######## mem_port_arbiter ########
Figure 1. Cells by drive strength (mem_port_arbiter).
Scale bar: 20 um.
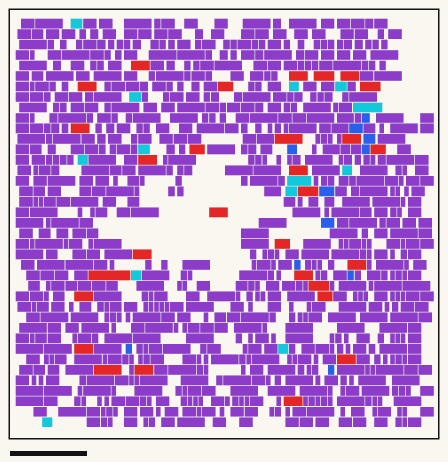

[src/rtl/mem_port_arbiter.sv]
// Shares one single-port synchronous RAM between instruction fetch and the MEM stage.
// One transaction in flight; MEM has priority except when IF has been starved too long.
module mem_port_arbiter #(
  parameter int LATENCY      = 1,
  parameter int STARVE_LIMIT = 4
) (
  input  logic        clk,
  input  logic        rst,
  input  logic        if_req,
  input  logic [31:0] if_addr,
  input  logic        if_flush,
  output logic        if_ready,
  output logic [31:0] if_rdata,
  input  logic        mem_req_read,
  input  logic        mem_req_write,
  input  logic [31:0] mem_addr,
  input  logic [31:0] mem_wdata,
  output logic        mem_ready,
  output logic [31:0] mem_rdata,
  output logic        ram_en,
  output logic        ram_we,
  output logic [31:0] ram_addr,
  output logic [31:0] ram_wdata,
  input  logic [31:0] ram_rdata,
  output logic        busy
);

  localparam int WW = $clog2(LATENCY + 1);
  localparam int SW = $clog2(STARVE_LIMIT + 1);
  localparam logic [WW-1:0] WAIT_LOAD  = WW'(LATENCY);
  localparam logic [SW-1:0] STARVE_MAX = SW'(STARVE_LIMIT);

  typedef enum logic [1:0] {IDLE, ISSUE, WAIT, DONE} state_t;

  state_t          state_r, state_s;
  logic            owner_mem_r, owner_mem_s;
  logic            kill_r, kill_s;
  logic [WW-1:0]   wait_cnt_r, wait_cnt_s;
  logic [SW-1:0]   starve_cnt_r, starve_cnt_s;
  logic            ram_en_r, ram_en_s;
  logic            ram_we_r, ram_we_s;
  logic [31:0]     ram_addr_r, ram_addr_s;
  logic [31:0]     ram_wdata_r, ram_wdata_s;
  logic            if_ready_r, if_ready_s;
  logic            mem_ready_r, mem_ready_s;
  logic [31:0]     if_rdata_r, if_rdata_s;
  logic [31:0]     mem_rdata_r, mem_rdata_s;
  logic            busy_r, busy_s;
  logic            mem_req_s;
  logic            grant_mem_s;
  logic            flush_hit_s;

  assign mem_req_s   = mem_req_read | mem_req_write;
  // IF wins a tie only once MEM has taken STARVE_LIMIT grants in a row past it
  assign grant_mem_s = mem_req_s & ~(if_req & (starve_cnt_r == STARVE_MAX));
  assign flush_hit_s = if_flush & ~owner_mem_r;

  // Next-state and next-output computation for the access sequencer
  always_comb begin
    state_s      = state_r;
    owner_mem_s  = owner_mem_r;
    kill_s       = kill_r;
    wait_cnt_s   = wait_cnt_r;
    starve_cnt_s = starve_cnt_r;
    ram_en_s     = 1'b0;
    ram_we_s     = ram_we_r;
    ram_addr_s   = ram_addr_r;
    ram_wdata_s  = ram_wdata_r;
    if_ready_s   = 1'b0;
    mem_ready_s  = 1'b0;
    if_rdata_s   = if_rdata_r;
    mem_rdata_s  = mem_rdata_r;
    case (state_r)
      IDLE: begin
        kill_s = 1'b0;
        if (grant_mem_s) begin
          state_s     = ISSUE;
          owner_mem_s = 1'b1;
          ram_en_s    = 1'b1;
          ram_we_s    = mem_req_write;
          ram_addr_s  = mem_addr;
          ram_wdata_s = mem_wdata;
          if (!if_req) begin
            starve_cnt_s = {SW{1'b0}};
          end else if (starve_cnt_r != STARVE_MAX) begin
            starve_cnt_s = starve_cnt_r + SW'(1);
          end else begin
            starve_cnt_s = starve_cnt_r;
          end
        end else if (if_req) begin
          state_s      = ISSUE;
          owner_mem_s  = 1'b0;
          ram_en_s     = 1'b1;
          ram_we_s     = 1'b0;
          ram_addr_s   = if_addr;
          ram_wdata_s  = 32'h0000_0000;
          starve_cnt_s = {SW{1'b0}};
          kill_s       = if_flush;
        end else begin
          state_s = IDLE;
        end
      end
      ISSUE: begin
        state_s    = WAIT;
        wait_cnt_s = WAIT_LOAD;
        kill_s     = kill_r | flush_hit_s;
      end
      WAIT: begin
        wait_cnt_s = wait_cnt_r - WW'(1);
        kill_s     = kill_r | flush_hit_s;
        if (wait_cnt_r == WW'(1)) begin
          state_s = DONE;
          if (owner_mem_r) begin
            mem_ready_s = 1'b1;
            if (!ram_we_r) begin
              mem_rdata_s = ram_rdata;
            end else begin
              mem_rdata_s = mem_rdata_r;
            end
          end else begin
            // a flushed fetch still lands in if_rdata; only the pulse is withheld
            if_rdata_s = ram_rdata;
            if_ready_s = ~(kill_r | if_flush);
          end
        end else begin
          state_s = WAIT;
        end
      end
      DONE: begin
        state_s = IDLE;
        kill_s  = 1'b0;
      end
      default: begin
        state_s = IDLE;
        kill_s  = 1'b0;
      end
    endcase
  end

  assign busy_s = (state_s != IDLE);

  // State and registered-output update with synchronous reset
  always_ff @(posedge clk) begin
    if (rst) begin
      state_r      <= IDLE;
      owner_mem_r  <= 1'b0;
      kill_r       <= 1'b0;
      wait_cnt_r   <= {WW{1'b0}};
      starve_cnt_r <= {SW{1'b0}};
      ram_en_r     <= 1'b0;
      ram_we_r     <= 1'b0;
      ram_addr_r   <= 32'h0000_0000;
      ram_wdata_r  <= 32'h0000_0000;
      if_ready_r   <= 1'b0;
      mem_ready_r  <= 1'b0;
      if_rdata_r   <= 32'h0000_0000;
      mem_rdata_r  <= 32'h0000_0000;
      busy_r       <= 1'b0;
    end else begin
      state_r      <= state_s;
      owner_mem_r  <= owner_mem_s;
      kill_r       <= kill_s;
      wait_cnt_r   <= wait_cnt_s;
      starve_cnt_r <= starve_cnt_s;
      ram_en_r     <= ram_en_s;
      ram_we_r     <= ram_we_s;
      ram_addr_r   <= ram_addr_s;
      ram_wdata_r  <= ram_wdata_s;
      if_ready_r   <= if_ready_s;
      mem_ready_r  <= mem_ready_s;
      if_rdata_r   <= if_rdata_s;
      mem_rdata_r  <= mem_rdata_s;
      busy_r       <= busy_s;
    end
  end

  assign if_ready  = if_ready_r;
  assign if_rdata  = if_rdata_r;
  assign mem_ready = mem_ready_r;
  assign mem_rdata = mem_rdata_r;
  assign ram_en    = ram_en_r;
  assign ram_we    = ram_we_r;
  assign ram_addr  = ram_addr_r;
  assign ram_wdata = ram_wdata_r;
  assign busy      = busy_r;

endmodule
[config.mk]
export PLATFORM = sky130hd
export DESIGN_NAME = mem_port_arbiter
export DESIGN_NICKNAME = d
export VERILOG_FILES = /design/src/rtl/mem_port_arbiter.sv
export SDC_FILE = /design/constraint.sdc
export NUM_CORES = 1
export LEC_CHECK = 0
export CORE_UTILIZATION = 45
export CTS_BUF_LIST = sky130_fd_sc_hd__clkbuf_2 sky130_fd_sc_hd__clkbuf_4 sky130_fd_sc_hd__clkbuf_8
export DETAILED_ROUTE_END_ITERATION = 8
export GPL_TIMING_DRIVEN = 0
export PLACE_DENSITY_LB_ADDON = 0.3
export REMOVE_ABC_BUFFERS = 1
export SLEW_MARGIN = 25
export SYNTH_ARGS = -nofsm -noshare
export SYNTH_HDL_FRONTEND = slang
export SYNTH_SLANG_ARGS = --single-unit
[constraint.sdc]
create_clock -name clk -period 2.4 [get_ports clk]
set_input_delay 0.36 -clock clk [delete_from_list [all_inputs] [get_ports clk]]
set_output_delay 0.36 -clock clk [all_outputs]
set_load 0.03 [all_outputs]
######## regfile_wb_arbiter ########
$ cat src/rtl/regfile_wb_arbiter.sv
// Register file writeback arbiter.
// Two writeback sources (ALU result path and memory/load path) each feed a
// one-entry holding buffer through a valid/ready handshake. A round-robin
// arbiter drains the buffers onto a registered register file write port.
// Writes to register 0 use up their grant slot but never raise RegWrite.
module regfile_wb_arbiter #(
   parameter int CNT_W     = 16,
   parameter bit MEM_FIRST = 1'b1
) (
   input  logic             clk,
   input  logic             rst_n,
   input  logic             alu_valid,
   output logic             alu_ready,
   input  logic [4:0]       alu_reg,
   input  logic [31:0]      alu_data,
   input  logic             mem_valid,
   output logic             mem_ready,
   input  logic [4:0]       mem_reg,
   input  logic [31:0]      mem_data,
   output logic             RegWrite,
   output logic [4:0]       Write_reg,
   output logic [31:0]      Data,
   output logic [CNT_W-1:0] conflict_cnt
);

   logic        full_alu;
   logic        full_mem;
   logic [4:0]  reg_alu;
   logic [4:0]  reg_mem;
   logic [31:0] data_alu;
   logic [31:0] data_mem;
   logic        ptr_mem;

   logic        both_full;
   logic        grant_alu;
   logic        grant_mem;
   logic        grant_any;
   logic [4:0]  grant_reg;
   logic [31:0] grant_data;
   logic        xfer_alu;
   logic        xfer_mem;

   // Grant depends only on registered full flags and the pointer, so ready never sees valid
   always_comb begin
      both_full  = full_alu & full_mem;
      grant_alu  = full_alu & (~full_mem | ~ptr_mem);
      grant_mem  = full_mem & (~full_alu | ptr_mem);
      grant_any  = grant_alu | grant_mem;
      grant_reg  = grant_mem ? reg_mem  : reg_alu;
      grant_data = grant_mem ? data_mem : data_alu;
   end

   // A buffer draining this cycle can take a new entry at the same edge
   assign alu_ready = ~full_alu | grant_alu;
   assign mem_ready = ~full_mem | grant_mem;
   assign xfer_alu  = alu_valid & alu_ready;
   assign xfer_mem  = mem_valid & mem_ready;

   // Holding buffers: load on handshake, empty when granted with nothing arriving
   always_ff @(posedge clk) begin
      if (!rst_n) begin
         full_alu <= 1'b0;
         full_mem <= 1'b0;
         reg_alu  <= '0;
         reg_mem  <= '0;
         data_alu <= '0;
         data_mem <= '0;
      end else begin
         if (xfer_alu) begin
            full_alu <= 1'b1;
            reg_alu  <= alu_reg;
            data_alu <= alu_data;
         end else if (grant_alu) begin
            full_alu <= 1'b0;
         end
         if (xfer_mem) begin
            full_mem <= 1'b1;
            reg_mem  <= mem_reg;
            data_mem <= mem_data;
         end else if (grant_mem) begin
            full_mem <= 1'b0;
         end
      end
   end

   // Registered write port; address and data hold when nothing is granted
   always_ff @(posedge clk) begin
      if (!rst_n) begin
         RegWrite  <= 1'b0;
         Write_reg <= '0;
         Data      <= '0;
      end else begin
         RegWrite <= grant_any & (grant_reg != 5'd0);
         if (grant_any) begin
            Write_reg <= grant_reg;
            Data      <= grant_data;
         end
      end
   end

   // Pointer alternates only on conflicts; the saturating counter tallies them
   always_ff @(posedge clk) begin
      if (!rst_n) begin
         ptr_mem      <= MEM_FIRST;
         conflict_cnt <= '0;
      end else if (both_full) begin
         ptr_mem <= ~ptr_mem;
         if (conflict_cnt != {CNT_W{1'b1}}) begin
            conflict_cnt <= conflict_cnt + {{(CNT_W-1){1'b0}}, 1'b1};
         end
      end
   end

endmodule

$ cat config.mk
export PLATFORM = sky130hd
export DESIGN_NAME = regfile_wb_arbiter
export DESIGN_NICKNAME = d
export VERILOG_FILES = /design/src/rtl/regfile_wb_arbiter.sv
export SDC_FILE = /design/constraint.sdc
export NUM_CORES = 1
export LEC_CHECK = 0
export CORE_ASPECT_RATIO = 1.2
export CORE_MARGIN = 10
export CORE_UTILIZATION = 54
export CTS_BUF_LIST = sky130_fd_sc_hd__clkbuf_2 sky130_fd_sc_hd__clkbuf_4 sky130_fd_sc_hd__clkbuf_8
export DETAILED_ROUTE_END_ITERATION = 10
export GPL_TIMING_DRIVEN = 0
export PLACE_DENSITY = 0.84
export SLEW_MARGIN = 15
export SYNTH_ARGS = -nofsm -noshare
export SYNTH_HDL_FRONTEND = slang
export SYNTH_SLANG_ARGS = --single-unit
$ cat constraint.sdc
create_clock -name clk -period 3.9 [get_ports clk]
set_input_delay 0.78 -clock clk [delete_from_list [all_inputs] [get_ports clk]]
set_output_delay 0.78 -clock clk [all_outputs]
set_load 0.005 [all_outputs]

==> screenshots <==
Clock network drawn from the DEF.
Scale bar: 20 um.
Plate I
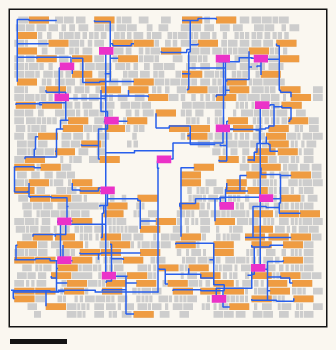
Plate II
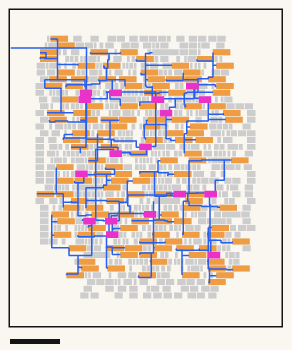
Plate II: regfile_wb_arbiter
Plate I: mem_port_arbiter

Figure 2. Layout detail (mem_port_arbiter).
Region (68, 13) to (98, 43) um. Cells in grey, sequential cells in the stronger grey; small squares are vias.
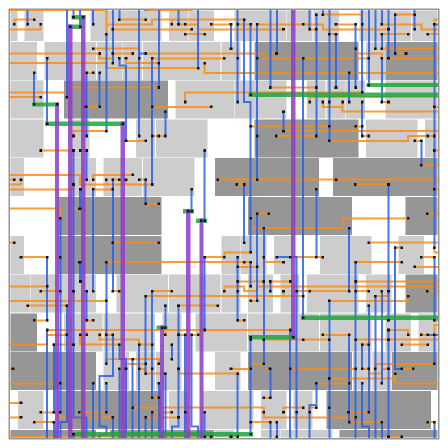
Purple shows metal 4. Blue shows metal 2. Green shows metal 3. Orange shows metal 1.
Sequential cells in the window: 13. Netlist names of flops here include `if_rdata` (7), `mem_rdata` (6). 82 logic cells have their middle in the window. Most frequent: nand2_1 (27), clkdlybuf4s50_1 (19), a21oi_1 (16).

About Figure 1:
Blue shows _2 cells, cells 11, most used clkinv_2. Red shows _6 and larger, cells 29, most used clkbuf_8. Cyan shows _3 and _4 cells, cells 13, most used clkinv_4. Purple shows _0 and _1 cells, cells 835, most used clkdlybuf4s50_1.
area grow syn2layout: 58.2%
non-clock buffer total of the final layout: 277
cell area after layout: 0.00845 mm^2

==> metrics.cfg, mem_port_arbiter <==
[synth]
synth_xor_xnor_area_share_pct=0
synth_adder_area_share_pct=1.17
topCombFamilyByArea=AND-OR/OR-AND gates
library_cells_used_by_synthesis=33
yosys_warnings=0

[drt]
drt-pass1-iter-count=9
route.top_layer_used=met4
antenna_left=0
post-route-drc-count=24
number_of_vias_per_cell=5.61
dr_total_vias=5782
route.met2.wl_um=9110

[setup_path]
path_cells=clkdlybuf4s50_1 > o31ai_4 > buf_6 > buf_6 > buf_6 > a31oi_1 > a21oi_1
cell_depth_of_the_worst_flop_to_flop_path=5
cp.depth=7

[global_route]
grt_first_pass_wirelength_um=28700
grt_use_met3_pct=8.69

[placed_design]
worst_slack_at_placement_ns=-0.116
dpl-instance-area_mm2=0.00808

[timing]
timing_worst_slew_pin_value_ns=0.935
worst_case_clock_skew_ns=0.0107
final-hold-violation-count=0
timing.final.setup_violations=0
period_utilization_post_route_pct=86.5

[die]
fp.dieArea_mm2=0.0123
num_rows=39

[outcome]
run_status=complete, but fails checks
violations=DRC

[run]
tally_of_openroad_warnings=28
max_cap_viol_count=0

[worst_hold_path]
worst_hold_path_type=primary input to flip-flop

[clock_network]
worstSkewPairLatency_ns=0.46
h-tree-depth=4

[cells_and_area]
finish.utilization_pct=73.4

[mem_port_arbiter: flip-flops by register name, indices dropped and copies added (netlist names)]
name          cells
busy              1
if_rdata         32
if_ready          1
kill_r            1
mem_rdata        32
mem_ready         1
owner_mem_r       1
ram_addr         32
ram_en            1
ram_wdata        32
ram_we            1
starve_cnt_r      3
state_r           2
wait_cnt_r        1
[mem_port_arbiter: layout make-up]
| type | count | area, um^2 | share of cell area [%] |
|---|---|---|---|
| clock inverter | 14 | 124 | 1.47 |
| inverter | 7 | 26.3 | 0.311 |
| sequential | 141 | 2820 | 33.4 |
| timing repair buffer | 277 | 2820 | 33.3 |
| clock buffer | 18 | 241 | 2.86 |
| multi-input combinational | 431 | 2240 | 26.5 |
| tap | 143 | 179 | 2.12 |
[mem_port_arbiter: path summary, 6_finish.rpt]
kind / start / endpoint / slack [ns]
setup / recovery: if_req / ram_addr[16] / 0.32
hold reg to reg: kill_r / if_ready / 0.43
setup reg to reg: state_r[0] / starve_cnt_r[2] / 0.55
hold / removal: rst / ram_wdata[18] / 0.38
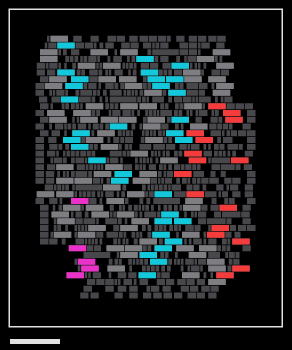
Figure 3: regfile_wb_arbiter, sequential cells grouped by signal name.
Scale bar: 20 um. Other sequential cells in the stronger grey, the rest of the logic in the fainter grey.
Red shows `conflict_cnt`, placed flops 16, where east. Cyan shows `Data`, placed flops 32. Magenta shows `reg_mem`, placed flops 5, where south-west.
register share of the cell area: 36.9%
Final Core Density: 75.5%

==> metrics.cfg, regfile_wb_arbiter <==
[setup_path]
critPathArrivalTime_ns=1.75
crit_path_top_delay_cell=clkdlybuf4s50_1
cell_depth_of_the_worst_flop_to_flop_path=5
cp.depth=4
crit_required_ns=3.12

[cells_and_area]
insertedDiodeCount=0
nNetsFinal=837

[synth]
fp_nets=685
enable_flop_cells=0
yosys_warnings=0

[die]
core_area_mm2=0.00942
die_w_um=109
design.portCount=134
fp.dieH_um=127

[timing]
period_utilization_post_route_pct=64.8
final.setup.worst_slack_ns=1.37
finalCriticalPeriod_ns=2.53

[drt]
drt-pass1-iter-count=5
drt_first_iter_violations=244
dr_total_vias=4978
met3WireLength_um=1100

[placed_design]
worst_slack_at_placement_ns=1.25
dpl-instance-area_mm2=0.00665
post-dp-hpwl_um=11600
buffer_ports.inserted=133

[run]
tally_of_openroad_warnings=26

[clock_network]
ctsRootBufferMaster=clkbuf_8
postCtsHoldBufs=0
maximum_number_of_buffers_from_clock_root_to_sink=2
clk_pin_slew_worst_paths_ns=0.08

[power]
total_power_per_unit_cell_area_mw_per_mm2=445
netSwitchingPower_w=0.000765
power.total_w=0.00316
worst_ir_drop_vdd_mv=0.277
power.share.clock_pct=41.2

[global_route]
grt_overflow_total=0
first_global_vias=5057
grt_first_pass_wirelength_um=24400

[outcome]
run_status=finished clean

[regfile_wb_arbiter: worst min path at each step]
stage	end	from	slack [ns]	cells after the start
finish	data_alu[18]	data_alu[18]	0.46	2
CTS	data_alu[18]	data_alu[18]	0.46	2
detailed placement	data_alu[14]	data_alu[14]	0.45	2
global placement	data_alu[8]	data_alu[8]	0.44	2
floorplan	data_alu[0]	data_alu[0]	0.44	2
global route	data_alu[9]	data_alu[9]	0.48	2
[regfile_wb_arbiter: cell families after synthesis]
logic type	Yosys count	synth area share [%]
buffers and inverters	47	4.41
adder cells (fa/ha/maj)	1	0.242
AND-OR/OR-AND	107	11.3
AND/OR/NAND/NOR	280	25.5
flip-flops	131	50.8
XOR/XNOR	1	0.170
multiplexers	39	7.56
[regfile_wb_arbiter: final cells by class]
class / instances / area, um^2
Buffer: 41 / 205
Clock buffer: 18 / 248
Clock inverter: 13 / 209
Fill cell: 666 / 2310
Inverter: 6 / 22.5
Multi-Input combinational cell: 428 / 2320
Sequential cell: 131 / 2620
Tap cell: 123 / 154
Timing Repair Buffer: 133 / 1330

######## adaptive_phase_ctrl ########
Figure 4. Sequential cells grouped by signal name (adaptive_phase_ctrl).
Scale bar: 20 um. Other sequential cells in the stronger grey, the rest of the logic in the fainter grey.
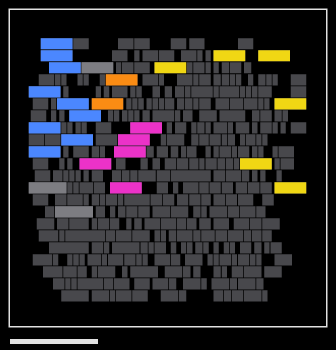

==> src/rtl/adaptive_phase_ctrl_pkg.sv <==
// Shared constants for the adaptive traffic-phase controller:
// FSM state encodings and bit positions inside each phase's light triplet.
package adaptive_phase_ctrl_pkg;

    localparam logic [1:0] ST_CLEAR  = 2'd0;
    localparam logic [1:0] ST_GREEN  = 2'd1;
    localparam logic [1:0] ST_YELLOW = 2'd2;

    localparam int GREEN_B = 2;
    localparam int YEL_B   = 1;
    localparam int RED_B   = 0;

endpackage

==> src/rtl/adaptive_phase_ctrl_phase_select.sv <==
// Rotate-priority search for the next phase to serve, starting one past the
// current phase and wrapping round to the current phase itself.
module adaptive_phase_ctrl_phase_select
    import adaptive_phase_ctrl_pkg::*;
#(
    parameter int N_PHASES   = 3,
    parameter int CNT_W      = 4,
    parameter int SKIP_EMPTY = 1
) (
    input  logic [N_PHASES*CNT_W-1:0]   count_i,
    input  logic [$clog2(N_PHASES)-1:0] phase_i,
    output logic [$clog2(N_PHASES)-1:0] next_phase_o,
    output logic [CNT_W-1:0]            sel_count_o
);

    localparam int PW = $clog2(N_PHASES);

    logic found;
    int   cand;

    always_comb begin
        // NOTE: every signal written here gets a value before any branch,
        // so no path can leave it unassigned and infer a latch.
        found        = 1'b0;
        cand         = 0;
        next_phase_o = (phase_i == PW'(N_PHASES - 1)) ? '0 : phase_i + 1'b1;
        for (int k = 1; k <= N_PHASES; k++) begin
            cand = int'(phase_i) + k;
            if (cand >= N_PHASES) begin
                cand = cand - N_PHASES;
            end
            if (SKIP_EMPTY != 0 && !found && count_i[cand*CNT_W +: CNT_W] != '0) begin
                found        = 1'b1;
                next_phase_o = PW'(cand);
            end
        end
        sel_count_o = count_i[next_phase_o*CNT_W +: CNT_W];
    end

endmodule

==> src/rtl/adaptive_phase_ctrl.sv <==
// Count-adaptive round-robin traffic-phase controller with hold and
// emergency pre-emption; all outputs are registered.
module adaptive_phase_ctrl
    import adaptive_phase_ctrl_pkg::*;
#(
    parameter int N_PHASES    = 3,
    parameter int CNT_W       = 4,
    parameter int TW          = 6,
    parameter int G_MIN       = 10,
    parameter int G_MAX       = 30,
    parameter int EXT_PER_CAR = 2,
    parameter int Y_TICKS     = 4,
    parameter int R_TICKS     = 2,
    parameter int SKIP_EMPTY  = 1
) (
    input  logic                        clk_i,
    input  logic                        rst_i,
    input  logic                        tick_i,
    input  logic [N_PHASES*CNT_W-1:0]   count_i,
    input  logic                        emergency_i,
    input  logic                        hold_i,
    output logic [3*N_PHASES-1:0]       lights_o,
    output logic [$clog2(N_PHASES)-1:0] phase_o,
    output logic [1:0]                  state_o,
    output logic [TW-1:0]               remaining_o,
    output logic [TW-1:0]               g_len_o,
    output logic                        phase_start_o
);

    localparam int            PW      = $clog2(N_PHASES);
    localparam logic [TW-1:0] Y_LOAD  = TW'(Y_TICKS - 1);
    localparam logic [TW-1:0] R_LOAD  = TW'(R_TICKS - 1);
    localparam logic [31:0]   EXT_CAP = 32'(G_MAX - G_MIN);

    logic [1:0]           state_q, state_d;
    logic [PW-1:0]        phase_q, phase_d;
    logic [TW-1:0]        remaining_q, remaining_d;
    logic [TW-1:0]        g_len_q, g_len_d;
    logic                 phase_start_q, phase_start_d;
    logic [3*N_PHASES-1:0] lights_q, lights_d;

    logic [PW-1:0]    next_phase;
    logic [CNT_W-1:0] sel_count;
    logic [31:0]      ext_full, ext_sat;
    logic [TW-1:0]    green_len;
    logic             step, expired;

    adaptive_phase_ctrl_phase_select #(
        .N_PHASES   (N_PHASES),
        .CNT_W      (CNT_W),
        .SKIP_EMPTY (SKIP_EMPTY)
    ) u_phase_select (
        .count_i      (count_i),
        .phase_i      (phase_q),
        .next_phase_o (next_phase),
        .sel_count_o  (sel_count)
    );

    // Extension is saturated in 32 bits so a large count cannot wrap.
    assign ext_full  = 32'(sel_count) * 32'(EXT_PER_CAR);
    assign ext_sat   = (ext_full > EXT_CAP) ? EXT_CAP : ext_full;
    assign green_len = TW'(32'(G_MIN) + ext_sat);

    assign step    = tick_i & ~hold_i;
    assign expired = (remaining_q == '0);

    always_comb begin
        state_d       = state_q;
        phase_d       = phase_q;
        remaining_d   = remaining_q;
        g_len_d       = g_len_q;
        phase_start_d = 1'b0;
        case (state_q)
            ST_GREEN: begin
                if (emergency_i || (step && expired)) begin
                    state_d     = ST_YELLOW;
                    remaining_d = Y_LOAD;
                end else if (step) begin
                    remaining_d = remaining_q - 1'b1;
                end
            end
            ST_YELLOW: begin
                if (step && expired) begin
                    state_d     = ST_CLEAR;
                    remaining_d = R_LOAD;
                end else if (step) begin
                    remaining_d = remaining_q - 1'b1;
                end
            end
            ST_CLEAR: begin
                // An expired clearance parks at zero while pre-empted.
                if (step && expired && !emergency_i) begin
                    state_d       = ST_GREEN;
                    phase_d       = next_phase;
                    g_len_d       = green_len;
                    remaining_d   = green_len - 1'b1;
                    phase_start_d = 1'b1;
                end else if (step && !expired) begin
                    remaining_d = remaining_q - 1'b1;
                end
            end
            default: begin
                state_d     = ST_CLEAR;
                remaining_d = R_LOAD;
            end
        endcase

        lights_d = '0;
        for (int p = 0; p < N_PHASES; p++) begin
            if (PW'(p) == phase_d && state_d == ST_GREEN) begin
                lights_d[3*p + GREEN_B] = 1'b1;
            end else if (PW'(p) == phase_d && state_d == ST_YELLOW) begin
                lights_d[3*p + YEL_B] = 1'b1;
            end else begin
                lights_d[3*p + RED_B] = 1'b1;
            end
        end
    end

    always_ff @(posedge clk_i) begin
        // NOTE: state registers use non-blocking assignments so every flop
        // samples the pre-edge values, independent of statement order.
        if (rst_i) begin
            state_q       <= ST_CLEAR;
            phase_q       <= PW'(N_PHASES - 1);
            remaining_q   <= R_LOAD;
            g_len_q       <= '0;
            phase_start_q <= 1'b0;
            for (int p = 0; p < N_PHASES; p++) begin
                lights_q[3*p +: 3] <= 3'b001;
            end
        end else begin
            state_q       <= state_d;
            phase_q       <= phase_d;
            remaining_q   <= remaining_d;
            g_len_q       <= g_len_d;
            phase_start_q <= phase_start_d;
            lights_q      <= lights_d;
        end
    end

    assign lights_o      = lights_q;
    assign phase_o       = phase_q;
    assign state_o       = state_q;
    assign remaining_o   = remaining_q;
    assign g_len_o       = g_len_q;
    assign phase_start_o = phase_start_q;

endmodule

==> config.mk <==
export PLATFORM = sky130hd
export DESIGN_NAME = adaptive_phase_ctrl
export DESIGN_NICKNAME = d
export VERILOG_FILES = /design/src/rtl/adaptive_phase_ctrl_pkg.sv /design/src/rtl/adaptive_phase_ctrl_phase_select.sv /design/src/rtl/adaptive_phase_ctrl.sv
export SDC_FILE = /design/constraint.sdc
export NUM_CORES = 1
export LEC_CHECK = 0
export ABC_AREA = 1
export CAP_MARGIN = 20
export CORE_MARGIN = 4
export CORE_UTILIZATION = 45
export CTS_CLUSTER_SIZE = 14
export DETAILED_ROUTE_END_ITERATION = 8
export PLACE_DENSITY = 0.76
export SYNTH_ARGS = -nofsm -noshare
export SYNTH_HDL_FRONTEND = slang
export SYNTH_SLANG_ARGS = --single-unit
==> constraint.sdc <==
create_clock -name clk_i -period 2.9 [get_ports clk_i]
set_input_delay 0.87 -clock clk_i [delete_from_list [all_inputs] [get_ports clk_i]]
set_output_delay 0.87 -clock clk_i [all_outputs]
set_load 0.02 [all_outputs]
######## wb_arbiter ########
$ cat src/rtl/wb_arb_pkg.sv
// Shared types and constants for the two-master Wishbone arbiter.
package wb_arb_pkg;

  localparam int unsigned NUM_MASTERS  = 2;
  localparam logic [31:0] TIMEOUT_DATA = 32'hDEAD_BEEF;
  localparam int unsigned TIMEOUT_W    = 16;

  typedef enum logic [1:0] {
    IDLE = 2'd0,
    GNT0 = 2'd1,
    GNT1 = 2'd2
  } arb_state_t;

endpackage

$ cat src/rtl/wb_arb_watchdog.sv
// ACK watchdog: counts stalled strobe cycles and flags expiry for one cycle.
module wb_arb_watchdog
  import wb_arb_pkg::*;
#(
  parameter int unsigned LIMIT = 255
) (
  input  logic clk_i,
  input  logic rst_i,
  input  logic stb_i,
  input  logic ack_i,
  input  logic clr_i,
  output logic expire_o
);

  logic [TIMEOUT_W-1:0] count;

  assign expire_o = (count == TIMEOUT_W'(LIMIT));

  // Stall counter; restarts on ACK, grant change or after firing
  always_ff @(posedge clk_i) begin
    if (rst_i || clr_i || ack_i || expire_o) begin
      count <= '0;
    end else if (stb_i) begin
      count <= count + 1'b1;
    end
  end

endmodule

$ cat src/rtl/wb_arbiter.sv
// Two-master to one-slave Wishbone B4 classic round-robin arbiter.
// Grant is held for the whole CYC burst; ACK/data return to the owner only.
// Optional ACK watchdog enabled by defining WB_ARB_TIMEOUT_EN.
module wb_arbiter
  import wb_arb_pkg::*;
#(
  parameter int unsigned ADDR_WIDTH     = 32,
  parameter int unsigned DATA_WIDTH     = 32,
  parameter int unsigned TIMEOUT_CYCLES = 255
) (
  input  logic                    clk_i,
  input  logic                    rst_i,
  input  logic                    M0_CYC_I,
  input  logic                    M0_STB_I,
  input  logic                    M0_WE_I,
  input  logic [DATA_WIDTH/8-1:0] M0_SEL_I,
  input  logic [ADDR_WIDTH-1:0]   M0_ADR_I,
  input  logic [DATA_WIDTH-1:0]   M0_DAT_I,
  output logic [DATA_WIDTH-1:0]   M0_DAT_O,
  output logic                    M0_ACK_O,
  input  logic                    M1_CYC_I,
  input  logic                    M1_STB_I,
  input  logic                    M1_WE_I,
  input  logic [DATA_WIDTH/8-1:0] M1_SEL_I,
  input  logic [ADDR_WIDTH-1:0]   M1_ADR_I,
  input  logic [DATA_WIDTH-1:0]   M1_DAT_I,
  output logic [DATA_WIDTH-1:0]   M1_DAT_O,
  output logic                    M1_ACK_O,
  output logic                    S_CYC_O,
  output logic                    S_STB_O,
  output logic                    S_WE_O,
  output logic [DATA_WIDTH/8-1:0] S_SEL_O,
  output logic [ADDR_WIDTH-1:0]   S_ADR_O,
  output logic [DATA_WIDTH-1:0]   S_DAT_O,
  input  logic [DATA_WIDTH-1:0]   S_DAT_I,
  input  logic                    S_ACK_I,
  output logic [NUM_MASTERS-1:0]  gnt_o,
  output logic                    timeout_o
);

  if (TIMEOUT_CYCLES < 1 || TIMEOUT_CYCLES > 65535) begin : g_bad_timeout
    $error("wb_arbiter: TIMEOUT_CYCLES out of range 1..65535");
  end

  arb_state_t            state, state_next;
  logic                  last, last_next;   // 1 = M1 was granted last
  logic                  cyc_raw, stb_raw;
  logic                  expire;
  logic                  ack_src;
  logic [DATA_WIDTH-1:0] rd_data;

  // State and last-grant pointer registers
  always_ff @(posedge clk_i) begin
    if (rst_i) begin
      state <= IDLE;
      last  <= 1'b1;
    end else begin
      state <= state_next;
      last  <= last_next;
    end
  end

  // Round-robin grant; release and handoff to a waiting peer happen on one edge
  always_comb begin
    state_next = state;
    last_next  = last;
    unique case (state)
      IDLE: begin
        if (M0_CYC_I && M1_CYC_I) begin
          state_next = last ? GNT0 : GNT1;
        end else if (M0_CYC_I) begin
          state_next = GNT0;
        end else if (M1_CYC_I) begin
          state_next = GNT1;
        end
      end
      GNT0: begin
        if (!M0_CYC_I) begin
          last_next  = 1'b0;
          state_next = M1_CYC_I ? GNT1 : IDLE;
        end
      end
      GNT1: begin
        if (!M1_CYC_I) begin
          last_next  = 1'b1;
          state_next = M0_CYC_I ? GNT0 : IDLE;
        end
      end
      default: state_next = IDLE;
    endcase
  end

  assign gnt_o = {state == GNT1, state == GNT0};

  // Downstream request mux; watchdog expiry masks CYC/STB for one cycle
  always_comb begin
    cyc_raw = 1'b0;
    stb_raw = 1'b0;
    S_WE_O  = 1'b0;
    S_SEL_O = '0;
    S_ADR_O = '0;
    S_DAT_O = '0;
    unique case (state)
      GNT0: begin
        cyc_raw = M0_CYC_I;
        stb_raw = M0_STB_I;
        S_WE_O  = M0_WE_I;
        S_SEL_O = M0_SEL_I;
        S_ADR_O = M0_ADR_I;
        S_DAT_O = M0_DAT_I;
      end
      GNT1: begin
        cyc_raw = M1_CYC_I;
        stb_raw = M1_STB_I;
        S_WE_O  = M1_WE_I;
        S_SEL_O = M1_SEL_I;
        S_ADR_O = M1_ADR_I;
        S_DAT_O = M1_DAT_I;
      end
      default: ;
    endcase
    S_CYC_O = cyc_raw & ~expire;
    S_STB_O = stb_raw & ~expire;
  end

`ifdef WB_ARB_TIMEOUT_EN
  wb_arb_watchdog #(
    .LIMIT(TIMEOUT_CYCLES)
  ) u_watchdog (
    .clk_i   (clk_i),
    .rst_i   (rst_i),
    .stb_i   (stb_raw),
    .ack_i   (S_ACK_I),
    .clr_i   (state_next != state),
    .expire_o(expire)
  );
`else
  assign expire = 1'b0;
`endif

  assign timeout_o = expire;
  assign ack_src   = S_ACK_I | expire;
  assign rd_data   = expire ? DATA_WIDTH'(TIMEOUT_DATA) : S_DAT_I;

  // Response demux: only the owner sees ACK and read data
  always_comb begin
    M0_ACK_O = gnt_o[0] & ack_src;
    M1_ACK_O = gnt_o[1] & ack_src;
    M0_DAT_O = gnt_o[0] ? rd_data : '0;
    M1_DAT_O = gnt_o[1] ? rd_data : '0;
  end

endmodule

$ cat config.mk
export PLATFORM = sky130hd
export DESIGN_NAME = wb_arbiter
export DESIGN_NICKNAME = d
export VERILOG_FILES = /design/src/rtl/wb_arb_pkg.sv /design/src/rtl/wb_arb_watchdog.sv /design/src/rtl/wb_arbiter.sv
export SDC_FILE = /design/constraint.sdc
export NUM_CORES = 1
export LEC_CHECK = 0
export ABC_AREA = 1
export CORE_AREA = 3 3 121 123
export DETAILED_ROUTE_END_ITERATION = 10
export DIE_AREA = 0 0 124 126
export GPL_ROUTABILITY_DRIVEN = 0
export HOLD_SLACK_MARGIN = 0.05
export PLACE_DENSITY_LB_ADDON = 0.1
export SYNTH_ARGS = -nofsm -noshare
export SYNTH_HDL_FRONTEND = slang
export SYNTH_SLANG_ARGS = --single-unit
$ cat constraint.sdc
create_clock -name clk_i -period 2.45 [get_ports clk_i]
set_input_delay 0.49 -clock clk_i [delete_from_list [all_inputs] [get_ports clk_i]]
set_output_delay 0.49 -clock clk_i [all_outputs]
set_load 0.005 [all_outputs]
######## mult_seq_ctrl ########
<file path="config.mk">
export PLATFORM = sky130hd
export DESIGN_NAME = mult_seq_ctrl
export DESIGN_NICKNAME = d
export VERILOG_FILES = /design/src/rtl/mult_pkg.sv /design/src/rtl/piso_shift_reg.sv /design/src/rtl/mult_seq_ctrl.sv
export SDC_FILE = /design/constraint.sdc
export NUM_CORES = 1
export LEC_CHECK = 0
export CAP_MARGIN = 0
export CORE_ASPECT_RATIO = 1.4
export CORE_UTILIZATION = 42
export DETAILED_ROUTE_END_ITERATION = 6
export GPL_TIMING_DRIVEN = 0
export MAX_ROUTING_LAYER = met4
export PLACE_DENSITY = 0.79
export REMOVE_ABC_BUFFERS = 1
export SETUP_SLACK_MARGIN = 0.3
export SLEW_MARGIN = 20
export SYNTH_ARGS = -nofsm -noshare
export SYNTH_HDL_FRONTEND = slang
export SYNTH_HIERARCHICAL = 1
export SYNTH_SLANG_ARGS = --single-unit
</file>
<file path="constraint.sdc">
create_clock -name clk -period 2.6 [get_ports clk]
set_clock_uncertainty 0.2 [all_clocks]
set_input_delay 0.65 -clock clk [delete_from_list [all_inputs] [get_ports clk]]
set_output_delay 0.65 -clock clk [all_outputs]
set_load 0.02 [all_outputs]
</file>
<file path="src/rtl/mult_pkg.sv">
// Shared sizing, FSM state encoding and a reference product for the
// sequencer of the 16x16 bit-serial multiplier.
package mult_pkg;

  localparam int N     = 16;
  localparam int CNT_W = $clog2(N);

  typedef enum logic [1:0] {
    IDLE  = 2'd0,
    CLEAR = 2'd1,
    RUN   = 2'd2,
    DONE  = 2'd3
  } state_t;

  function automatic logic [2*N-1:0] ref_mult(input logic [N-1:0] a, input logic [N-1:0] b);
    logic [2*N-1:0] a_wide;
    logic [2*N-1:0] b_wide;
    a_wide = {{N{1'b0}}, a};
    b_wide = {{N{1'b0}}, b};
    return a_wide * b_wide;
  endfunction

endpackage

</file>
<file path="src/rtl/piso_shift_reg.sv">
// Parallel-load, serial-out shift register; bit 0 leaves first, zeros fill from the top.
module piso_shift_reg #(
  parameter int W = 16
) (
  input  logic         clk,
  input  logic         rst,
  input  logic         load,
  input  logic         shift,
  input  logic [W-1:0] din,
  output logic         sout
);

  logic [W-1:0] q_reg;
  logic [W-1:0] q_next;

  genvar gi;
  generate
    for (gi = 0; gi < W; gi++) begin : g_bit
      logic fill;
      if (gi == W - 1) begin : g_top
        assign fill = 1'b0;
      end else begin : g_mid
        assign fill = q_reg[gi+1];
      end
      // load takes priority so an accept never mixes old and new bits
      assign q_next[gi] = load ? din[gi] : (shift ? fill : q_reg[gi]);
    end
  endgenerate

  always_ff @(posedge clk) begin
    if (rst) begin
      q_reg <= '0;
    end else begin
      q_reg <= q_next;
    end
  end

  assign sout = q_reg[0];

endmodule

</file>
<file path="src/rtl/mult_seq_ctrl.sv">
// Sequencer for the bit-serial multiplier: accepts an operand pair, clears the
// multiplier, streams the evaluator operand LSB-first and holds the product.
module mult_seq_ctrl #(
  parameter int N     = mult_pkg::N,
  parameter int CNT_W = $clog2(N)
) (
  input  logic           clk,
  input  logic           rst,
  input  logic           in_valid,
  output logic           in_ready,
  input  logic [N-1:0]   a,
  input  logic [N-1:0]   b,
  output logic           mult_clr,
  output logic [N-1:0]   g_out,
  output logic           e_bit,
  input  logic [2*N-1:0] prod_in,
  output logic           out_valid,
  input  logic           out_ready,
  output logic [2*N-1:0] product,
  output logic           busy
);

  mult_pkg::state_t state_reg;
  mult_pkg::state_t state_next;

  logic [CNT_W-1:0] cnt_reg;
  logic [N-1:0]     a_reg;
  logic [2*N-1:0]   product_reg;
  logic             accept;
  logic             last_run;
  logic             run_shift;
  logic             e_serial;

  assign accept    = (state_reg == mult_pkg::IDLE) && in_valid;
  assign run_shift = (state_reg == mult_pkg::RUN);
  assign last_run  = run_shift && (cnt_reg == CNT_W'(N - 1));

  always_ff @(posedge clk) begin
    if (rst) begin
      state_reg <= mult_pkg::IDLE;
    end else begin
      state_reg <= state_next;
    end
  end

  always_comb begin
    state_next = state_reg;
    case (state_reg)
      mult_pkg::IDLE:  if (in_valid)  state_next = mult_pkg::CLEAR;
      mult_pkg::CLEAR: state_next = mult_pkg::RUN;
      mult_pkg::RUN:   if (last_run)  state_next = mult_pkg::DONE;
      mult_pkg::DONE:  if (out_ready) state_next = mult_pkg::IDLE;
      default:         state_next = mult_pkg::IDLE;
    endcase
  end

  // prod_in is only meaningful once all N multiplier bits have been applied
  always_ff @(posedge clk) begin
    if (rst) begin
      cnt_reg     <= '0;
      a_reg       <= '0;
      product_reg <= '0;
    end else begin
      if (accept) begin
        a_reg   <= a;
        cnt_reg <= '0;
      end
      if (last_run) begin
        product_reg <= prod_in;
        cnt_reg     <= '0;
      end else if (run_shift) begin
        cnt_reg <= cnt_reg + 1'b1;
      end
    end
  end

  piso_shift_reg #(
    .W(N)
  ) u_b_sh (
    .clk  (clk),
    .rst  (rst),
    .load (accept),
    .shift(run_shift),
    .din  (b),
    .sout (e_serial)
  );

  always_comb begin
    in_ready  = 1'b0;
    mult_clr  = rst;
    e_bit     = 1'b0;
    out_valid = 1'b0;
    busy      = 1'b1;
    case (state_reg)
      mult_pkg::IDLE: begin
        in_ready = 1'b1;
        busy     = 1'b0;
      end
      mult_pkg::CLEAR: mult_clr  = 1'b1;
      mult_pkg::RUN:   e_bit     = e_serial;
      mult_pkg::DONE:  out_valid = 1'b1;
      default: ;
    endcase
  end

  assign g_out   = a_reg;
  assign product = product_reg;

endmodule

</file>
Figure 5. Layout detail (wb_arbiter).
Region (78, 16) to (108, 46) um. Cells in grey, sequential cells in the stronger grey; small squares are vias.
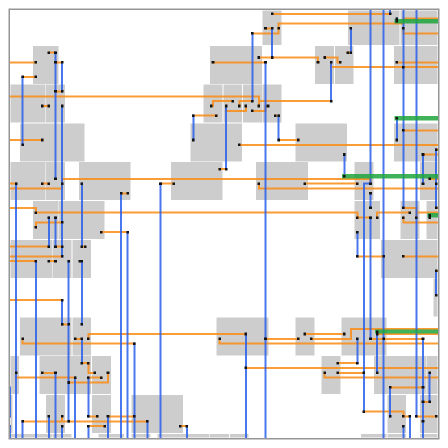
Green shows metal 3. Orange shows metal 1. Blue shows metal 2.
Most frequent: clkdlybuf4s50_1 (18), nand2_1 (16), inv_1 (5). Sequential cells in the window: 0. 47 logic cells have their middle in the window.

==> metrics.cfg, wb_arbiter <==
[timing]
maxClockFrequency_mhz=418
finalCriticalPeriod_ns=2.39
hold_slack_ns=0.520
fin_setup_tns_ns=0

[setup_path]
crit_required_ns=1.96
kind_of_cell_adding_the_most_delay_to_the_critical_path=buffers and inverters
setup_crit_start_kind=flip-flop
critPathLaunch=state[1]
cp.buffers_inverters=5
critPathArrivalTime_ns=1.90
cell_depth_of_the_worst_flop_to_flop_path=11

[global_route]
global_route.usage.met2_pct=30.5
grt_use_met3_pct=5.39

[cells_and_area]
nFillCells=1495
layout.area.comb_mm2=0.00138
nNetsFinal=903
register_area_um2=65.1
layout.cell_area.non_filler_mm2=0.00559

[die]
core_area_mm2=0.0138
fp.dieArea_mm2=0.0156
num_rows=43

[synth]
netlist_top_cells_area=nand2_1 (45%), a21oi_1 (20%), inv_1 (14%)
synthesized_instance_count=415
synth.largest_area_cell=nand2_1
yosys_warnings=0
yosys-stat-cells=415
ys.flop_type=dfxtp_1
async_reset_ff_share_pct=0
post-synth-top-count-cell=nand2_1
post_synth_most_frequent_cells=nand2_1 (218), a21oi_1 (72), inv_1 (71)

[clock_network]
maximum_number_of_buffers_from_clock_root_to_sink=2
cts_tree=yes
postCtsHoldBufs=0
cts_made_buffers=3
post_cts.repair.setup_buffers=3

[drt]
drt_first_iter_violations=111
number_of_vias_per_cell=4.02
route.met2.wl_um=7080
route.layer.met1.wl_um=4160

[run]
tally_of_openroad_warnings=32

[outcome]
run_status=finished clean

[placed_design]
buffer_ports.inserted=315

-- wb_arbiter: area by class of cell --
cell class,instances,area share (%)
flip-flops and latches,3,1.16
inverters,73,4.90
clock buffers,4,1.41
well taps,180,4.03
multi-input cells,306,24.7
repair buffers,334,63.8
-- wb_arbiter: state kept, by name (all words and copies together), names as in the netlist --
| name | count |
|---|---|
| last | 1 |
| state | 2 |
-- wb_arbiter: report_power, final --
part           internal, W  switching, W  total [W]
Sequential       0.0000606     0.0000136  0.0000741
Clock             0.000215     0.0000440   0.000259
Combinational      0.00103      0.000851    0.00188
-- wb_arbiter: cell usage in the layout (no fill, tap or decap), types with 3 or more instances in the layout --
| master | netlist | final |
|---|---|---|
| a21oi_1 | 72 | 64 |
| nand2_2 | 3 | 3 |
| clkbuf_16 | 0 | 5 |
| inv_2 | 2 | 4 |
| inv_1 | 71 | 69 |
| ha_1 | 5 | 3 |
| dlygate4sd2_1 | 0 | 3 |
| dlymetal6s2s_1 | 0 | 32 |
| nand2_1 | 218 | 218 |
| buf_12 | 0 | 11 |
| a21oi_2 | 0 | 6 |
| clkdlybuf4s50_1 | 0 | 280 |
| buf_4 | 2 | 4 |
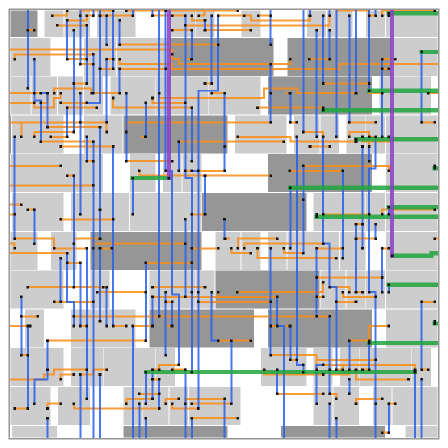
Figure 6: mult_seq_ctrl, layout detail.
Region (39, 10) to (69, 40) um. Cells in grey, sequential cells in the stronger grey; small squares are vias.
Purple shows metal 4. Blue shows metal 2. Orange shows metal 1. Green shows metal 3.
Netlist names of flops here include `product` (9), `state_reg` (1). Sequential cells in the window: 10. 87 logic cells have their middle in the window. Most frequent: nand2_1 (23), clkdlybuf4s50_1 (19), a21oi_1 (10).

==> metrics.cfg, mult_seq_ctrl <==
[synth]
enable_flop_cells=0
yosys-mux-area-fraction_pct=5.99
post-synth-top-count-cell=nand2_1
synthesized_instance_count=322
postSynthSeqShare_pct=49.3

[outcome]
run_status=finished clean

[timing]
grt_setup_unrepaired=false
fin_setup_tns_ns=0
max-slew-margin-rel_pct=67.6

[drt]
met3WireLength_um=424

[setup_path]
crit_required_ns=1.75
cell_depth_of_the_worst_flop_to_flop_path=6

[cells_and_area]
layout_top_cell_excl_fill_tap=clkdlybuf4s50_1
largest_register_ffs=32

[clock_network]
clk_pin_slew_worst_paths_ns=0.07
cts_sinks=70

[mult_seq_ctrl: how the worst max path moves through the flow]
stage,from,endpoint,slack (ns)
4_1_cts,state_reg[0],e_bit,0.26
3_3_place_gp,rst,mult_clr,-2.25
5_1_grt,state_reg[0],in_ready,0.29
2_1_floorplan,state_reg[0],product[0],-0.17
6_report,rst,mult_clr,0.33
3_5_place_dp,in_valid,u_b_sh/q_reg[7],-0.32
[mult_seq_ctrl: power breakdown]
part | internal (W) | switching [W]
logic | 0.000518 | 0.000555
registers | 0.00123 | 0.0000847
clock network | 0.000436 | 0.000400
total | 0.00218 | 0.00104
[mult_seq_ctrl: worst max-delay path, cell delays in order]
cell,delay (ns)
buf_4,0.15
buf_16,0.16
or2_2,0.29
buf_2,0.16
[mult_seq_ctrl: through the flow]
stage / hold WS, ns / setup WS (ns) / utilization (%) / instance area, um^2 / instances
finish: 0.254 / 0.328 / 65.9 / 4330 / 517
global route: 0.270 / 0.291 / 65.9 / 4330 / 517
CTS: 0.256 / 0.259 / 65.1 / 4280 / 515
detailed placement: 0.246 / -0.322 / 61.2 / 4020 / 496
global placement: 0.241 / -2.25 / 60.6 / 3980 / 494
floorplan: 0.284 / -0.172 / - / 2690 / 300
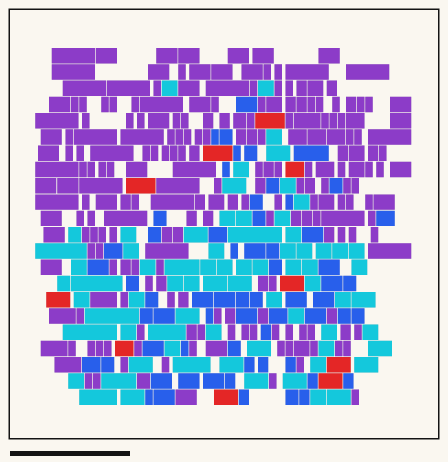
Figure 7: adaptive_phase_ctrl, cells by drive strength.
Scale bar: 20 um.
Blue shows _2 cells, cells 62, most used nand3_2. Purple shows _0 and _1 cells, cells 225, most used nand2_1. Cyan shows _3 and _4 cells, cells 72, most used buf_4. Red shows _6 and larger, cells 10, most used buf_6.
cell area after layout: 0.00290 mm^2
least setup slack across all paths after layout: -0.0895 ns
area grow syn2layout: 59.3%
non-clock buffer total of the final layout: 87

About Figure 4:
Orange shows `state_o`, placed flops 2. Blue shows `lights_o`, placed flops 9. Yellow shows `remaining_o`, placed flops 6. Magenta shows `g_len_o`, placed flops 5.
Another 3 sequential cells are not coloured.
sequential cell area in the final layout: 508 um^2
Final Core Density: 76.8%

==> metrics.cfg, adaptive_phase_ctrl <==
[power]
sequentialPowerShare_pct=36.3
p_leak_nw=1.41
clk-power_w=0.000226

[synth]
post_synth_most_frequent_cells=nand2_1 (69), inv_1 (39), nor2_1 (35)
synthesized_instance_count=282
post-synth-top-count-cell=nand2_1
netlist_top_cells_area=dfxtp_1 (28%), nand2_1 (14%), nand3_1 (8.5%)
synth_area_per_cell_um2=6.45
simple_gate_area_share_pct=41.7
yosys-mux-area-fraction_pct=0
synth.largest_area_cell=dfxtp_1

[timing]
final-hold-violation-count=0
final.setup.worst_slack_ns=-0.0895
timing.final.setup_violations=1

[die]
core_area_mm2=0.00377
die_w_um=71.6
fp.dieH_um=71.6

[cells_and_area]
layout.area.comb_mm2=0.00137
nNetsFinal=395
nFillCells=244

[setup_path]
cell_depth_of_the_worst_flop_to_flop_path=24
crit_end=remaining_o[2]

[outcome]
run_status=complete, but fails checks
violations=setup timing

[run]
tally_of_openroad_warnings=33

[adaptive_phase_ctrl: metal layers]
layer / track usage [%] / up-vias / part of all wire [%]
li1: - / 1067 / -
met1: 28.1 / 940 / 44
met2: 33.6 / 72 / 49
met3: 4.07 / 14 / 5.0
met4: 3.34 / 0 / 2.1
met5: 0 / - / 0
[adaptive_phase_ctrl: flip-flops by register name, indices dropped and copies added (netlist names)]
register       cells
g_len_o            5
phase_o            2
lights_o           9
state_o            2
phase_start_o      1
remaining_o        6
[adaptive_phase_ctrl: stage by stage]
step	setup WS (ns)	cell area, um^2	utilization [%]	cells	hold slack (ns)
floorplan	-0.0145	1910	-	282	0.542
global placement	-0.669	2550	67.8	394	0.452
detailed placement	-0.695	2550	67.8	394	0.458
CTS	0.00743	2710	71.9	408	0.476
global route	-0.262	2900	76.8	417	0.506
finish	-0.0895	2900	76.8	417	0.472
[adaptive_phase_ctrl: timing repair]
item / 4_1_cts / 5_1_grt
endpoints found under the setup margin: 6 / 6
pin swaps: 28 / 37
endpoints found under the hold margin: 0 / 0
gates cloned: 0 / 0
setup buffers: 10 / 10
gates resized: 54 / 46

######## nfifo_rd_stream ########
Figure 8. Sequential cells grouped by signal name (nfifo_rd_stream).
Scale bar: 20 um. Other sequential cells in the stronger grey, the rest of the logic in the fainter grey.
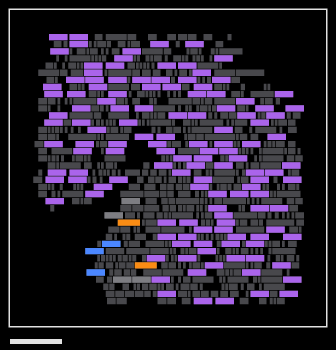

===== src/rtl/nfifo_rd_stream.sv =====
// nfifo_rd_stream: pops a synchronous FIFO and re-times its read data into a valid/ready stream.
// Define NFIFO_RD_STATS_EN to add saturating handshake and stall counters.
module nfifo_rd_stream #(
    parameter int width  = 32,
    parameter int RD_LAT = 1,
    parameter int DEPTH  = 4
) (
    input  logic             clk_i,
    input  logic             rst_i,
    input  logic             fifo_empty_i,
    output logic             fifo_rd_o,
    input  logic [width-1:0] fifo_data_i,
    output logic             m_valid_o,
    input  logic             m_ready_i,
    output logic [width-1:0] m_data_o,
    input  logic             flush_i,
`ifdef NFIFO_RD_STATS_EN
    output logic [31:0]      stat_words_o,
    output logic [31:0]      stat_stall_o,
`endif
    output logic             busy_o
);

    localparam int AW = (DEPTH > 1) ? $clog2(DEPTH) : 1;
    localparam int CW = $clog2(DEPTH) + 1;

    if (RD_LAT < 1) begin : g_bad_lat
        $error("nfifo_rd_stream: RD_LAT must be >= 1");
    end
    if (DEPTH < 1 || (DEPTH & (DEPTH - 1)) != 0) begin : g_bad_depth
        $error("nfifo_rd_stream: DEPTH must be a power of 2");
    end

    typedef enum logic {
        RUN   = 1'b0,
        FLUSH = 1'b1
    } state_t;

    state_t            state_q, state_d;
    logic [RD_LAT-1:0] sh_q, sh_d;
    logic [CW-1:0]     count_q, count_d;
    logic [AW-1:0]     wr_ptr_q, wr_ptr_d;
    logic [AW-1:0]     rd_ptr_q, rd_ptr_d;
    logic [width-1:0]  buf_q [DEPTH];
    logic [width-1:0]  buf_d [DEPTH];

    logic run;
    logic credit_ok;
    logic pop_acc;
    logic hs;
    logic drop;
    logic cap;
    int   inflight;

    function automatic logic [AW-1:0] ptr_inc(input logic [AW-1:0] p);
        if (p == AW'(DEPTH - 1)) begin
            return '0;
        end
        return p + AW'(1);
    endfunction

    // Credits cover both buffered and in-flight words, so the buffer cannot overflow.
    always_comb begin
        inflight = 0;
        for (int i = 0; i < RD_LAT; i++) begin
            if (sh_q[i]) begin
                inflight++;
            end
        end
        run       = (state_q == RUN);
        credit_ok = (int'(count_q) + inflight) < DEPTH;
        fifo_rd_o = run & ~rst_i & ~fifo_empty_i & credit_ok;
        pop_acc   = fifo_rd_o & ~fifo_empty_i;
        m_valid_o = (count_q != '0);
        m_data_o  = buf_q[rd_ptr_q];
        busy_o    = (state_q == FLUSH);
        hs        = m_valid_o & m_ready_i;
        drop      = ~run | flush_i;
        cap       = sh_q[RD_LAT-1] & ~drop;
    end

    always_comb begin
        sh_d[0] = pop_acc;
        for (int i = 1; i < RD_LAT; i++) begin
            sh_d[i] = sh_q[i-1];
        end
    end

    always_comb begin
        state_d = state_q;
        unique case (state_q)
            RUN: begin
                if (flush_i) begin
                    state_d = FLUSH;
                end
            end
            FLUSH: begin
                if (inflight == 0 && !flush_i) begin
                    state_d = RUN;
                end
            end
            default: state_d = RUN;
        endcase
    end

    // Entering or holding FLUSH empties the buffer; returning words are dropped.
    always_comb begin
        buf_d    = buf_q;
        count_d  = count_q;
        wr_ptr_d = wr_ptr_q;
        rd_ptr_d = rd_ptr_q;
        if (drop) begin
            count_d  = '0;
            wr_ptr_d = '0;
            rd_ptr_d = '0;
        end else begin
            if (cap) begin
                buf_d[wr_ptr_q] = fifo_data_i;
                wr_ptr_d        = ptr_inc(wr_ptr_q);
            end
            if (hs) begin
                rd_ptr_d = ptr_inc(rd_ptr_q);
            end
            case ({cap, hs})
                2'b10:   count_d = count_q + CW'(1);
                2'b01:   count_d = count_q - CW'(1);
                default: count_d = count_q;
            endcase
        end
    end

    always_ff @(posedge clk_i) begin
        if (rst_i) begin
            state_q  <= RUN;
            sh_q     <= '0;
            count_q  <= '0;
            wr_ptr_q <= '0;
            rd_ptr_q <= '0;
            for (int i = 0; i < DEPTH; i++) begin
                buf_q[i] <= '0;
            end
        end else begin
            state_q  <= state_d;
            sh_q     <= sh_d;
            count_q  <= count_d;
            wr_ptr_q <= wr_ptr_d;
            rd_ptr_q <= rd_ptr_d;
            buf_q    <= buf_d;
        end
    end

`ifdef NFIFO_RD_STATS_EN
    logic [31:0] stat_words_q, stat_words_d;
    logic [31:0] stat_stall_q, stat_stall_d;

    always_comb begin
        stat_words_d = stat_words_q;
        stat_stall_d = stat_stall_q;
        if (hs && stat_words_q != '1) begin
            stat_words_d = stat_words_q + 32'd1;
        end
        if (m_valid_o && !m_ready_i && stat_stall_q != '1) begin
            stat_stall_d = stat_stall_q + 32'd1;
        end
    end

    always_ff @(posedge clk_i) begin
        if (rst_i) begin
            stat_words_q <= '0;
            stat_stall_q <= '0;
        end else begin
            stat_words_q <= stat_words_d;
            stat_stall_q <= stat_stall_d;
        end
    end

    assign stat_words_o = stat_words_q;
    assign stat_stall_o = stat_stall_q;
`endif

endmodule


===== config.mk =====
export PLATFORM = sky130hd
export DESIGN_NAME = nfifo_rd_stream
export DESIGN_NICKNAME = d
export VERILOG_FILES = /design/src/rtl/nfifo_rd_stream.sv
export SDC_FILE = /design/constraint.sdc
export NUM_CORES = 1
export LEC_CHECK = 0
export CAP_MARGIN = 10
export CORE_MARGIN = 8
export CORE_UTILIZATION = 56
export CTS_CLUSTER_SIZE = 30
export DETAILED_ROUTE_END_ITERATION = 10
export PLACE_DENSITY = 0.86
export SYNTH_ARGS = -nofsm -noshare
export SYNTH_HDL_FRONTEND = slang
export SYNTH_SLANG_ARGS = --single-unit

===== constraint.sdc =====
create_clock -name clk_i -period 2.5 [get_ports clk_i]
set_input_delay 0.5 -clock clk_i [delete_from_list [all_inputs] [get_ports clk_i]]
set_output_delay 0.5 -clock clk_i [all_outputs]
set_load 0.02 [all_outputs]

######## mem_load_port ########
**src/rtl/mem_load_pkg.sv**
```systemverilog
// Shared definitions for the memory load/readback port.
// Holds the loader FSM state encoding, default widths, the NOP instruction
// constant used by the core wrapper, and a small width helper.
package mem_load_pkg;

    // Loader FSM states.
    typedef enum logic [1:0] {
        ST_IDLE    = 2'd0,
        ST_WRITE   = 2'd1,
        ST_RD_WAIT = 2'd2,
        ST_ACK     = 2'd3
    } state_e;

    localparam int DW_DEF     = 16;
    localparam int AW_DEF     = 13;
    localparam int NCH_DEF    = 2;
    localparam int RD_LAT_DEF = 1;

    // Read-wait counter width; holds RD_LAT values up to 4.
    localparam int CNT_W = 3;

    // Instruction word the core wrapper feeds while memories are being loaded.
    localparam logic [15:0] NOP_INSTR = 16'h0000;

    // Select-field width for n channels, never narrower than one bit.
    function automatic int clog2_min1(input int n);
        int w;
        w = $clog2(n);
        if (w < 1) begin
            w = 1;
        end else begin
            w = w;
        end
        return w;
    endfunction

endpackage

```
**src/rtl/strobe_sync.sv**
```systemverilog
// Two-flop synchroniser with rising-edge detector for an asynchronous pad.
// Ports:
//   clk      system clock
//   reset    asynchronous active-low reset
//   async_in asynchronous pin input
//   level    synchronised level
//   rise     one-cycle pulse on a synchronised 0->1 transition
module strobe_sync (
    input  logic clk,
    input  logic reset,
    input  logic async_in,
    output logic level,
    output logic rise
);

    logic sync1_q, sync1_d;
    logic sync2_q, sync2_d;
    logic prev_q,  prev_d;

    // Shift the pin through the synchroniser and remember the last level.
    always_comb begin
        sync1_d = async_in;
        sync2_d = sync1_q;
        prev_d  = sync2_q;
    end

    // Synchroniser and edge-history registers.
    always_ff @(posedge clk or negedge reset) begin
        if (!reset) begin
            sync1_q <= 1'b0;
            sync2_q <= 1'b0;
            prev_q  <= 1'b0;
        end else begin
            sync1_q <= sync1_d;
            sync2_q <= sync2_d;
            prev_q  <= prev_d;
        end
    end

    assign level = sync2_q;
    assign rise  = sync2_q & ~prev_q;

endmodule

```
**src/rtl/mem_load_port.sv**
```systemverilog
// Host loader/readback port for NCH processor memories.
// A host drives a narrow parallel bus with a four-phase strobe/ack handshake
// to load per-channel address registers and to write or read memory words;
// each memory access auto-increments that channel's address register.
// When start=1 the memories are handed to the processor datapath.
// Ports:
//   clk, reset            clock, asynchronous active-low reset
//   start                 1 = processor owns memories, 0 = loader mode
//   host_strobe           asynchronous command strobe
//   host_wr_rdb           1 = write, 0 = read
//   host_addr_memb        1 = address register target, 0 = memory target
//   host_ch, host_din     channel select, write data
//   host_dout, host_ack   registered readback data, acknowledge
//   busy                  loader FSM not idle
//   cpu_addr/wen_n/wdata  processor-side memory interface
//   mem_addr/wen_n/wdata  memory macro interface (muxed)
//   mem_rdata             memory read data
module mem_load_port
    import mem_load_pkg::*;
#(
    parameter  int DW     = 16,
    parameter  int AW     = 13,
    parameter  int NCH    = 2,
    parameter  int RD_LAT = 1,
    localparam int CW     = clog2_min1(NCH)
) (
    input  logic              clk,
    input  logic              reset,
    input  logic              start,
    input  logic              host_strobe,
    input  logic              host_wr_rdb,
    input  logic              host_addr_memb,
    input  logic [CW-1:0]     host_ch,
    input  logic [DW-1:0]     host_din,
    output logic [DW-1:0]     host_dout,
    output logic              host_ack,
    output logic              busy,
    input  logic [NCH*AW-1:0] cpu_addr,
    input  logic [NCH-1:0]    cpu_wen_n,
    input  logic [NCH*DW-1:0] cpu_wdata,
    output logic [NCH*AW-1:0] mem_addr,
    output logic [NCH-1:0]    mem_wen_n,
    output logic [NCH*DW-1:0] mem_wdata,
    input  logic [NCH*DW-1:0] mem_rdata
);

    state_e             state_q, state_d;
    logic               ack_q, ack_d;
    logic               busy_q, busy_d;
    logic [DW-1:0]      dout_q, dout_d;
    logic [CNT_W-1:0]   cnt_q, cnt_d;
    logic [CW-1:0]      ch_q, ch_d;
    logic [DW-1:0]      din_q, din_d;

    logic               strb_lvl_s, strb_rise_s;
    logic               cap_en_s, ld_en_s, inc_en_s;
    logic               host_ch_ok_s;
    logic [NCH*AW-1:0]  addr_all_s;
    logic [AW-1:0]      host_addr_sel_s;
    logic [DW-1:0]      addr_zext_s;
    logic [DW-1:0]      rdata_sel_s;

    strobe_sync u_strobe_sync (
        .clk      (clk),
        .reset    (reset),
        .async_in (host_strobe),
        .level    (strb_lvl_s),
        .rise     (strb_rise_s)
    );

    // Channel validity and per-channel selection of address / read data.
    always_comb begin
        host_ch_ok_s    = (32'(host_ch) < NCH);
        host_addr_sel_s = '0;
        rdata_sel_s     = '0;
        for (int k = 0; k < NCH; k++) begin
            host_addr_sel_s = (host_ch == CW'(k)) ? addr_all_s[k*AW +: AW] : host_addr_sel_s;
            rdata_sel_s     = (ch_q == CW'(k)) ? mem_rdata[k*DW +: DW] : rdata_sel_s;
        end
        addr_zext_s           = '0;
        addr_zext_s[AW-1:0]   = host_addr_sel_s;
    end

    // Loader FSM: next state, handshake, readback and address-register controls.
    always_comb begin
        state_d  = state_q;
        ack_d    = ack_q;
        dout_d   = dout_q;
        cnt_d    = cnt_q;
        cap_en_s = 1'b0;
        ld_en_s  = 1'b0;
        inc_en_s = 1'b0;
        if (start) begin
            // Processor takes over: abandon whatever the loader was doing.
            state_d = ST_IDLE;
            ack_d   = 1'b0;
        end else begin
            case (state_q)
                ST_IDLE: begin
                    if (strb_rise_s) begin
                        cap_en_s = 1'b1;
                        if (!host_ch_ok_s) begin
                            dout_d  = '0;
                            ack_d   = 1'b1;
                            state_d = ST_ACK;
                        end else if (host_addr_memb) begin
                            if (host_wr_rdb) begin
                                ld_en_s = 1'b1;
                            end else begin
                                dout_d = addr_zext_s;
                            end
                            ack_d   = 1'b1;
                            state_d = ST_ACK;
                        end else if (host_wr_rdb) begin
                            state_d = ST_WRITE;
                        end else begin
                            cnt_d   = CNT_W'(RD_LAT);
                            state_d = ST_RD_WAIT;
                        end
                    end else begin
                        state_d = ST_IDLE;
                    end
                end
                ST_WRITE: begin
                    inc_en_s = 1'b1;
                    ack_d    = 1'b1;
                    state_d  = ST_ACK;
                end
                ST_RD_WAIT: begin
                    // Address is presented from the first wait cycle; data is
                    // valid RD_LAT cycles later, when the counter hits zero.
                    if (cnt_q == '0) begin
                        dout_d   = rdata_sel_s;
                        inc_en_s = 1'b1;
                        ack_d    = 1'b1;
                        state_d  = ST_ACK;
                    end else begin
                        cnt_d = cnt_q - CNT_W'(1);
                    end
                end
                ST_ACK: begin
                    if (!strb_lvl_s) begin
                        ack_d   = 1'b0;
                        state_d = ST_IDLE;
                    end else begin
                        state_d = ST_ACK;
                    end
                end
                default: begin
                    ack_d   = 1'b0;
                    state_d = ST_IDLE;
                end
            endcase
        end
        busy_d = (state_d != ST_IDLE);
        ch_d   = cap_en_s ? host_ch  : ch_q;
        din_d  = cap_en_s ? host_din : din_q;
    end

    // FSM, handshake, readback and command registers.
    always_ff @(posedge clk or negedge reset) begin
        if (!reset) begin
            state_q <= ST_IDLE;
            ack_q   <= 1'b0;
            busy_q  <= 1'b0;
            dout_q  <= '0;
            cnt_q   <= '0;
            ch_q    <= '0;
            din_q   <= '0;
        end else begin
            state_q <= state_d;
            ack_q   <= ack_d;
            busy_q  <= busy_d;
            dout_q  <= dout_d;
            cnt_q   <= cnt_d;
            ch_q    <= ch_d;
            din_q   <= din_d;
        end
    end

    assign host_ack  = ack_q;
    assign host_dout = dout_q;
    assign busy      = busy_q;

    for (genvar k = 0; k < NCH; k++) begin : g_ch
        logic [AW-1:0] addr_q, addr_d;

        // Address register: explicit load, post-access increment, else hold.
        always_comb begin
            if (ld_en_s && (host_ch == CW'(k))) begin
                addr_d = host_din[AW-1:0];
            end else if (inc_en_s && (ch_q == CW'(k))) begin
                addr_d = addr_q + AW'(1);
            end else begin
                addr_d = addr_q;
            end
        end

        // Per-channel address register.
        always_ff @(posedge clk or negedge reset) begin
            if (!reset) begin
                addr_q <= '0;
            end else begin
                addr_q <= addr_d;
            end
        end

        assign addr_all_s[k*AW +: AW] = addr_q;

        // Ownership mux is combinational on start so the processor sees its
        // memories in the same cycle it claims them.
        assign mem_addr[k*AW +: AW]  = start ? cpu_addr[k*AW +: AW] : addr_q;
        assign mem_wen_n[k]          = start ? cpu_wen_n[k]
                                             : ~((state_q == ST_WRITE) && (ch_q == CW'(k)));
        assign mem_wdata[k*DW +: DW] = start ? cpu_wdata[k*DW +: DW] : din_q;
    end

endmodule

```
**config.mk**
```make
export PLATFORM = sky130hd
export DESIGN_NAME = mem_load_port
export DESIGN_NICKNAME = d
export VERILOG_FILES = /design/src/rtl/mem_load_pkg.sv /design/src/rtl/strobe_sync.sv /design/src/rtl/mem_load_port.sv
export SDC_FILE = /design/constraint.sdc
export NUM_CORES = 1
export LEC_CHECK = 0
export ABC_AREA = 0
export CAP_MARGIN = 20
export CORE_MARGIN = 2
export CORE_UTILIZATION = 27
export DETAILED_ROUTE_END_ITERATION = 8
export PLACE_DENSITY = 0.65
export SLEW_MARGIN = 40
export SYNTH_ARGS = -nofsm -noshare
export SYNTH_HDL_FRONTEND = slang
export SYNTH_HIERARCHICAL = 1
export SYNTH_SLANG_ARGS = --single-unit
```
**constraint.sdc**
```tcl
create_clock -name clk -period 4.5 [get_ports clk]
set_input_delay 0.675 -clock clk [delete_from_list [all_inputs] [get_ports clk]]
set_output_delay 0.675 -clock clk [all_outputs]
set_load 0.005 [all_outputs]
```
######## guess ########
`src/rtl/guess.sv`:
```
// Four-digit guess entry: a 2-bit cursor selects one of four 3-bit digits that
// the up/down buttons step modulo 8; left/right move the cursor modulo 4.
module guess (
  input  logic       clk,
  input  logic       rst,
  input  logic       enable,
  input  logic       left,
  input  logic       right,
  input  logic       up,
  input  logic       down,
  output logic [2:0] led_zero,
  output logic [2:0] led_one,
  output logic [2:0] led_two,
  output logic [2:0] led_three,
  output logic [1:0] sel_led
);

  logic [1:0]      sel_q, sel_d;
  logic [3:0][2:0] digit_q, digit_d;

  always_comb begin
    sel_d = sel_q;
    if (enable) begin
      if (right && !left) begin
        sel_d = sel_q + 2'd1;
      end else if (left && !right) begin
        sel_d = sel_q - 2'd1;
      end
    end
  end

  // The digit step is addressed by the pre-edge cursor, so a simultaneous
  // move and step edits the old digit and shows the new cursor next cycle.
  always_comb begin
    digit_d = digit_q;
    if (enable) begin
      if (up && !down) begin
        digit_d[sel_q] = digit_q[sel_q] + 3'd1;
      end else if (down && !up) begin
        digit_d[sel_q] = digit_q[sel_q] - 3'd1;
      end
    end
  end

  always_ff @(posedge clk) begin
    if (rst) begin
      sel_q   <= 2'd0;
      digit_q <= '0;
    end else begin
      sel_q   <= sel_d;
      digit_q <= digit_d;
    end
  end

  assign sel_led   = sel_q;
  assign led_zero  = digit_q[0];
  assign led_one   = digit_q[1];
  assign led_two   = digit_q[2];
  assign led_three = digit_q[3];

endmodule

```
`config.mk`:
```
export PLATFORM = sky130hd
export DESIGN_NAME = guess
export DESIGN_NICKNAME = d
export VERILOG_FILES = /design/src/rtl/guess.sv
export SDC_FILE = /design/constraint.sdc
export NUM_CORES = 1
export LEC_CHECK = 0
export CAP_MARGIN = 20
export CORE_MARGIN = 2
export CORE_UTILIZATION = 25
export DETAILED_ROUTE_END_ITERATION = 7
export PLACE_DENSITY = 0.57
export SLEW_MARGIN = 0
export SYNTH_ARGS = -nofsm -noshare
export SYNTH_HDL_FRONTEND = slang
export SYNTH_SLANG_ARGS = --single-unit
```
`constraint.sdc`:
```
create_clock -name clk -period 2.25 [get_ports clk]
set_input_delay 0.45 -clock clk [delete_from_list [all_inputs] [get_ports clk]]
set_output_delay 0.45 -clock clk [all_outputs]
set_load 0.05 [all_outputs]
```
######## data_mem_responder ########
<file path="src/rtl/data_mem_responder.sv">
// Data-memory responder: word RAM behind a load/store request port with a DataDone pulse.
// Latency WAIT_CYCLES+1 cycles from acceptance to DataDone; requests arriving while Busy are dropped and flagged.
module data_mem_responder #(
    parameter int WORD_SIZE   = 16,
    parameter int DEPTH       = 256,
    parameter int WAIT_CYCLES = 0
) (
    input  logic                 Clock,
    input  logic                 Reset,
    input  logic [WORD_SIZE-1:0] DataAddr,
    input  logic [WORD_SIZE-1:0] DataOut,
    input  logic                 ReadData,
    input  logic                 WriteData,
    output logic [WORD_SIZE-1:0] DataIn,
    output logic                 DataDone,
    output logic                 Busy,
    output logic                 Overrun,
    output logic                 AddrErr
);

    localparam int AW = (DEPTH > 1) ? $clog2(DEPTH) : 1;
    localparam logic [3:0] WAIT_INIT = 4'(WAIT_CYCLES);

    typedef enum logic [1:0] {S_IDLE, S_WAIT, S_DONE} state_t;

    state_t               state;
    state_t               next_state;
    logic [3:0]           cnt;
    logic [WORD_SIZE-1:0] mem [DEPTH];
    logic [WORD_SIZE-1:0] hold;
    logic                 rd_pend;
    logic [WORD_SIZE-1:0] data_in_q;
    logic                 overrun_q;
    logic                 addr_err_q;

    logic                 req;
    logic                 accept;
    logic                 addr_ok;
    logic [AW-1:0]        mem_idx;
    logic [WORD_SIZE-1:0] rd_val;
    logic                 wait_last;

    assign req       = ReadData | WriteData;
    assign accept    = req && (state != S_WAIT);
    assign addr_ok   = 32'(DataAddr) < DEPTH;
    assign mem_idx   = DataAddr[AW-1:0];
    assign wait_last = (state == S_WAIT) && (cnt == 4'd1);

    // Out-of-range reads return 0; a combined read/write returns the store data.
    always_comb begin
        rd_val = '0;
        if (addr_ok) begin
            rd_val = WriteData ? DataOut : mem[mem_idx];
        end
    end

    always_ff @(posedge Clock) begin
        if (Reset) begin
            state <= S_IDLE;
        end else begin
            state <= next_state;
        end
    end

    always_comb begin
        next_state = state;
        case (state)
            S_IDLE, S_DONE: begin
                if (req) begin
                    next_state = (WAIT_CYCLES == 0) ? S_DONE : S_WAIT;
                end else begin
                    next_state = S_IDLE;
                end
            end
            S_WAIT: begin
                if (cnt == 4'd1) begin
                    next_state = S_DONE;
                end
            end
            default: next_state = S_IDLE;
        endcase
    end

    always_comb begin
        DataDone = 1'b0;
        Busy     = 1'b0;
        DataIn   = data_in_q;
        Overrun  = overrun_q;
        AddrErr  = addr_err_q;
        if (state == S_DONE) begin
            DataDone = 1'b1;
        end
        if (state == S_WAIT) begin
            Busy = 1'b1;
        end
    end

    always_ff @(posedge Clock) begin
        if (Reset) begin
            cnt <= '0;
        end else if (accept) begin
            cnt <= WAIT_INIT;
        end else if (state == S_WAIT) begin
            cnt <= cnt - 4'd1;
        end
    end

    // RAM is deliberately left out of reset so committed stores survive it.
    always_ff @(posedge Clock) begin
        if (!Reset && accept && WriteData && addr_ok) begin
            mem[mem_idx] <= DataOut;
        end
    end

    always_ff @(posedge Clock) begin
        if (Reset) begin
            hold       <= '0;
            rd_pend    <= 1'b0;
            data_in_q  <= '0;
            overrun_q  <= 1'b0;
            addr_err_q <= 1'b0;
        end else begin
            if (accept) begin
                hold    <= rd_val;
                rd_pend <= ReadData;
                if ((WAIT_CYCLES == 0) && ReadData) begin
                    data_in_q <= rd_val;
                end
            end
            if (wait_last && rd_pend) begin
                data_in_q <= hold;
            end
            if (req && (state == S_WAIT)) begin
                overrun_q <= 1'b1;
            end
            if (accept && !addr_ok) begin
                addr_err_q <= 1'b1;
            end
        end
    end

endmodule

</file>
<file path="config.mk">
export PLATFORM = sky130hd
export DESIGN_NAME = data_mem_responder
export DESIGN_NICKNAME = d
export VERILOG_FILES = /design/src/rtl/data_mem_responder.sv
export SDC_FILE = /design/constraint.sdc
export NUM_CORES = 2
export LEC_CHECK = 0
export CORE_MARGIN = 4
export CORE_UTILIZATION = 45
export DETAILED_ROUTE_END_ITERATION = 10
export GPL_ROUTABILITY_DRIVEN = 0
export SYNTH_ARGS = -nofsm -noshare
export SYNTH_HDL_FRONTEND = slang
export SYNTH_SLANG_ARGS = --single-unit
export TNS_END_PERCENT = 10
</file>
<file path="constraint.sdc">
create_clock -name Clock -period 4.3 [get_ports Clock]
set_clock_uncertainty 0.1 [all_clocks]
set_input_delay 0.43 -clock Clock [delete_from_list [all_inputs] [get_ports Clock]]
set_output_delay 0.43 -clock Clock [all_outputs]
set_load 0.03 [all_outputs]
</file>
Figure 9. Clock routing (mem_load_port).
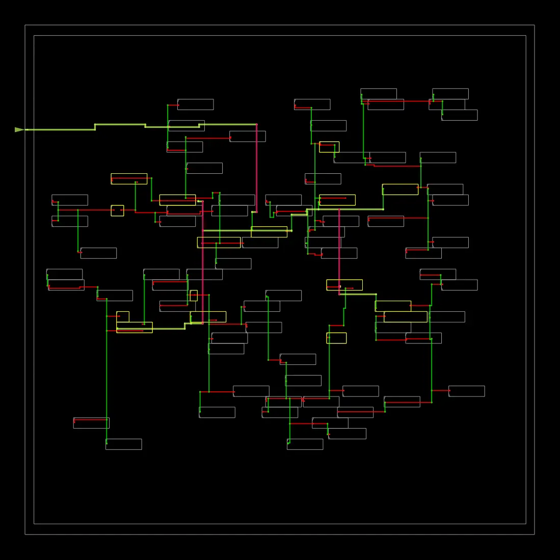
clock buffer count in the final layout: 11
clk sinks: 69
flip-flops: 69
worst-case clock skew: 0.00780 ns
CTS buffer count: 9

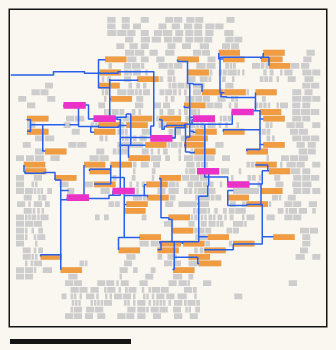
Figure 10: mem_load_port, clock network drawn from the DEF.
Scale bar: 50 um.
Magenta shows clock drivers, count 9. Blue shows clock wires, length 1040 um. Orange shows flip-flops, count 69.
There are 10 routed clock nets.
Clock Power: 0.000791 W
clock network fraction of design power: 26.2%
clock latency on the worst-skew pair: 0.33 ns

==> metrics.cfg, mem_load_port <==
[outcome]
run_status=finished clean

[cells_and_area]
largestClassByArea=multi-input combinational cells
bufAreaShareNonClock_pct=28.9
nNetsFinal=783
inverters_excl_clock=8

[placed_design]
dpl-instance-area_mm2=0.00644

[die]
n_tap_cell=216

[synth]
synth.largest_area_cell=dfrtp_1
enable_flop_cells=0

[setup_path]
r2r-start=state_q[0]
critPathArrivalTime_ns=2.64
kind_of_cell_adding_the_most_delay_to_the_critical_path=buffers and inverters

[timing]
period_utilization_post_route_pct=73.7
final.setup.worst_slack_ns=1.18
fin_setup_tns_ns=0

[global_route]
first_global_vias=3999

[run]
max_cap_viol_count=0

[drt]
dr_total_vias=4059

[mem_load_port: kinds of logic after synthesis]
kind of cell,count (synthesis)
AOI/OAI and AO/OA,72
xor gates and xnor gates,24
adders and majority gates,8
buffers and inverters,37
DFF,69
muxes,76
and+or+nand+nor,195
[mem_load_port: flip-flops by register name, indices dropped and copies added (netlist names)]
register	flops
u_strobe_sync/prev_q	1
host_dout	16
state_q	2
ch_q	1
u_strobe_sync/sync1_q	1
busy	1
cnt_q	3
din_q	16
g_ch.addr_q	26
host_ack	1
u_strobe_sync/level	1
[mem_load_port: power by group]
| group | internal [W] | switching (W) | leakage (nW) |
|---|---|---|---|
| Combinational | 0.000705 | 0.000454 | 1.84 |
| Clock | 0.000516 | 0.000274 | 0.166 |
| Sequential | 0.000837 | 0.000236 | 0.865 |
[mem_load_port: layer usage]
metal / vias up / global-route usage, %
met5: - / 0
met4: 0 / 3.63
met3: 14 / 4.44
met2: 129 / 28.8
met1: 1923 / 20.1
li1: 1993 / -
[mem_load_port: worst reg2reg max path, cell delays in order, from the launching register on]
cell	delay, ns
dfrtp_1	0.41
inv_1	0.08
ha_1	0.29
buf_4	0.26
inv_2	0.14
o2bb2ai_1	0.11
or3_2	0.74
o31ai_1	0.34
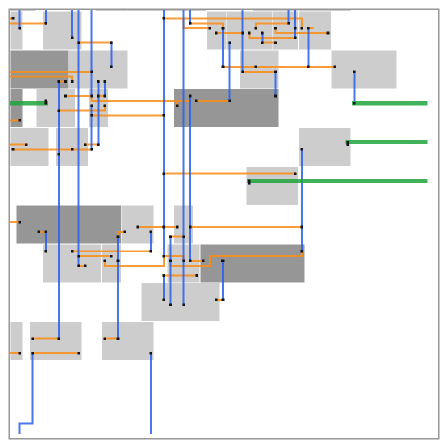
Figure 11: guess, layout detail.
Region (29, 0) to (59, 30) um. Cells in grey, sequential cells in the stronger grey; small squares are vias.
Blue shows metal 2. Orange shows metal 1. Green shows metal 3.
Most frequent: nor2_1 (4), clkdlybuf4s50_1 (4), dfxtp_1 (4). Sequential cells in the window: 4. 26 logic cells have their middle in the window.

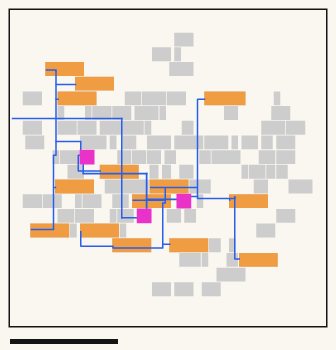
Figure 12: guess, clock network drawn from the DEF.
Scale bar: 20 um.
Magenta shows clock drivers, count 3. Orange shows flip-flops, count 14. Blue shows clock wires, length 217 um.
There are 4 routed clock nets.
clock latency on the worst-skew pair: 0.28 ns
worst-case clock skew: 0.00711 ns
clock network fraction of design power: 27.8%
Clock Power: 0.000184 W

==> metrics.cfg, guess <==
[die]
die_w_um=58.5
n_tap_cell=31
fp.dieH_um=58.5
init_core_util_pct=26.7
core_area_mm2=0.00278

[timing]
maxClockFrequency_mhz=474
timing_worst_slew_pin_value_ns=0.506
max-slew-margin-rel_pct=66.2
timing.final.setup_violations=0
period_utilization_post_route_pct=93.7

[cells_and_area]
multiInputCombCellCount=51
layout_top_cell_excl_fill_tap=clkdlybuf4s50_1
nFillCells=282
sh_seq_area_pct=26.7
insertedDiodeCount=0
layout.cells.most_common_list=clkdlybuf4s50_1 (19), nor2_1 (13), dfxtp_1 (13)

[setup_path]
kind_of_cell_adding_the_most_delay_to_the_critical_path=buffers and inverters
worst_r2r_endpoint=led_zero[2]
r2r-start=sel_led[0]

[synth]
synth.largest_area_cell=dfxtp_1
syn_area_um2=743
yosys-stat-cells=72

[outcome]
run_status=finished clean

[drt]
route.layer.met1.wl_um=750

[global_route]
antenna_found_initial=0
grt_overflow_total=0

[worst_hold_path]
holdCritStartpoint=led_three[2]

[power]
worst_ir_drop_vdd_mv=0.375

-- guess: kinds of logic (layout without fill, tap and decap cells) --
| group | Yosys count | after routing | synth area share (%) |
|---|---|---|---|
| compound gates | 4 | 4 | 3.20 |
| xor+xnor | 7 | 7 | 8.25 |
| fa+ha+maj | 4 | 4 | 6.73 |
| buf+inv | 7 | 35 | 4.55 |
| flops | 14 | 14 | 37.7 |
| mux | 10 | 10 | 17.8 |
| simple gates | 26 | 26 | 21.7 |
-- guess: where the power goes --
part           switching (W)  leakage [nW]  total [W]  internal [W]
registers          0.0000170         0.114   0.000280      0.000263
logic               0.000110         0.319   0.000200     0.0000897
clock network      0.0000860        0.0210   0.000184     0.0000985
total               0.000213         0.454   0.000664      0.000451
-- guess: worst max-delay path by stage --
stage	startpoint	end	slack, ns	cells past startpoint
detailed placement	down	led_one[2]	0.02	6
global route	sel_led[0]	led_zero[2]	0.006	5
floorplan	sel_led[0]	led_zero[2]	0.02	6
CTS	sel_led[1]	sel_led[1]	0.06	2
global placement	down	led_one[2]	0.02	6
finish	sel_led[0]	sel_led[0]	0.14	2
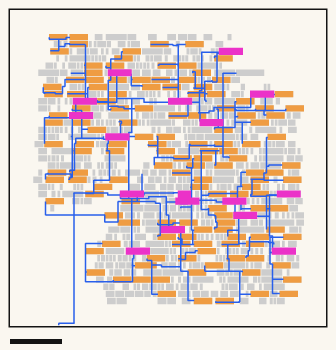
Figure 13: nfifo_rd_stream, clock network drawn from the DEF.
Scale bar: 20 um.
Magenta shows clock drivers, count 17. Blue shows clock wires, length 1630 um. Orange shows flip-flops, count 137.
There are 18 routed clock nets.
worst-case clock skew: 0.00829 ns
Clock Power: 0.00261 W
clock network fraction of design power: 51.3%

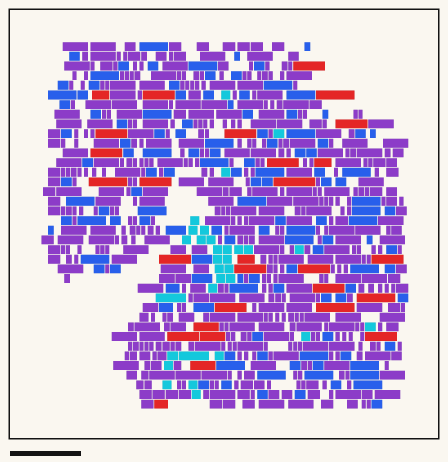
Figure 14: nfifo_rd_stream, cells by drive strength.
Scale bar: 20 um.
Red shows _6 and larger, cells 28, most used clkbuf_16. Purple shows _0 and _1 cells, cells 547, most used nand2_1. Cyan shows _3 and _4 cells, cells 31, most used buf_4. Blue shows _2 cells, cells 127, most used a21oi_2.
non-clock buffer total of the final layout: 99
cell area after layout: 0.00750 mm^2
least setup slack across all paths after layout: 0.0524 ns

About Figure 8:
Orange shows `rd_ptr_q`, placed flops 2. Blue shows `count_q`, placed flops 3. Purple shows `buf_q`, placed flops 128.
Another 4 sequential cells are not coloured.
register share of the cell area: 36.7%
sequential cell area in the final layout: 0.00275 mm^2
Final Core Density: 69.8%

==> metrics.cfg, nfifo_rd_stream <==
[worst_hold_path]
worst_hold_path_type=primary input to flip-flop
holdCritStartpoint=rst_i

[synth]
library_cells_used_by_synthesis=26
synth_adder_area_share_pct=1.56
topCombFamilyByArea=simple AND/OR/NAND/NOR gates
aoi_share_pct=16.6
synthesized_instance_count=660
ys.flop_type=dfxtp_1
yosys-mux-area-fraction_pct=11.8
synth_area_per_cell_um2=9.26
postSynthSeqShare_pct=44.9
yosys_warnings=0

[cells_and_area]
final_layout_size_suffix_gt1_share_pct=25.4
largest_register_ffs=128
largest_registers=buf_q (128), count_q (3)
nFillCells=772

[power]
p_comb_w=0.000262
power.combinational.fraction_pct=5.2
power.sequential.total_w=0.00221
netSwitchingPower_w=0.00111

[setup_path]
critical-path-max-stage-delay_ns=0.53
critPathArrivalTime_ns=1.95
ff2ff_setup_slack_ns=0.46
path_cells=buf_12 > mux4_2 > clkdlybuf4s15_1
critical_path.max_fanout=13
r2r-start=busy_o
worst_r2r_endpoint=count_q[2]

[die]
num_rows=38
design.portCount=72
init_core_util_pct=56.9
fp.dieArea_mm2=0.0145
core_area_mm2=0.0107

[outcome]
run_status=finished clean

[clock_network]
post_cts.repair.setup_buffers=1
cts_sinks=137

[global_route]
gr-usage-all-layers_pct=23.2
grt_use_met3_pct=5.36
global_route.usage.met1_pct=25.4
grt_overflow_total=0

[drt]
drt_first_iter_violations=503
route.layer.met1.wl_um=6130
post-route-drc-count=0

[placed_design]
worst_slack_at_placement_ns=-0.136

## nfifo_rd_stream: placed cells by master, fill, tap and decap left out, types with 5 or more instances in the layout
master and n:
inv_1 6, a21oi_2 81, dlygate4sd2_1 19, ha_1 6
clkdlybuf4s50_1 37, nor2_1 6, clkdlybuf4s15_1 8, buf_2 5
dfxtp_1 135, clkbuf_16 16, buf_4 24, nand2_1 259
mux4_2 32, a21oi_1 51
## nfifo_rd_stream: cell type report
| type | instances | area [um^2] | share of cell area (%) |
|---|---|---|---|
| Clock inverter | 11 | 171 | 2.29 |
| Tap cell | 140 | 175 | 2.34 |
| Sequential cell | 137 | 2750 | 36.7 |
| Inverter | 6 | 22.5 | 0.300 |
| Timing Repair Buffer | 99 | 931 | 12.4 |
| Multi-Input combinational cell | 460 | 3000 | 40.0 |
| Clock buffer | 20 | 445 | 5.94 |
## nfifo_rd_stream: critical path, delay by kind of cell, from the launching register on
| kind | cells | cell delay (ns) |
|---|---|---|
| buffers and inverters | 2 | 0.49 |
| flip-flops | 1 | 0.40 |
| multiplexers | 1 | 0.53 |
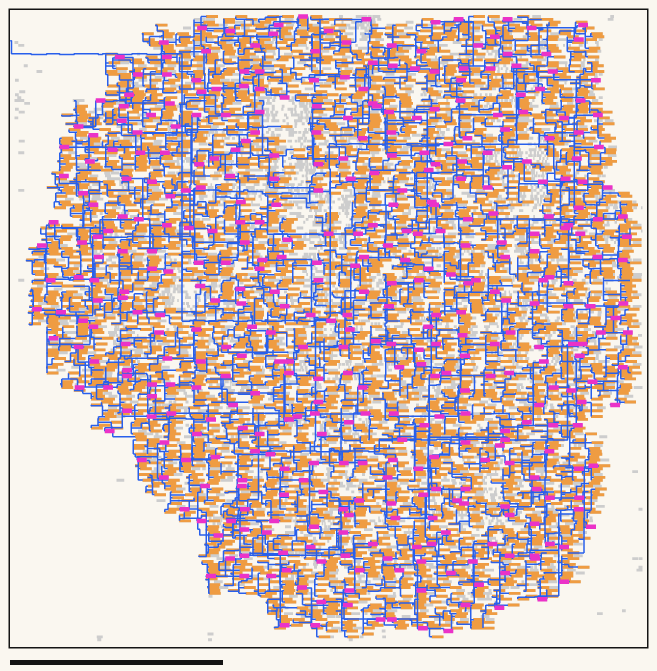
Figure 15: data_mem_responder, clock network drawn from the DEF.
Scale bar: 200 um.
Magenta shows clock drivers, count 415. Orange shows flip-flops, count 4114. Blue shows clock wires, length 45.6 mm.
There are 416 routed clock nets. Position of the flops: spread over the die.
clock latency on the worst-skew pair: 0.98 ns
Clock Power: 0.0348 W
clock network fraction of design power: 42.0%

==> metrics.cfg, data_mem_responder <==
[global_route]
gr-usage-all-layers_pct=24.2
grt_first_pass_wirelength_um=615000

[setup_path]
crit_end=DataIn[13]
setup_crit_start_kind=primary input
crit_path_top_delay_cell=a221oi_1
ff2ff_setup_slack_ns=0.90

[cells_and_area]
layout.cells.most_common_list=edfxtp_1 (4096), mux4_2 (870), buf_4 (681)

[clock_network]
maximum_number_of_buffers_from_clock_root_to_sink=4
cts_made_buffers=415

[outcome]
run_status=complete, but fails checks
violations=capacitance limit, slew limit

[run]
max_cap_viol_count=1

[timing]
slew_viol_final=3
grt_setup_unrepaired=false

[placed_design]
buffer_ports.inserted=53

[synth]
ys.flop_type=edfxtp_1
aoi_share_pct=3.53
number_of_synthesized_register_bits=4114
postSynthSeqShare_pct=78.8

[worst_hold_path]
worst_hold_path_type=primary input to flip-flop

[die]
init_core_util_pct=45.2
num_rows=216

[drt]
number_of_vias_per_cell=6.16
drt_first_iter_violations=12100

data_mem_responder: per-stage QoR:
| stage | cell area (um^2) | setup TNS, ns | total power (W) | worst slack, ns | cells |
|---|---|---|---|---|---|
| after CTS | 181000 | 0 | 0.0835 | 0.465 | 12900 |
| after global routing | 181000 | 0 | 0.0853 | 0.290 | 12900 |
| after detailed placement | 168000 | -4.39 | 0.0489 | -0.554 | 12100 |
| final | 181000 | 0 | 0.0829 | 0.312 | 12900 |
| after global placement | 168000 | -5.03 | 0.0489 | -0.607 | 12100 |
| after floorplan | 156000 | 0 | 0.0467 | 0.952 | 7098 |
data_mem_responder: power by group:
group	internal (W)	switching, W
clock	0.0196	0.0152
sequential	0.0441	0.00000136
combinational	0.00138	0.00262
total	0.0651	0.0178
data_mem_responder: flip-flops by register name (all words and copies together), names as in the netlist:
name,count
DataIn,16
mem,4096
AddrErr,1
state,1
data_mem_responder: area by class of cell:
cell class | instances | area, um^2
fillers | 26500 | 165000
multi-input cells | 2559 | 31200
clock buffers | 502 | 10800
diodes | 19 | 47.5
inverters | 2 | 7.51
flip-flops and latches | 4114 | 123000
repair buffers | 842 | 7740
clock inverters | 254 | 2250
well taps | 4578 | 5730

######## multicycle_ctrl ########
Figure 16. Clock routing (multicycle_ctrl).
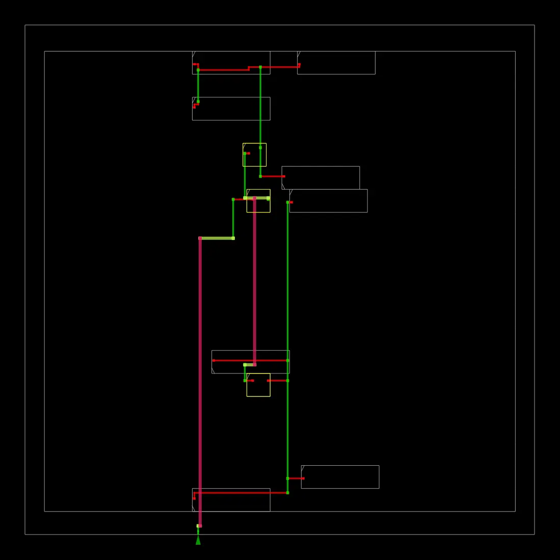

--- src/rtl/multicycle_ctrl.sv ---
// Multicycle MIPS control FSM: sequences each instruction through IF/ID/EX/MEM/WB
// states and drives the datapath mux selects and write enables.
module multicycle_ctrl (
    input  logic       clk,
    input  logic       reset_n,
    input  logic [5:0] op,
    input  logic [5:0] funct,
    input  logic [4:0] rt,
    input  logic       zero,
    input  logic       ge0,
    input  logic       mem_ready,
    output logic [1:0] RegDst,
    output logic       ALUSrc,
    output logic [1:0] MemtoReg,
    output logic [1:0] ALUOp,
    output logic [1:0] ExtOp,
    output logic [1:0] PCSrc,
    output logic       PCWrite,
    output logic       IRWrite,
    output logic       RegWrite,
    output logic       MemRead,
    output logic       MemWrite,
    output logic       retire,
    output logic       illegal,
    output logic [3:0] state
);

    typedef enum logic [3:0] {
        S_IF  = 4'd0,
        S_ID  = 4'd1,
        S_EX  = 4'd2,
        S_MA  = 4'd3,
        S_MR  = 4'd4,
        S_MWB = 4'd5,
        S_MW  = 4'd6,
        S_WB  = 4'd7,
        S_BR  = 4'd8,
        S_JP  = 4'd9
    } state_t;

    typedef enum logic [3:0] {
        C_NONE, C_ADDU, C_SUBU, C_SLT, C_JR, C_ORI, C_LUI,
        C_LW, C_SW, C_BEQ, C_BGEZAL, C_JAL
    } cls_t;

    state_t     state_q, state_d;
    cls_t       cls_q, cls_d, cls_dec;

    logic [1:0] reg_dst_c, mem_to_reg_c, alu_op_c, ext_op_c, pc_src_c;
    logic       alu_src_c, pc_write_c, ir_write_c, reg_write_c;
    logic       mem_read_c, mem_write_c, retire_c, illegal_c;

    always_comb begin
        cls_dec = C_NONE;
        case (op)
            6'b000000: begin
                case (funct)
                    6'b100001: cls_dec = C_ADDU;
                    6'b100011: cls_dec = C_SUBU;
                    6'b101010: cls_dec = C_SLT;
                    6'b001000: cls_dec = C_JR;
                    default:   cls_dec = C_NONE;
                endcase
            end
            6'b000001: cls_dec = (rt == 5'b10001) ? C_BGEZAL : C_NONE;
            6'b001101: cls_dec = C_ORI;
            6'b001111: cls_dec = C_LUI;
            6'b100011: cls_dec = C_LW;
            6'b101011: cls_dec = C_SW;
            6'b000100: cls_dec = C_BEQ;
            6'b000011: cls_dec = C_JAL;
            default:   cls_dec = C_NONE;
        endcase
    end

    always_comb begin
        state_d      = state_q;
        cls_d        = cls_q;
        reg_dst_c    = 2'b00;
        alu_src_c    = 1'b0;
        mem_to_reg_c = 2'b00;
        alu_op_c     = 2'b00;
        ext_op_c     = 2'b00;
        pc_src_c     = 2'b00;
        pc_write_c   = 1'b0;
        ir_write_c   = 1'b0;
        reg_write_c  = 1'b0;
        mem_read_c   = 1'b0;
        mem_write_c  = 1'b0;
        retire_c     = 1'b0;
        illegal_c    = 1'b0;
        case (state_q)
            S_IF: begin
                mem_read_c = 1'b1;
                if (mem_ready) begin
                    ir_write_c = 1'b1;
                    pc_write_c = 1'b1;
                    state_d    = S_ID;
                end
            end
            S_ID: begin
                // Only this state looks at the live IR fields; later states use cls_q.
                cls_d = cls_dec;
                case (cls_dec)
                    C_ADDU, C_SUBU, C_SLT, C_ORI, C_LUI: state_d = S_EX;
                    C_LW, C_SW:                          state_d = S_MA;
                    C_BEQ, C_BGEZAL:                     state_d = S_BR;
                    C_JAL, C_JR:                         state_d = S_JP;
                    default: begin
                        state_d   = S_IF;
                        illegal_c = 1'b1;
                    end
                endcase
            end
            S_EX: begin
                case (cls_q)
                    C_SUBU, C_SLT: alu_op_c = 2'b01;
                    C_ORI: begin
                        alu_op_c  = 2'b10;
                        alu_src_c = 1'b1;
                    end
                    C_LUI: begin
                        alu_op_c  = 2'b11;
                        alu_src_c = 1'b1;
                    end
                    default: alu_op_c = 2'b00;
                endcase
                state_d = S_WB;
            end
            S_WB: begin
                reg_write_c  = 1'b1;
                retire_c     = 1'b1;
                reg_dst_c    = (cls_q == C_ORI || cls_q == C_LUI) ? 2'b00 : 2'b01;
                mem_to_reg_c = (cls_q == C_SLT) ? 2'b11 : 2'b00;
                state_d      = S_IF;
            end
            S_MA: begin
                alu_src_c = 1'b1;
                ext_op_c  = 2'b01;
                state_d   = (cls_q == C_SW) ? S_MW : S_MR;
            end
            S_MR: begin
                mem_read_c = 1'b1;
                if (mem_ready) state_d = S_MWB;
            end
            S_MWB: begin
                reg_write_c  = 1'b1;
                mem_to_reg_c = 2'b01;
                retire_c     = 1'b1;
                state_d      = S_IF;
            end
            S_MW: begin
                mem_write_c = 1'b1;
                if (mem_ready) begin
                    retire_c = 1'b1;
                    state_d  = S_IF;
                end
            end
            S_BR: begin
                alu_op_c = 2'b01;
                pc_src_c = 2'b01;
                retire_c = 1'b1;
                if (cls_q == C_BGEZAL) begin
                    // Link register is written whether or not the branch is taken.
                    pc_write_c   = ge0;
                    reg_write_c  = 1'b1;
                    reg_dst_c    = 2'b10;
                    mem_to_reg_c = 2'b10;
                end else begin
                    pc_write_c = zero;
                end
                state_d = S_IF;
            end
            S_JP: begin
                pc_write_c = 1'b1;
                retire_c   = 1'b1;
                if (cls_q == C_JAL) begin
                    pc_src_c     = 2'b10;
                    reg_write_c  = 1'b1;
                    reg_dst_c    = 2'b10;
                    mem_to_reg_c = 2'b10;
                end else begin
                    pc_src_c = 2'b11;
                end
                state_d = S_IF;
            end
            default: state_d = S_IF;
        endcase
    end

    always_ff @(posedge clk or negedge reset_n) begin
        if (!reset_n) begin
            state_q <= S_IF;
            cls_q   <= C_NONE;
        end else begin
            state_q <= state_d;
            cls_q   <= cls_d;
        end
    end

    // Reset gates every output combinationally so an in-flight write dies without a clock.
    always_comb begin
        RegDst   = reset_n ? reg_dst_c    : 2'b00;
        ALUSrc   = reset_n ? alu_src_c    : 1'b0;
        MemtoReg = reset_n ? mem_to_reg_c : 2'b00;
        ALUOp    = reset_n ? alu_op_c     : 2'b00;
        ExtOp    = reset_n ? ext_op_c     : 2'b00;
        PCSrc    = reset_n ? pc_src_c     : 2'b00;
        PCWrite  = reset_n ? pc_write_c   : 1'b0;
        IRWrite  = reset_n ? ir_write_c   : 1'b0;
        RegWrite = reset_n ? reg_write_c  : 1'b0;
        MemRead  = reset_n ? mem_read_c   : 1'b0;
        MemWrite = reset_n ? mem_write_c  : 1'b0;
        retire   = reset_n ? retire_c     : 1'b0;
        illegal  = reset_n ? illegal_c    : 1'b0;
        state    = state_q;
    end

endmodule

--- config.mk ---
export PLATFORM = sky130hd
export DESIGN_NAME = multicycle_ctrl
export DESIGN_NICKNAME = d
export VERILOG_FILES = /design/src/rtl/multicycle_ctrl.sv
export SDC_FILE = /design/constraint.sdc
export NUM_CORES = 1
export LEC_CHECK = 0
export CAP_MARGIN = 20
export CELL_PAD_IN_SITES_DETAIL_PLACEMENT = 1
export CELL_PAD_IN_SITES_GLOBAL_PLACEMENT = 1
export CORE_MARGIN = 2
export CORE_UTILIZATION = 30
export DETAILED_ROUTE_END_ITERATION = 6
export PLACE_DENSITY_LB_ADDON = 0.05
export SLEW_MARGIN = 10
export SYNTH_ARGS = -nofsm -noshare
export SYNTH_HDL_FRONTEND = slang
export SYNTH_SLANG_ARGS = --single-unit
--- constraint.sdc ---
create_clock -name clk -period 3.4 [get_ports clk]
set_clock_uncertainty 0.15 [all_clocks]
set_input_delay 0.68 -clock clk [delete_from_list [all_inputs] [get_ports clk]]
set_output_delay 0.68 -clock clk [all_outputs]
set_load 0.02 [all_outputs]
######## alc_seq ########
`config.mk`:
```
export PLATFORM = sky130hd
export DESIGN_NAME = alc_seq
export DESIGN_NICKNAME = d
export VERILOG_FILES = /design/src/rtl/alc_seq.sv
export SDC_FILE = /design/constraint.sdc
export NUM_CORES = 1
export LEC_CHECK = 0
export CORE_ASPECT_RATIO = 1.5
export CORE_MARGIN = 4
export CORE_UTILIZATION = 45
export DETAILED_ROUTE_END_ITERATION = 10
export PLACE_DENSITY_LB_ADDON = 0.08
export SETUP_SLACK_MARGIN = 0.4
export SYNTH_ARGS = -nofsm -noshare
export SYNTH_HDL_FRONTEND = slang
export SYNTH_SLANG_ARGS = --single-unit
```
`constraint.sdc`:
```
create_clock -name clk -period 2.2 [get_ports clk]
set_input_delay 0.22 -clock clk [delete_from_list [all_inputs] [get_ports clk]]
set_output_delay 0.22 -clock clk [all_outputs]
set_load 0.01 [all_outputs]
```
`src/rtl/alc_seq.sv`:
```
// rtl/alc_seq.sv - ALC instruction sequencer: decodes one ALC word into datapath gates and strobes
//
// Ports:
//   clk, rst_n            clock; asynchronous active-low reset
//   i_start, i_ir         one-cycle request and the 16-bit ALC instruction to execute
//   i_MX, i_YIC           latched datapath result and carry-out, sampled in the write-back cycle
//   i_DD                  multiply/divide unit busy; blocks acceptance of a new instruction
//   o_L_Mcs, o_Ln_Mjg     one-hot operand (ACS) and result (ACD) accumulator gates
//   o_Mcs_Q..o_JWF        adder input, increment and carry-base controls
//   o_Q_*MX               shifter selects
//   o_DRJG, o_DRL, o_DRCj result-latch, accumulator-write and carry-write strobes
//   o_busy, o_done, o_skip, o_err  status
//
// Every output is a flop. The next-cycle output image is computed from the next
// state, so outputs switch on the same edge as the state register and never glitch.

module alc_seq (
  input  logic        clk,
  input  logic        rst_n,
  input  logic        i_start,
  input  logic [15:0] i_ir,
  input  logic [15:0] i_MX,
  input  logic        i_YIC,
  input  logic        i_DD,
  output logic [3:0]  o_L_Mcs,
  output logic [3:0]  o_Ln_Mjg,
  output logic        o_Mcs_Q,
  output logic        o_Mcsn_Q,
  output logic        o_Mjg_Q,
  output logic        o_McsMjg_Q,
  output logic        o_1_Q,
  output logic        o_JW0,
  output logic        o_JWF,
  output logic        o_Q_MX,
  output logic        o_Q_Y_MX,
  output logic        o_Q_Z_MX,
  output logic        o_Q_B_MX,
  output logic        o_DRJG,
  output logic [3:0]  o_DRL,
  output logic        o_DRCj,
  output logic        o_busy,
  output logic        o_done,
  output logic        o_skip,
  output logic        o_err
);

  typedef enum logic [2:0] {S_IDLE, S_SEL, S_LATCH, S_WB, S_DONE} state_t;

  typedef struct packed {
    logic [3:0] l_mcs;
    logic [3:0] ln_mjg;
    logic       mcs_q;
    logic       mcsn_q;
    logic       mjg_q;
    logic       mcsmjg_q;
    logic       one_q;
    logic       jw0;
    logic       jwf;
    logic       q_mx;
    logic       q_y_mx;
    logic       q_z_mx;
    logic       q_b_mx;
    logic       drjg;
    logic [3:0] drl;
    logic       drcj;
    logic       busy;
    logic       done;
    logic       skip;
    logic       err;
  } ctl_t;

  state_t      state_q, state_d;
  logic [15:0] ir_q;
  ctl_t        ctl_q, ctl_d;
  logic        accept;
  logic [15:0] ir_sel;
  logic        in_op;
  logic        mx_zero;

  always_ff @(posedge clk or negedge rst_n) begin
    if (!rst_n) begin
      state_q <= S_IDLE;
      ir_q    <= '0;
      ctl_q   <= '0;
    end else begin
      state_q <= state_d;
      ctl_q   <= ctl_d;
      if (accept) ir_q <= i_ir;
    end
  end

  always_comb begin
    accept  = (state_q == S_IDLE) && i_start && !i_DD;
    // On the accepting edge the instruction is not yet in ir_q, so decode straight from i_ir.
    ir_sel  = accept ? i_ir : ir_q;
    mx_zero = (i_MX == 16'h0000);
    state_d = state_q;
    ctl_d   = '0;

    case (state_q)
      S_IDLE:  if (accept) state_d = i_ir[15] ? S_SEL : S_DONE;
      S_SEL:   state_d = S_LATCH;
      S_LATCH: state_d = S_WB;
      S_WB:    state_d = S_DONE;
      S_DONE:  state_d = S_IDLE;
      default: state_d = S_IDLE;
    endcase

    in_op = (state_d == S_SEL) || (state_d == S_LATCH) || (state_d == S_WB);

    if (in_op) begin
      ctl_d.l_mcs  = 4'b0001 << ir_sel[14:13];
      ctl_d.ln_mjg = 4'b0001 << ir_sel[12:11];
      case (ir_sel[10:8])
        3'b000: ctl_d.mcsn_q = 1'b1;
        3'b001: begin ctl_d.mcsn_q = 1'b1; ctl_d.one_q = 1'b1; end
        3'b010: ctl_d.mcs_q = 1'b1;
        3'b011: begin ctl_d.mcs_q = 1'b1; ctl_d.one_q = 1'b1; end
        3'b100: begin ctl_d.mcsn_q = 1'b1; ctl_d.mjg_q = 1'b1; end
        3'b101: begin ctl_d.mcsn_q = 1'b1; ctl_d.mjg_q = 1'b1; ctl_d.one_q = 1'b1; end
        3'b110: begin ctl_d.mcs_q = 1'b1; ctl_d.mjg_q = 1'b1; end
        default: ctl_d.mcsmjg_q = 1'b1;
      endcase
      case (ir_sel[5:4])
        2'b00: ;
        2'b01: ctl_d.jw0 = 1'b1;
        2'b10: begin ctl_d.jw0 = 1'b1; ctl_d.jwf = 1'b1; end
        default: ctl_d.jwf = 1'b1;
      endcase
      case (ir_sel[7:6])
        2'b00: ctl_d.q_mx   = 1'b1;
        2'b01: ctl_d.q_y_mx = 1'b1;
        2'b10: ctl_d.q_z_mx = 1'b1;
        default: ctl_d.q_b_mx = 1'b1;
      endcase
    end

    ctl_d.drjg = (state_d == S_LATCH);
    if ((state_d == S_WB) && !ir_sel[3]) begin
      ctl_d.drl  = 4'b0001 << ir_sel[12:11];
      ctl_d.drcj = 1'b1;
    end

    ctl_d.busy = (state_d != S_IDLE);
    ctl_d.done = (state_d == S_DONE);
    ctl_d.err  = (state_d == S_DONE) && !ir_sel[15];

    // Only the WB->DONE transition samples the datapath flags; the illegal path skips WB.
    if (state_q == S_WB) begin
      case (ir_q[2:0])
        3'b000: ctl_d.skip = 1'b0;
        3'b001: ctl_d.skip = 1'b1;
        3'b010: ctl_d.skip = !i_YIC;
        3'b011: ctl_d.skip = i_YIC;
        3'b100: ctl_d.skip = mx_zero;
        3'b101: ctl_d.skip = !mx_zero;
        3'b110: ctl_d.skip = !i_YIC || mx_zero;
        default: ctl_d.skip = i_YIC && !mx_zero;
      endcase
    end
  end

  assign o_L_Mcs    = ctl_q.l_mcs;
  assign o_Ln_Mjg   = ctl_q.ln_mjg;
  assign o_Mcs_Q    = ctl_q.mcs_q;
  assign o_Mcsn_Q   = ctl_q.mcsn_q;
  assign o_Mjg_Q    = ctl_q.mjg_q;
  assign o_McsMjg_Q = ctl_q.mcsmjg_q;
  assign o_1_Q      = ctl_q.one_q;
  assign o_JW0      = ctl_q.jw0;
  assign o_JWF      = ctl_q.jwf;
  assign o_Q_MX     = ctl_q.q_mx;
  assign o_Q_Y_MX   = ctl_q.q_y_mx;
  assign o_Q_Z_MX   = ctl_q.q_z_mx;
  assign o_Q_B_MX   = ctl_q.q_b_mx;
  assign o_DRJG     = ctl_q.drjg;
  assign o_DRL      = ctl_q.drl;
  assign o_DRCj     = ctl_q.drcj;
  assign o_busy     = ctl_q.busy;
  assign o_done     = ctl_q.done;
  assign o_skip     = ctl_q.skip;
  assign o_err      = ctl_q.err;

endmodule
```

==> notes/layouts.md <==
Pictures saved along the way, in no particular order.

Layout detail.
image #1
Region (31, 7) to (61, 37) um. Cells in grey, sequential cells in the stronger grey; small squares are vias.
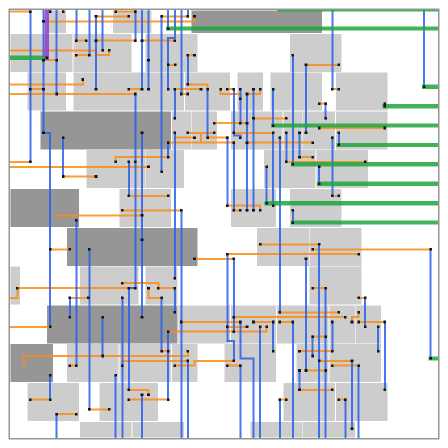
image #2
Region (30, 0) to (60, 30) um. Cells in grey, sequential cells in the stronger grey; small squares are vias.
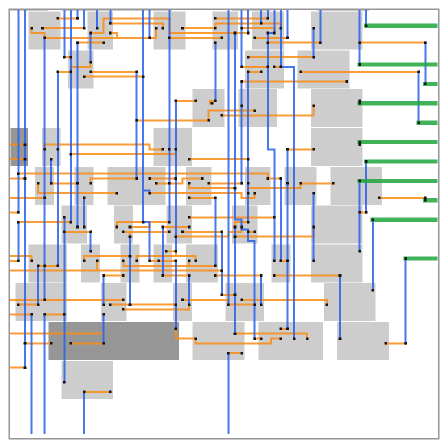
Image #2 is multicycle_ctrl.
Image #1 is alc_seq.

Key to image #1:
Purple shows metal 4. Green shows metal 3. Blue shows metal 2. Orange shows metal 1.
Most frequent: clkdlybuf4s50_1 (19), dfrtp_1 (5), nor2_1 (4). 51 logic cells have their middle in the window. Netlist names of flops here include `ir_q` (3). Sequential cells in the window: 5.

Figure 17. Clock network drawn from the DEF (multicycle_ctrl).
Scale bar: 20 um.
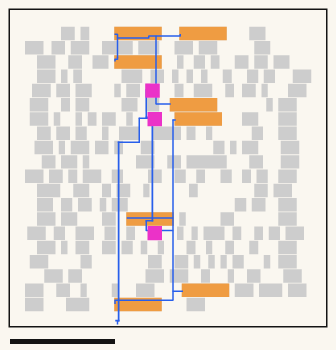
Blue shows clock wires, length 172 um. Magenta shows clock drivers, count 3. Orange shows flip-flops, count 8.
There are 4 routed clock nets.
clock latency on the worst-skew pair: 0.26 ns
Clock Power: 0.0000772 W
clock network fraction of design power: 12.6%

## Picture notes: Figure 16
flip-flops: 8
CTS buffer count: 3
clk sinks: 8
clock buffer count in the final layout: 3

==> metrics.cfg, multicycle_ctrl <==
[worst_hold_path]
hold_path_depth=2
holdCritStartpoint=cls_q[3]

[synth]
netlist_top_cells_area=dfrtp_1 (21%), nor2_1 (6.3%), nand2_1 (4.4%)
number_of_synthesized_register_bits=8
ys.flop_type=dfrtp_1
enable_flop_cells=0
topCombFamilyByArea=simple AND/OR/NAND/NOR gates
simple_gate_area_share_pct=40.6
synth_xor_xnor_area_share_pct=3.69
synthesized_instance_count=126
yosysChipArea_um2=948
fp_nets=148
synth.largest_area_cell=dfrtp_1

[global_route]
grt_overflow_total=0

[power]
power.largest_group=combinational cells

[cells_and_area]
multiInputCombCellCount=105
register_area_um2=200
area.growth.synth_to_final_pct=65.0
layout.area.comb_um2=686

[run]
tally_of_openroad_warnings=26
max_cap_viol_count=0

[die]
fp.dieArea_mm2=0.00363
init_core_util_pct=31.3
fp.dieH_um=60.2
core_area_mm2=0.00303

[setup_path]
kind_of_cell_adding_the_most_delay_to_the_critical_path=buffers and inverters
critical_path.max_fanout=3
r2r-start=state[1]

[timing]
timing.final.setup_violations=0
hold_slack_ns=0.426
period_utilization_post_route_pct=96.5

[outcome]
run_status=finished clean

[placed_design]
gpl.final_weighted_congestion=0.870
post-dp-hpwl_um=2670
buffer_ports.inserted=42

[clock_network]
maximum_number_of_buffers_from_clock_root_to_sink=2
h-tree-depth=1
cts_tree=yes

[drt]
dr_total_vias=1155

[multicycle_ctrl: how the worst max path moves through the flow]
| stage | cells past startpoint | to | start |
|---|---|---|---|
| after CTS | 7 | illegal | op[5] |
| final | 8 | illegal | rt[0] |
| after detailed placement | 8 | illegal | op[3] |
| after global routing | 8 | illegal | op[0] |
| after global placement | 8 | illegal | op[3] |
| after floorplan | 4 | ALUSrc | state[3] |
[multicycle_ctrl: state kept, by name (all words and copies together), names as in the netlist]
register / count
cls_q: 4
state: 4
[multicycle_ctrl: through the flow]
stage	instances	total power (W)	setup TNS (ns)	worst slack, ns
2_1_floorplan	126	0.000387	0	0.723
3_3_place_gp	225	0.000529	-0.132	-0.132
3_5_place_dp	225	0.000536	-0.274	-0.274
4_1_cts	228	0.000617	0	0.0346
5_1_grt	228	0.000658	0	0.000389
6_report	228	0.000612	0	0.119
[multicycle_ctrl: per-layer routing]
layer  wire length, um  GRT usage (%)
met5                 0              0
met1              1270           19.4
met3               111          0.649
met4                53           8.57
met2              1760           36.3
[multicycle_ctrl: timing repair]
item,in CTS,in global routing
hold buffers,0,0
hold endpoints to repair,0,0
buffers inserted,0,0
gates resized,6,3
pin swaps,1,0
setup endpoints to repair,1,2
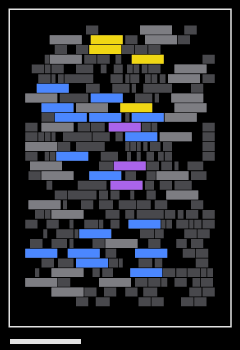
Figure 18: alc_seq, sequential cells grouped by signal name.
Scale bar: 20 um. Other sequential cells in the stronger grey, the rest of the logic in the fainter grey.
Blue shows `ir_q`, placed flops 16. Purple shows `state_q`, placed flops 3. Yellow shows `o_Ln_Mjg`, placed flops 4, where north.
Another 25 sequential cells are not coloured.
Final Core Density: 67.5%
sequential cell area in the final layout: 0.00120 mm^2
register share of the cell area: 42.3%
total sequential power: 0.00141 W

==> metrics.cfg, alc_seq <==
[timing]
maxClockFrequency_mhz=570
fin_setup_tns_ns=0
finalCriticalPeriod_ns=1.75

[clock_network]
cts_tree=yes
maximum_number_of_buffers_from_clock_root_to_sink=2

[synth]
post-synth-top-count-cell=dfrtp_1
ys.flop_type=dfrtp_1
syn_area_mm2=0.00195

[placed_design]
dpl-instance-area_mm2=0.00265
worst_slack_at_placement_ns=0.0558

[drt]
dr_total_vias=1343
post-route-drc-count=0
average_wire_per_cell_in_the_routed_design_um=14.9

[die]
init_core_util_pct=46.3
die_w_um=61.7
fp.dieArea_mm2=0.00547

[power]
power.share.clock_pct=15.0
worst_ir_drop_vdd_mv=0.885

[global_route]
antenna_found_initial=0

[setup_path]
crit_required_ns=2.38
worstSetupEndpointType=flip-flop
crit_end=o_Mcs_Q

[cells_and_area]
final_layout_size_suffix_gt1_share_pct=22.2
inverters_excl_clock=12
signal_buffers=79
nNetsFinal=261
largestClassByArea=registers
clockNetworkAreaShare_pct=3.30

[outcome]
run_status=finished clean

## alc_seq: critical path: cells and delay by family (launching register included)
kind | cells | cell delay (ns)
buffers and inverters | 1 | 0.19
DFF | 1 | 0.38
muxes | 1 | 0.27
and+or+nand+nor | 2 | 0.78
## alc_seq: metal layers
layer / GRT usage (%) / wire (um) / vias to the layer above
met5: 0 / 0 / -
met4: 6.37 / 63 / 0
met3: 5.99 / 307 / 6
met2: 28.5 / 2190 / 41
met1: 18.4 / 1470 / 645
li1: - / - / 651
## alc_seq: sequential cells by signal (all words and copies together) (netlist names), 3 cells and up
| name | flops |
|---|---|
| ir_q | 16 |
| o_DRL | 4 |
| o_L_Mcs | 4 |
| o_Ln_Mjg | 4 |
| state_q | 3 |
## alc_seq: what timing repair did
| action | in CTS | in global routing |
|---|---|---|
| setup endpoints to repair | 7 | 14 |
| hold buffers | 1 | 0 |
| setup buffers | 3 | 1 |
| pin swaps | 0 | 3 |
| endpoints found under the hold margin | 15 | 0 |
| resized | 0 | 11 |
## alc_seq: kinds of logic after synthesis
family | Yosys count
compound gates | 12
xor+xnor | 3
buf+inv | 19
simple gates | 46
mux | 17
flops | 48

######## fetch_debug_controller ########
Figure 19. Cells by drive strength (fetch_debug_controller).
Scale bar: 20 um.
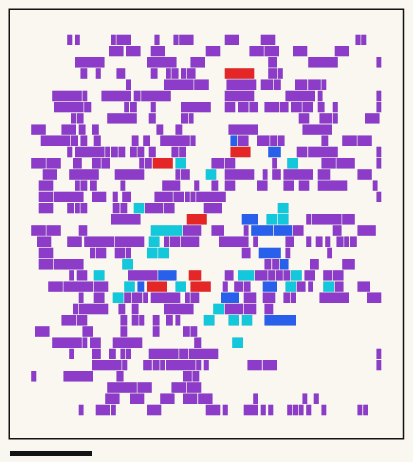

**src/rtl/fetch_debug_pkg.sv**
```systemverilog
// Shared types and constants for the fetch-stage debug sequencer:
// FSM state encoding, command byte codes and the default HALT encoding.
package fetch_debug_pkg;

  typedef enum logic [2:0] {
    ST_IDLE    = 3'd0,
    ST_LOAD    = 3'd1,
    ST_READY   = 3'd2,
    ST_RUN     = 3'd3,
    ST_STEP    = 3'd4,
    ST_DONE    = 3'd5,
    ST_RESTART = 3'd6
  } state_t;

  localparam logic [7:0] CMD_LOAD    = 8'h4C;  // 'L'
  localparam logic [7:0] CMD_CONT    = 8'h43;  // 'C'
  localparam logic [7:0] CMD_STEP    = 8'h53;  // 'S'
  localparam logic [7:0] CMD_PAUSE   = 8'h50;  // 'P'
  localparam logic [7:0] CMD_RESTART = 8'h52;  // 'R'

  localparam logic [31:0] HALT_WORD_DEFAULT = 32'hFFFF_FFFF;

endpackage

```
**src/rtl/fetch_debug_controller_word_assembler.sv**
```systemverilog
// Packs a little-endian byte stream into 32-bit words; o_word_valid pulses
// for one cycle after the 4th byte of each word.
module word_assembler (
  input  logic        clk,
  input  logic        rst,
  input  logic        i_clear,
  input  logic [7:0]  i_byte,
  input  logic        i_valid,
  output logic [31:0] o_word,
  output logic        o_word_valid
);

  logic [1:0]  r_cnt;
  logic [31:0] r_word;
  logic        r_word_valid;

  // NOTE: all state here uses non-blocking assignments so every register
  // samples the values from before the clock edge, independent of order.
  always_ff @(posedge clk) begin
    if (rst) begin
      r_cnt        <= 2'd0;
      r_word       <= 32'd0;
      r_word_valid <= 1'b0;
    end else begin
      r_word_valid <= 1'b0;
      if (i_clear) begin
        r_cnt <= 2'd0;
      end else if (i_valid) begin
        r_word[{r_cnt, 3'b000} +: 8] <= i_byte;
        r_cnt                        <= r_cnt + 2'd1;
        r_word_valid                 <= (r_cnt == 2'd3);
      end
    end
  end

  assign o_word       = r_word;
  assign o_word_valid = r_word_valid;

endmodule

```
**src/rtl/fetch_debug_controller.sv**
```systemverilog
// Fetch-stage sequencer: loads a program from a byte stream, then runs or
// single-steps the PC until HALT. Optional cycle counter: STEP_CYCLE_CNT_EN.
module fetch_debug_controller
  import fetch_debug_pkg::*;
#(
  parameter int          ADDR_W    = 8,
  parameter logic [31:0] HALT_WORD = HALT_WORD_DEFAULT
) (
  input  logic              clk,
  input  logic              rst,
  input  logic [7:0]        i_rx_data,
  input  logic              i_rx_valid,
  input  logic              i_halt_fetched,
  output logic              o_imem_wr_en,
  output logic [ADDR_W-1:0] o_imem_wr_addr,
  output logic [31:0]       o_imem_wr_data,
  output logic              o_PC_write,
  output logic              o_pipe_rst,
  output logic              o_halted,
  output logic              o_load_err,
  output logic [31:0]       o_cycle_count
);

  state_t            r_state;
  state_t            w_next;
  logic [ADDR_W-1:0] r_addr;
  logic              r_load_err;
  logic [31:0]       w_word;
  logic              w_word_valid;
  logic              w_enter_load;
  logic              w_enter_restart;
  logic              w_last_addr;
  logic              w_is_halt;

  assign w_last_addr = (r_addr == {ADDR_W{1'b1}});
  assign w_is_halt   = (w_word == HALT_WORD);

  word_assembler u_asm (
    .clk          (clk),
    .rst          (rst),
    .i_clear      (w_enter_load),
    .i_byte       (i_rx_data),
    .i_valid      (i_rx_valid && (r_state == ST_LOAD)),
    .o_word       (w_word),
    .o_word_valid (w_word_valid)
  );

  // NOTE: every signal driven here gets a default first, so no path through
  // the case statement can leave one unassigned and infer a latch.
  always_comb begin
    w_next       = r_state;
    o_pipe_rst   = 1'b0;
    o_PC_write   = 1'b0;
    o_halted     = 1'b0;
    o_imem_wr_en = 1'b0;
    case (r_state)
      ST_IDLE: begin
        o_pipe_rst = 1'b1;
        if (i_rx_valid && i_rx_data == CMD_LOAD) w_next = ST_LOAD;
      end
      ST_LOAD: begin
        o_pipe_rst   = 1'b1;
        o_imem_wr_en = w_word_valid;
        if (w_word_valid && (w_is_halt || w_last_addr)) w_next = ST_READY;
      end
      ST_READY: begin
        if (i_rx_valid) begin
          case (i_rx_data)
            CMD_CONT:    w_next = ST_RUN;
            CMD_STEP:    w_next = ST_STEP;
            CMD_LOAD:    w_next = ST_LOAD;
            CMD_RESTART: w_next = ST_RESTART;
            default:     w_next = ST_READY;
          endcase
        end
      end
      ST_RUN: begin
        o_PC_write = 1'b1;
        // Halt wins over a simultaneous pause.
        if (i_halt_fetched)                            w_next = ST_DONE;
        else if (i_rx_valid && i_rx_data == CMD_PAUSE) w_next = ST_READY;
      end
      ST_STEP: begin
        o_PC_write = 1'b1;
        w_next     = i_halt_fetched ? ST_DONE : ST_READY;
      end
      ST_DONE: begin
        o_halted = 1'b1;
        if (i_rx_valid && i_rx_data == CMD_RESTART)   w_next = ST_RESTART;
        else if (i_rx_valid && i_rx_data == CMD_LOAD) w_next = ST_LOAD;
      end
      ST_RESTART: begin
        o_pipe_rst = 1'b1;
        w_next     = ST_READY;
      end
      default: w_next = ST_IDLE;
    endcase
  end

  assign w_enter_load    = (w_next == ST_LOAD) && (r_state != ST_LOAD);
  assign w_enter_restart = (w_next == ST_RESTART) && (r_state != ST_RESTART);

  always_ff @(posedge clk) begin
    if (rst) begin
      r_state    <= ST_IDLE;
      r_addr     <= '0;
      r_load_err <= 1'b0;
    end else begin
      r_state <= w_next;
      if (w_enter_load) begin
        r_addr     <= '0;
        r_load_err <= 1'b0;
      end else if (o_imem_wr_en) begin
        // The address saturates at the top word instead of wrapping.
        if (!w_last_addr)             r_addr     <= r_addr + 1'b1;
        if (w_last_addr && !w_is_halt) r_load_err <= 1'b1;
      end
    end
  end

  assign o_imem_wr_addr = r_addr;
  assign o_imem_wr_data = w_word;
  assign o_load_err     = r_load_err;

`ifdef STEP_CYCLE_CNT_EN
  logic [31:0] r_cycle_count;

  always_ff @(posedge clk) begin
    if (rst)                                r_cycle_count <= 32'd0;
    else if (w_enter_load || w_enter_restart) r_cycle_count <= 32'd0;
    else if (o_PC_write)                    r_cycle_count <= r_cycle_count + 32'd1;
  end

  assign o_cycle_count = r_cycle_count;
`else
  assign o_cycle_count = 32'd0;
`endif

endmodule

```
**config.mk**
```make
export PLATFORM = sky130hd
export DESIGN_NAME = fetch_debug_controller
export DESIGN_NICKNAME = d
export VERILOG_FILES = /design/src/rtl/fetch_debug_pkg.sv /design/src/rtl/fetch_debug_controller_word_assembler.sv /design/src/rtl/fetch_debug_controller.sv
export SDC_FILE = /design/constraint.sdc
export NUM_CORES = 1
export LEC_CHECK = 0
export CORE_ASPECT_RATIO = 1.1
export CORE_MARGIN = 5
export CORE_UTILIZATION = 32
export DETAILED_ROUTE_END_ITERATION = 7
export PLACE_DENSITY_LB_ADDON = 0.08
export SYNTH_ARGS = -nofsm -noshare
export SYNTH_HDL_FRONTEND = slang
export SYNTH_SLANG_ARGS = --single-unit
```
**constraint.sdc**
```tcl
create_clock -name clk -period 2.3 [get_ports clk]
set_clock_uncertainty 0.05 [all_clocks]
set_input_delay 0.46 -clock clk [delete_from_list [all_inputs] [get_ports clk]]
set_output_delay 0.46 -clock clk [all_outputs]
set_load 0.03 [all_outputs]
```
######## fifo_wr_ctrl ########
$ cat config.mk
export PLATFORM = sky130hd
export DESIGN_NAME = fifo_wr_ctrl
export DESIGN_NICKNAME = d
export VERILOG_FILES = /design/src/rtl/fifo_wr_ctrl.sv
export SDC_FILE = /design/constraint.sdc
export NUM_CORES = 1
export LEC_CHECK = 0
export ABC_CLOCK_PERIOD_IN_PS = 5700
export CAP_MARGIN = 10
export CORE_MARGIN = 3
export CORE_UTILIZATION = 24
export CTS_BUF_LIST = sky130_fd_sc_hd__clkbuf_4 sky130_fd_sc_hd__clkbuf_8
export DETAILED_ROUTE_END_ITERATION = 10
export PLACE_DENSITY = 0.49
export SLEW_MARGIN = 20
export SYNTH_ARGS = -nofsm -noshare
export SYNTH_HDL_FRONTEND = slang
export SYNTH_SLANG_ARGS = --single-unit
export TNS_END_PERCENT = 20
$ cat constraint.sdc
create_clock -name w_clk -period 5.7 [get_ports w_clk]
set_clock_uncertainty 0.05 [all_clocks]
set_input_delay 1.14 -clock w_clk [delete_from_list [all_inputs] [get_ports w_clk]]
set_output_delay 1.14 -clock w_clk [all_outputs]
set_load 0.005 [all_outputs]
$ cat src/rtl/fifo_wr_ctrl.sv
// Write-domain half of an async FIFO: binary RAM address, write enable, registered gray pointer,
// full flag, occupancy count and sticky overflow. Optional almost_full via FIFO_WR_ALMOST_FULL_EN.
module fifo_wr_ctrl #(
  parameter int P_SIZE   = 5,
  parameter int AF_LEVEL = 12
) (
  input  logic              w_clk,
  input  logic              w_rst,
  input  logic              w_inc,
  input  logic              w_ovf_clr,
  input  logic [P_SIZE-1:0] sync_rd_ptr,
  output logic [P_SIZE-2:0] wr_addr,
  output logic              w_en,
  output logic              full,
  output logic [P_SIZE-1:0] gray_wr_ptr,
  output logic [P_SIZE-1:0] w_count,
  output logic              overflow
`ifdef FIFO_WR_ALMOST_FULL_EN
  ,
  output logic              almost_full
`endif
);

  localparam int DEPTH = 1 << (P_SIZE - 1);

  if (AF_LEVEL < 1 || AF_LEVEL > DEPTH) begin : g_bad_af_level
    $error("fifo_wr_ctrl: AF_LEVEL must lie in 1..DEPTH");
  end

  logic [P_SIZE-1:0] wr_ptr_q, wr_ptr_d;
  logic [P_SIZE-1:0] gray_q, gray_d;
  logic              full_q, full_d;
  logic [P_SIZE-1:0] count_q, count_d;
  logic              ovf_q, ovf_d;
  logic [P_SIZE-1:0] rd_bin;
  logic [P_SIZE-1:0] full_match;

  // Each binary bit is the XOR of all gray bits at or above it.
  for (genvar gi = 0; gi < P_SIZE; gi++) begin : g_rd_bin
    assign rd_bin[gi] = ^sync_rd_ptr[P_SIZE-1:gi];
  end

  // Gray pointer one lap ahead of the reader: top two gray bits inverted.
  assign full_match = {~sync_rd_ptr[P_SIZE-1:P_SIZE-2], sync_rd_ptr[P_SIZE-3:0]};

  assign w_en = w_inc & ~full_q;

  always_comb begin
    wr_ptr_d = wr_ptr_q + {{(P_SIZE-1){1'b0}}, w_en};
    gray_d   = wr_ptr_d ^ (wr_ptr_d >> 1);
    full_d   = (gray_d == full_match);
    count_d  = wr_ptr_d - rd_bin;
    ovf_d    = ovf_q;
    if (w_inc && full_q) begin
      ovf_d = 1'b1;
    end else if (w_ovf_clr) begin
      ovf_d = 1'b0;
    end
  end

  always_ff @(posedge w_clk) begin
    if (w_rst) begin
      wr_ptr_q <= '0;
      gray_q   <= '0;
      full_q   <= 1'b0;
      count_q  <= '0;
      ovf_q    <= 1'b0;
    end else begin
      wr_ptr_q <= wr_ptr_d;
      gray_q   <= gray_d;
      full_q   <= full_d;
      count_q  <= count_d;
      ovf_q    <= ovf_d;
    end
  end

  assign wr_addr     = wr_ptr_q[P_SIZE-2:0];
  assign full        = full_q;
  assign gray_wr_ptr = gray_q;
  assign w_count     = count_q;
  assign overflow    = ovf_q;

`ifdef FIFO_WR_ALMOST_FULL_EN
  logic af_q, af_d;

  always_comb begin
    af_d = (32'(count_d) >= AF_LEVEL);
  end

  always_ff @(posedge w_clk) begin
    if (w_rst) begin
      af_q <= 1'b0;
    end else begin
      af_q <= af_d;
    end
  end

  assign almost_full = af_q;
`endif

endmodule

######## cam_ctrl ########
`config.mk`:
```
export PLATFORM = sky130hd
export DESIGN_NAME = cam_ctrl
export DESIGN_NICKNAME = d
export VERILOG_FILES = /design/src/rtl/cam_pkg.sv /design/src/rtl/cam_free_enc.sv /design/src/rtl/cam_ctrl.sv
export SDC_FILE = /design/constraint.sdc
export NUM_CORES = 1
export LEC_CHECK = 0
export CAP_MARGIN = 20
export CORE_MARGIN = 4
export CORE_UTILIZATION = 30
export DETAILED_ROUTE_END_ITERATION = 16
export SLEW_MARGIN = 0
export SYNTH_ARGS = -nofsm -noshare
export SYNTH_HDL_FRONTEND = slang
export SYNTH_SLANG_ARGS = --single-unit
```
`constraint.sdc`:
```
create_clock -name clk -period 5.3 [get_ports clk]
set_clock_uncertainty 0.15 [all_clocks]
set_input_delay 1.59 -clock clk [delete_from_list [all_inputs] [get_ports clk]]
set_output_delay 1.59 -clock clk [all_outputs]
set_load 0.02 [all_outputs]
```
`src/rtl/cam_pkg.sv`:
```
// rtl/cam_pkg.sv - shared constants, encodings and state type for the CAM sequencing controller
package cam_pkg;

  localparam int CAM_KEY_W = 16;
  localparam int CAM_DEPTH = 256;
  localparam int CAM_AW    = 8;
  localparam logic [CAM_KEY_W-1:0] CAM_KEY_NULL = 16'hFFFF;

  localparam logic OP_INSERT = 1'b0;
  localparam logic OP_DELETE = 1'b1;

  typedef enum logic [1:0] {
    STAT_OK   = 2'b00,
    STAT_DUP  = 2'b01,
    STAT_FULL = 2'b10,
    STAT_BAD  = 2'b11
  } status_e;

  typedef enum logic [2:0] {
    S_INIT,
    S_IDLE,
    S_SEARCH,
    S_RESOLVE,
    S_WRITE,
    S_ACK
  } state_e;

endpackage

```
`src/rtl/cam_free_enc.sv`:
```
// rtl/cam_free_enc.sv - lowest-free-slot priority encoder over the valid bitmap
module cam_free_enc
  import cam_pkg::*;
#(
  parameter int DEPTH = CAM_DEPTH,
  parameter int AW    = CAM_AW
) (
  input  logic [DEPTH-1:0] valid_i,
  output logic [AW-1:0]    free_idx_o,
  output logic             full_o
);

  // Scan from the top down so the last assignment wins with the lowest zero.
  always_comb begin
    free_idx_o = '0;
    full_o     = 1'b1;
    for (int i = DEPTH - 1; i >= 0; i--) begin
      if (!valid_i[i]) begin
        free_idx_o = AW'(i);
        full_o     = 1'b0;
      end
    end
  end

endmodule

```
`src/rtl/cam_ctrl.sv`:
```
// rtl/cam_ctrl.sv - round-robin lookup/update sequencer for a 256x16 CAM with slot allocation and clear sweep
module cam_ctrl
  import cam_pkg::*;
#(
  parameter int KEY_W = CAM_KEY_W,
  parameter int DEPTH = CAM_DEPTH,
  parameter logic [KEY_W-1:0] KEY_NULL = CAM_KEY_NULL,
  localparam int AW = $clog2(DEPTH)
) (
  input  logic             clk,
  input  logic             rst,
  input  logic             l_req,
  input  logic [KEY_W-1:0] l_key,
  output logic             l_ack,
  output logic             l_hit,
  output logic [AW-1:0]    l_addr,
  input  logic             u_req,
  input  logic             u_op,
  input  logic [KEY_W-1:0] u_key,
  input  logic [AW-1:0]    u_addr,
  output logic             u_ack,
  output logic [1:0]       u_status,
  output logic [AW-1:0]    u_res_addr,
  output logic             init_done,
  output logic [AW:0]      count,
  output logic             cam_enable,
  output logic             cam_match_en,
  output logic             cam_write_en,
  output logic [KEY_W-1:0] cam_data,
  output logic [AW-1:0]    cam_write_addr,
  input  logic             cam_match,
  input  logic [AW-1:0]    cam_match_addr
);

  localparam logic [AW:0]   CNT_FULL  = (AW+1)'(DEPTH);
  localparam logic [AW-1:0] SWEEP_END = AW'(DEPTH - 1);

  state_e           state_q, state_d;
  logic [AW-1:0]    sweep_q, sweep_d;
  logic             init_done_q, init_done_d;
  logic [DEPTH-1:0] valid_q, valid_d;
  logic [AW:0]      count_q, count_d;
  logic             prio_u_q, prio_u_d;
  logic             upd_q, upd_d;
  logic             op_q, op_d;
  logic [KEY_W-1:0] key_q, key_d;
  logic [AW-1:0]    addr_q, addr_d;
  logic             hit_q, hit_d;
  logic [AW-1:0]    laddr_q, laddr_d;
  status_e          status_q, status_d;
  logic [AW-1:0]    res_addr_q, res_addr_d;

  logic [AW-1:0]    free_idx;
  logic             free_full;

  cam_free_enc #(
    .DEPTH (DEPTH),
    .AW    (AW)
  ) u_free_enc (
    .valid_i    (valid_q),
    .free_idx_o (free_idx),
    .full_o     (free_full)
  );

  always_ff @(posedge clk) begin
    if (rst) begin
      state_q     <= S_INIT;
      sweep_q     <= '0;
      init_done_q <= 1'b0;
      valid_q     <= '0;
      count_q     <= '0;
      prio_u_q    <= 1'b0;
      upd_q       <= 1'b0;
      op_q        <= OP_INSERT;
      key_q       <= '0;
      addr_q      <= '0;
      hit_q       <= 1'b0;
      laddr_q     <= '0;
      status_q    <= STAT_OK;
      res_addr_q  <= '0;
    end else begin
      state_q     <= state_d;
      sweep_q     <= sweep_d;
      init_done_q <= init_done_d;
      valid_q     <= valid_d;
      count_q     <= count_d;
      prio_u_q    <= prio_u_d;
      upd_q       <= upd_d;
      op_q        <= op_d;
      key_q       <= key_d;
      addr_q      <= addr_d;
      hit_q       <= hit_d;
      laddr_q     <= laddr_d;
      status_q    <= status_d;
      res_addr_q  <= res_addr_d;
    end
  end

  always_comb begin
    state_d        = state_q;
    sweep_d        = sweep_q;
    init_done_d    = init_done_q;
    valid_d        = valid_q;
    count_d        = count_q;
    prio_u_d       = prio_u_q;
    upd_d          = upd_q;
    op_d           = op_q;
    key_d          = key_q;
    addr_d         = addr_q;
    hit_d          = hit_q;
    laddr_d        = laddr_q;
    status_d       = status_q;
    res_addr_d     = res_addr_q;
    cam_enable     = 1'b1;
    cam_match_en   = 1'b0;
    cam_write_en   = 1'b0;
    cam_data       = key_q;
    cam_write_addr = addr_q;
    l_ack          = 1'b0;
    u_ack          = 1'b0;

    case (state_q)
      S_INIT: begin
        cam_write_en   = 1'b1;
        cam_data       = KEY_NULL;
        cam_write_addr = sweep_q;
        sweep_d        = sweep_q + AW'(1);
        if (sweep_q == SWEEP_END) begin
          state_d     = S_IDLE;
          init_done_d = 1'b1;
        end
      end

      S_IDLE: begin
        // prio_u_q set means lookup won last time, so update goes first on contention.
        if (l_req && (!u_req || !prio_u_q)) begin
          upd_d    = 1'b0;
          prio_u_d = 1'b1;
          key_d    = l_key;
          if (l_key == KEY_NULL) begin
            hit_d   = 1'b0;
            laddr_d = '0;
            state_d = S_ACK;
          end else begin
            state_d = S_SEARCH;
          end
        end else if (u_req) begin
          upd_d      = 1'b1;
          prio_u_d   = 1'b0;
          op_d       = u_op;
          key_d      = u_key;
          addr_d     = u_addr;
          res_addr_d = '0;
          if (u_op == OP_INSERT) begin
            if (u_key == KEY_NULL) begin
              status_d = STAT_BAD;
              state_d  = S_ACK;
            end else begin
              state_d = S_SEARCH;
            end
          end else if (valid_q[u_addr]) begin
            state_d = S_WRITE;
          end else begin
            status_d = STAT_BAD;
            state_d  = S_ACK;
          end
        end
      end

      S_SEARCH: begin
        cam_match_en = 1'b1;
        cam_data     = key_q;
        state_d      = S_RESOLVE;
      end

      S_RESOLVE: begin
        state_d = S_ACK;
        if (!upd_q) begin
          hit_d   = cam_match && valid_q[cam_match_addr];
          laddr_d = (cam_match && valid_q[cam_match_addr]) ? cam_match_addr : '0;
        end else if (cam_match) begin
          status_d   = STAT_DUP;
          res_addr_d = cam_match_addr;
        end else if (count_q == CNT_FULL || free_full) begin
          status_d = STAT_FULL;
        end else begin
          addr_d  = free_idx;
          state_d = S_WRITE;
        end
      end

      S_WRITE: begin
        cam_write_en   = 1'b1;
        cam_write_addr = addr_q;
        status_d       = STAT_OK;
        state_d        = S_ACK;
        if (op_q == OP_INSERT) begin
          cam_data         = key_q;
          valid_d[addr_q]  = 1'b1;
          count_d          = count_q + (AW+1)'(1);
          res_addr_d       = addr_q;
        end else begin
          cam_data         = KEY_NULL;
          valid_d[addr_q]  = 1'b0;
          count_d          = count_q - (AW+1)'(1);
          res_addr_d       = '0;
        end
      end

      S_ACK: begin
        l_ack   = !upd_q;
        u_ack   = upd_q;
        state_d = S_IDLE;
      end

      default: state_d = S_INIT;
    endcase

    // Keep the CAM quiet while reset is held so an aborted write never lands.
    if (rst) begin
      cam_enable   = 1'b0;
      cam_match_en = 1'b0;
      cam_write_en = 1'b0;
      l_ack        = 1'b0;
      u_ack        = 1'b0;
    end
  end

  assign l_hit      = hit_q;
  assign l_addr     = laddr_q;
  assign u_status   = status_q;
  assign u_res_addr = res_addr_q;
  assign init_done  = init_done_q;
  assign count      = count_q;

  // Invalid slots always hold KEY_NULL, which is never searched for.
  a_lookup_hit_valid: assert property (@(posedge clk) disable iff (rst)
    (state_q == S_RESOLVE && !upd_q && cam_match) |-> valid_q[cam_match_addr]);

endmodule

```
######## mem_arbiter_flat ########
[src/rtl/mem_arbiter_if.sv]
// Shared bus bundle for the two-client burst arbiter: both cache ports plus the memory port.
// slave is the arbiter's view; master is the surrounding system (caches + memory).
interface mem_arbiter_if #(
  parameter int ADDR_WIDTH     = 32,
  parameter int DATA_WIDTH     = 32,
  parameter int BURSTLEN_WIDTH = 3
);
  logic [ADDR_WIDTH-1:0]     c1_addr, c2_addr;
  logic [BURSTLEN_WIDTH-1:0] c1_burst_len, c2_burst_len;
  logic [DATA_WIDTH-1:0]     c1_data_in, c2_data_in;
  logic                      c1_wr, c2_wr, c1_rd, c2_rd;
  logic [DATA_WIDTH-1:0]     c1_data_out, c2_data_out;
  logic                      c1_waitrequest, c2_waitrequest;
  logic                      c1_rd_valid, c2_rd_valid;

  logic [ADDR_WIDTH-1:0]     mm_addr;
  logic [BURSTLEN_WIDTH-1:0] mm_burst_len;
  logic [DATA_WIDTH-1:0]     mm_data_out;
  logic                      mm_wr, mm_rd;
  logic [DATA_WIDTH-1:0]     mm_data_in;
  logic                      mm_waitrequest, mm_rd_valid;

  modport slave (
    input  c1_addr, c2_addr, c1_burst_len, c2_burst_len, c1_data_in, c2_data_in,
           c1_wr, c2_wr, c1_rd, c2_rd, mm_data_in, mm_waitrequest, mm_rd_valid,
    output c1_data_out, c2_data_out, c1_waitrequest, c2_waitrequest,
           c1_rd_valid, c2_rd_valid, mm_addr, mm_burst_len, mm_data_out, mm_wr, mm_rd
  );

  modport master (
    output c1_addr, c2_addr, c1_burst_len, c2_burst_len, c1_data_in, c2_data_in,
           c1_wr, c2_wr, c1_rd, c2_rd, mm_data_in, mm_waitrequest, mm_rd_valid,
    input  c1_data_out, c2_data_out, c1_waitrequest, c2_waitrequest,
           c1_rd_valid, c2_rd_valid, mm_addr, mm_burst_len, mm_data_out, mm_wr, mm_rd
  );
endinterface

[src/rtl/mem_arbiter.sv]
// Two-client round-robin burst arbiter: grants the memory port to one cache for a whole
// read or write burst, with a mandatory IDLE cycle between bursts.
module mem_arbiter #(
  parameter int ADDR_WIDTH     = 32,
  parameter int DATA_WIDTH     = 32,
  parameter int BURSTLEN_WIDTH = 3
) (
  input logic          clock,
  input logic          reset,
  mem_arbiter_if.slave bus
);
  typedef enum logic [1:0] {IDLE, OWN1, OWN2} state_t;

  localparam logic [BURSTLEN_WIDTH:0] ONE = 1;

  state_t                  state;
  logic                    last2;    // client 2 was the most recent owner
  logic [BURSTLEN_WIDTH:0] rem;
  logic                    rd_pend;  // read command accepted, beats outstanding
  logic                    wr_act;   // write burst has accepted its first beat

  logic                    owned, own2, rd_acc, wr_acc;
  logic [1:0]              req;
  logic [BURSTLEN_WIDTH:0] burst_ld, wr_cnt;

  assign owned    = (state != IDLE);
  assign own2     = (state == OWN2);
  assign req      = {bus.c2_rd | bus.c2_wr, bus.c1_rd | bus.c1_wr};
  assign rd_acc   = bus.mm_rd & ~bus.mm_waitrequest;
  assign wr_acc   = bus.mm_wr & ~bus.mm_waitrequest;
  assign burst_ld = {1'b0, bus.mm_burst_len} + ONE;
  // First write beat both loads the count and consumes itself.
  assign wr_cnt   = wr_act ? rem : burst_ld;

  assign bus.c1_data_out = bus.mm_data_in;
  assign bus.c2_data_out = bus.mm_data_in;

  always_comb begin
    bus.mm_addr        = '0;
    bus.mm_burst_len   = '0;
    bus.mm_data_out    = '0;
    bus.mm_rd          = 1'b0;
    bus.mm_wr          = 1'b0;
    bus.c1_waitrequest = 1'b1;
    bus.c2_waitrequest = 1'b1;
    bus.c1_rd_valid    = 1'b0;
    bus.c2_rd_valid    = 1'b0;
    if (owned) begin
      bus.mm_addr      = own2 ? bus.c2_addr      : bus.c1_addr;
      bus.mm_burst_len = own2 ? bus.c2_burst_len : bus.c1_burst_len;
      bus.mm_data_out  = own2 ? bus.c2_data_in   : bus.c1_data_in;
      bus.mm_rd        = (own2 ? bus.c2_rd : bus.c1_rd) & ~rd_pend;
      bus.mm_wr        = own2 ? bus.c2_wr : bus.c1_wr;
      if (own2) begin
        bus.c2_waitrequest = rd_pend | bus.mm_waitrequest;
        bus.c2_rd_valid    = rd_pend & bus.mm_rd_valid;
      end else begin
        bus.c1_waitrequest = rd_pend | bus.mm_waitrequest;
        bus.c1_rd_valid    = rd_pend & bus.mm_rd_valid;
      end
    end
  end

  always_ff @(posedge clock or posedge reset) begin
    if (reset) begin
      state   <= IDLE;
      last2   <= 1'b1;
      rem     <= '0;
      rd_pend <= 1'b0;
      wr_act  <= 1'b0;
    end else begin
      case (state)
        IDLE: begin
          rd_pend <= 1'b0;
          wr_act  <= 1'b0;
          // On a tie the client that did not own last wins.
          if (req[0] && (!req[1] || last2)) state <= OWN1;
          else if (req[1])                  state <= OWN2;
        end
        default: begin
          if (rd_acc) begin
            rd_pend <= 1'b1;
            rem     <= burst_ld;
          end else if (rd_pend && bus.mm_rd_valid) begin
            rem <= rem - ONE;
            if (rem == ONE) begin
              state   <= IDLE;
              last2   <= own2;
              rd_pend <= 1'b0;
            end
          end else if (wr_acc) begin
            rem    <= wr_cnt - ONE;
            wr_act <= 1'b1;
            if (wr_cnt == ONE) begin
              state  <= IDLE;
              last2  <= own2;
              wr_act <= 1'b0;
            end
          end
        end
      endcase
    end
  end
endmodule

[src/flat_wrapper.sv]
// flat-port wrapper written by rule: the top's interface ports become plain ports
module mem_arbiter_flat 
#(
  parameter int ADDR_WIDTH     = 32,
  parameter int DATA_WIDTH     = 32,
  parameter int BURSTLEN_WIDTH = 3
)
  (clock, reset, bus_c1_addr, bus_c2_addr, bus_c1_burst_len, bus_c2_burst_len, bus_c1_data_in, bus_c2_data_in, bus_c1_wr, bus_c2_wr, bus_c1_rd, bus_c2_rd, bus_mm_data_in, bus_mm_waitrequest, bus_mm_rd_valid, bus_c1_data_out, bus_c2_data_out, bus_c1_waitrequest, bus_c2_waitrequest, bus_c1_rd_valid, bus_c2_rd_valid, bus_mm_addr, bus_mm_burst_len, bus_mm_data_out, bus_mm_wr, bus_mm_rd);
  mem_arbiter_if #(.ADDR_WIDTH(ADDR_WIDTH), .DATA_WIDTH(DATA_WIDTH), .BURSTLEN_WIDTH(BURSTLEN_WIDTH)) bus_i ();
  input logic clock;
  input logic reset;
  input wire logic [$bits(bus_i.c1_addr)-1:0] bus_c1_addr;
  input wire logic [$bits(bus_i.c2_addr)-1:0] bus_c2_addr;
  input wire logic [$bits(bus_i.c1_burst_len)-1:0] bus_c1_burst_len;
  input wire logic [$bits(bus_i.c2_burst_len)-1:0] bus_c2_burst_len;
  input wire logic [$bits(bus_i.c1_data_in)-1:0] bus_c1_data_in;
  input wire logic [$bits(bus_i.c2_data_in)-1:0] bus_c2_data_in;
  input wire logic [$bits(bus_i.c1_wr)-1:0] bus_c1_wr;
  input wire logic [$bits(bus_i.c2_wr)-1:0] bus_c2_wr;
  input wire logic [$bits(bus_i.c1_rd)-1:0] bus_c1_rd;
  input wire logic [$bits(bus_i.c2_rd)-1:0] bus_c2_rd;
  input wire logic [$bits(bus_i.mm_data_in)-1:0] bus_mm_data_in;
  input wire logic [$bits(bus_i.mm_waitrequest)-1:0] bus_mm_waitrequest;
  input wire logic [$bits(bus_i.mm_rd_valid)-1:0] bus_mm_rd_valid;
  output wire logic [$bits(bus_i.c1_data_out)-1:0] bus_c1_data_out;
  output wire logic [$bits(bus_i.c2_data_out)-1:0] bus_c2_data_out;
  output wire logic [$bits(bus_i.c1_waitrequest)-1:0] bus_c1_waitrequest;
  output wire logic [$bits(bus_i.c2_waitrequest)-1:0] bus_c2_waitrequest;
  output wire logic [$bits(bus_i.c1_rd_valid)-1:0] bus_c1_rd_valid;
  output wire logic [$bits(bus_i.c2_rd_valid)-1:0] bus_c2_rd_valid;
  output wire logic [$bits(bus_i.mm_addr)-1:0] bus_mm_addr;
  output wire logic [$bits(bus_i.mm_burst_len)-1:0] bus_mm_burst_len;
  output wire logic [$bits(bus_i.mm_data_out)-1:0] bus_mm_data_out;
  output wire logic [$bits(bus_i.mm_wr)-1:0] bus_mm_wr;
  output wire logic [$bits(bus_i.mm_rd)-1:0] bus_mm_rd;
  assign bus_i.c1_addr = bus_c1_addr;
  assign bus_i.c2_addr = bus_c2_addr;
  assign bus_i.c1_burst_len = bus_c1_burst_len;
  assign bus_i.c2_burst_len = bus_c2_burst_len;
  assign bus_i.c1_data_in = bus_c1_data_in;
  assign bus_i.c2_data_in = bus_c2_data_in;
  assign bus_i.c1_wr = bus_c1_wr;
  assign bus_i.c2_wr = bus_c2_wr;
  assign bus_i.c1_rd = bus_c1_rd;
  assign bus_i.c2_rd = bus_c2_rd;
  assign bus_i.mm_data_in = bus_mm_data_in;
  assign bus_i.mm_waitrequest = bus_mm_waitrequest;
  assign bus_i.mm_rd_valid = bus_mm_rd_valid;
  assign bus_c1_data_out = bus_i.c1_data_out;
  assign bus_c2_data_out = bus_i.c2_data_out;
  assign bus_c1_waitrequest = bus_i.c1_waitrequest;
  assign bus_c2_waitrequest = bus_i.c2_waitrequest;
  assign bus_c1_rd_valid = bus_i.c1_rd_valid;
  assign bus_c2_rd_valid = bus_i.c2_rd_valid;
  assign bus_mm_addr = bus_i.mm_addr;
  assign bus_mm_burst_len = bus_i.mm_burst_len;
  assign bus_mm_data_out = bus_i.mm_data_out;
  assign bus_mm_wr = bus_i.mm_wr;
  assign bus_mm_rd = bus_i.mm_rd;
  mem_arbiter #(.ADDR_WIDTH(ADDR_WIDTH), .DATA_WIDTH(DATA_WIDTH), .BURSTLEN_WIDTH(BURSTLEN_WIDTH)) u_core (.clock(clock), .reset(reset), .bus(bus_i));
endmodule
[config.mk]
export PLATFORM = sky130hd
export DESIGN_NAME = mem_arbiter_flat
export DESIGN_NICKNAME = d
export VERILOG_FILES = /design/src/rtl/mem_arbiter_if.sv /design/src/rtl/mem_arbiter.sv /design/src/flat_wrapper.sv
export SDC_FILE = /design/constraint.sdc
export NUM_CORES = 1
export LEC_CHECK = 0
export ABC_CLOCK_PERIOD_IN_PS = 2800
export CORE_AREA = 2 2 121 123
export DETAILED_ROUTE_END_ITERATION = 10
export DIE_AREA = 0 0 123 125
export SKIP_LAST_GASP = 1
export SLEW_MARGIN = 15
export SYNTH_ARGS = -nofsm -noshare
export SYNTH_HDL_FRONTEND = slang
export SYNTH_SLANG_ARGS = --single-unit
[constraint.sdc]
create_clock -name clock -period 2.8 [get_ports clock]
set_clock_uncertainty 0.2 [all_clocks]
set_input_delay 0.28 -clock clock [delete_from_list [all_inputs] [get_ports clock]]
set_output_delay 0.28 -clock clock [all_outputs]
set_load 0.02 [all_outputs]

==> layout pictures side by side <==
Clock routing.
picture 1
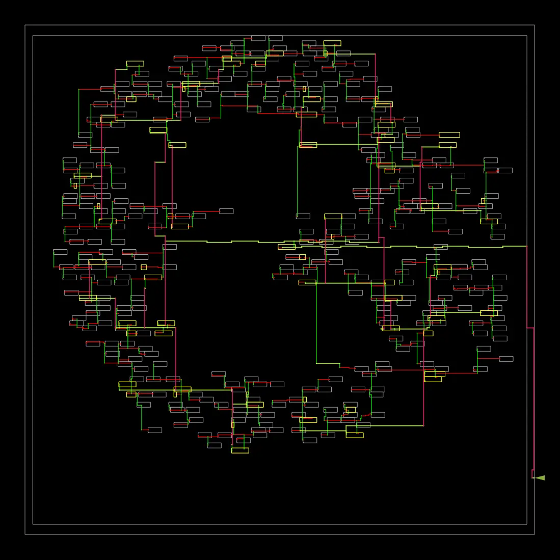
picture 2
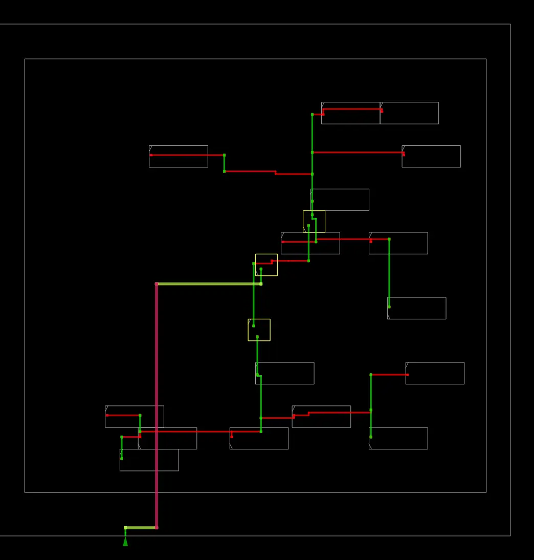
picture 3
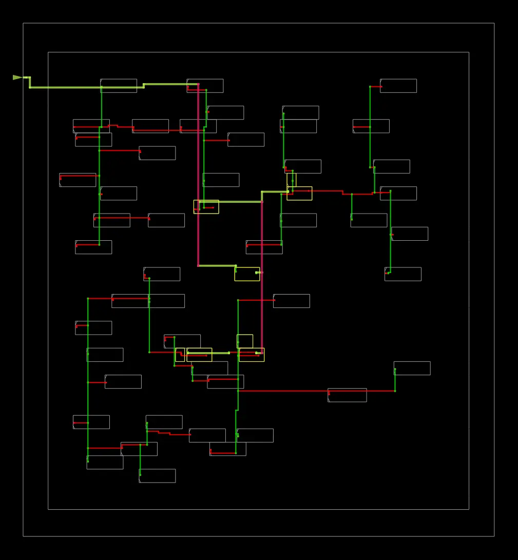
picture 4
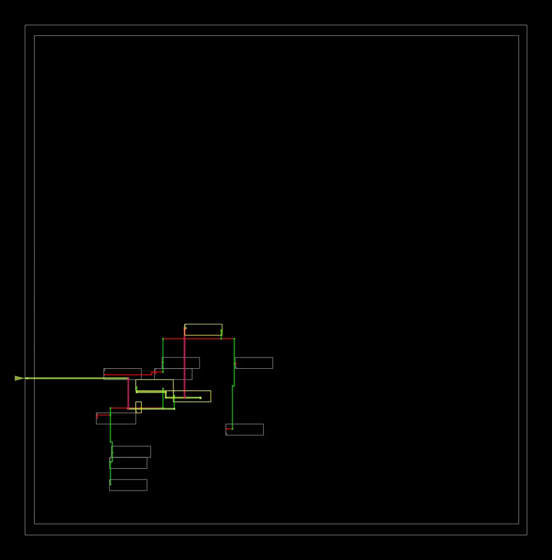
fifo_wr_ctrl -> picture 2
mem_arbiter_flat -> picture 4
cam_ctrl -> picture 1
fetch_debug_controller -> picture 3

Figure 20. Cells by drive strength (cam_ctrl).
Scale bar: 100 um.
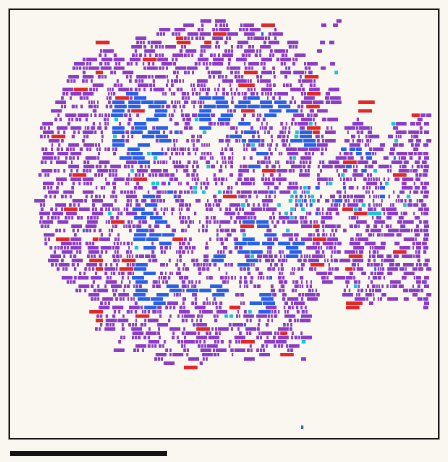
Cyan shows _3 and _4 cells, cells 55, most used buf_4. Purple shows _0 and _1 cells, cells 2315, most used a21oi_1. Blue shows _2 cells, cells 156, most used mux4_2. Red shows _6 and larger, cells 58, most used clkbuf_16.
area grow syn2layout: 14.9%
cell area after layout: 0.0241 mm^2

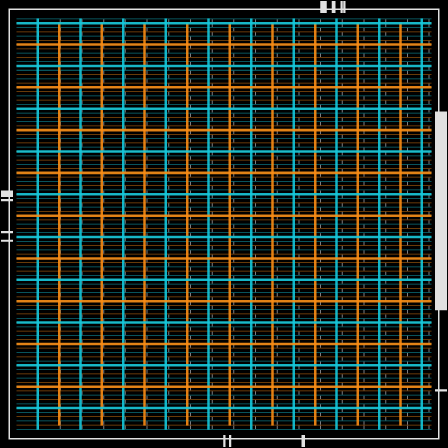
Figure 21: cam_ctrl, floorplan with the power grid.
Pins as bars on the die edge. Tap cells in grey.
Cyan shows VSS. Orange shows VDD.
97 met1 rails follow the rows. The core has 96 rows. 19 straps on met5. 931 tap cells.
x dimension of the die: 272 um
Vert. Die Dim: 272 um

==> metrics.cfg, cam_ctrl <==
[clock_network]
cts_tree=yes
cts_repair_resizes=0
h-tree-depth=2

[placed_design]
gpl.final_weighted_congestion=0.976

[global_route]
global_route.usage.met1_pct=29.8
grt_overflow_total=0
grt_use_met3_pct=4.86
grt_first_pass_wirelength_um=123000
first_global_vias=19000
busiest_layer_in_global_routing=met2
grt_max_degree=256

[cells_and_area]
nNetsFinal=2618
stdcell_count=3518
nFillCells=7215
finish.utilization_pct=34.9

[synth]
syn_area_mm2=0.0209
yosysTopAreaCellShare_pct=30.9
yosys_warnings=0
synthesized_instance_count=2579
yosys-stat-cells=2579

[power]
sequentialPowerShare_pct=44.2
power_switching_share_pct=23.1
power.total_w=0.00550

[drt]
drt-pass1-iter-count=6
route.top_layer_used=met5

[setup_path]
setup_crit_start_kind=primary input

[timing]
hold_slack_ns=0.312

[outcome]
run_status=finished clean

-- cam_ctrl: worst paths after layout --
| check | end | cells after the start | from | slack (ns) |
|---|---|---|---|---|
| max | cam_enable | 4 | rst | 0.66 |
| min | l_hit | 2 | l_hit | 0.31 |
| max reg2reg | l_addr[4] | 7 | state_q[1] | 1.70 |
| min reg2reg | l_hit | 2 | l_hit | 0.31 |
-- cam_ctrl: worst max-delay path, stage by stage --
cell and delay, ns:
buf_8 0.26, buf_4 0.33, clkinv_1 0.14, clkdlybuf4s50_1 0.56
-- cam_ctrl: cells by family after synthesis --
| group | synth area share [%] |
|---|---|
| AND-OR/OR-AND | 24.0 |
| XOR/XNOR | 0.418 |
| adder cells (fa/ha/maj) | 0.573 |
| buffers and inverters | 5.70 |
| flip-flops | 30.9 |
| multiplexers | 16.2 |
| AND/OR/NAND/NOR | 22.2 |
-- cam_ctrl: cell type report --
class                      instances  area, um^2  share of cell area (%)
multi-input combinational       1956       13300                    55.3
sequential                       323        6470                    26.9
timing repair buffer             165        1540                    6.40
clock buffer                      60        1190                    4.93
tap                              931        1160                    4.84
inverter                          71         267                    1.11
clock inverter                     9         129                   0.535
antenna                            3        7.51                  0.0312
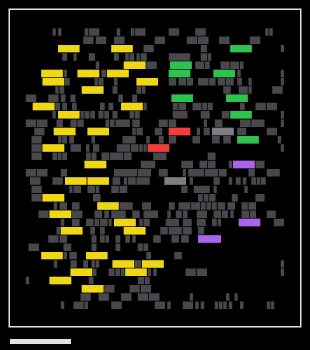
Figure 22: fetch_debug_controller, sequential cells grouped by signal name.
Scale bar: 20 um. Other sequential cells in the stronger grey, the rest of the logic in the fainter grey.
Yellow shows `u_asm.o_word`, placed flops 32. Purple shows `r_state`, placed flops 3. Red shows `u_asm.r_cnt`, placed flops 2. Green shows `o_imem_wr_addr`, placed flops 8, where north-east.
Another 2 sequential cells are not coloured.
Final Core Density: 42.0%
register share of the cell area: 28.5%

About Figure 19:
Purple shows _0 and _1 cells, cells 331, most used clkdlybuf4s50_1. Cyan shows _3 and _4 cells, cells 25, most used buf_4. Red shows _6 and larger, cells 7, most used clkbuf_8. Blue shows _2 cells, cells 12, most used and4bb_2.
area grow syn2layout: 29.0%
non-clock buffer total of the final layout: 80
least setup slack across all paths after layout: 0.239 ns

==> metrics.cfg, fetch_debug_controller <==
[outcome]
run_status=finished clean

[worst_hold_path]
holdCritStartpoint=u_asm.o_word[23]
min_delay_worst_endpoint=u_asm.o_word[23]

[synth]
topCombFamilyByArea=simple AND/OR/NAND/NOR gates
netlist_top_cells_area=dfxtp_1 (37%), buf_4 (9.4%), nand3_1 (5.5%)
postSynthSeqShare_pct=36.8
yosys-mux-area-fraction_pct=0.782
syn_area_mm2=0.00256
synth_adder_area_share_pct=3.42
library_cells_used_by_synthesis=49
synthesized_instance_count=306

[timing]
max-slew-margin-rel_pct=63.8
maxClockFrequency_mhz=485
timing.final.setup_violations=0
hold_slack_ns=0.422
grt_setup_unrepaired=false
timing_worst_slew_pin_value_ns=0.537

[setup_path]
setup_crit_start_kind=flip-flop
r2r-start=u_asm.r_cnt[0]
worst_r2r_endpoint=u_asm.o_word[16]
critical_path_type=flip-flop to output pin
ff2ff_setup_slack_ns=0.38
crit_end=o_halted

[cells_and_area]
layout.clock_buffers=5
inverters_excl_clock=5
largestClassByArea=multi-input combinational cells
layout.area.comb_mm2=0.00137
layout.cell_area.non_filler_mm2=0.00330
layout_top_cell_excl_fill_tap=clkdlybuf4s50_1

[global_route]
grt_overflow_total=0
gr-usage-all-layers_pct=14.8

[placed_design]
buffer_ports.inserted=56
worst_slack_at_placement_ns=-0.0539
dp.cells=475

[drt]
drt-pass1-iter-count=4

[clock_network]
maximum_number_of_buffers_from_clock_root_to_sink=2

[power]
p_leak_nw=1.16
total_power_per_unit_cell_area_mw_per_mm2=446
worst_ir_drop_vdd_mv=0.289

[die]
fp.dieArea_mm2=0.00989
die_w_um=95.3
init_core_util_pct=32.5

[run]
tally_of_openroad_warnings=31

[fetch_debug_controller: sequential cells by signal (all words and copies together), names as in the netlist]
signal and flops:
o_imem_wr_addr 8, o_load_err 1, u_asm.o_word 32, r_state 3, u_asm.r_cnt 2, u_asm.o_word_valid 1
[fetch_debug_controller: where the power goes]
part | internal (W) | switching (W) | total [W]
registers | 0.000813 | 0.000000285 | 0.000813
logic | 0.0000359 | 0.000112 | 0.000148
clock network | 0.000215 | 0.000298 | 0.000513
total | 0.00106 | 0.000410 | 0.00147
[fetch_debug_controller: critical path: stages, from the launching register on]
cell	delay, ns
dfxtp_1	0.40
nor2b_1	0.23
and2_1	0.20
dlygate4sd2_1	0.41
[fetch_debug_controller: routing by layer]
| metal | routed length (um) | vias to the layer above | track usage [%] |
|---|---|---|---|
| li1 | - | 1160 | - |
| met1 | 3200 | 1094 | 19.4 |
| met2 | 3390 | 75 | 23.3 |
| met3 | 381 | 13 | 3.26 |
| met4 | 203 | 0 | 5.57 |
| met5 | 0 | - | 0 |
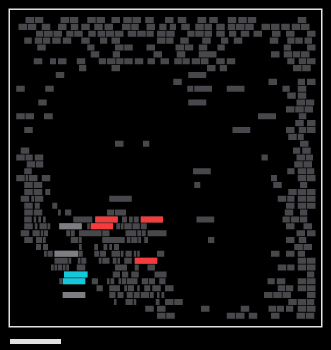
Figure 23: mem_arbiter_flat, sequential cells grouped by signal name.
Scale bar: 20 um. Other sequential cells in the stronger grey, the rest of the logic in the fainter grey.
Cyan shows `u_core.state`, placed flops 2. Red shows `u_core.rem`, placed flops 4.
Another 3 sequential cells are not coloured.
Final Core Density: 28.6%
sequential cell area in the final layout: 228 um^2
register share of the cell area: 5.61%
total sequential power: 0.000334 W

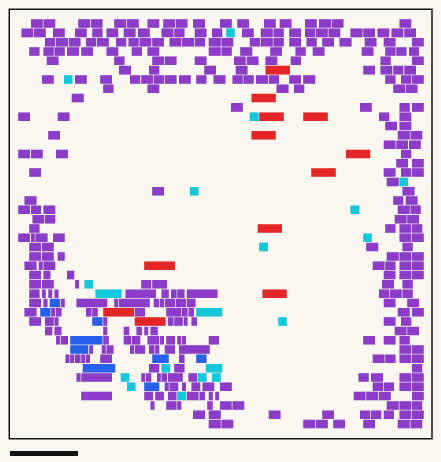
Figure 24: mem_arbiter_flat, cells by drive strength.
Scale bar: 20 um.
Red shows _6 and larger, cells 12, most used buf_12. Blue shows _2 cells, cells 9, most used o21ai_2. Cyan shows _3 and _4 cells, cells 19, most used buf_4. Purple shows _0 and _1 cells, cells 364, most used clkdlybuf4s50_1.
least setup slack across all paths after layout: 0.156 ns
non-clock buffer total of the final layout: 224

==> metrics.cfg, mem_arbiter_flat <==
[outcome]
run_status=finished clean

[global_route]
antenna_found_initial=1

[setup_path]
critical-path-max-stage-delay_ns=0.61
crit_path_top_delay_cell=clkdlybuf4s50_1
worstSetupEndpointType=output pin
setup_crit_start_kind=flip-flop
critical_path.max_fanout=47

[clock_network]
h-tree-depth=1

[synth]
enable_flop_cells=0
synth_area_per_cell_um2=7.79
fp_nets=436

[timing]
maxClockFrequency_mhz=378
period_utilization_post_route_pct=94.4
timing.final.setup_violations=0

[drt]
drt_first_iter_violations=128
drt-pass1-iter-count=4
route.met2.wl_um=4960

[placed_design]
gpl.final_weighted_congestion=0.798

[power]
cellInternalPower_w=0.00206
worst_ir_drop_vdd_mv=0.366
power_switching_share_pct=48.3

[die]
num_rows=44

## mem_arbiter_flat: cell usage after synthesis, types with 4 or more instances
cell	instances	share of area (%)
clkbuf_1	6	1.1
inv_1	4	0.74
buf_1	6	1.1
a22o_1	64	28
o22ai_1	4	1.2
buf_2	4	0.99
nor2_1	15	2.8
nand2_1	17	3.2
buf_4	66	25
o21ai_0	9	2.2
a21oi_1	6	1.5
dfrtp_1	8	9.9
xnor2_1	4	1.7
## mem_arbiter_flat: layout by cell type, fill, tap and decap left out, drive strengths merged, types with 3 or more instances in the layout
| cell type | instances |
|---|---|
| o31ai | 3 |
| o21ai | 10 |
| ha | 3 |
| xnor2 | 4 |
| dfrtp | 8 |
| o22ai | 4 |
| nand3b | 3 |
| clkdlybuf4s50 | 199 |
| nand2 | 17 |
| inv | 4 |
| nor3 | 3 |
| clkbuf | 4 |
| nor2 | 15 |
| a21oi | 6 |
| a31oi | 4 |
| a22o | 64 |
| buf | 25 |
| and2 | 3 |
## mem_arbiter_flat: state kept, by name, summed over array words and instances (netlist names)
name / flops
u_core.state: 2
u_core.wr_act: 1
u_core.rd_pend: 1
u_core.rem: 4
u_core.last2: 1
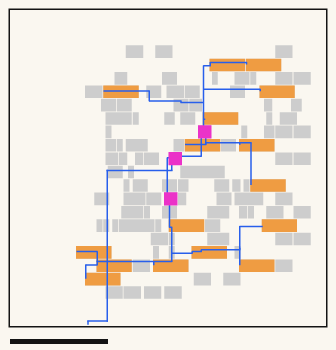
Figure 25: fifo_wr_ctrl, clock network drawn from the DEF.
Scale bar: 20 um.
Orange shows flip-flops, count 16. Blue shows clock wires, length 220 um. Magenta shows clock drivers, count 3.
There are 4 routed clock nets.
clock network fraction of design power: 20.6%
Clock Power: 0.0000575 W
clock latency on the worst-skew pair: 0.28 ns

==> metrics.cfg, fifo_wr_ctrl <==
[setup_path]
crit_required_ns=5.84

[cells_and_area]
largestClassByArea=multi-input combinational cells
signal_buffers=25

[global_route]
grt_use_met3_pct=1.93
antenna_found_initial=0

[synth]
topCombFamilyByArea=XOR/XNOR gates
yosys_warnings=0
fp_nets=97
postSynthSeqShare_pct=39.4
synth_area_per_cell_um2=9.92
aoi_share_pct=6.15

[power]
total_power_per_unit_cell_area_mw_per_mm2=245

[worst_hold_path]
worst_hold_path_type=flip-flop to flip-flop

[run]
max_cap_viol_count=0

[drt]
antenna_left=0
met3WireLength_um=79

[clock_network]
maximum_number_of_buffers_from_clock_root_to_sink=2
cts_repair_resizes=0
cts_tree=yes

[die]
die_w_um=64.2
init_core_util_pct=25.8
core_area_mm2=0.00315

[timing]
hold_slack_ns=0.425

[outcome]
run_status=finished clean

==> fifo_wr_ctrl: synthesized netlist by cell type (2+ instances only) <==
master,count
nor2_1,13
nand3_1,4
xnor2_1,5
a21oi_1,2
nand2b_1,2
xor2_1,11
dfxtp_1,16
ha_1,5
inv_1,6
==> fifo_wr_ctrl: final timing paths <==
check | start | end | slack [ns] | cells after the start
max reg2reg | full | w_count[3] | 3.08 | 10
max | sync_rd_ptr[4] | w_count[4] | 1.87 | 9
min | overflow | overflow | 0.42 | 2
min reg2reg | overflow | overflow | 0.42 | 2
==> fifo_wr_ctrl: per-stage QoR <==
stage	cell area (um^2)	power [W]	worst slack [ns]
after CTS	1140	0.000285	1.88
after floorplan	813	0.000182	2.39
after detailed placement	1110	0.000226	1.63
after global placement	1110	0.000226	1.71
after global routing	1140	0.000302	1.67
final	1140	0.000279	1.87
==> fifo_wr_ctrl: registers in the layout (all words and copies together), names as in the netlist <==
signal and flops:
w_count 5, gray_wr_ptr 4, overflow 1, full 1, wr_ptr_q 5
==> fifo_wr_ctrl: report_power, final <==
group          internal (W)  switching [W]
clock             0.0000244      0.0000331
sequential         0.000124     0.00000353
combinational     0.0000524      0.0000410


## Gallery

M2 wires.
panel A
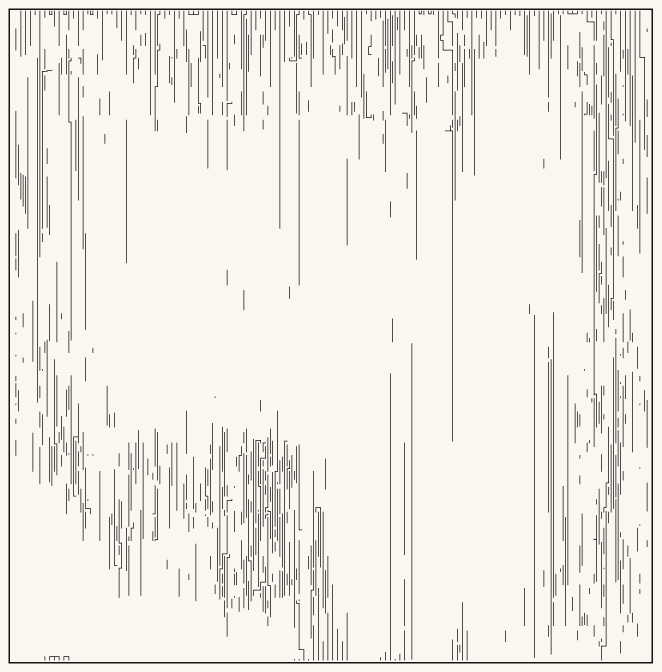
panel B
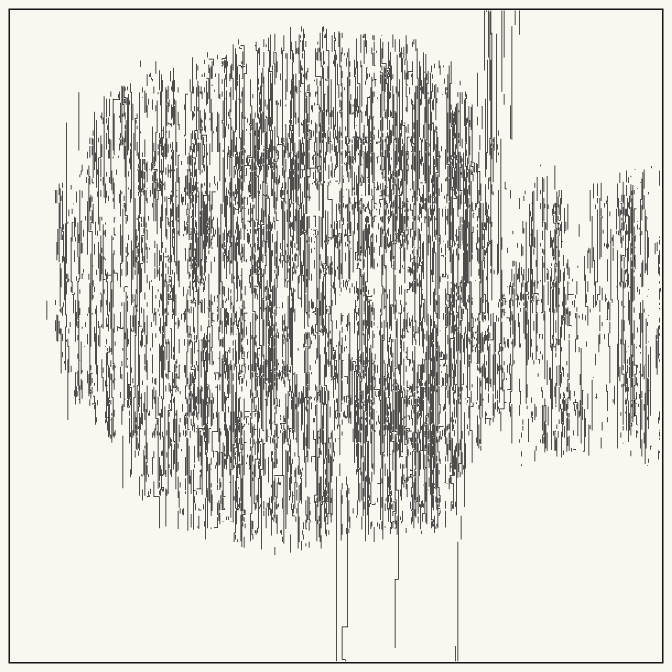
panel C
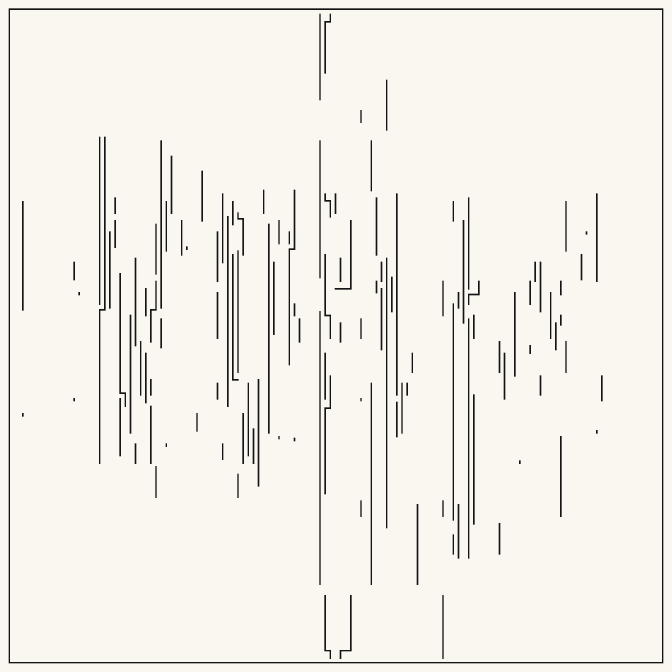
panel D
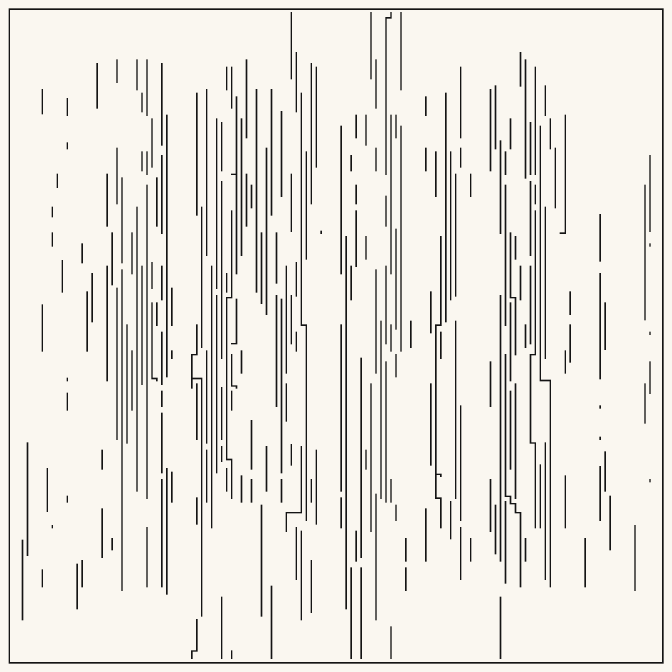
panel E
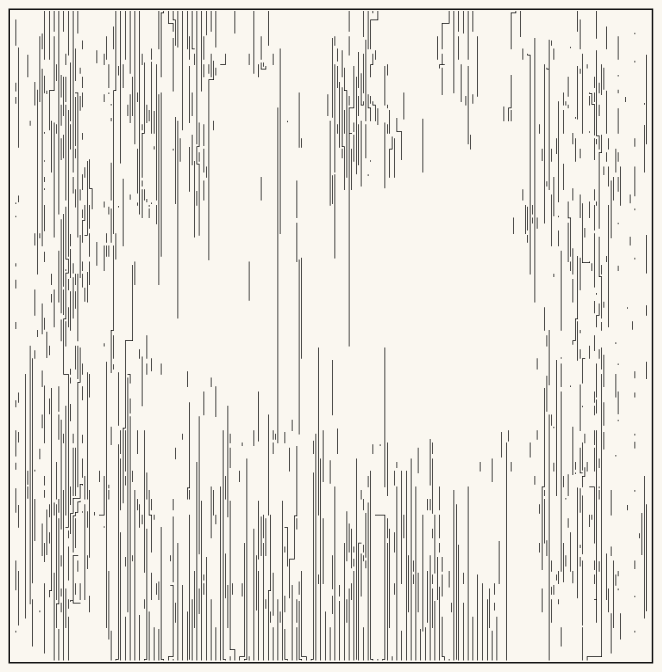
multicycle_ctrl -> panel D
guess -> panel C
wb_arbiter -> panel E
cam_ctrl -> panel B
mem_arbiter_flat -> panel A

Key to panel E:
The layer carries 7080 um of wire. The layer holds 53% of the routed length.


==> notes/layouts.md <==
Pictures saved along the way, in no particular order.

Clock routing.
(a)
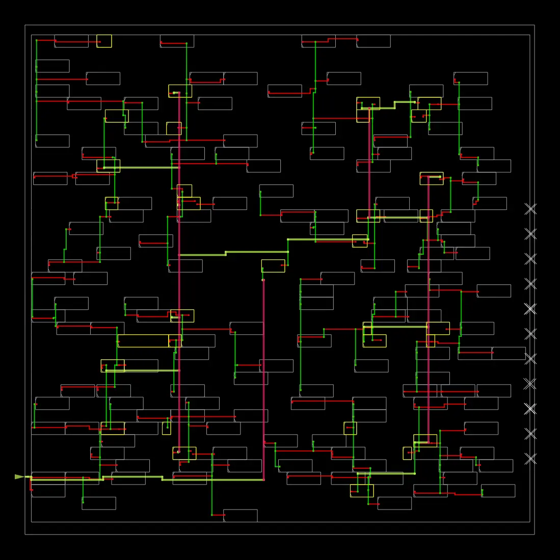
(b)
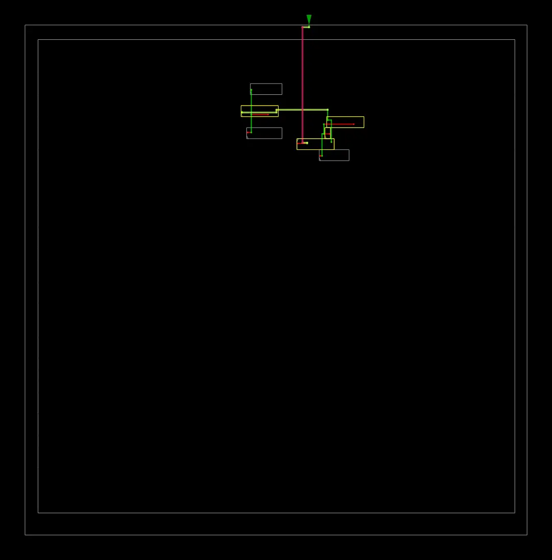
(c)
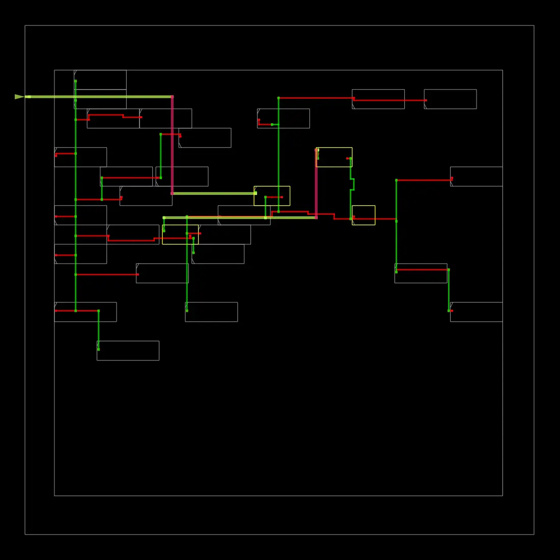
(d)
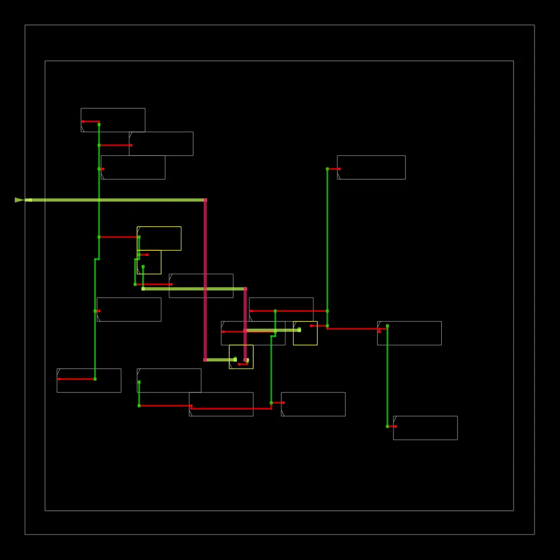
(e)
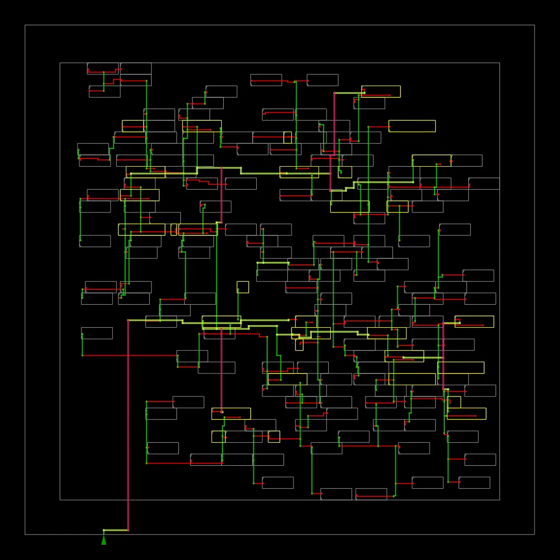
(f)
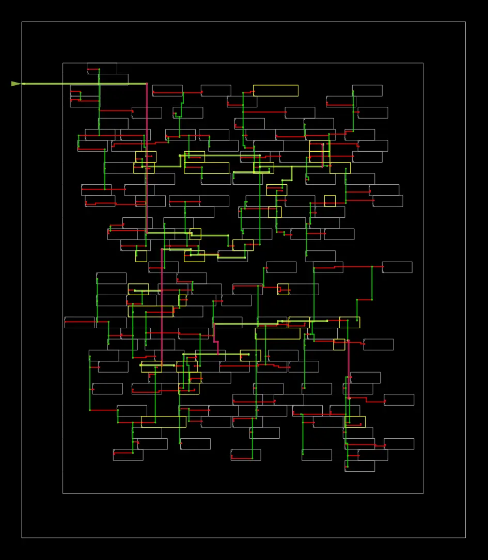
Of these, fewest sequential cells: (b)
- nfifo_rd_stream = (e)
- regfile_wb_arbiter = (f)
- wb_arbiter = (b)
- guess = (d)
- adaptive_phase_ctrl = (c)
- mem_port_arbiter = (a)

No activity file was given, so power comes from the tool's default toggle rates.
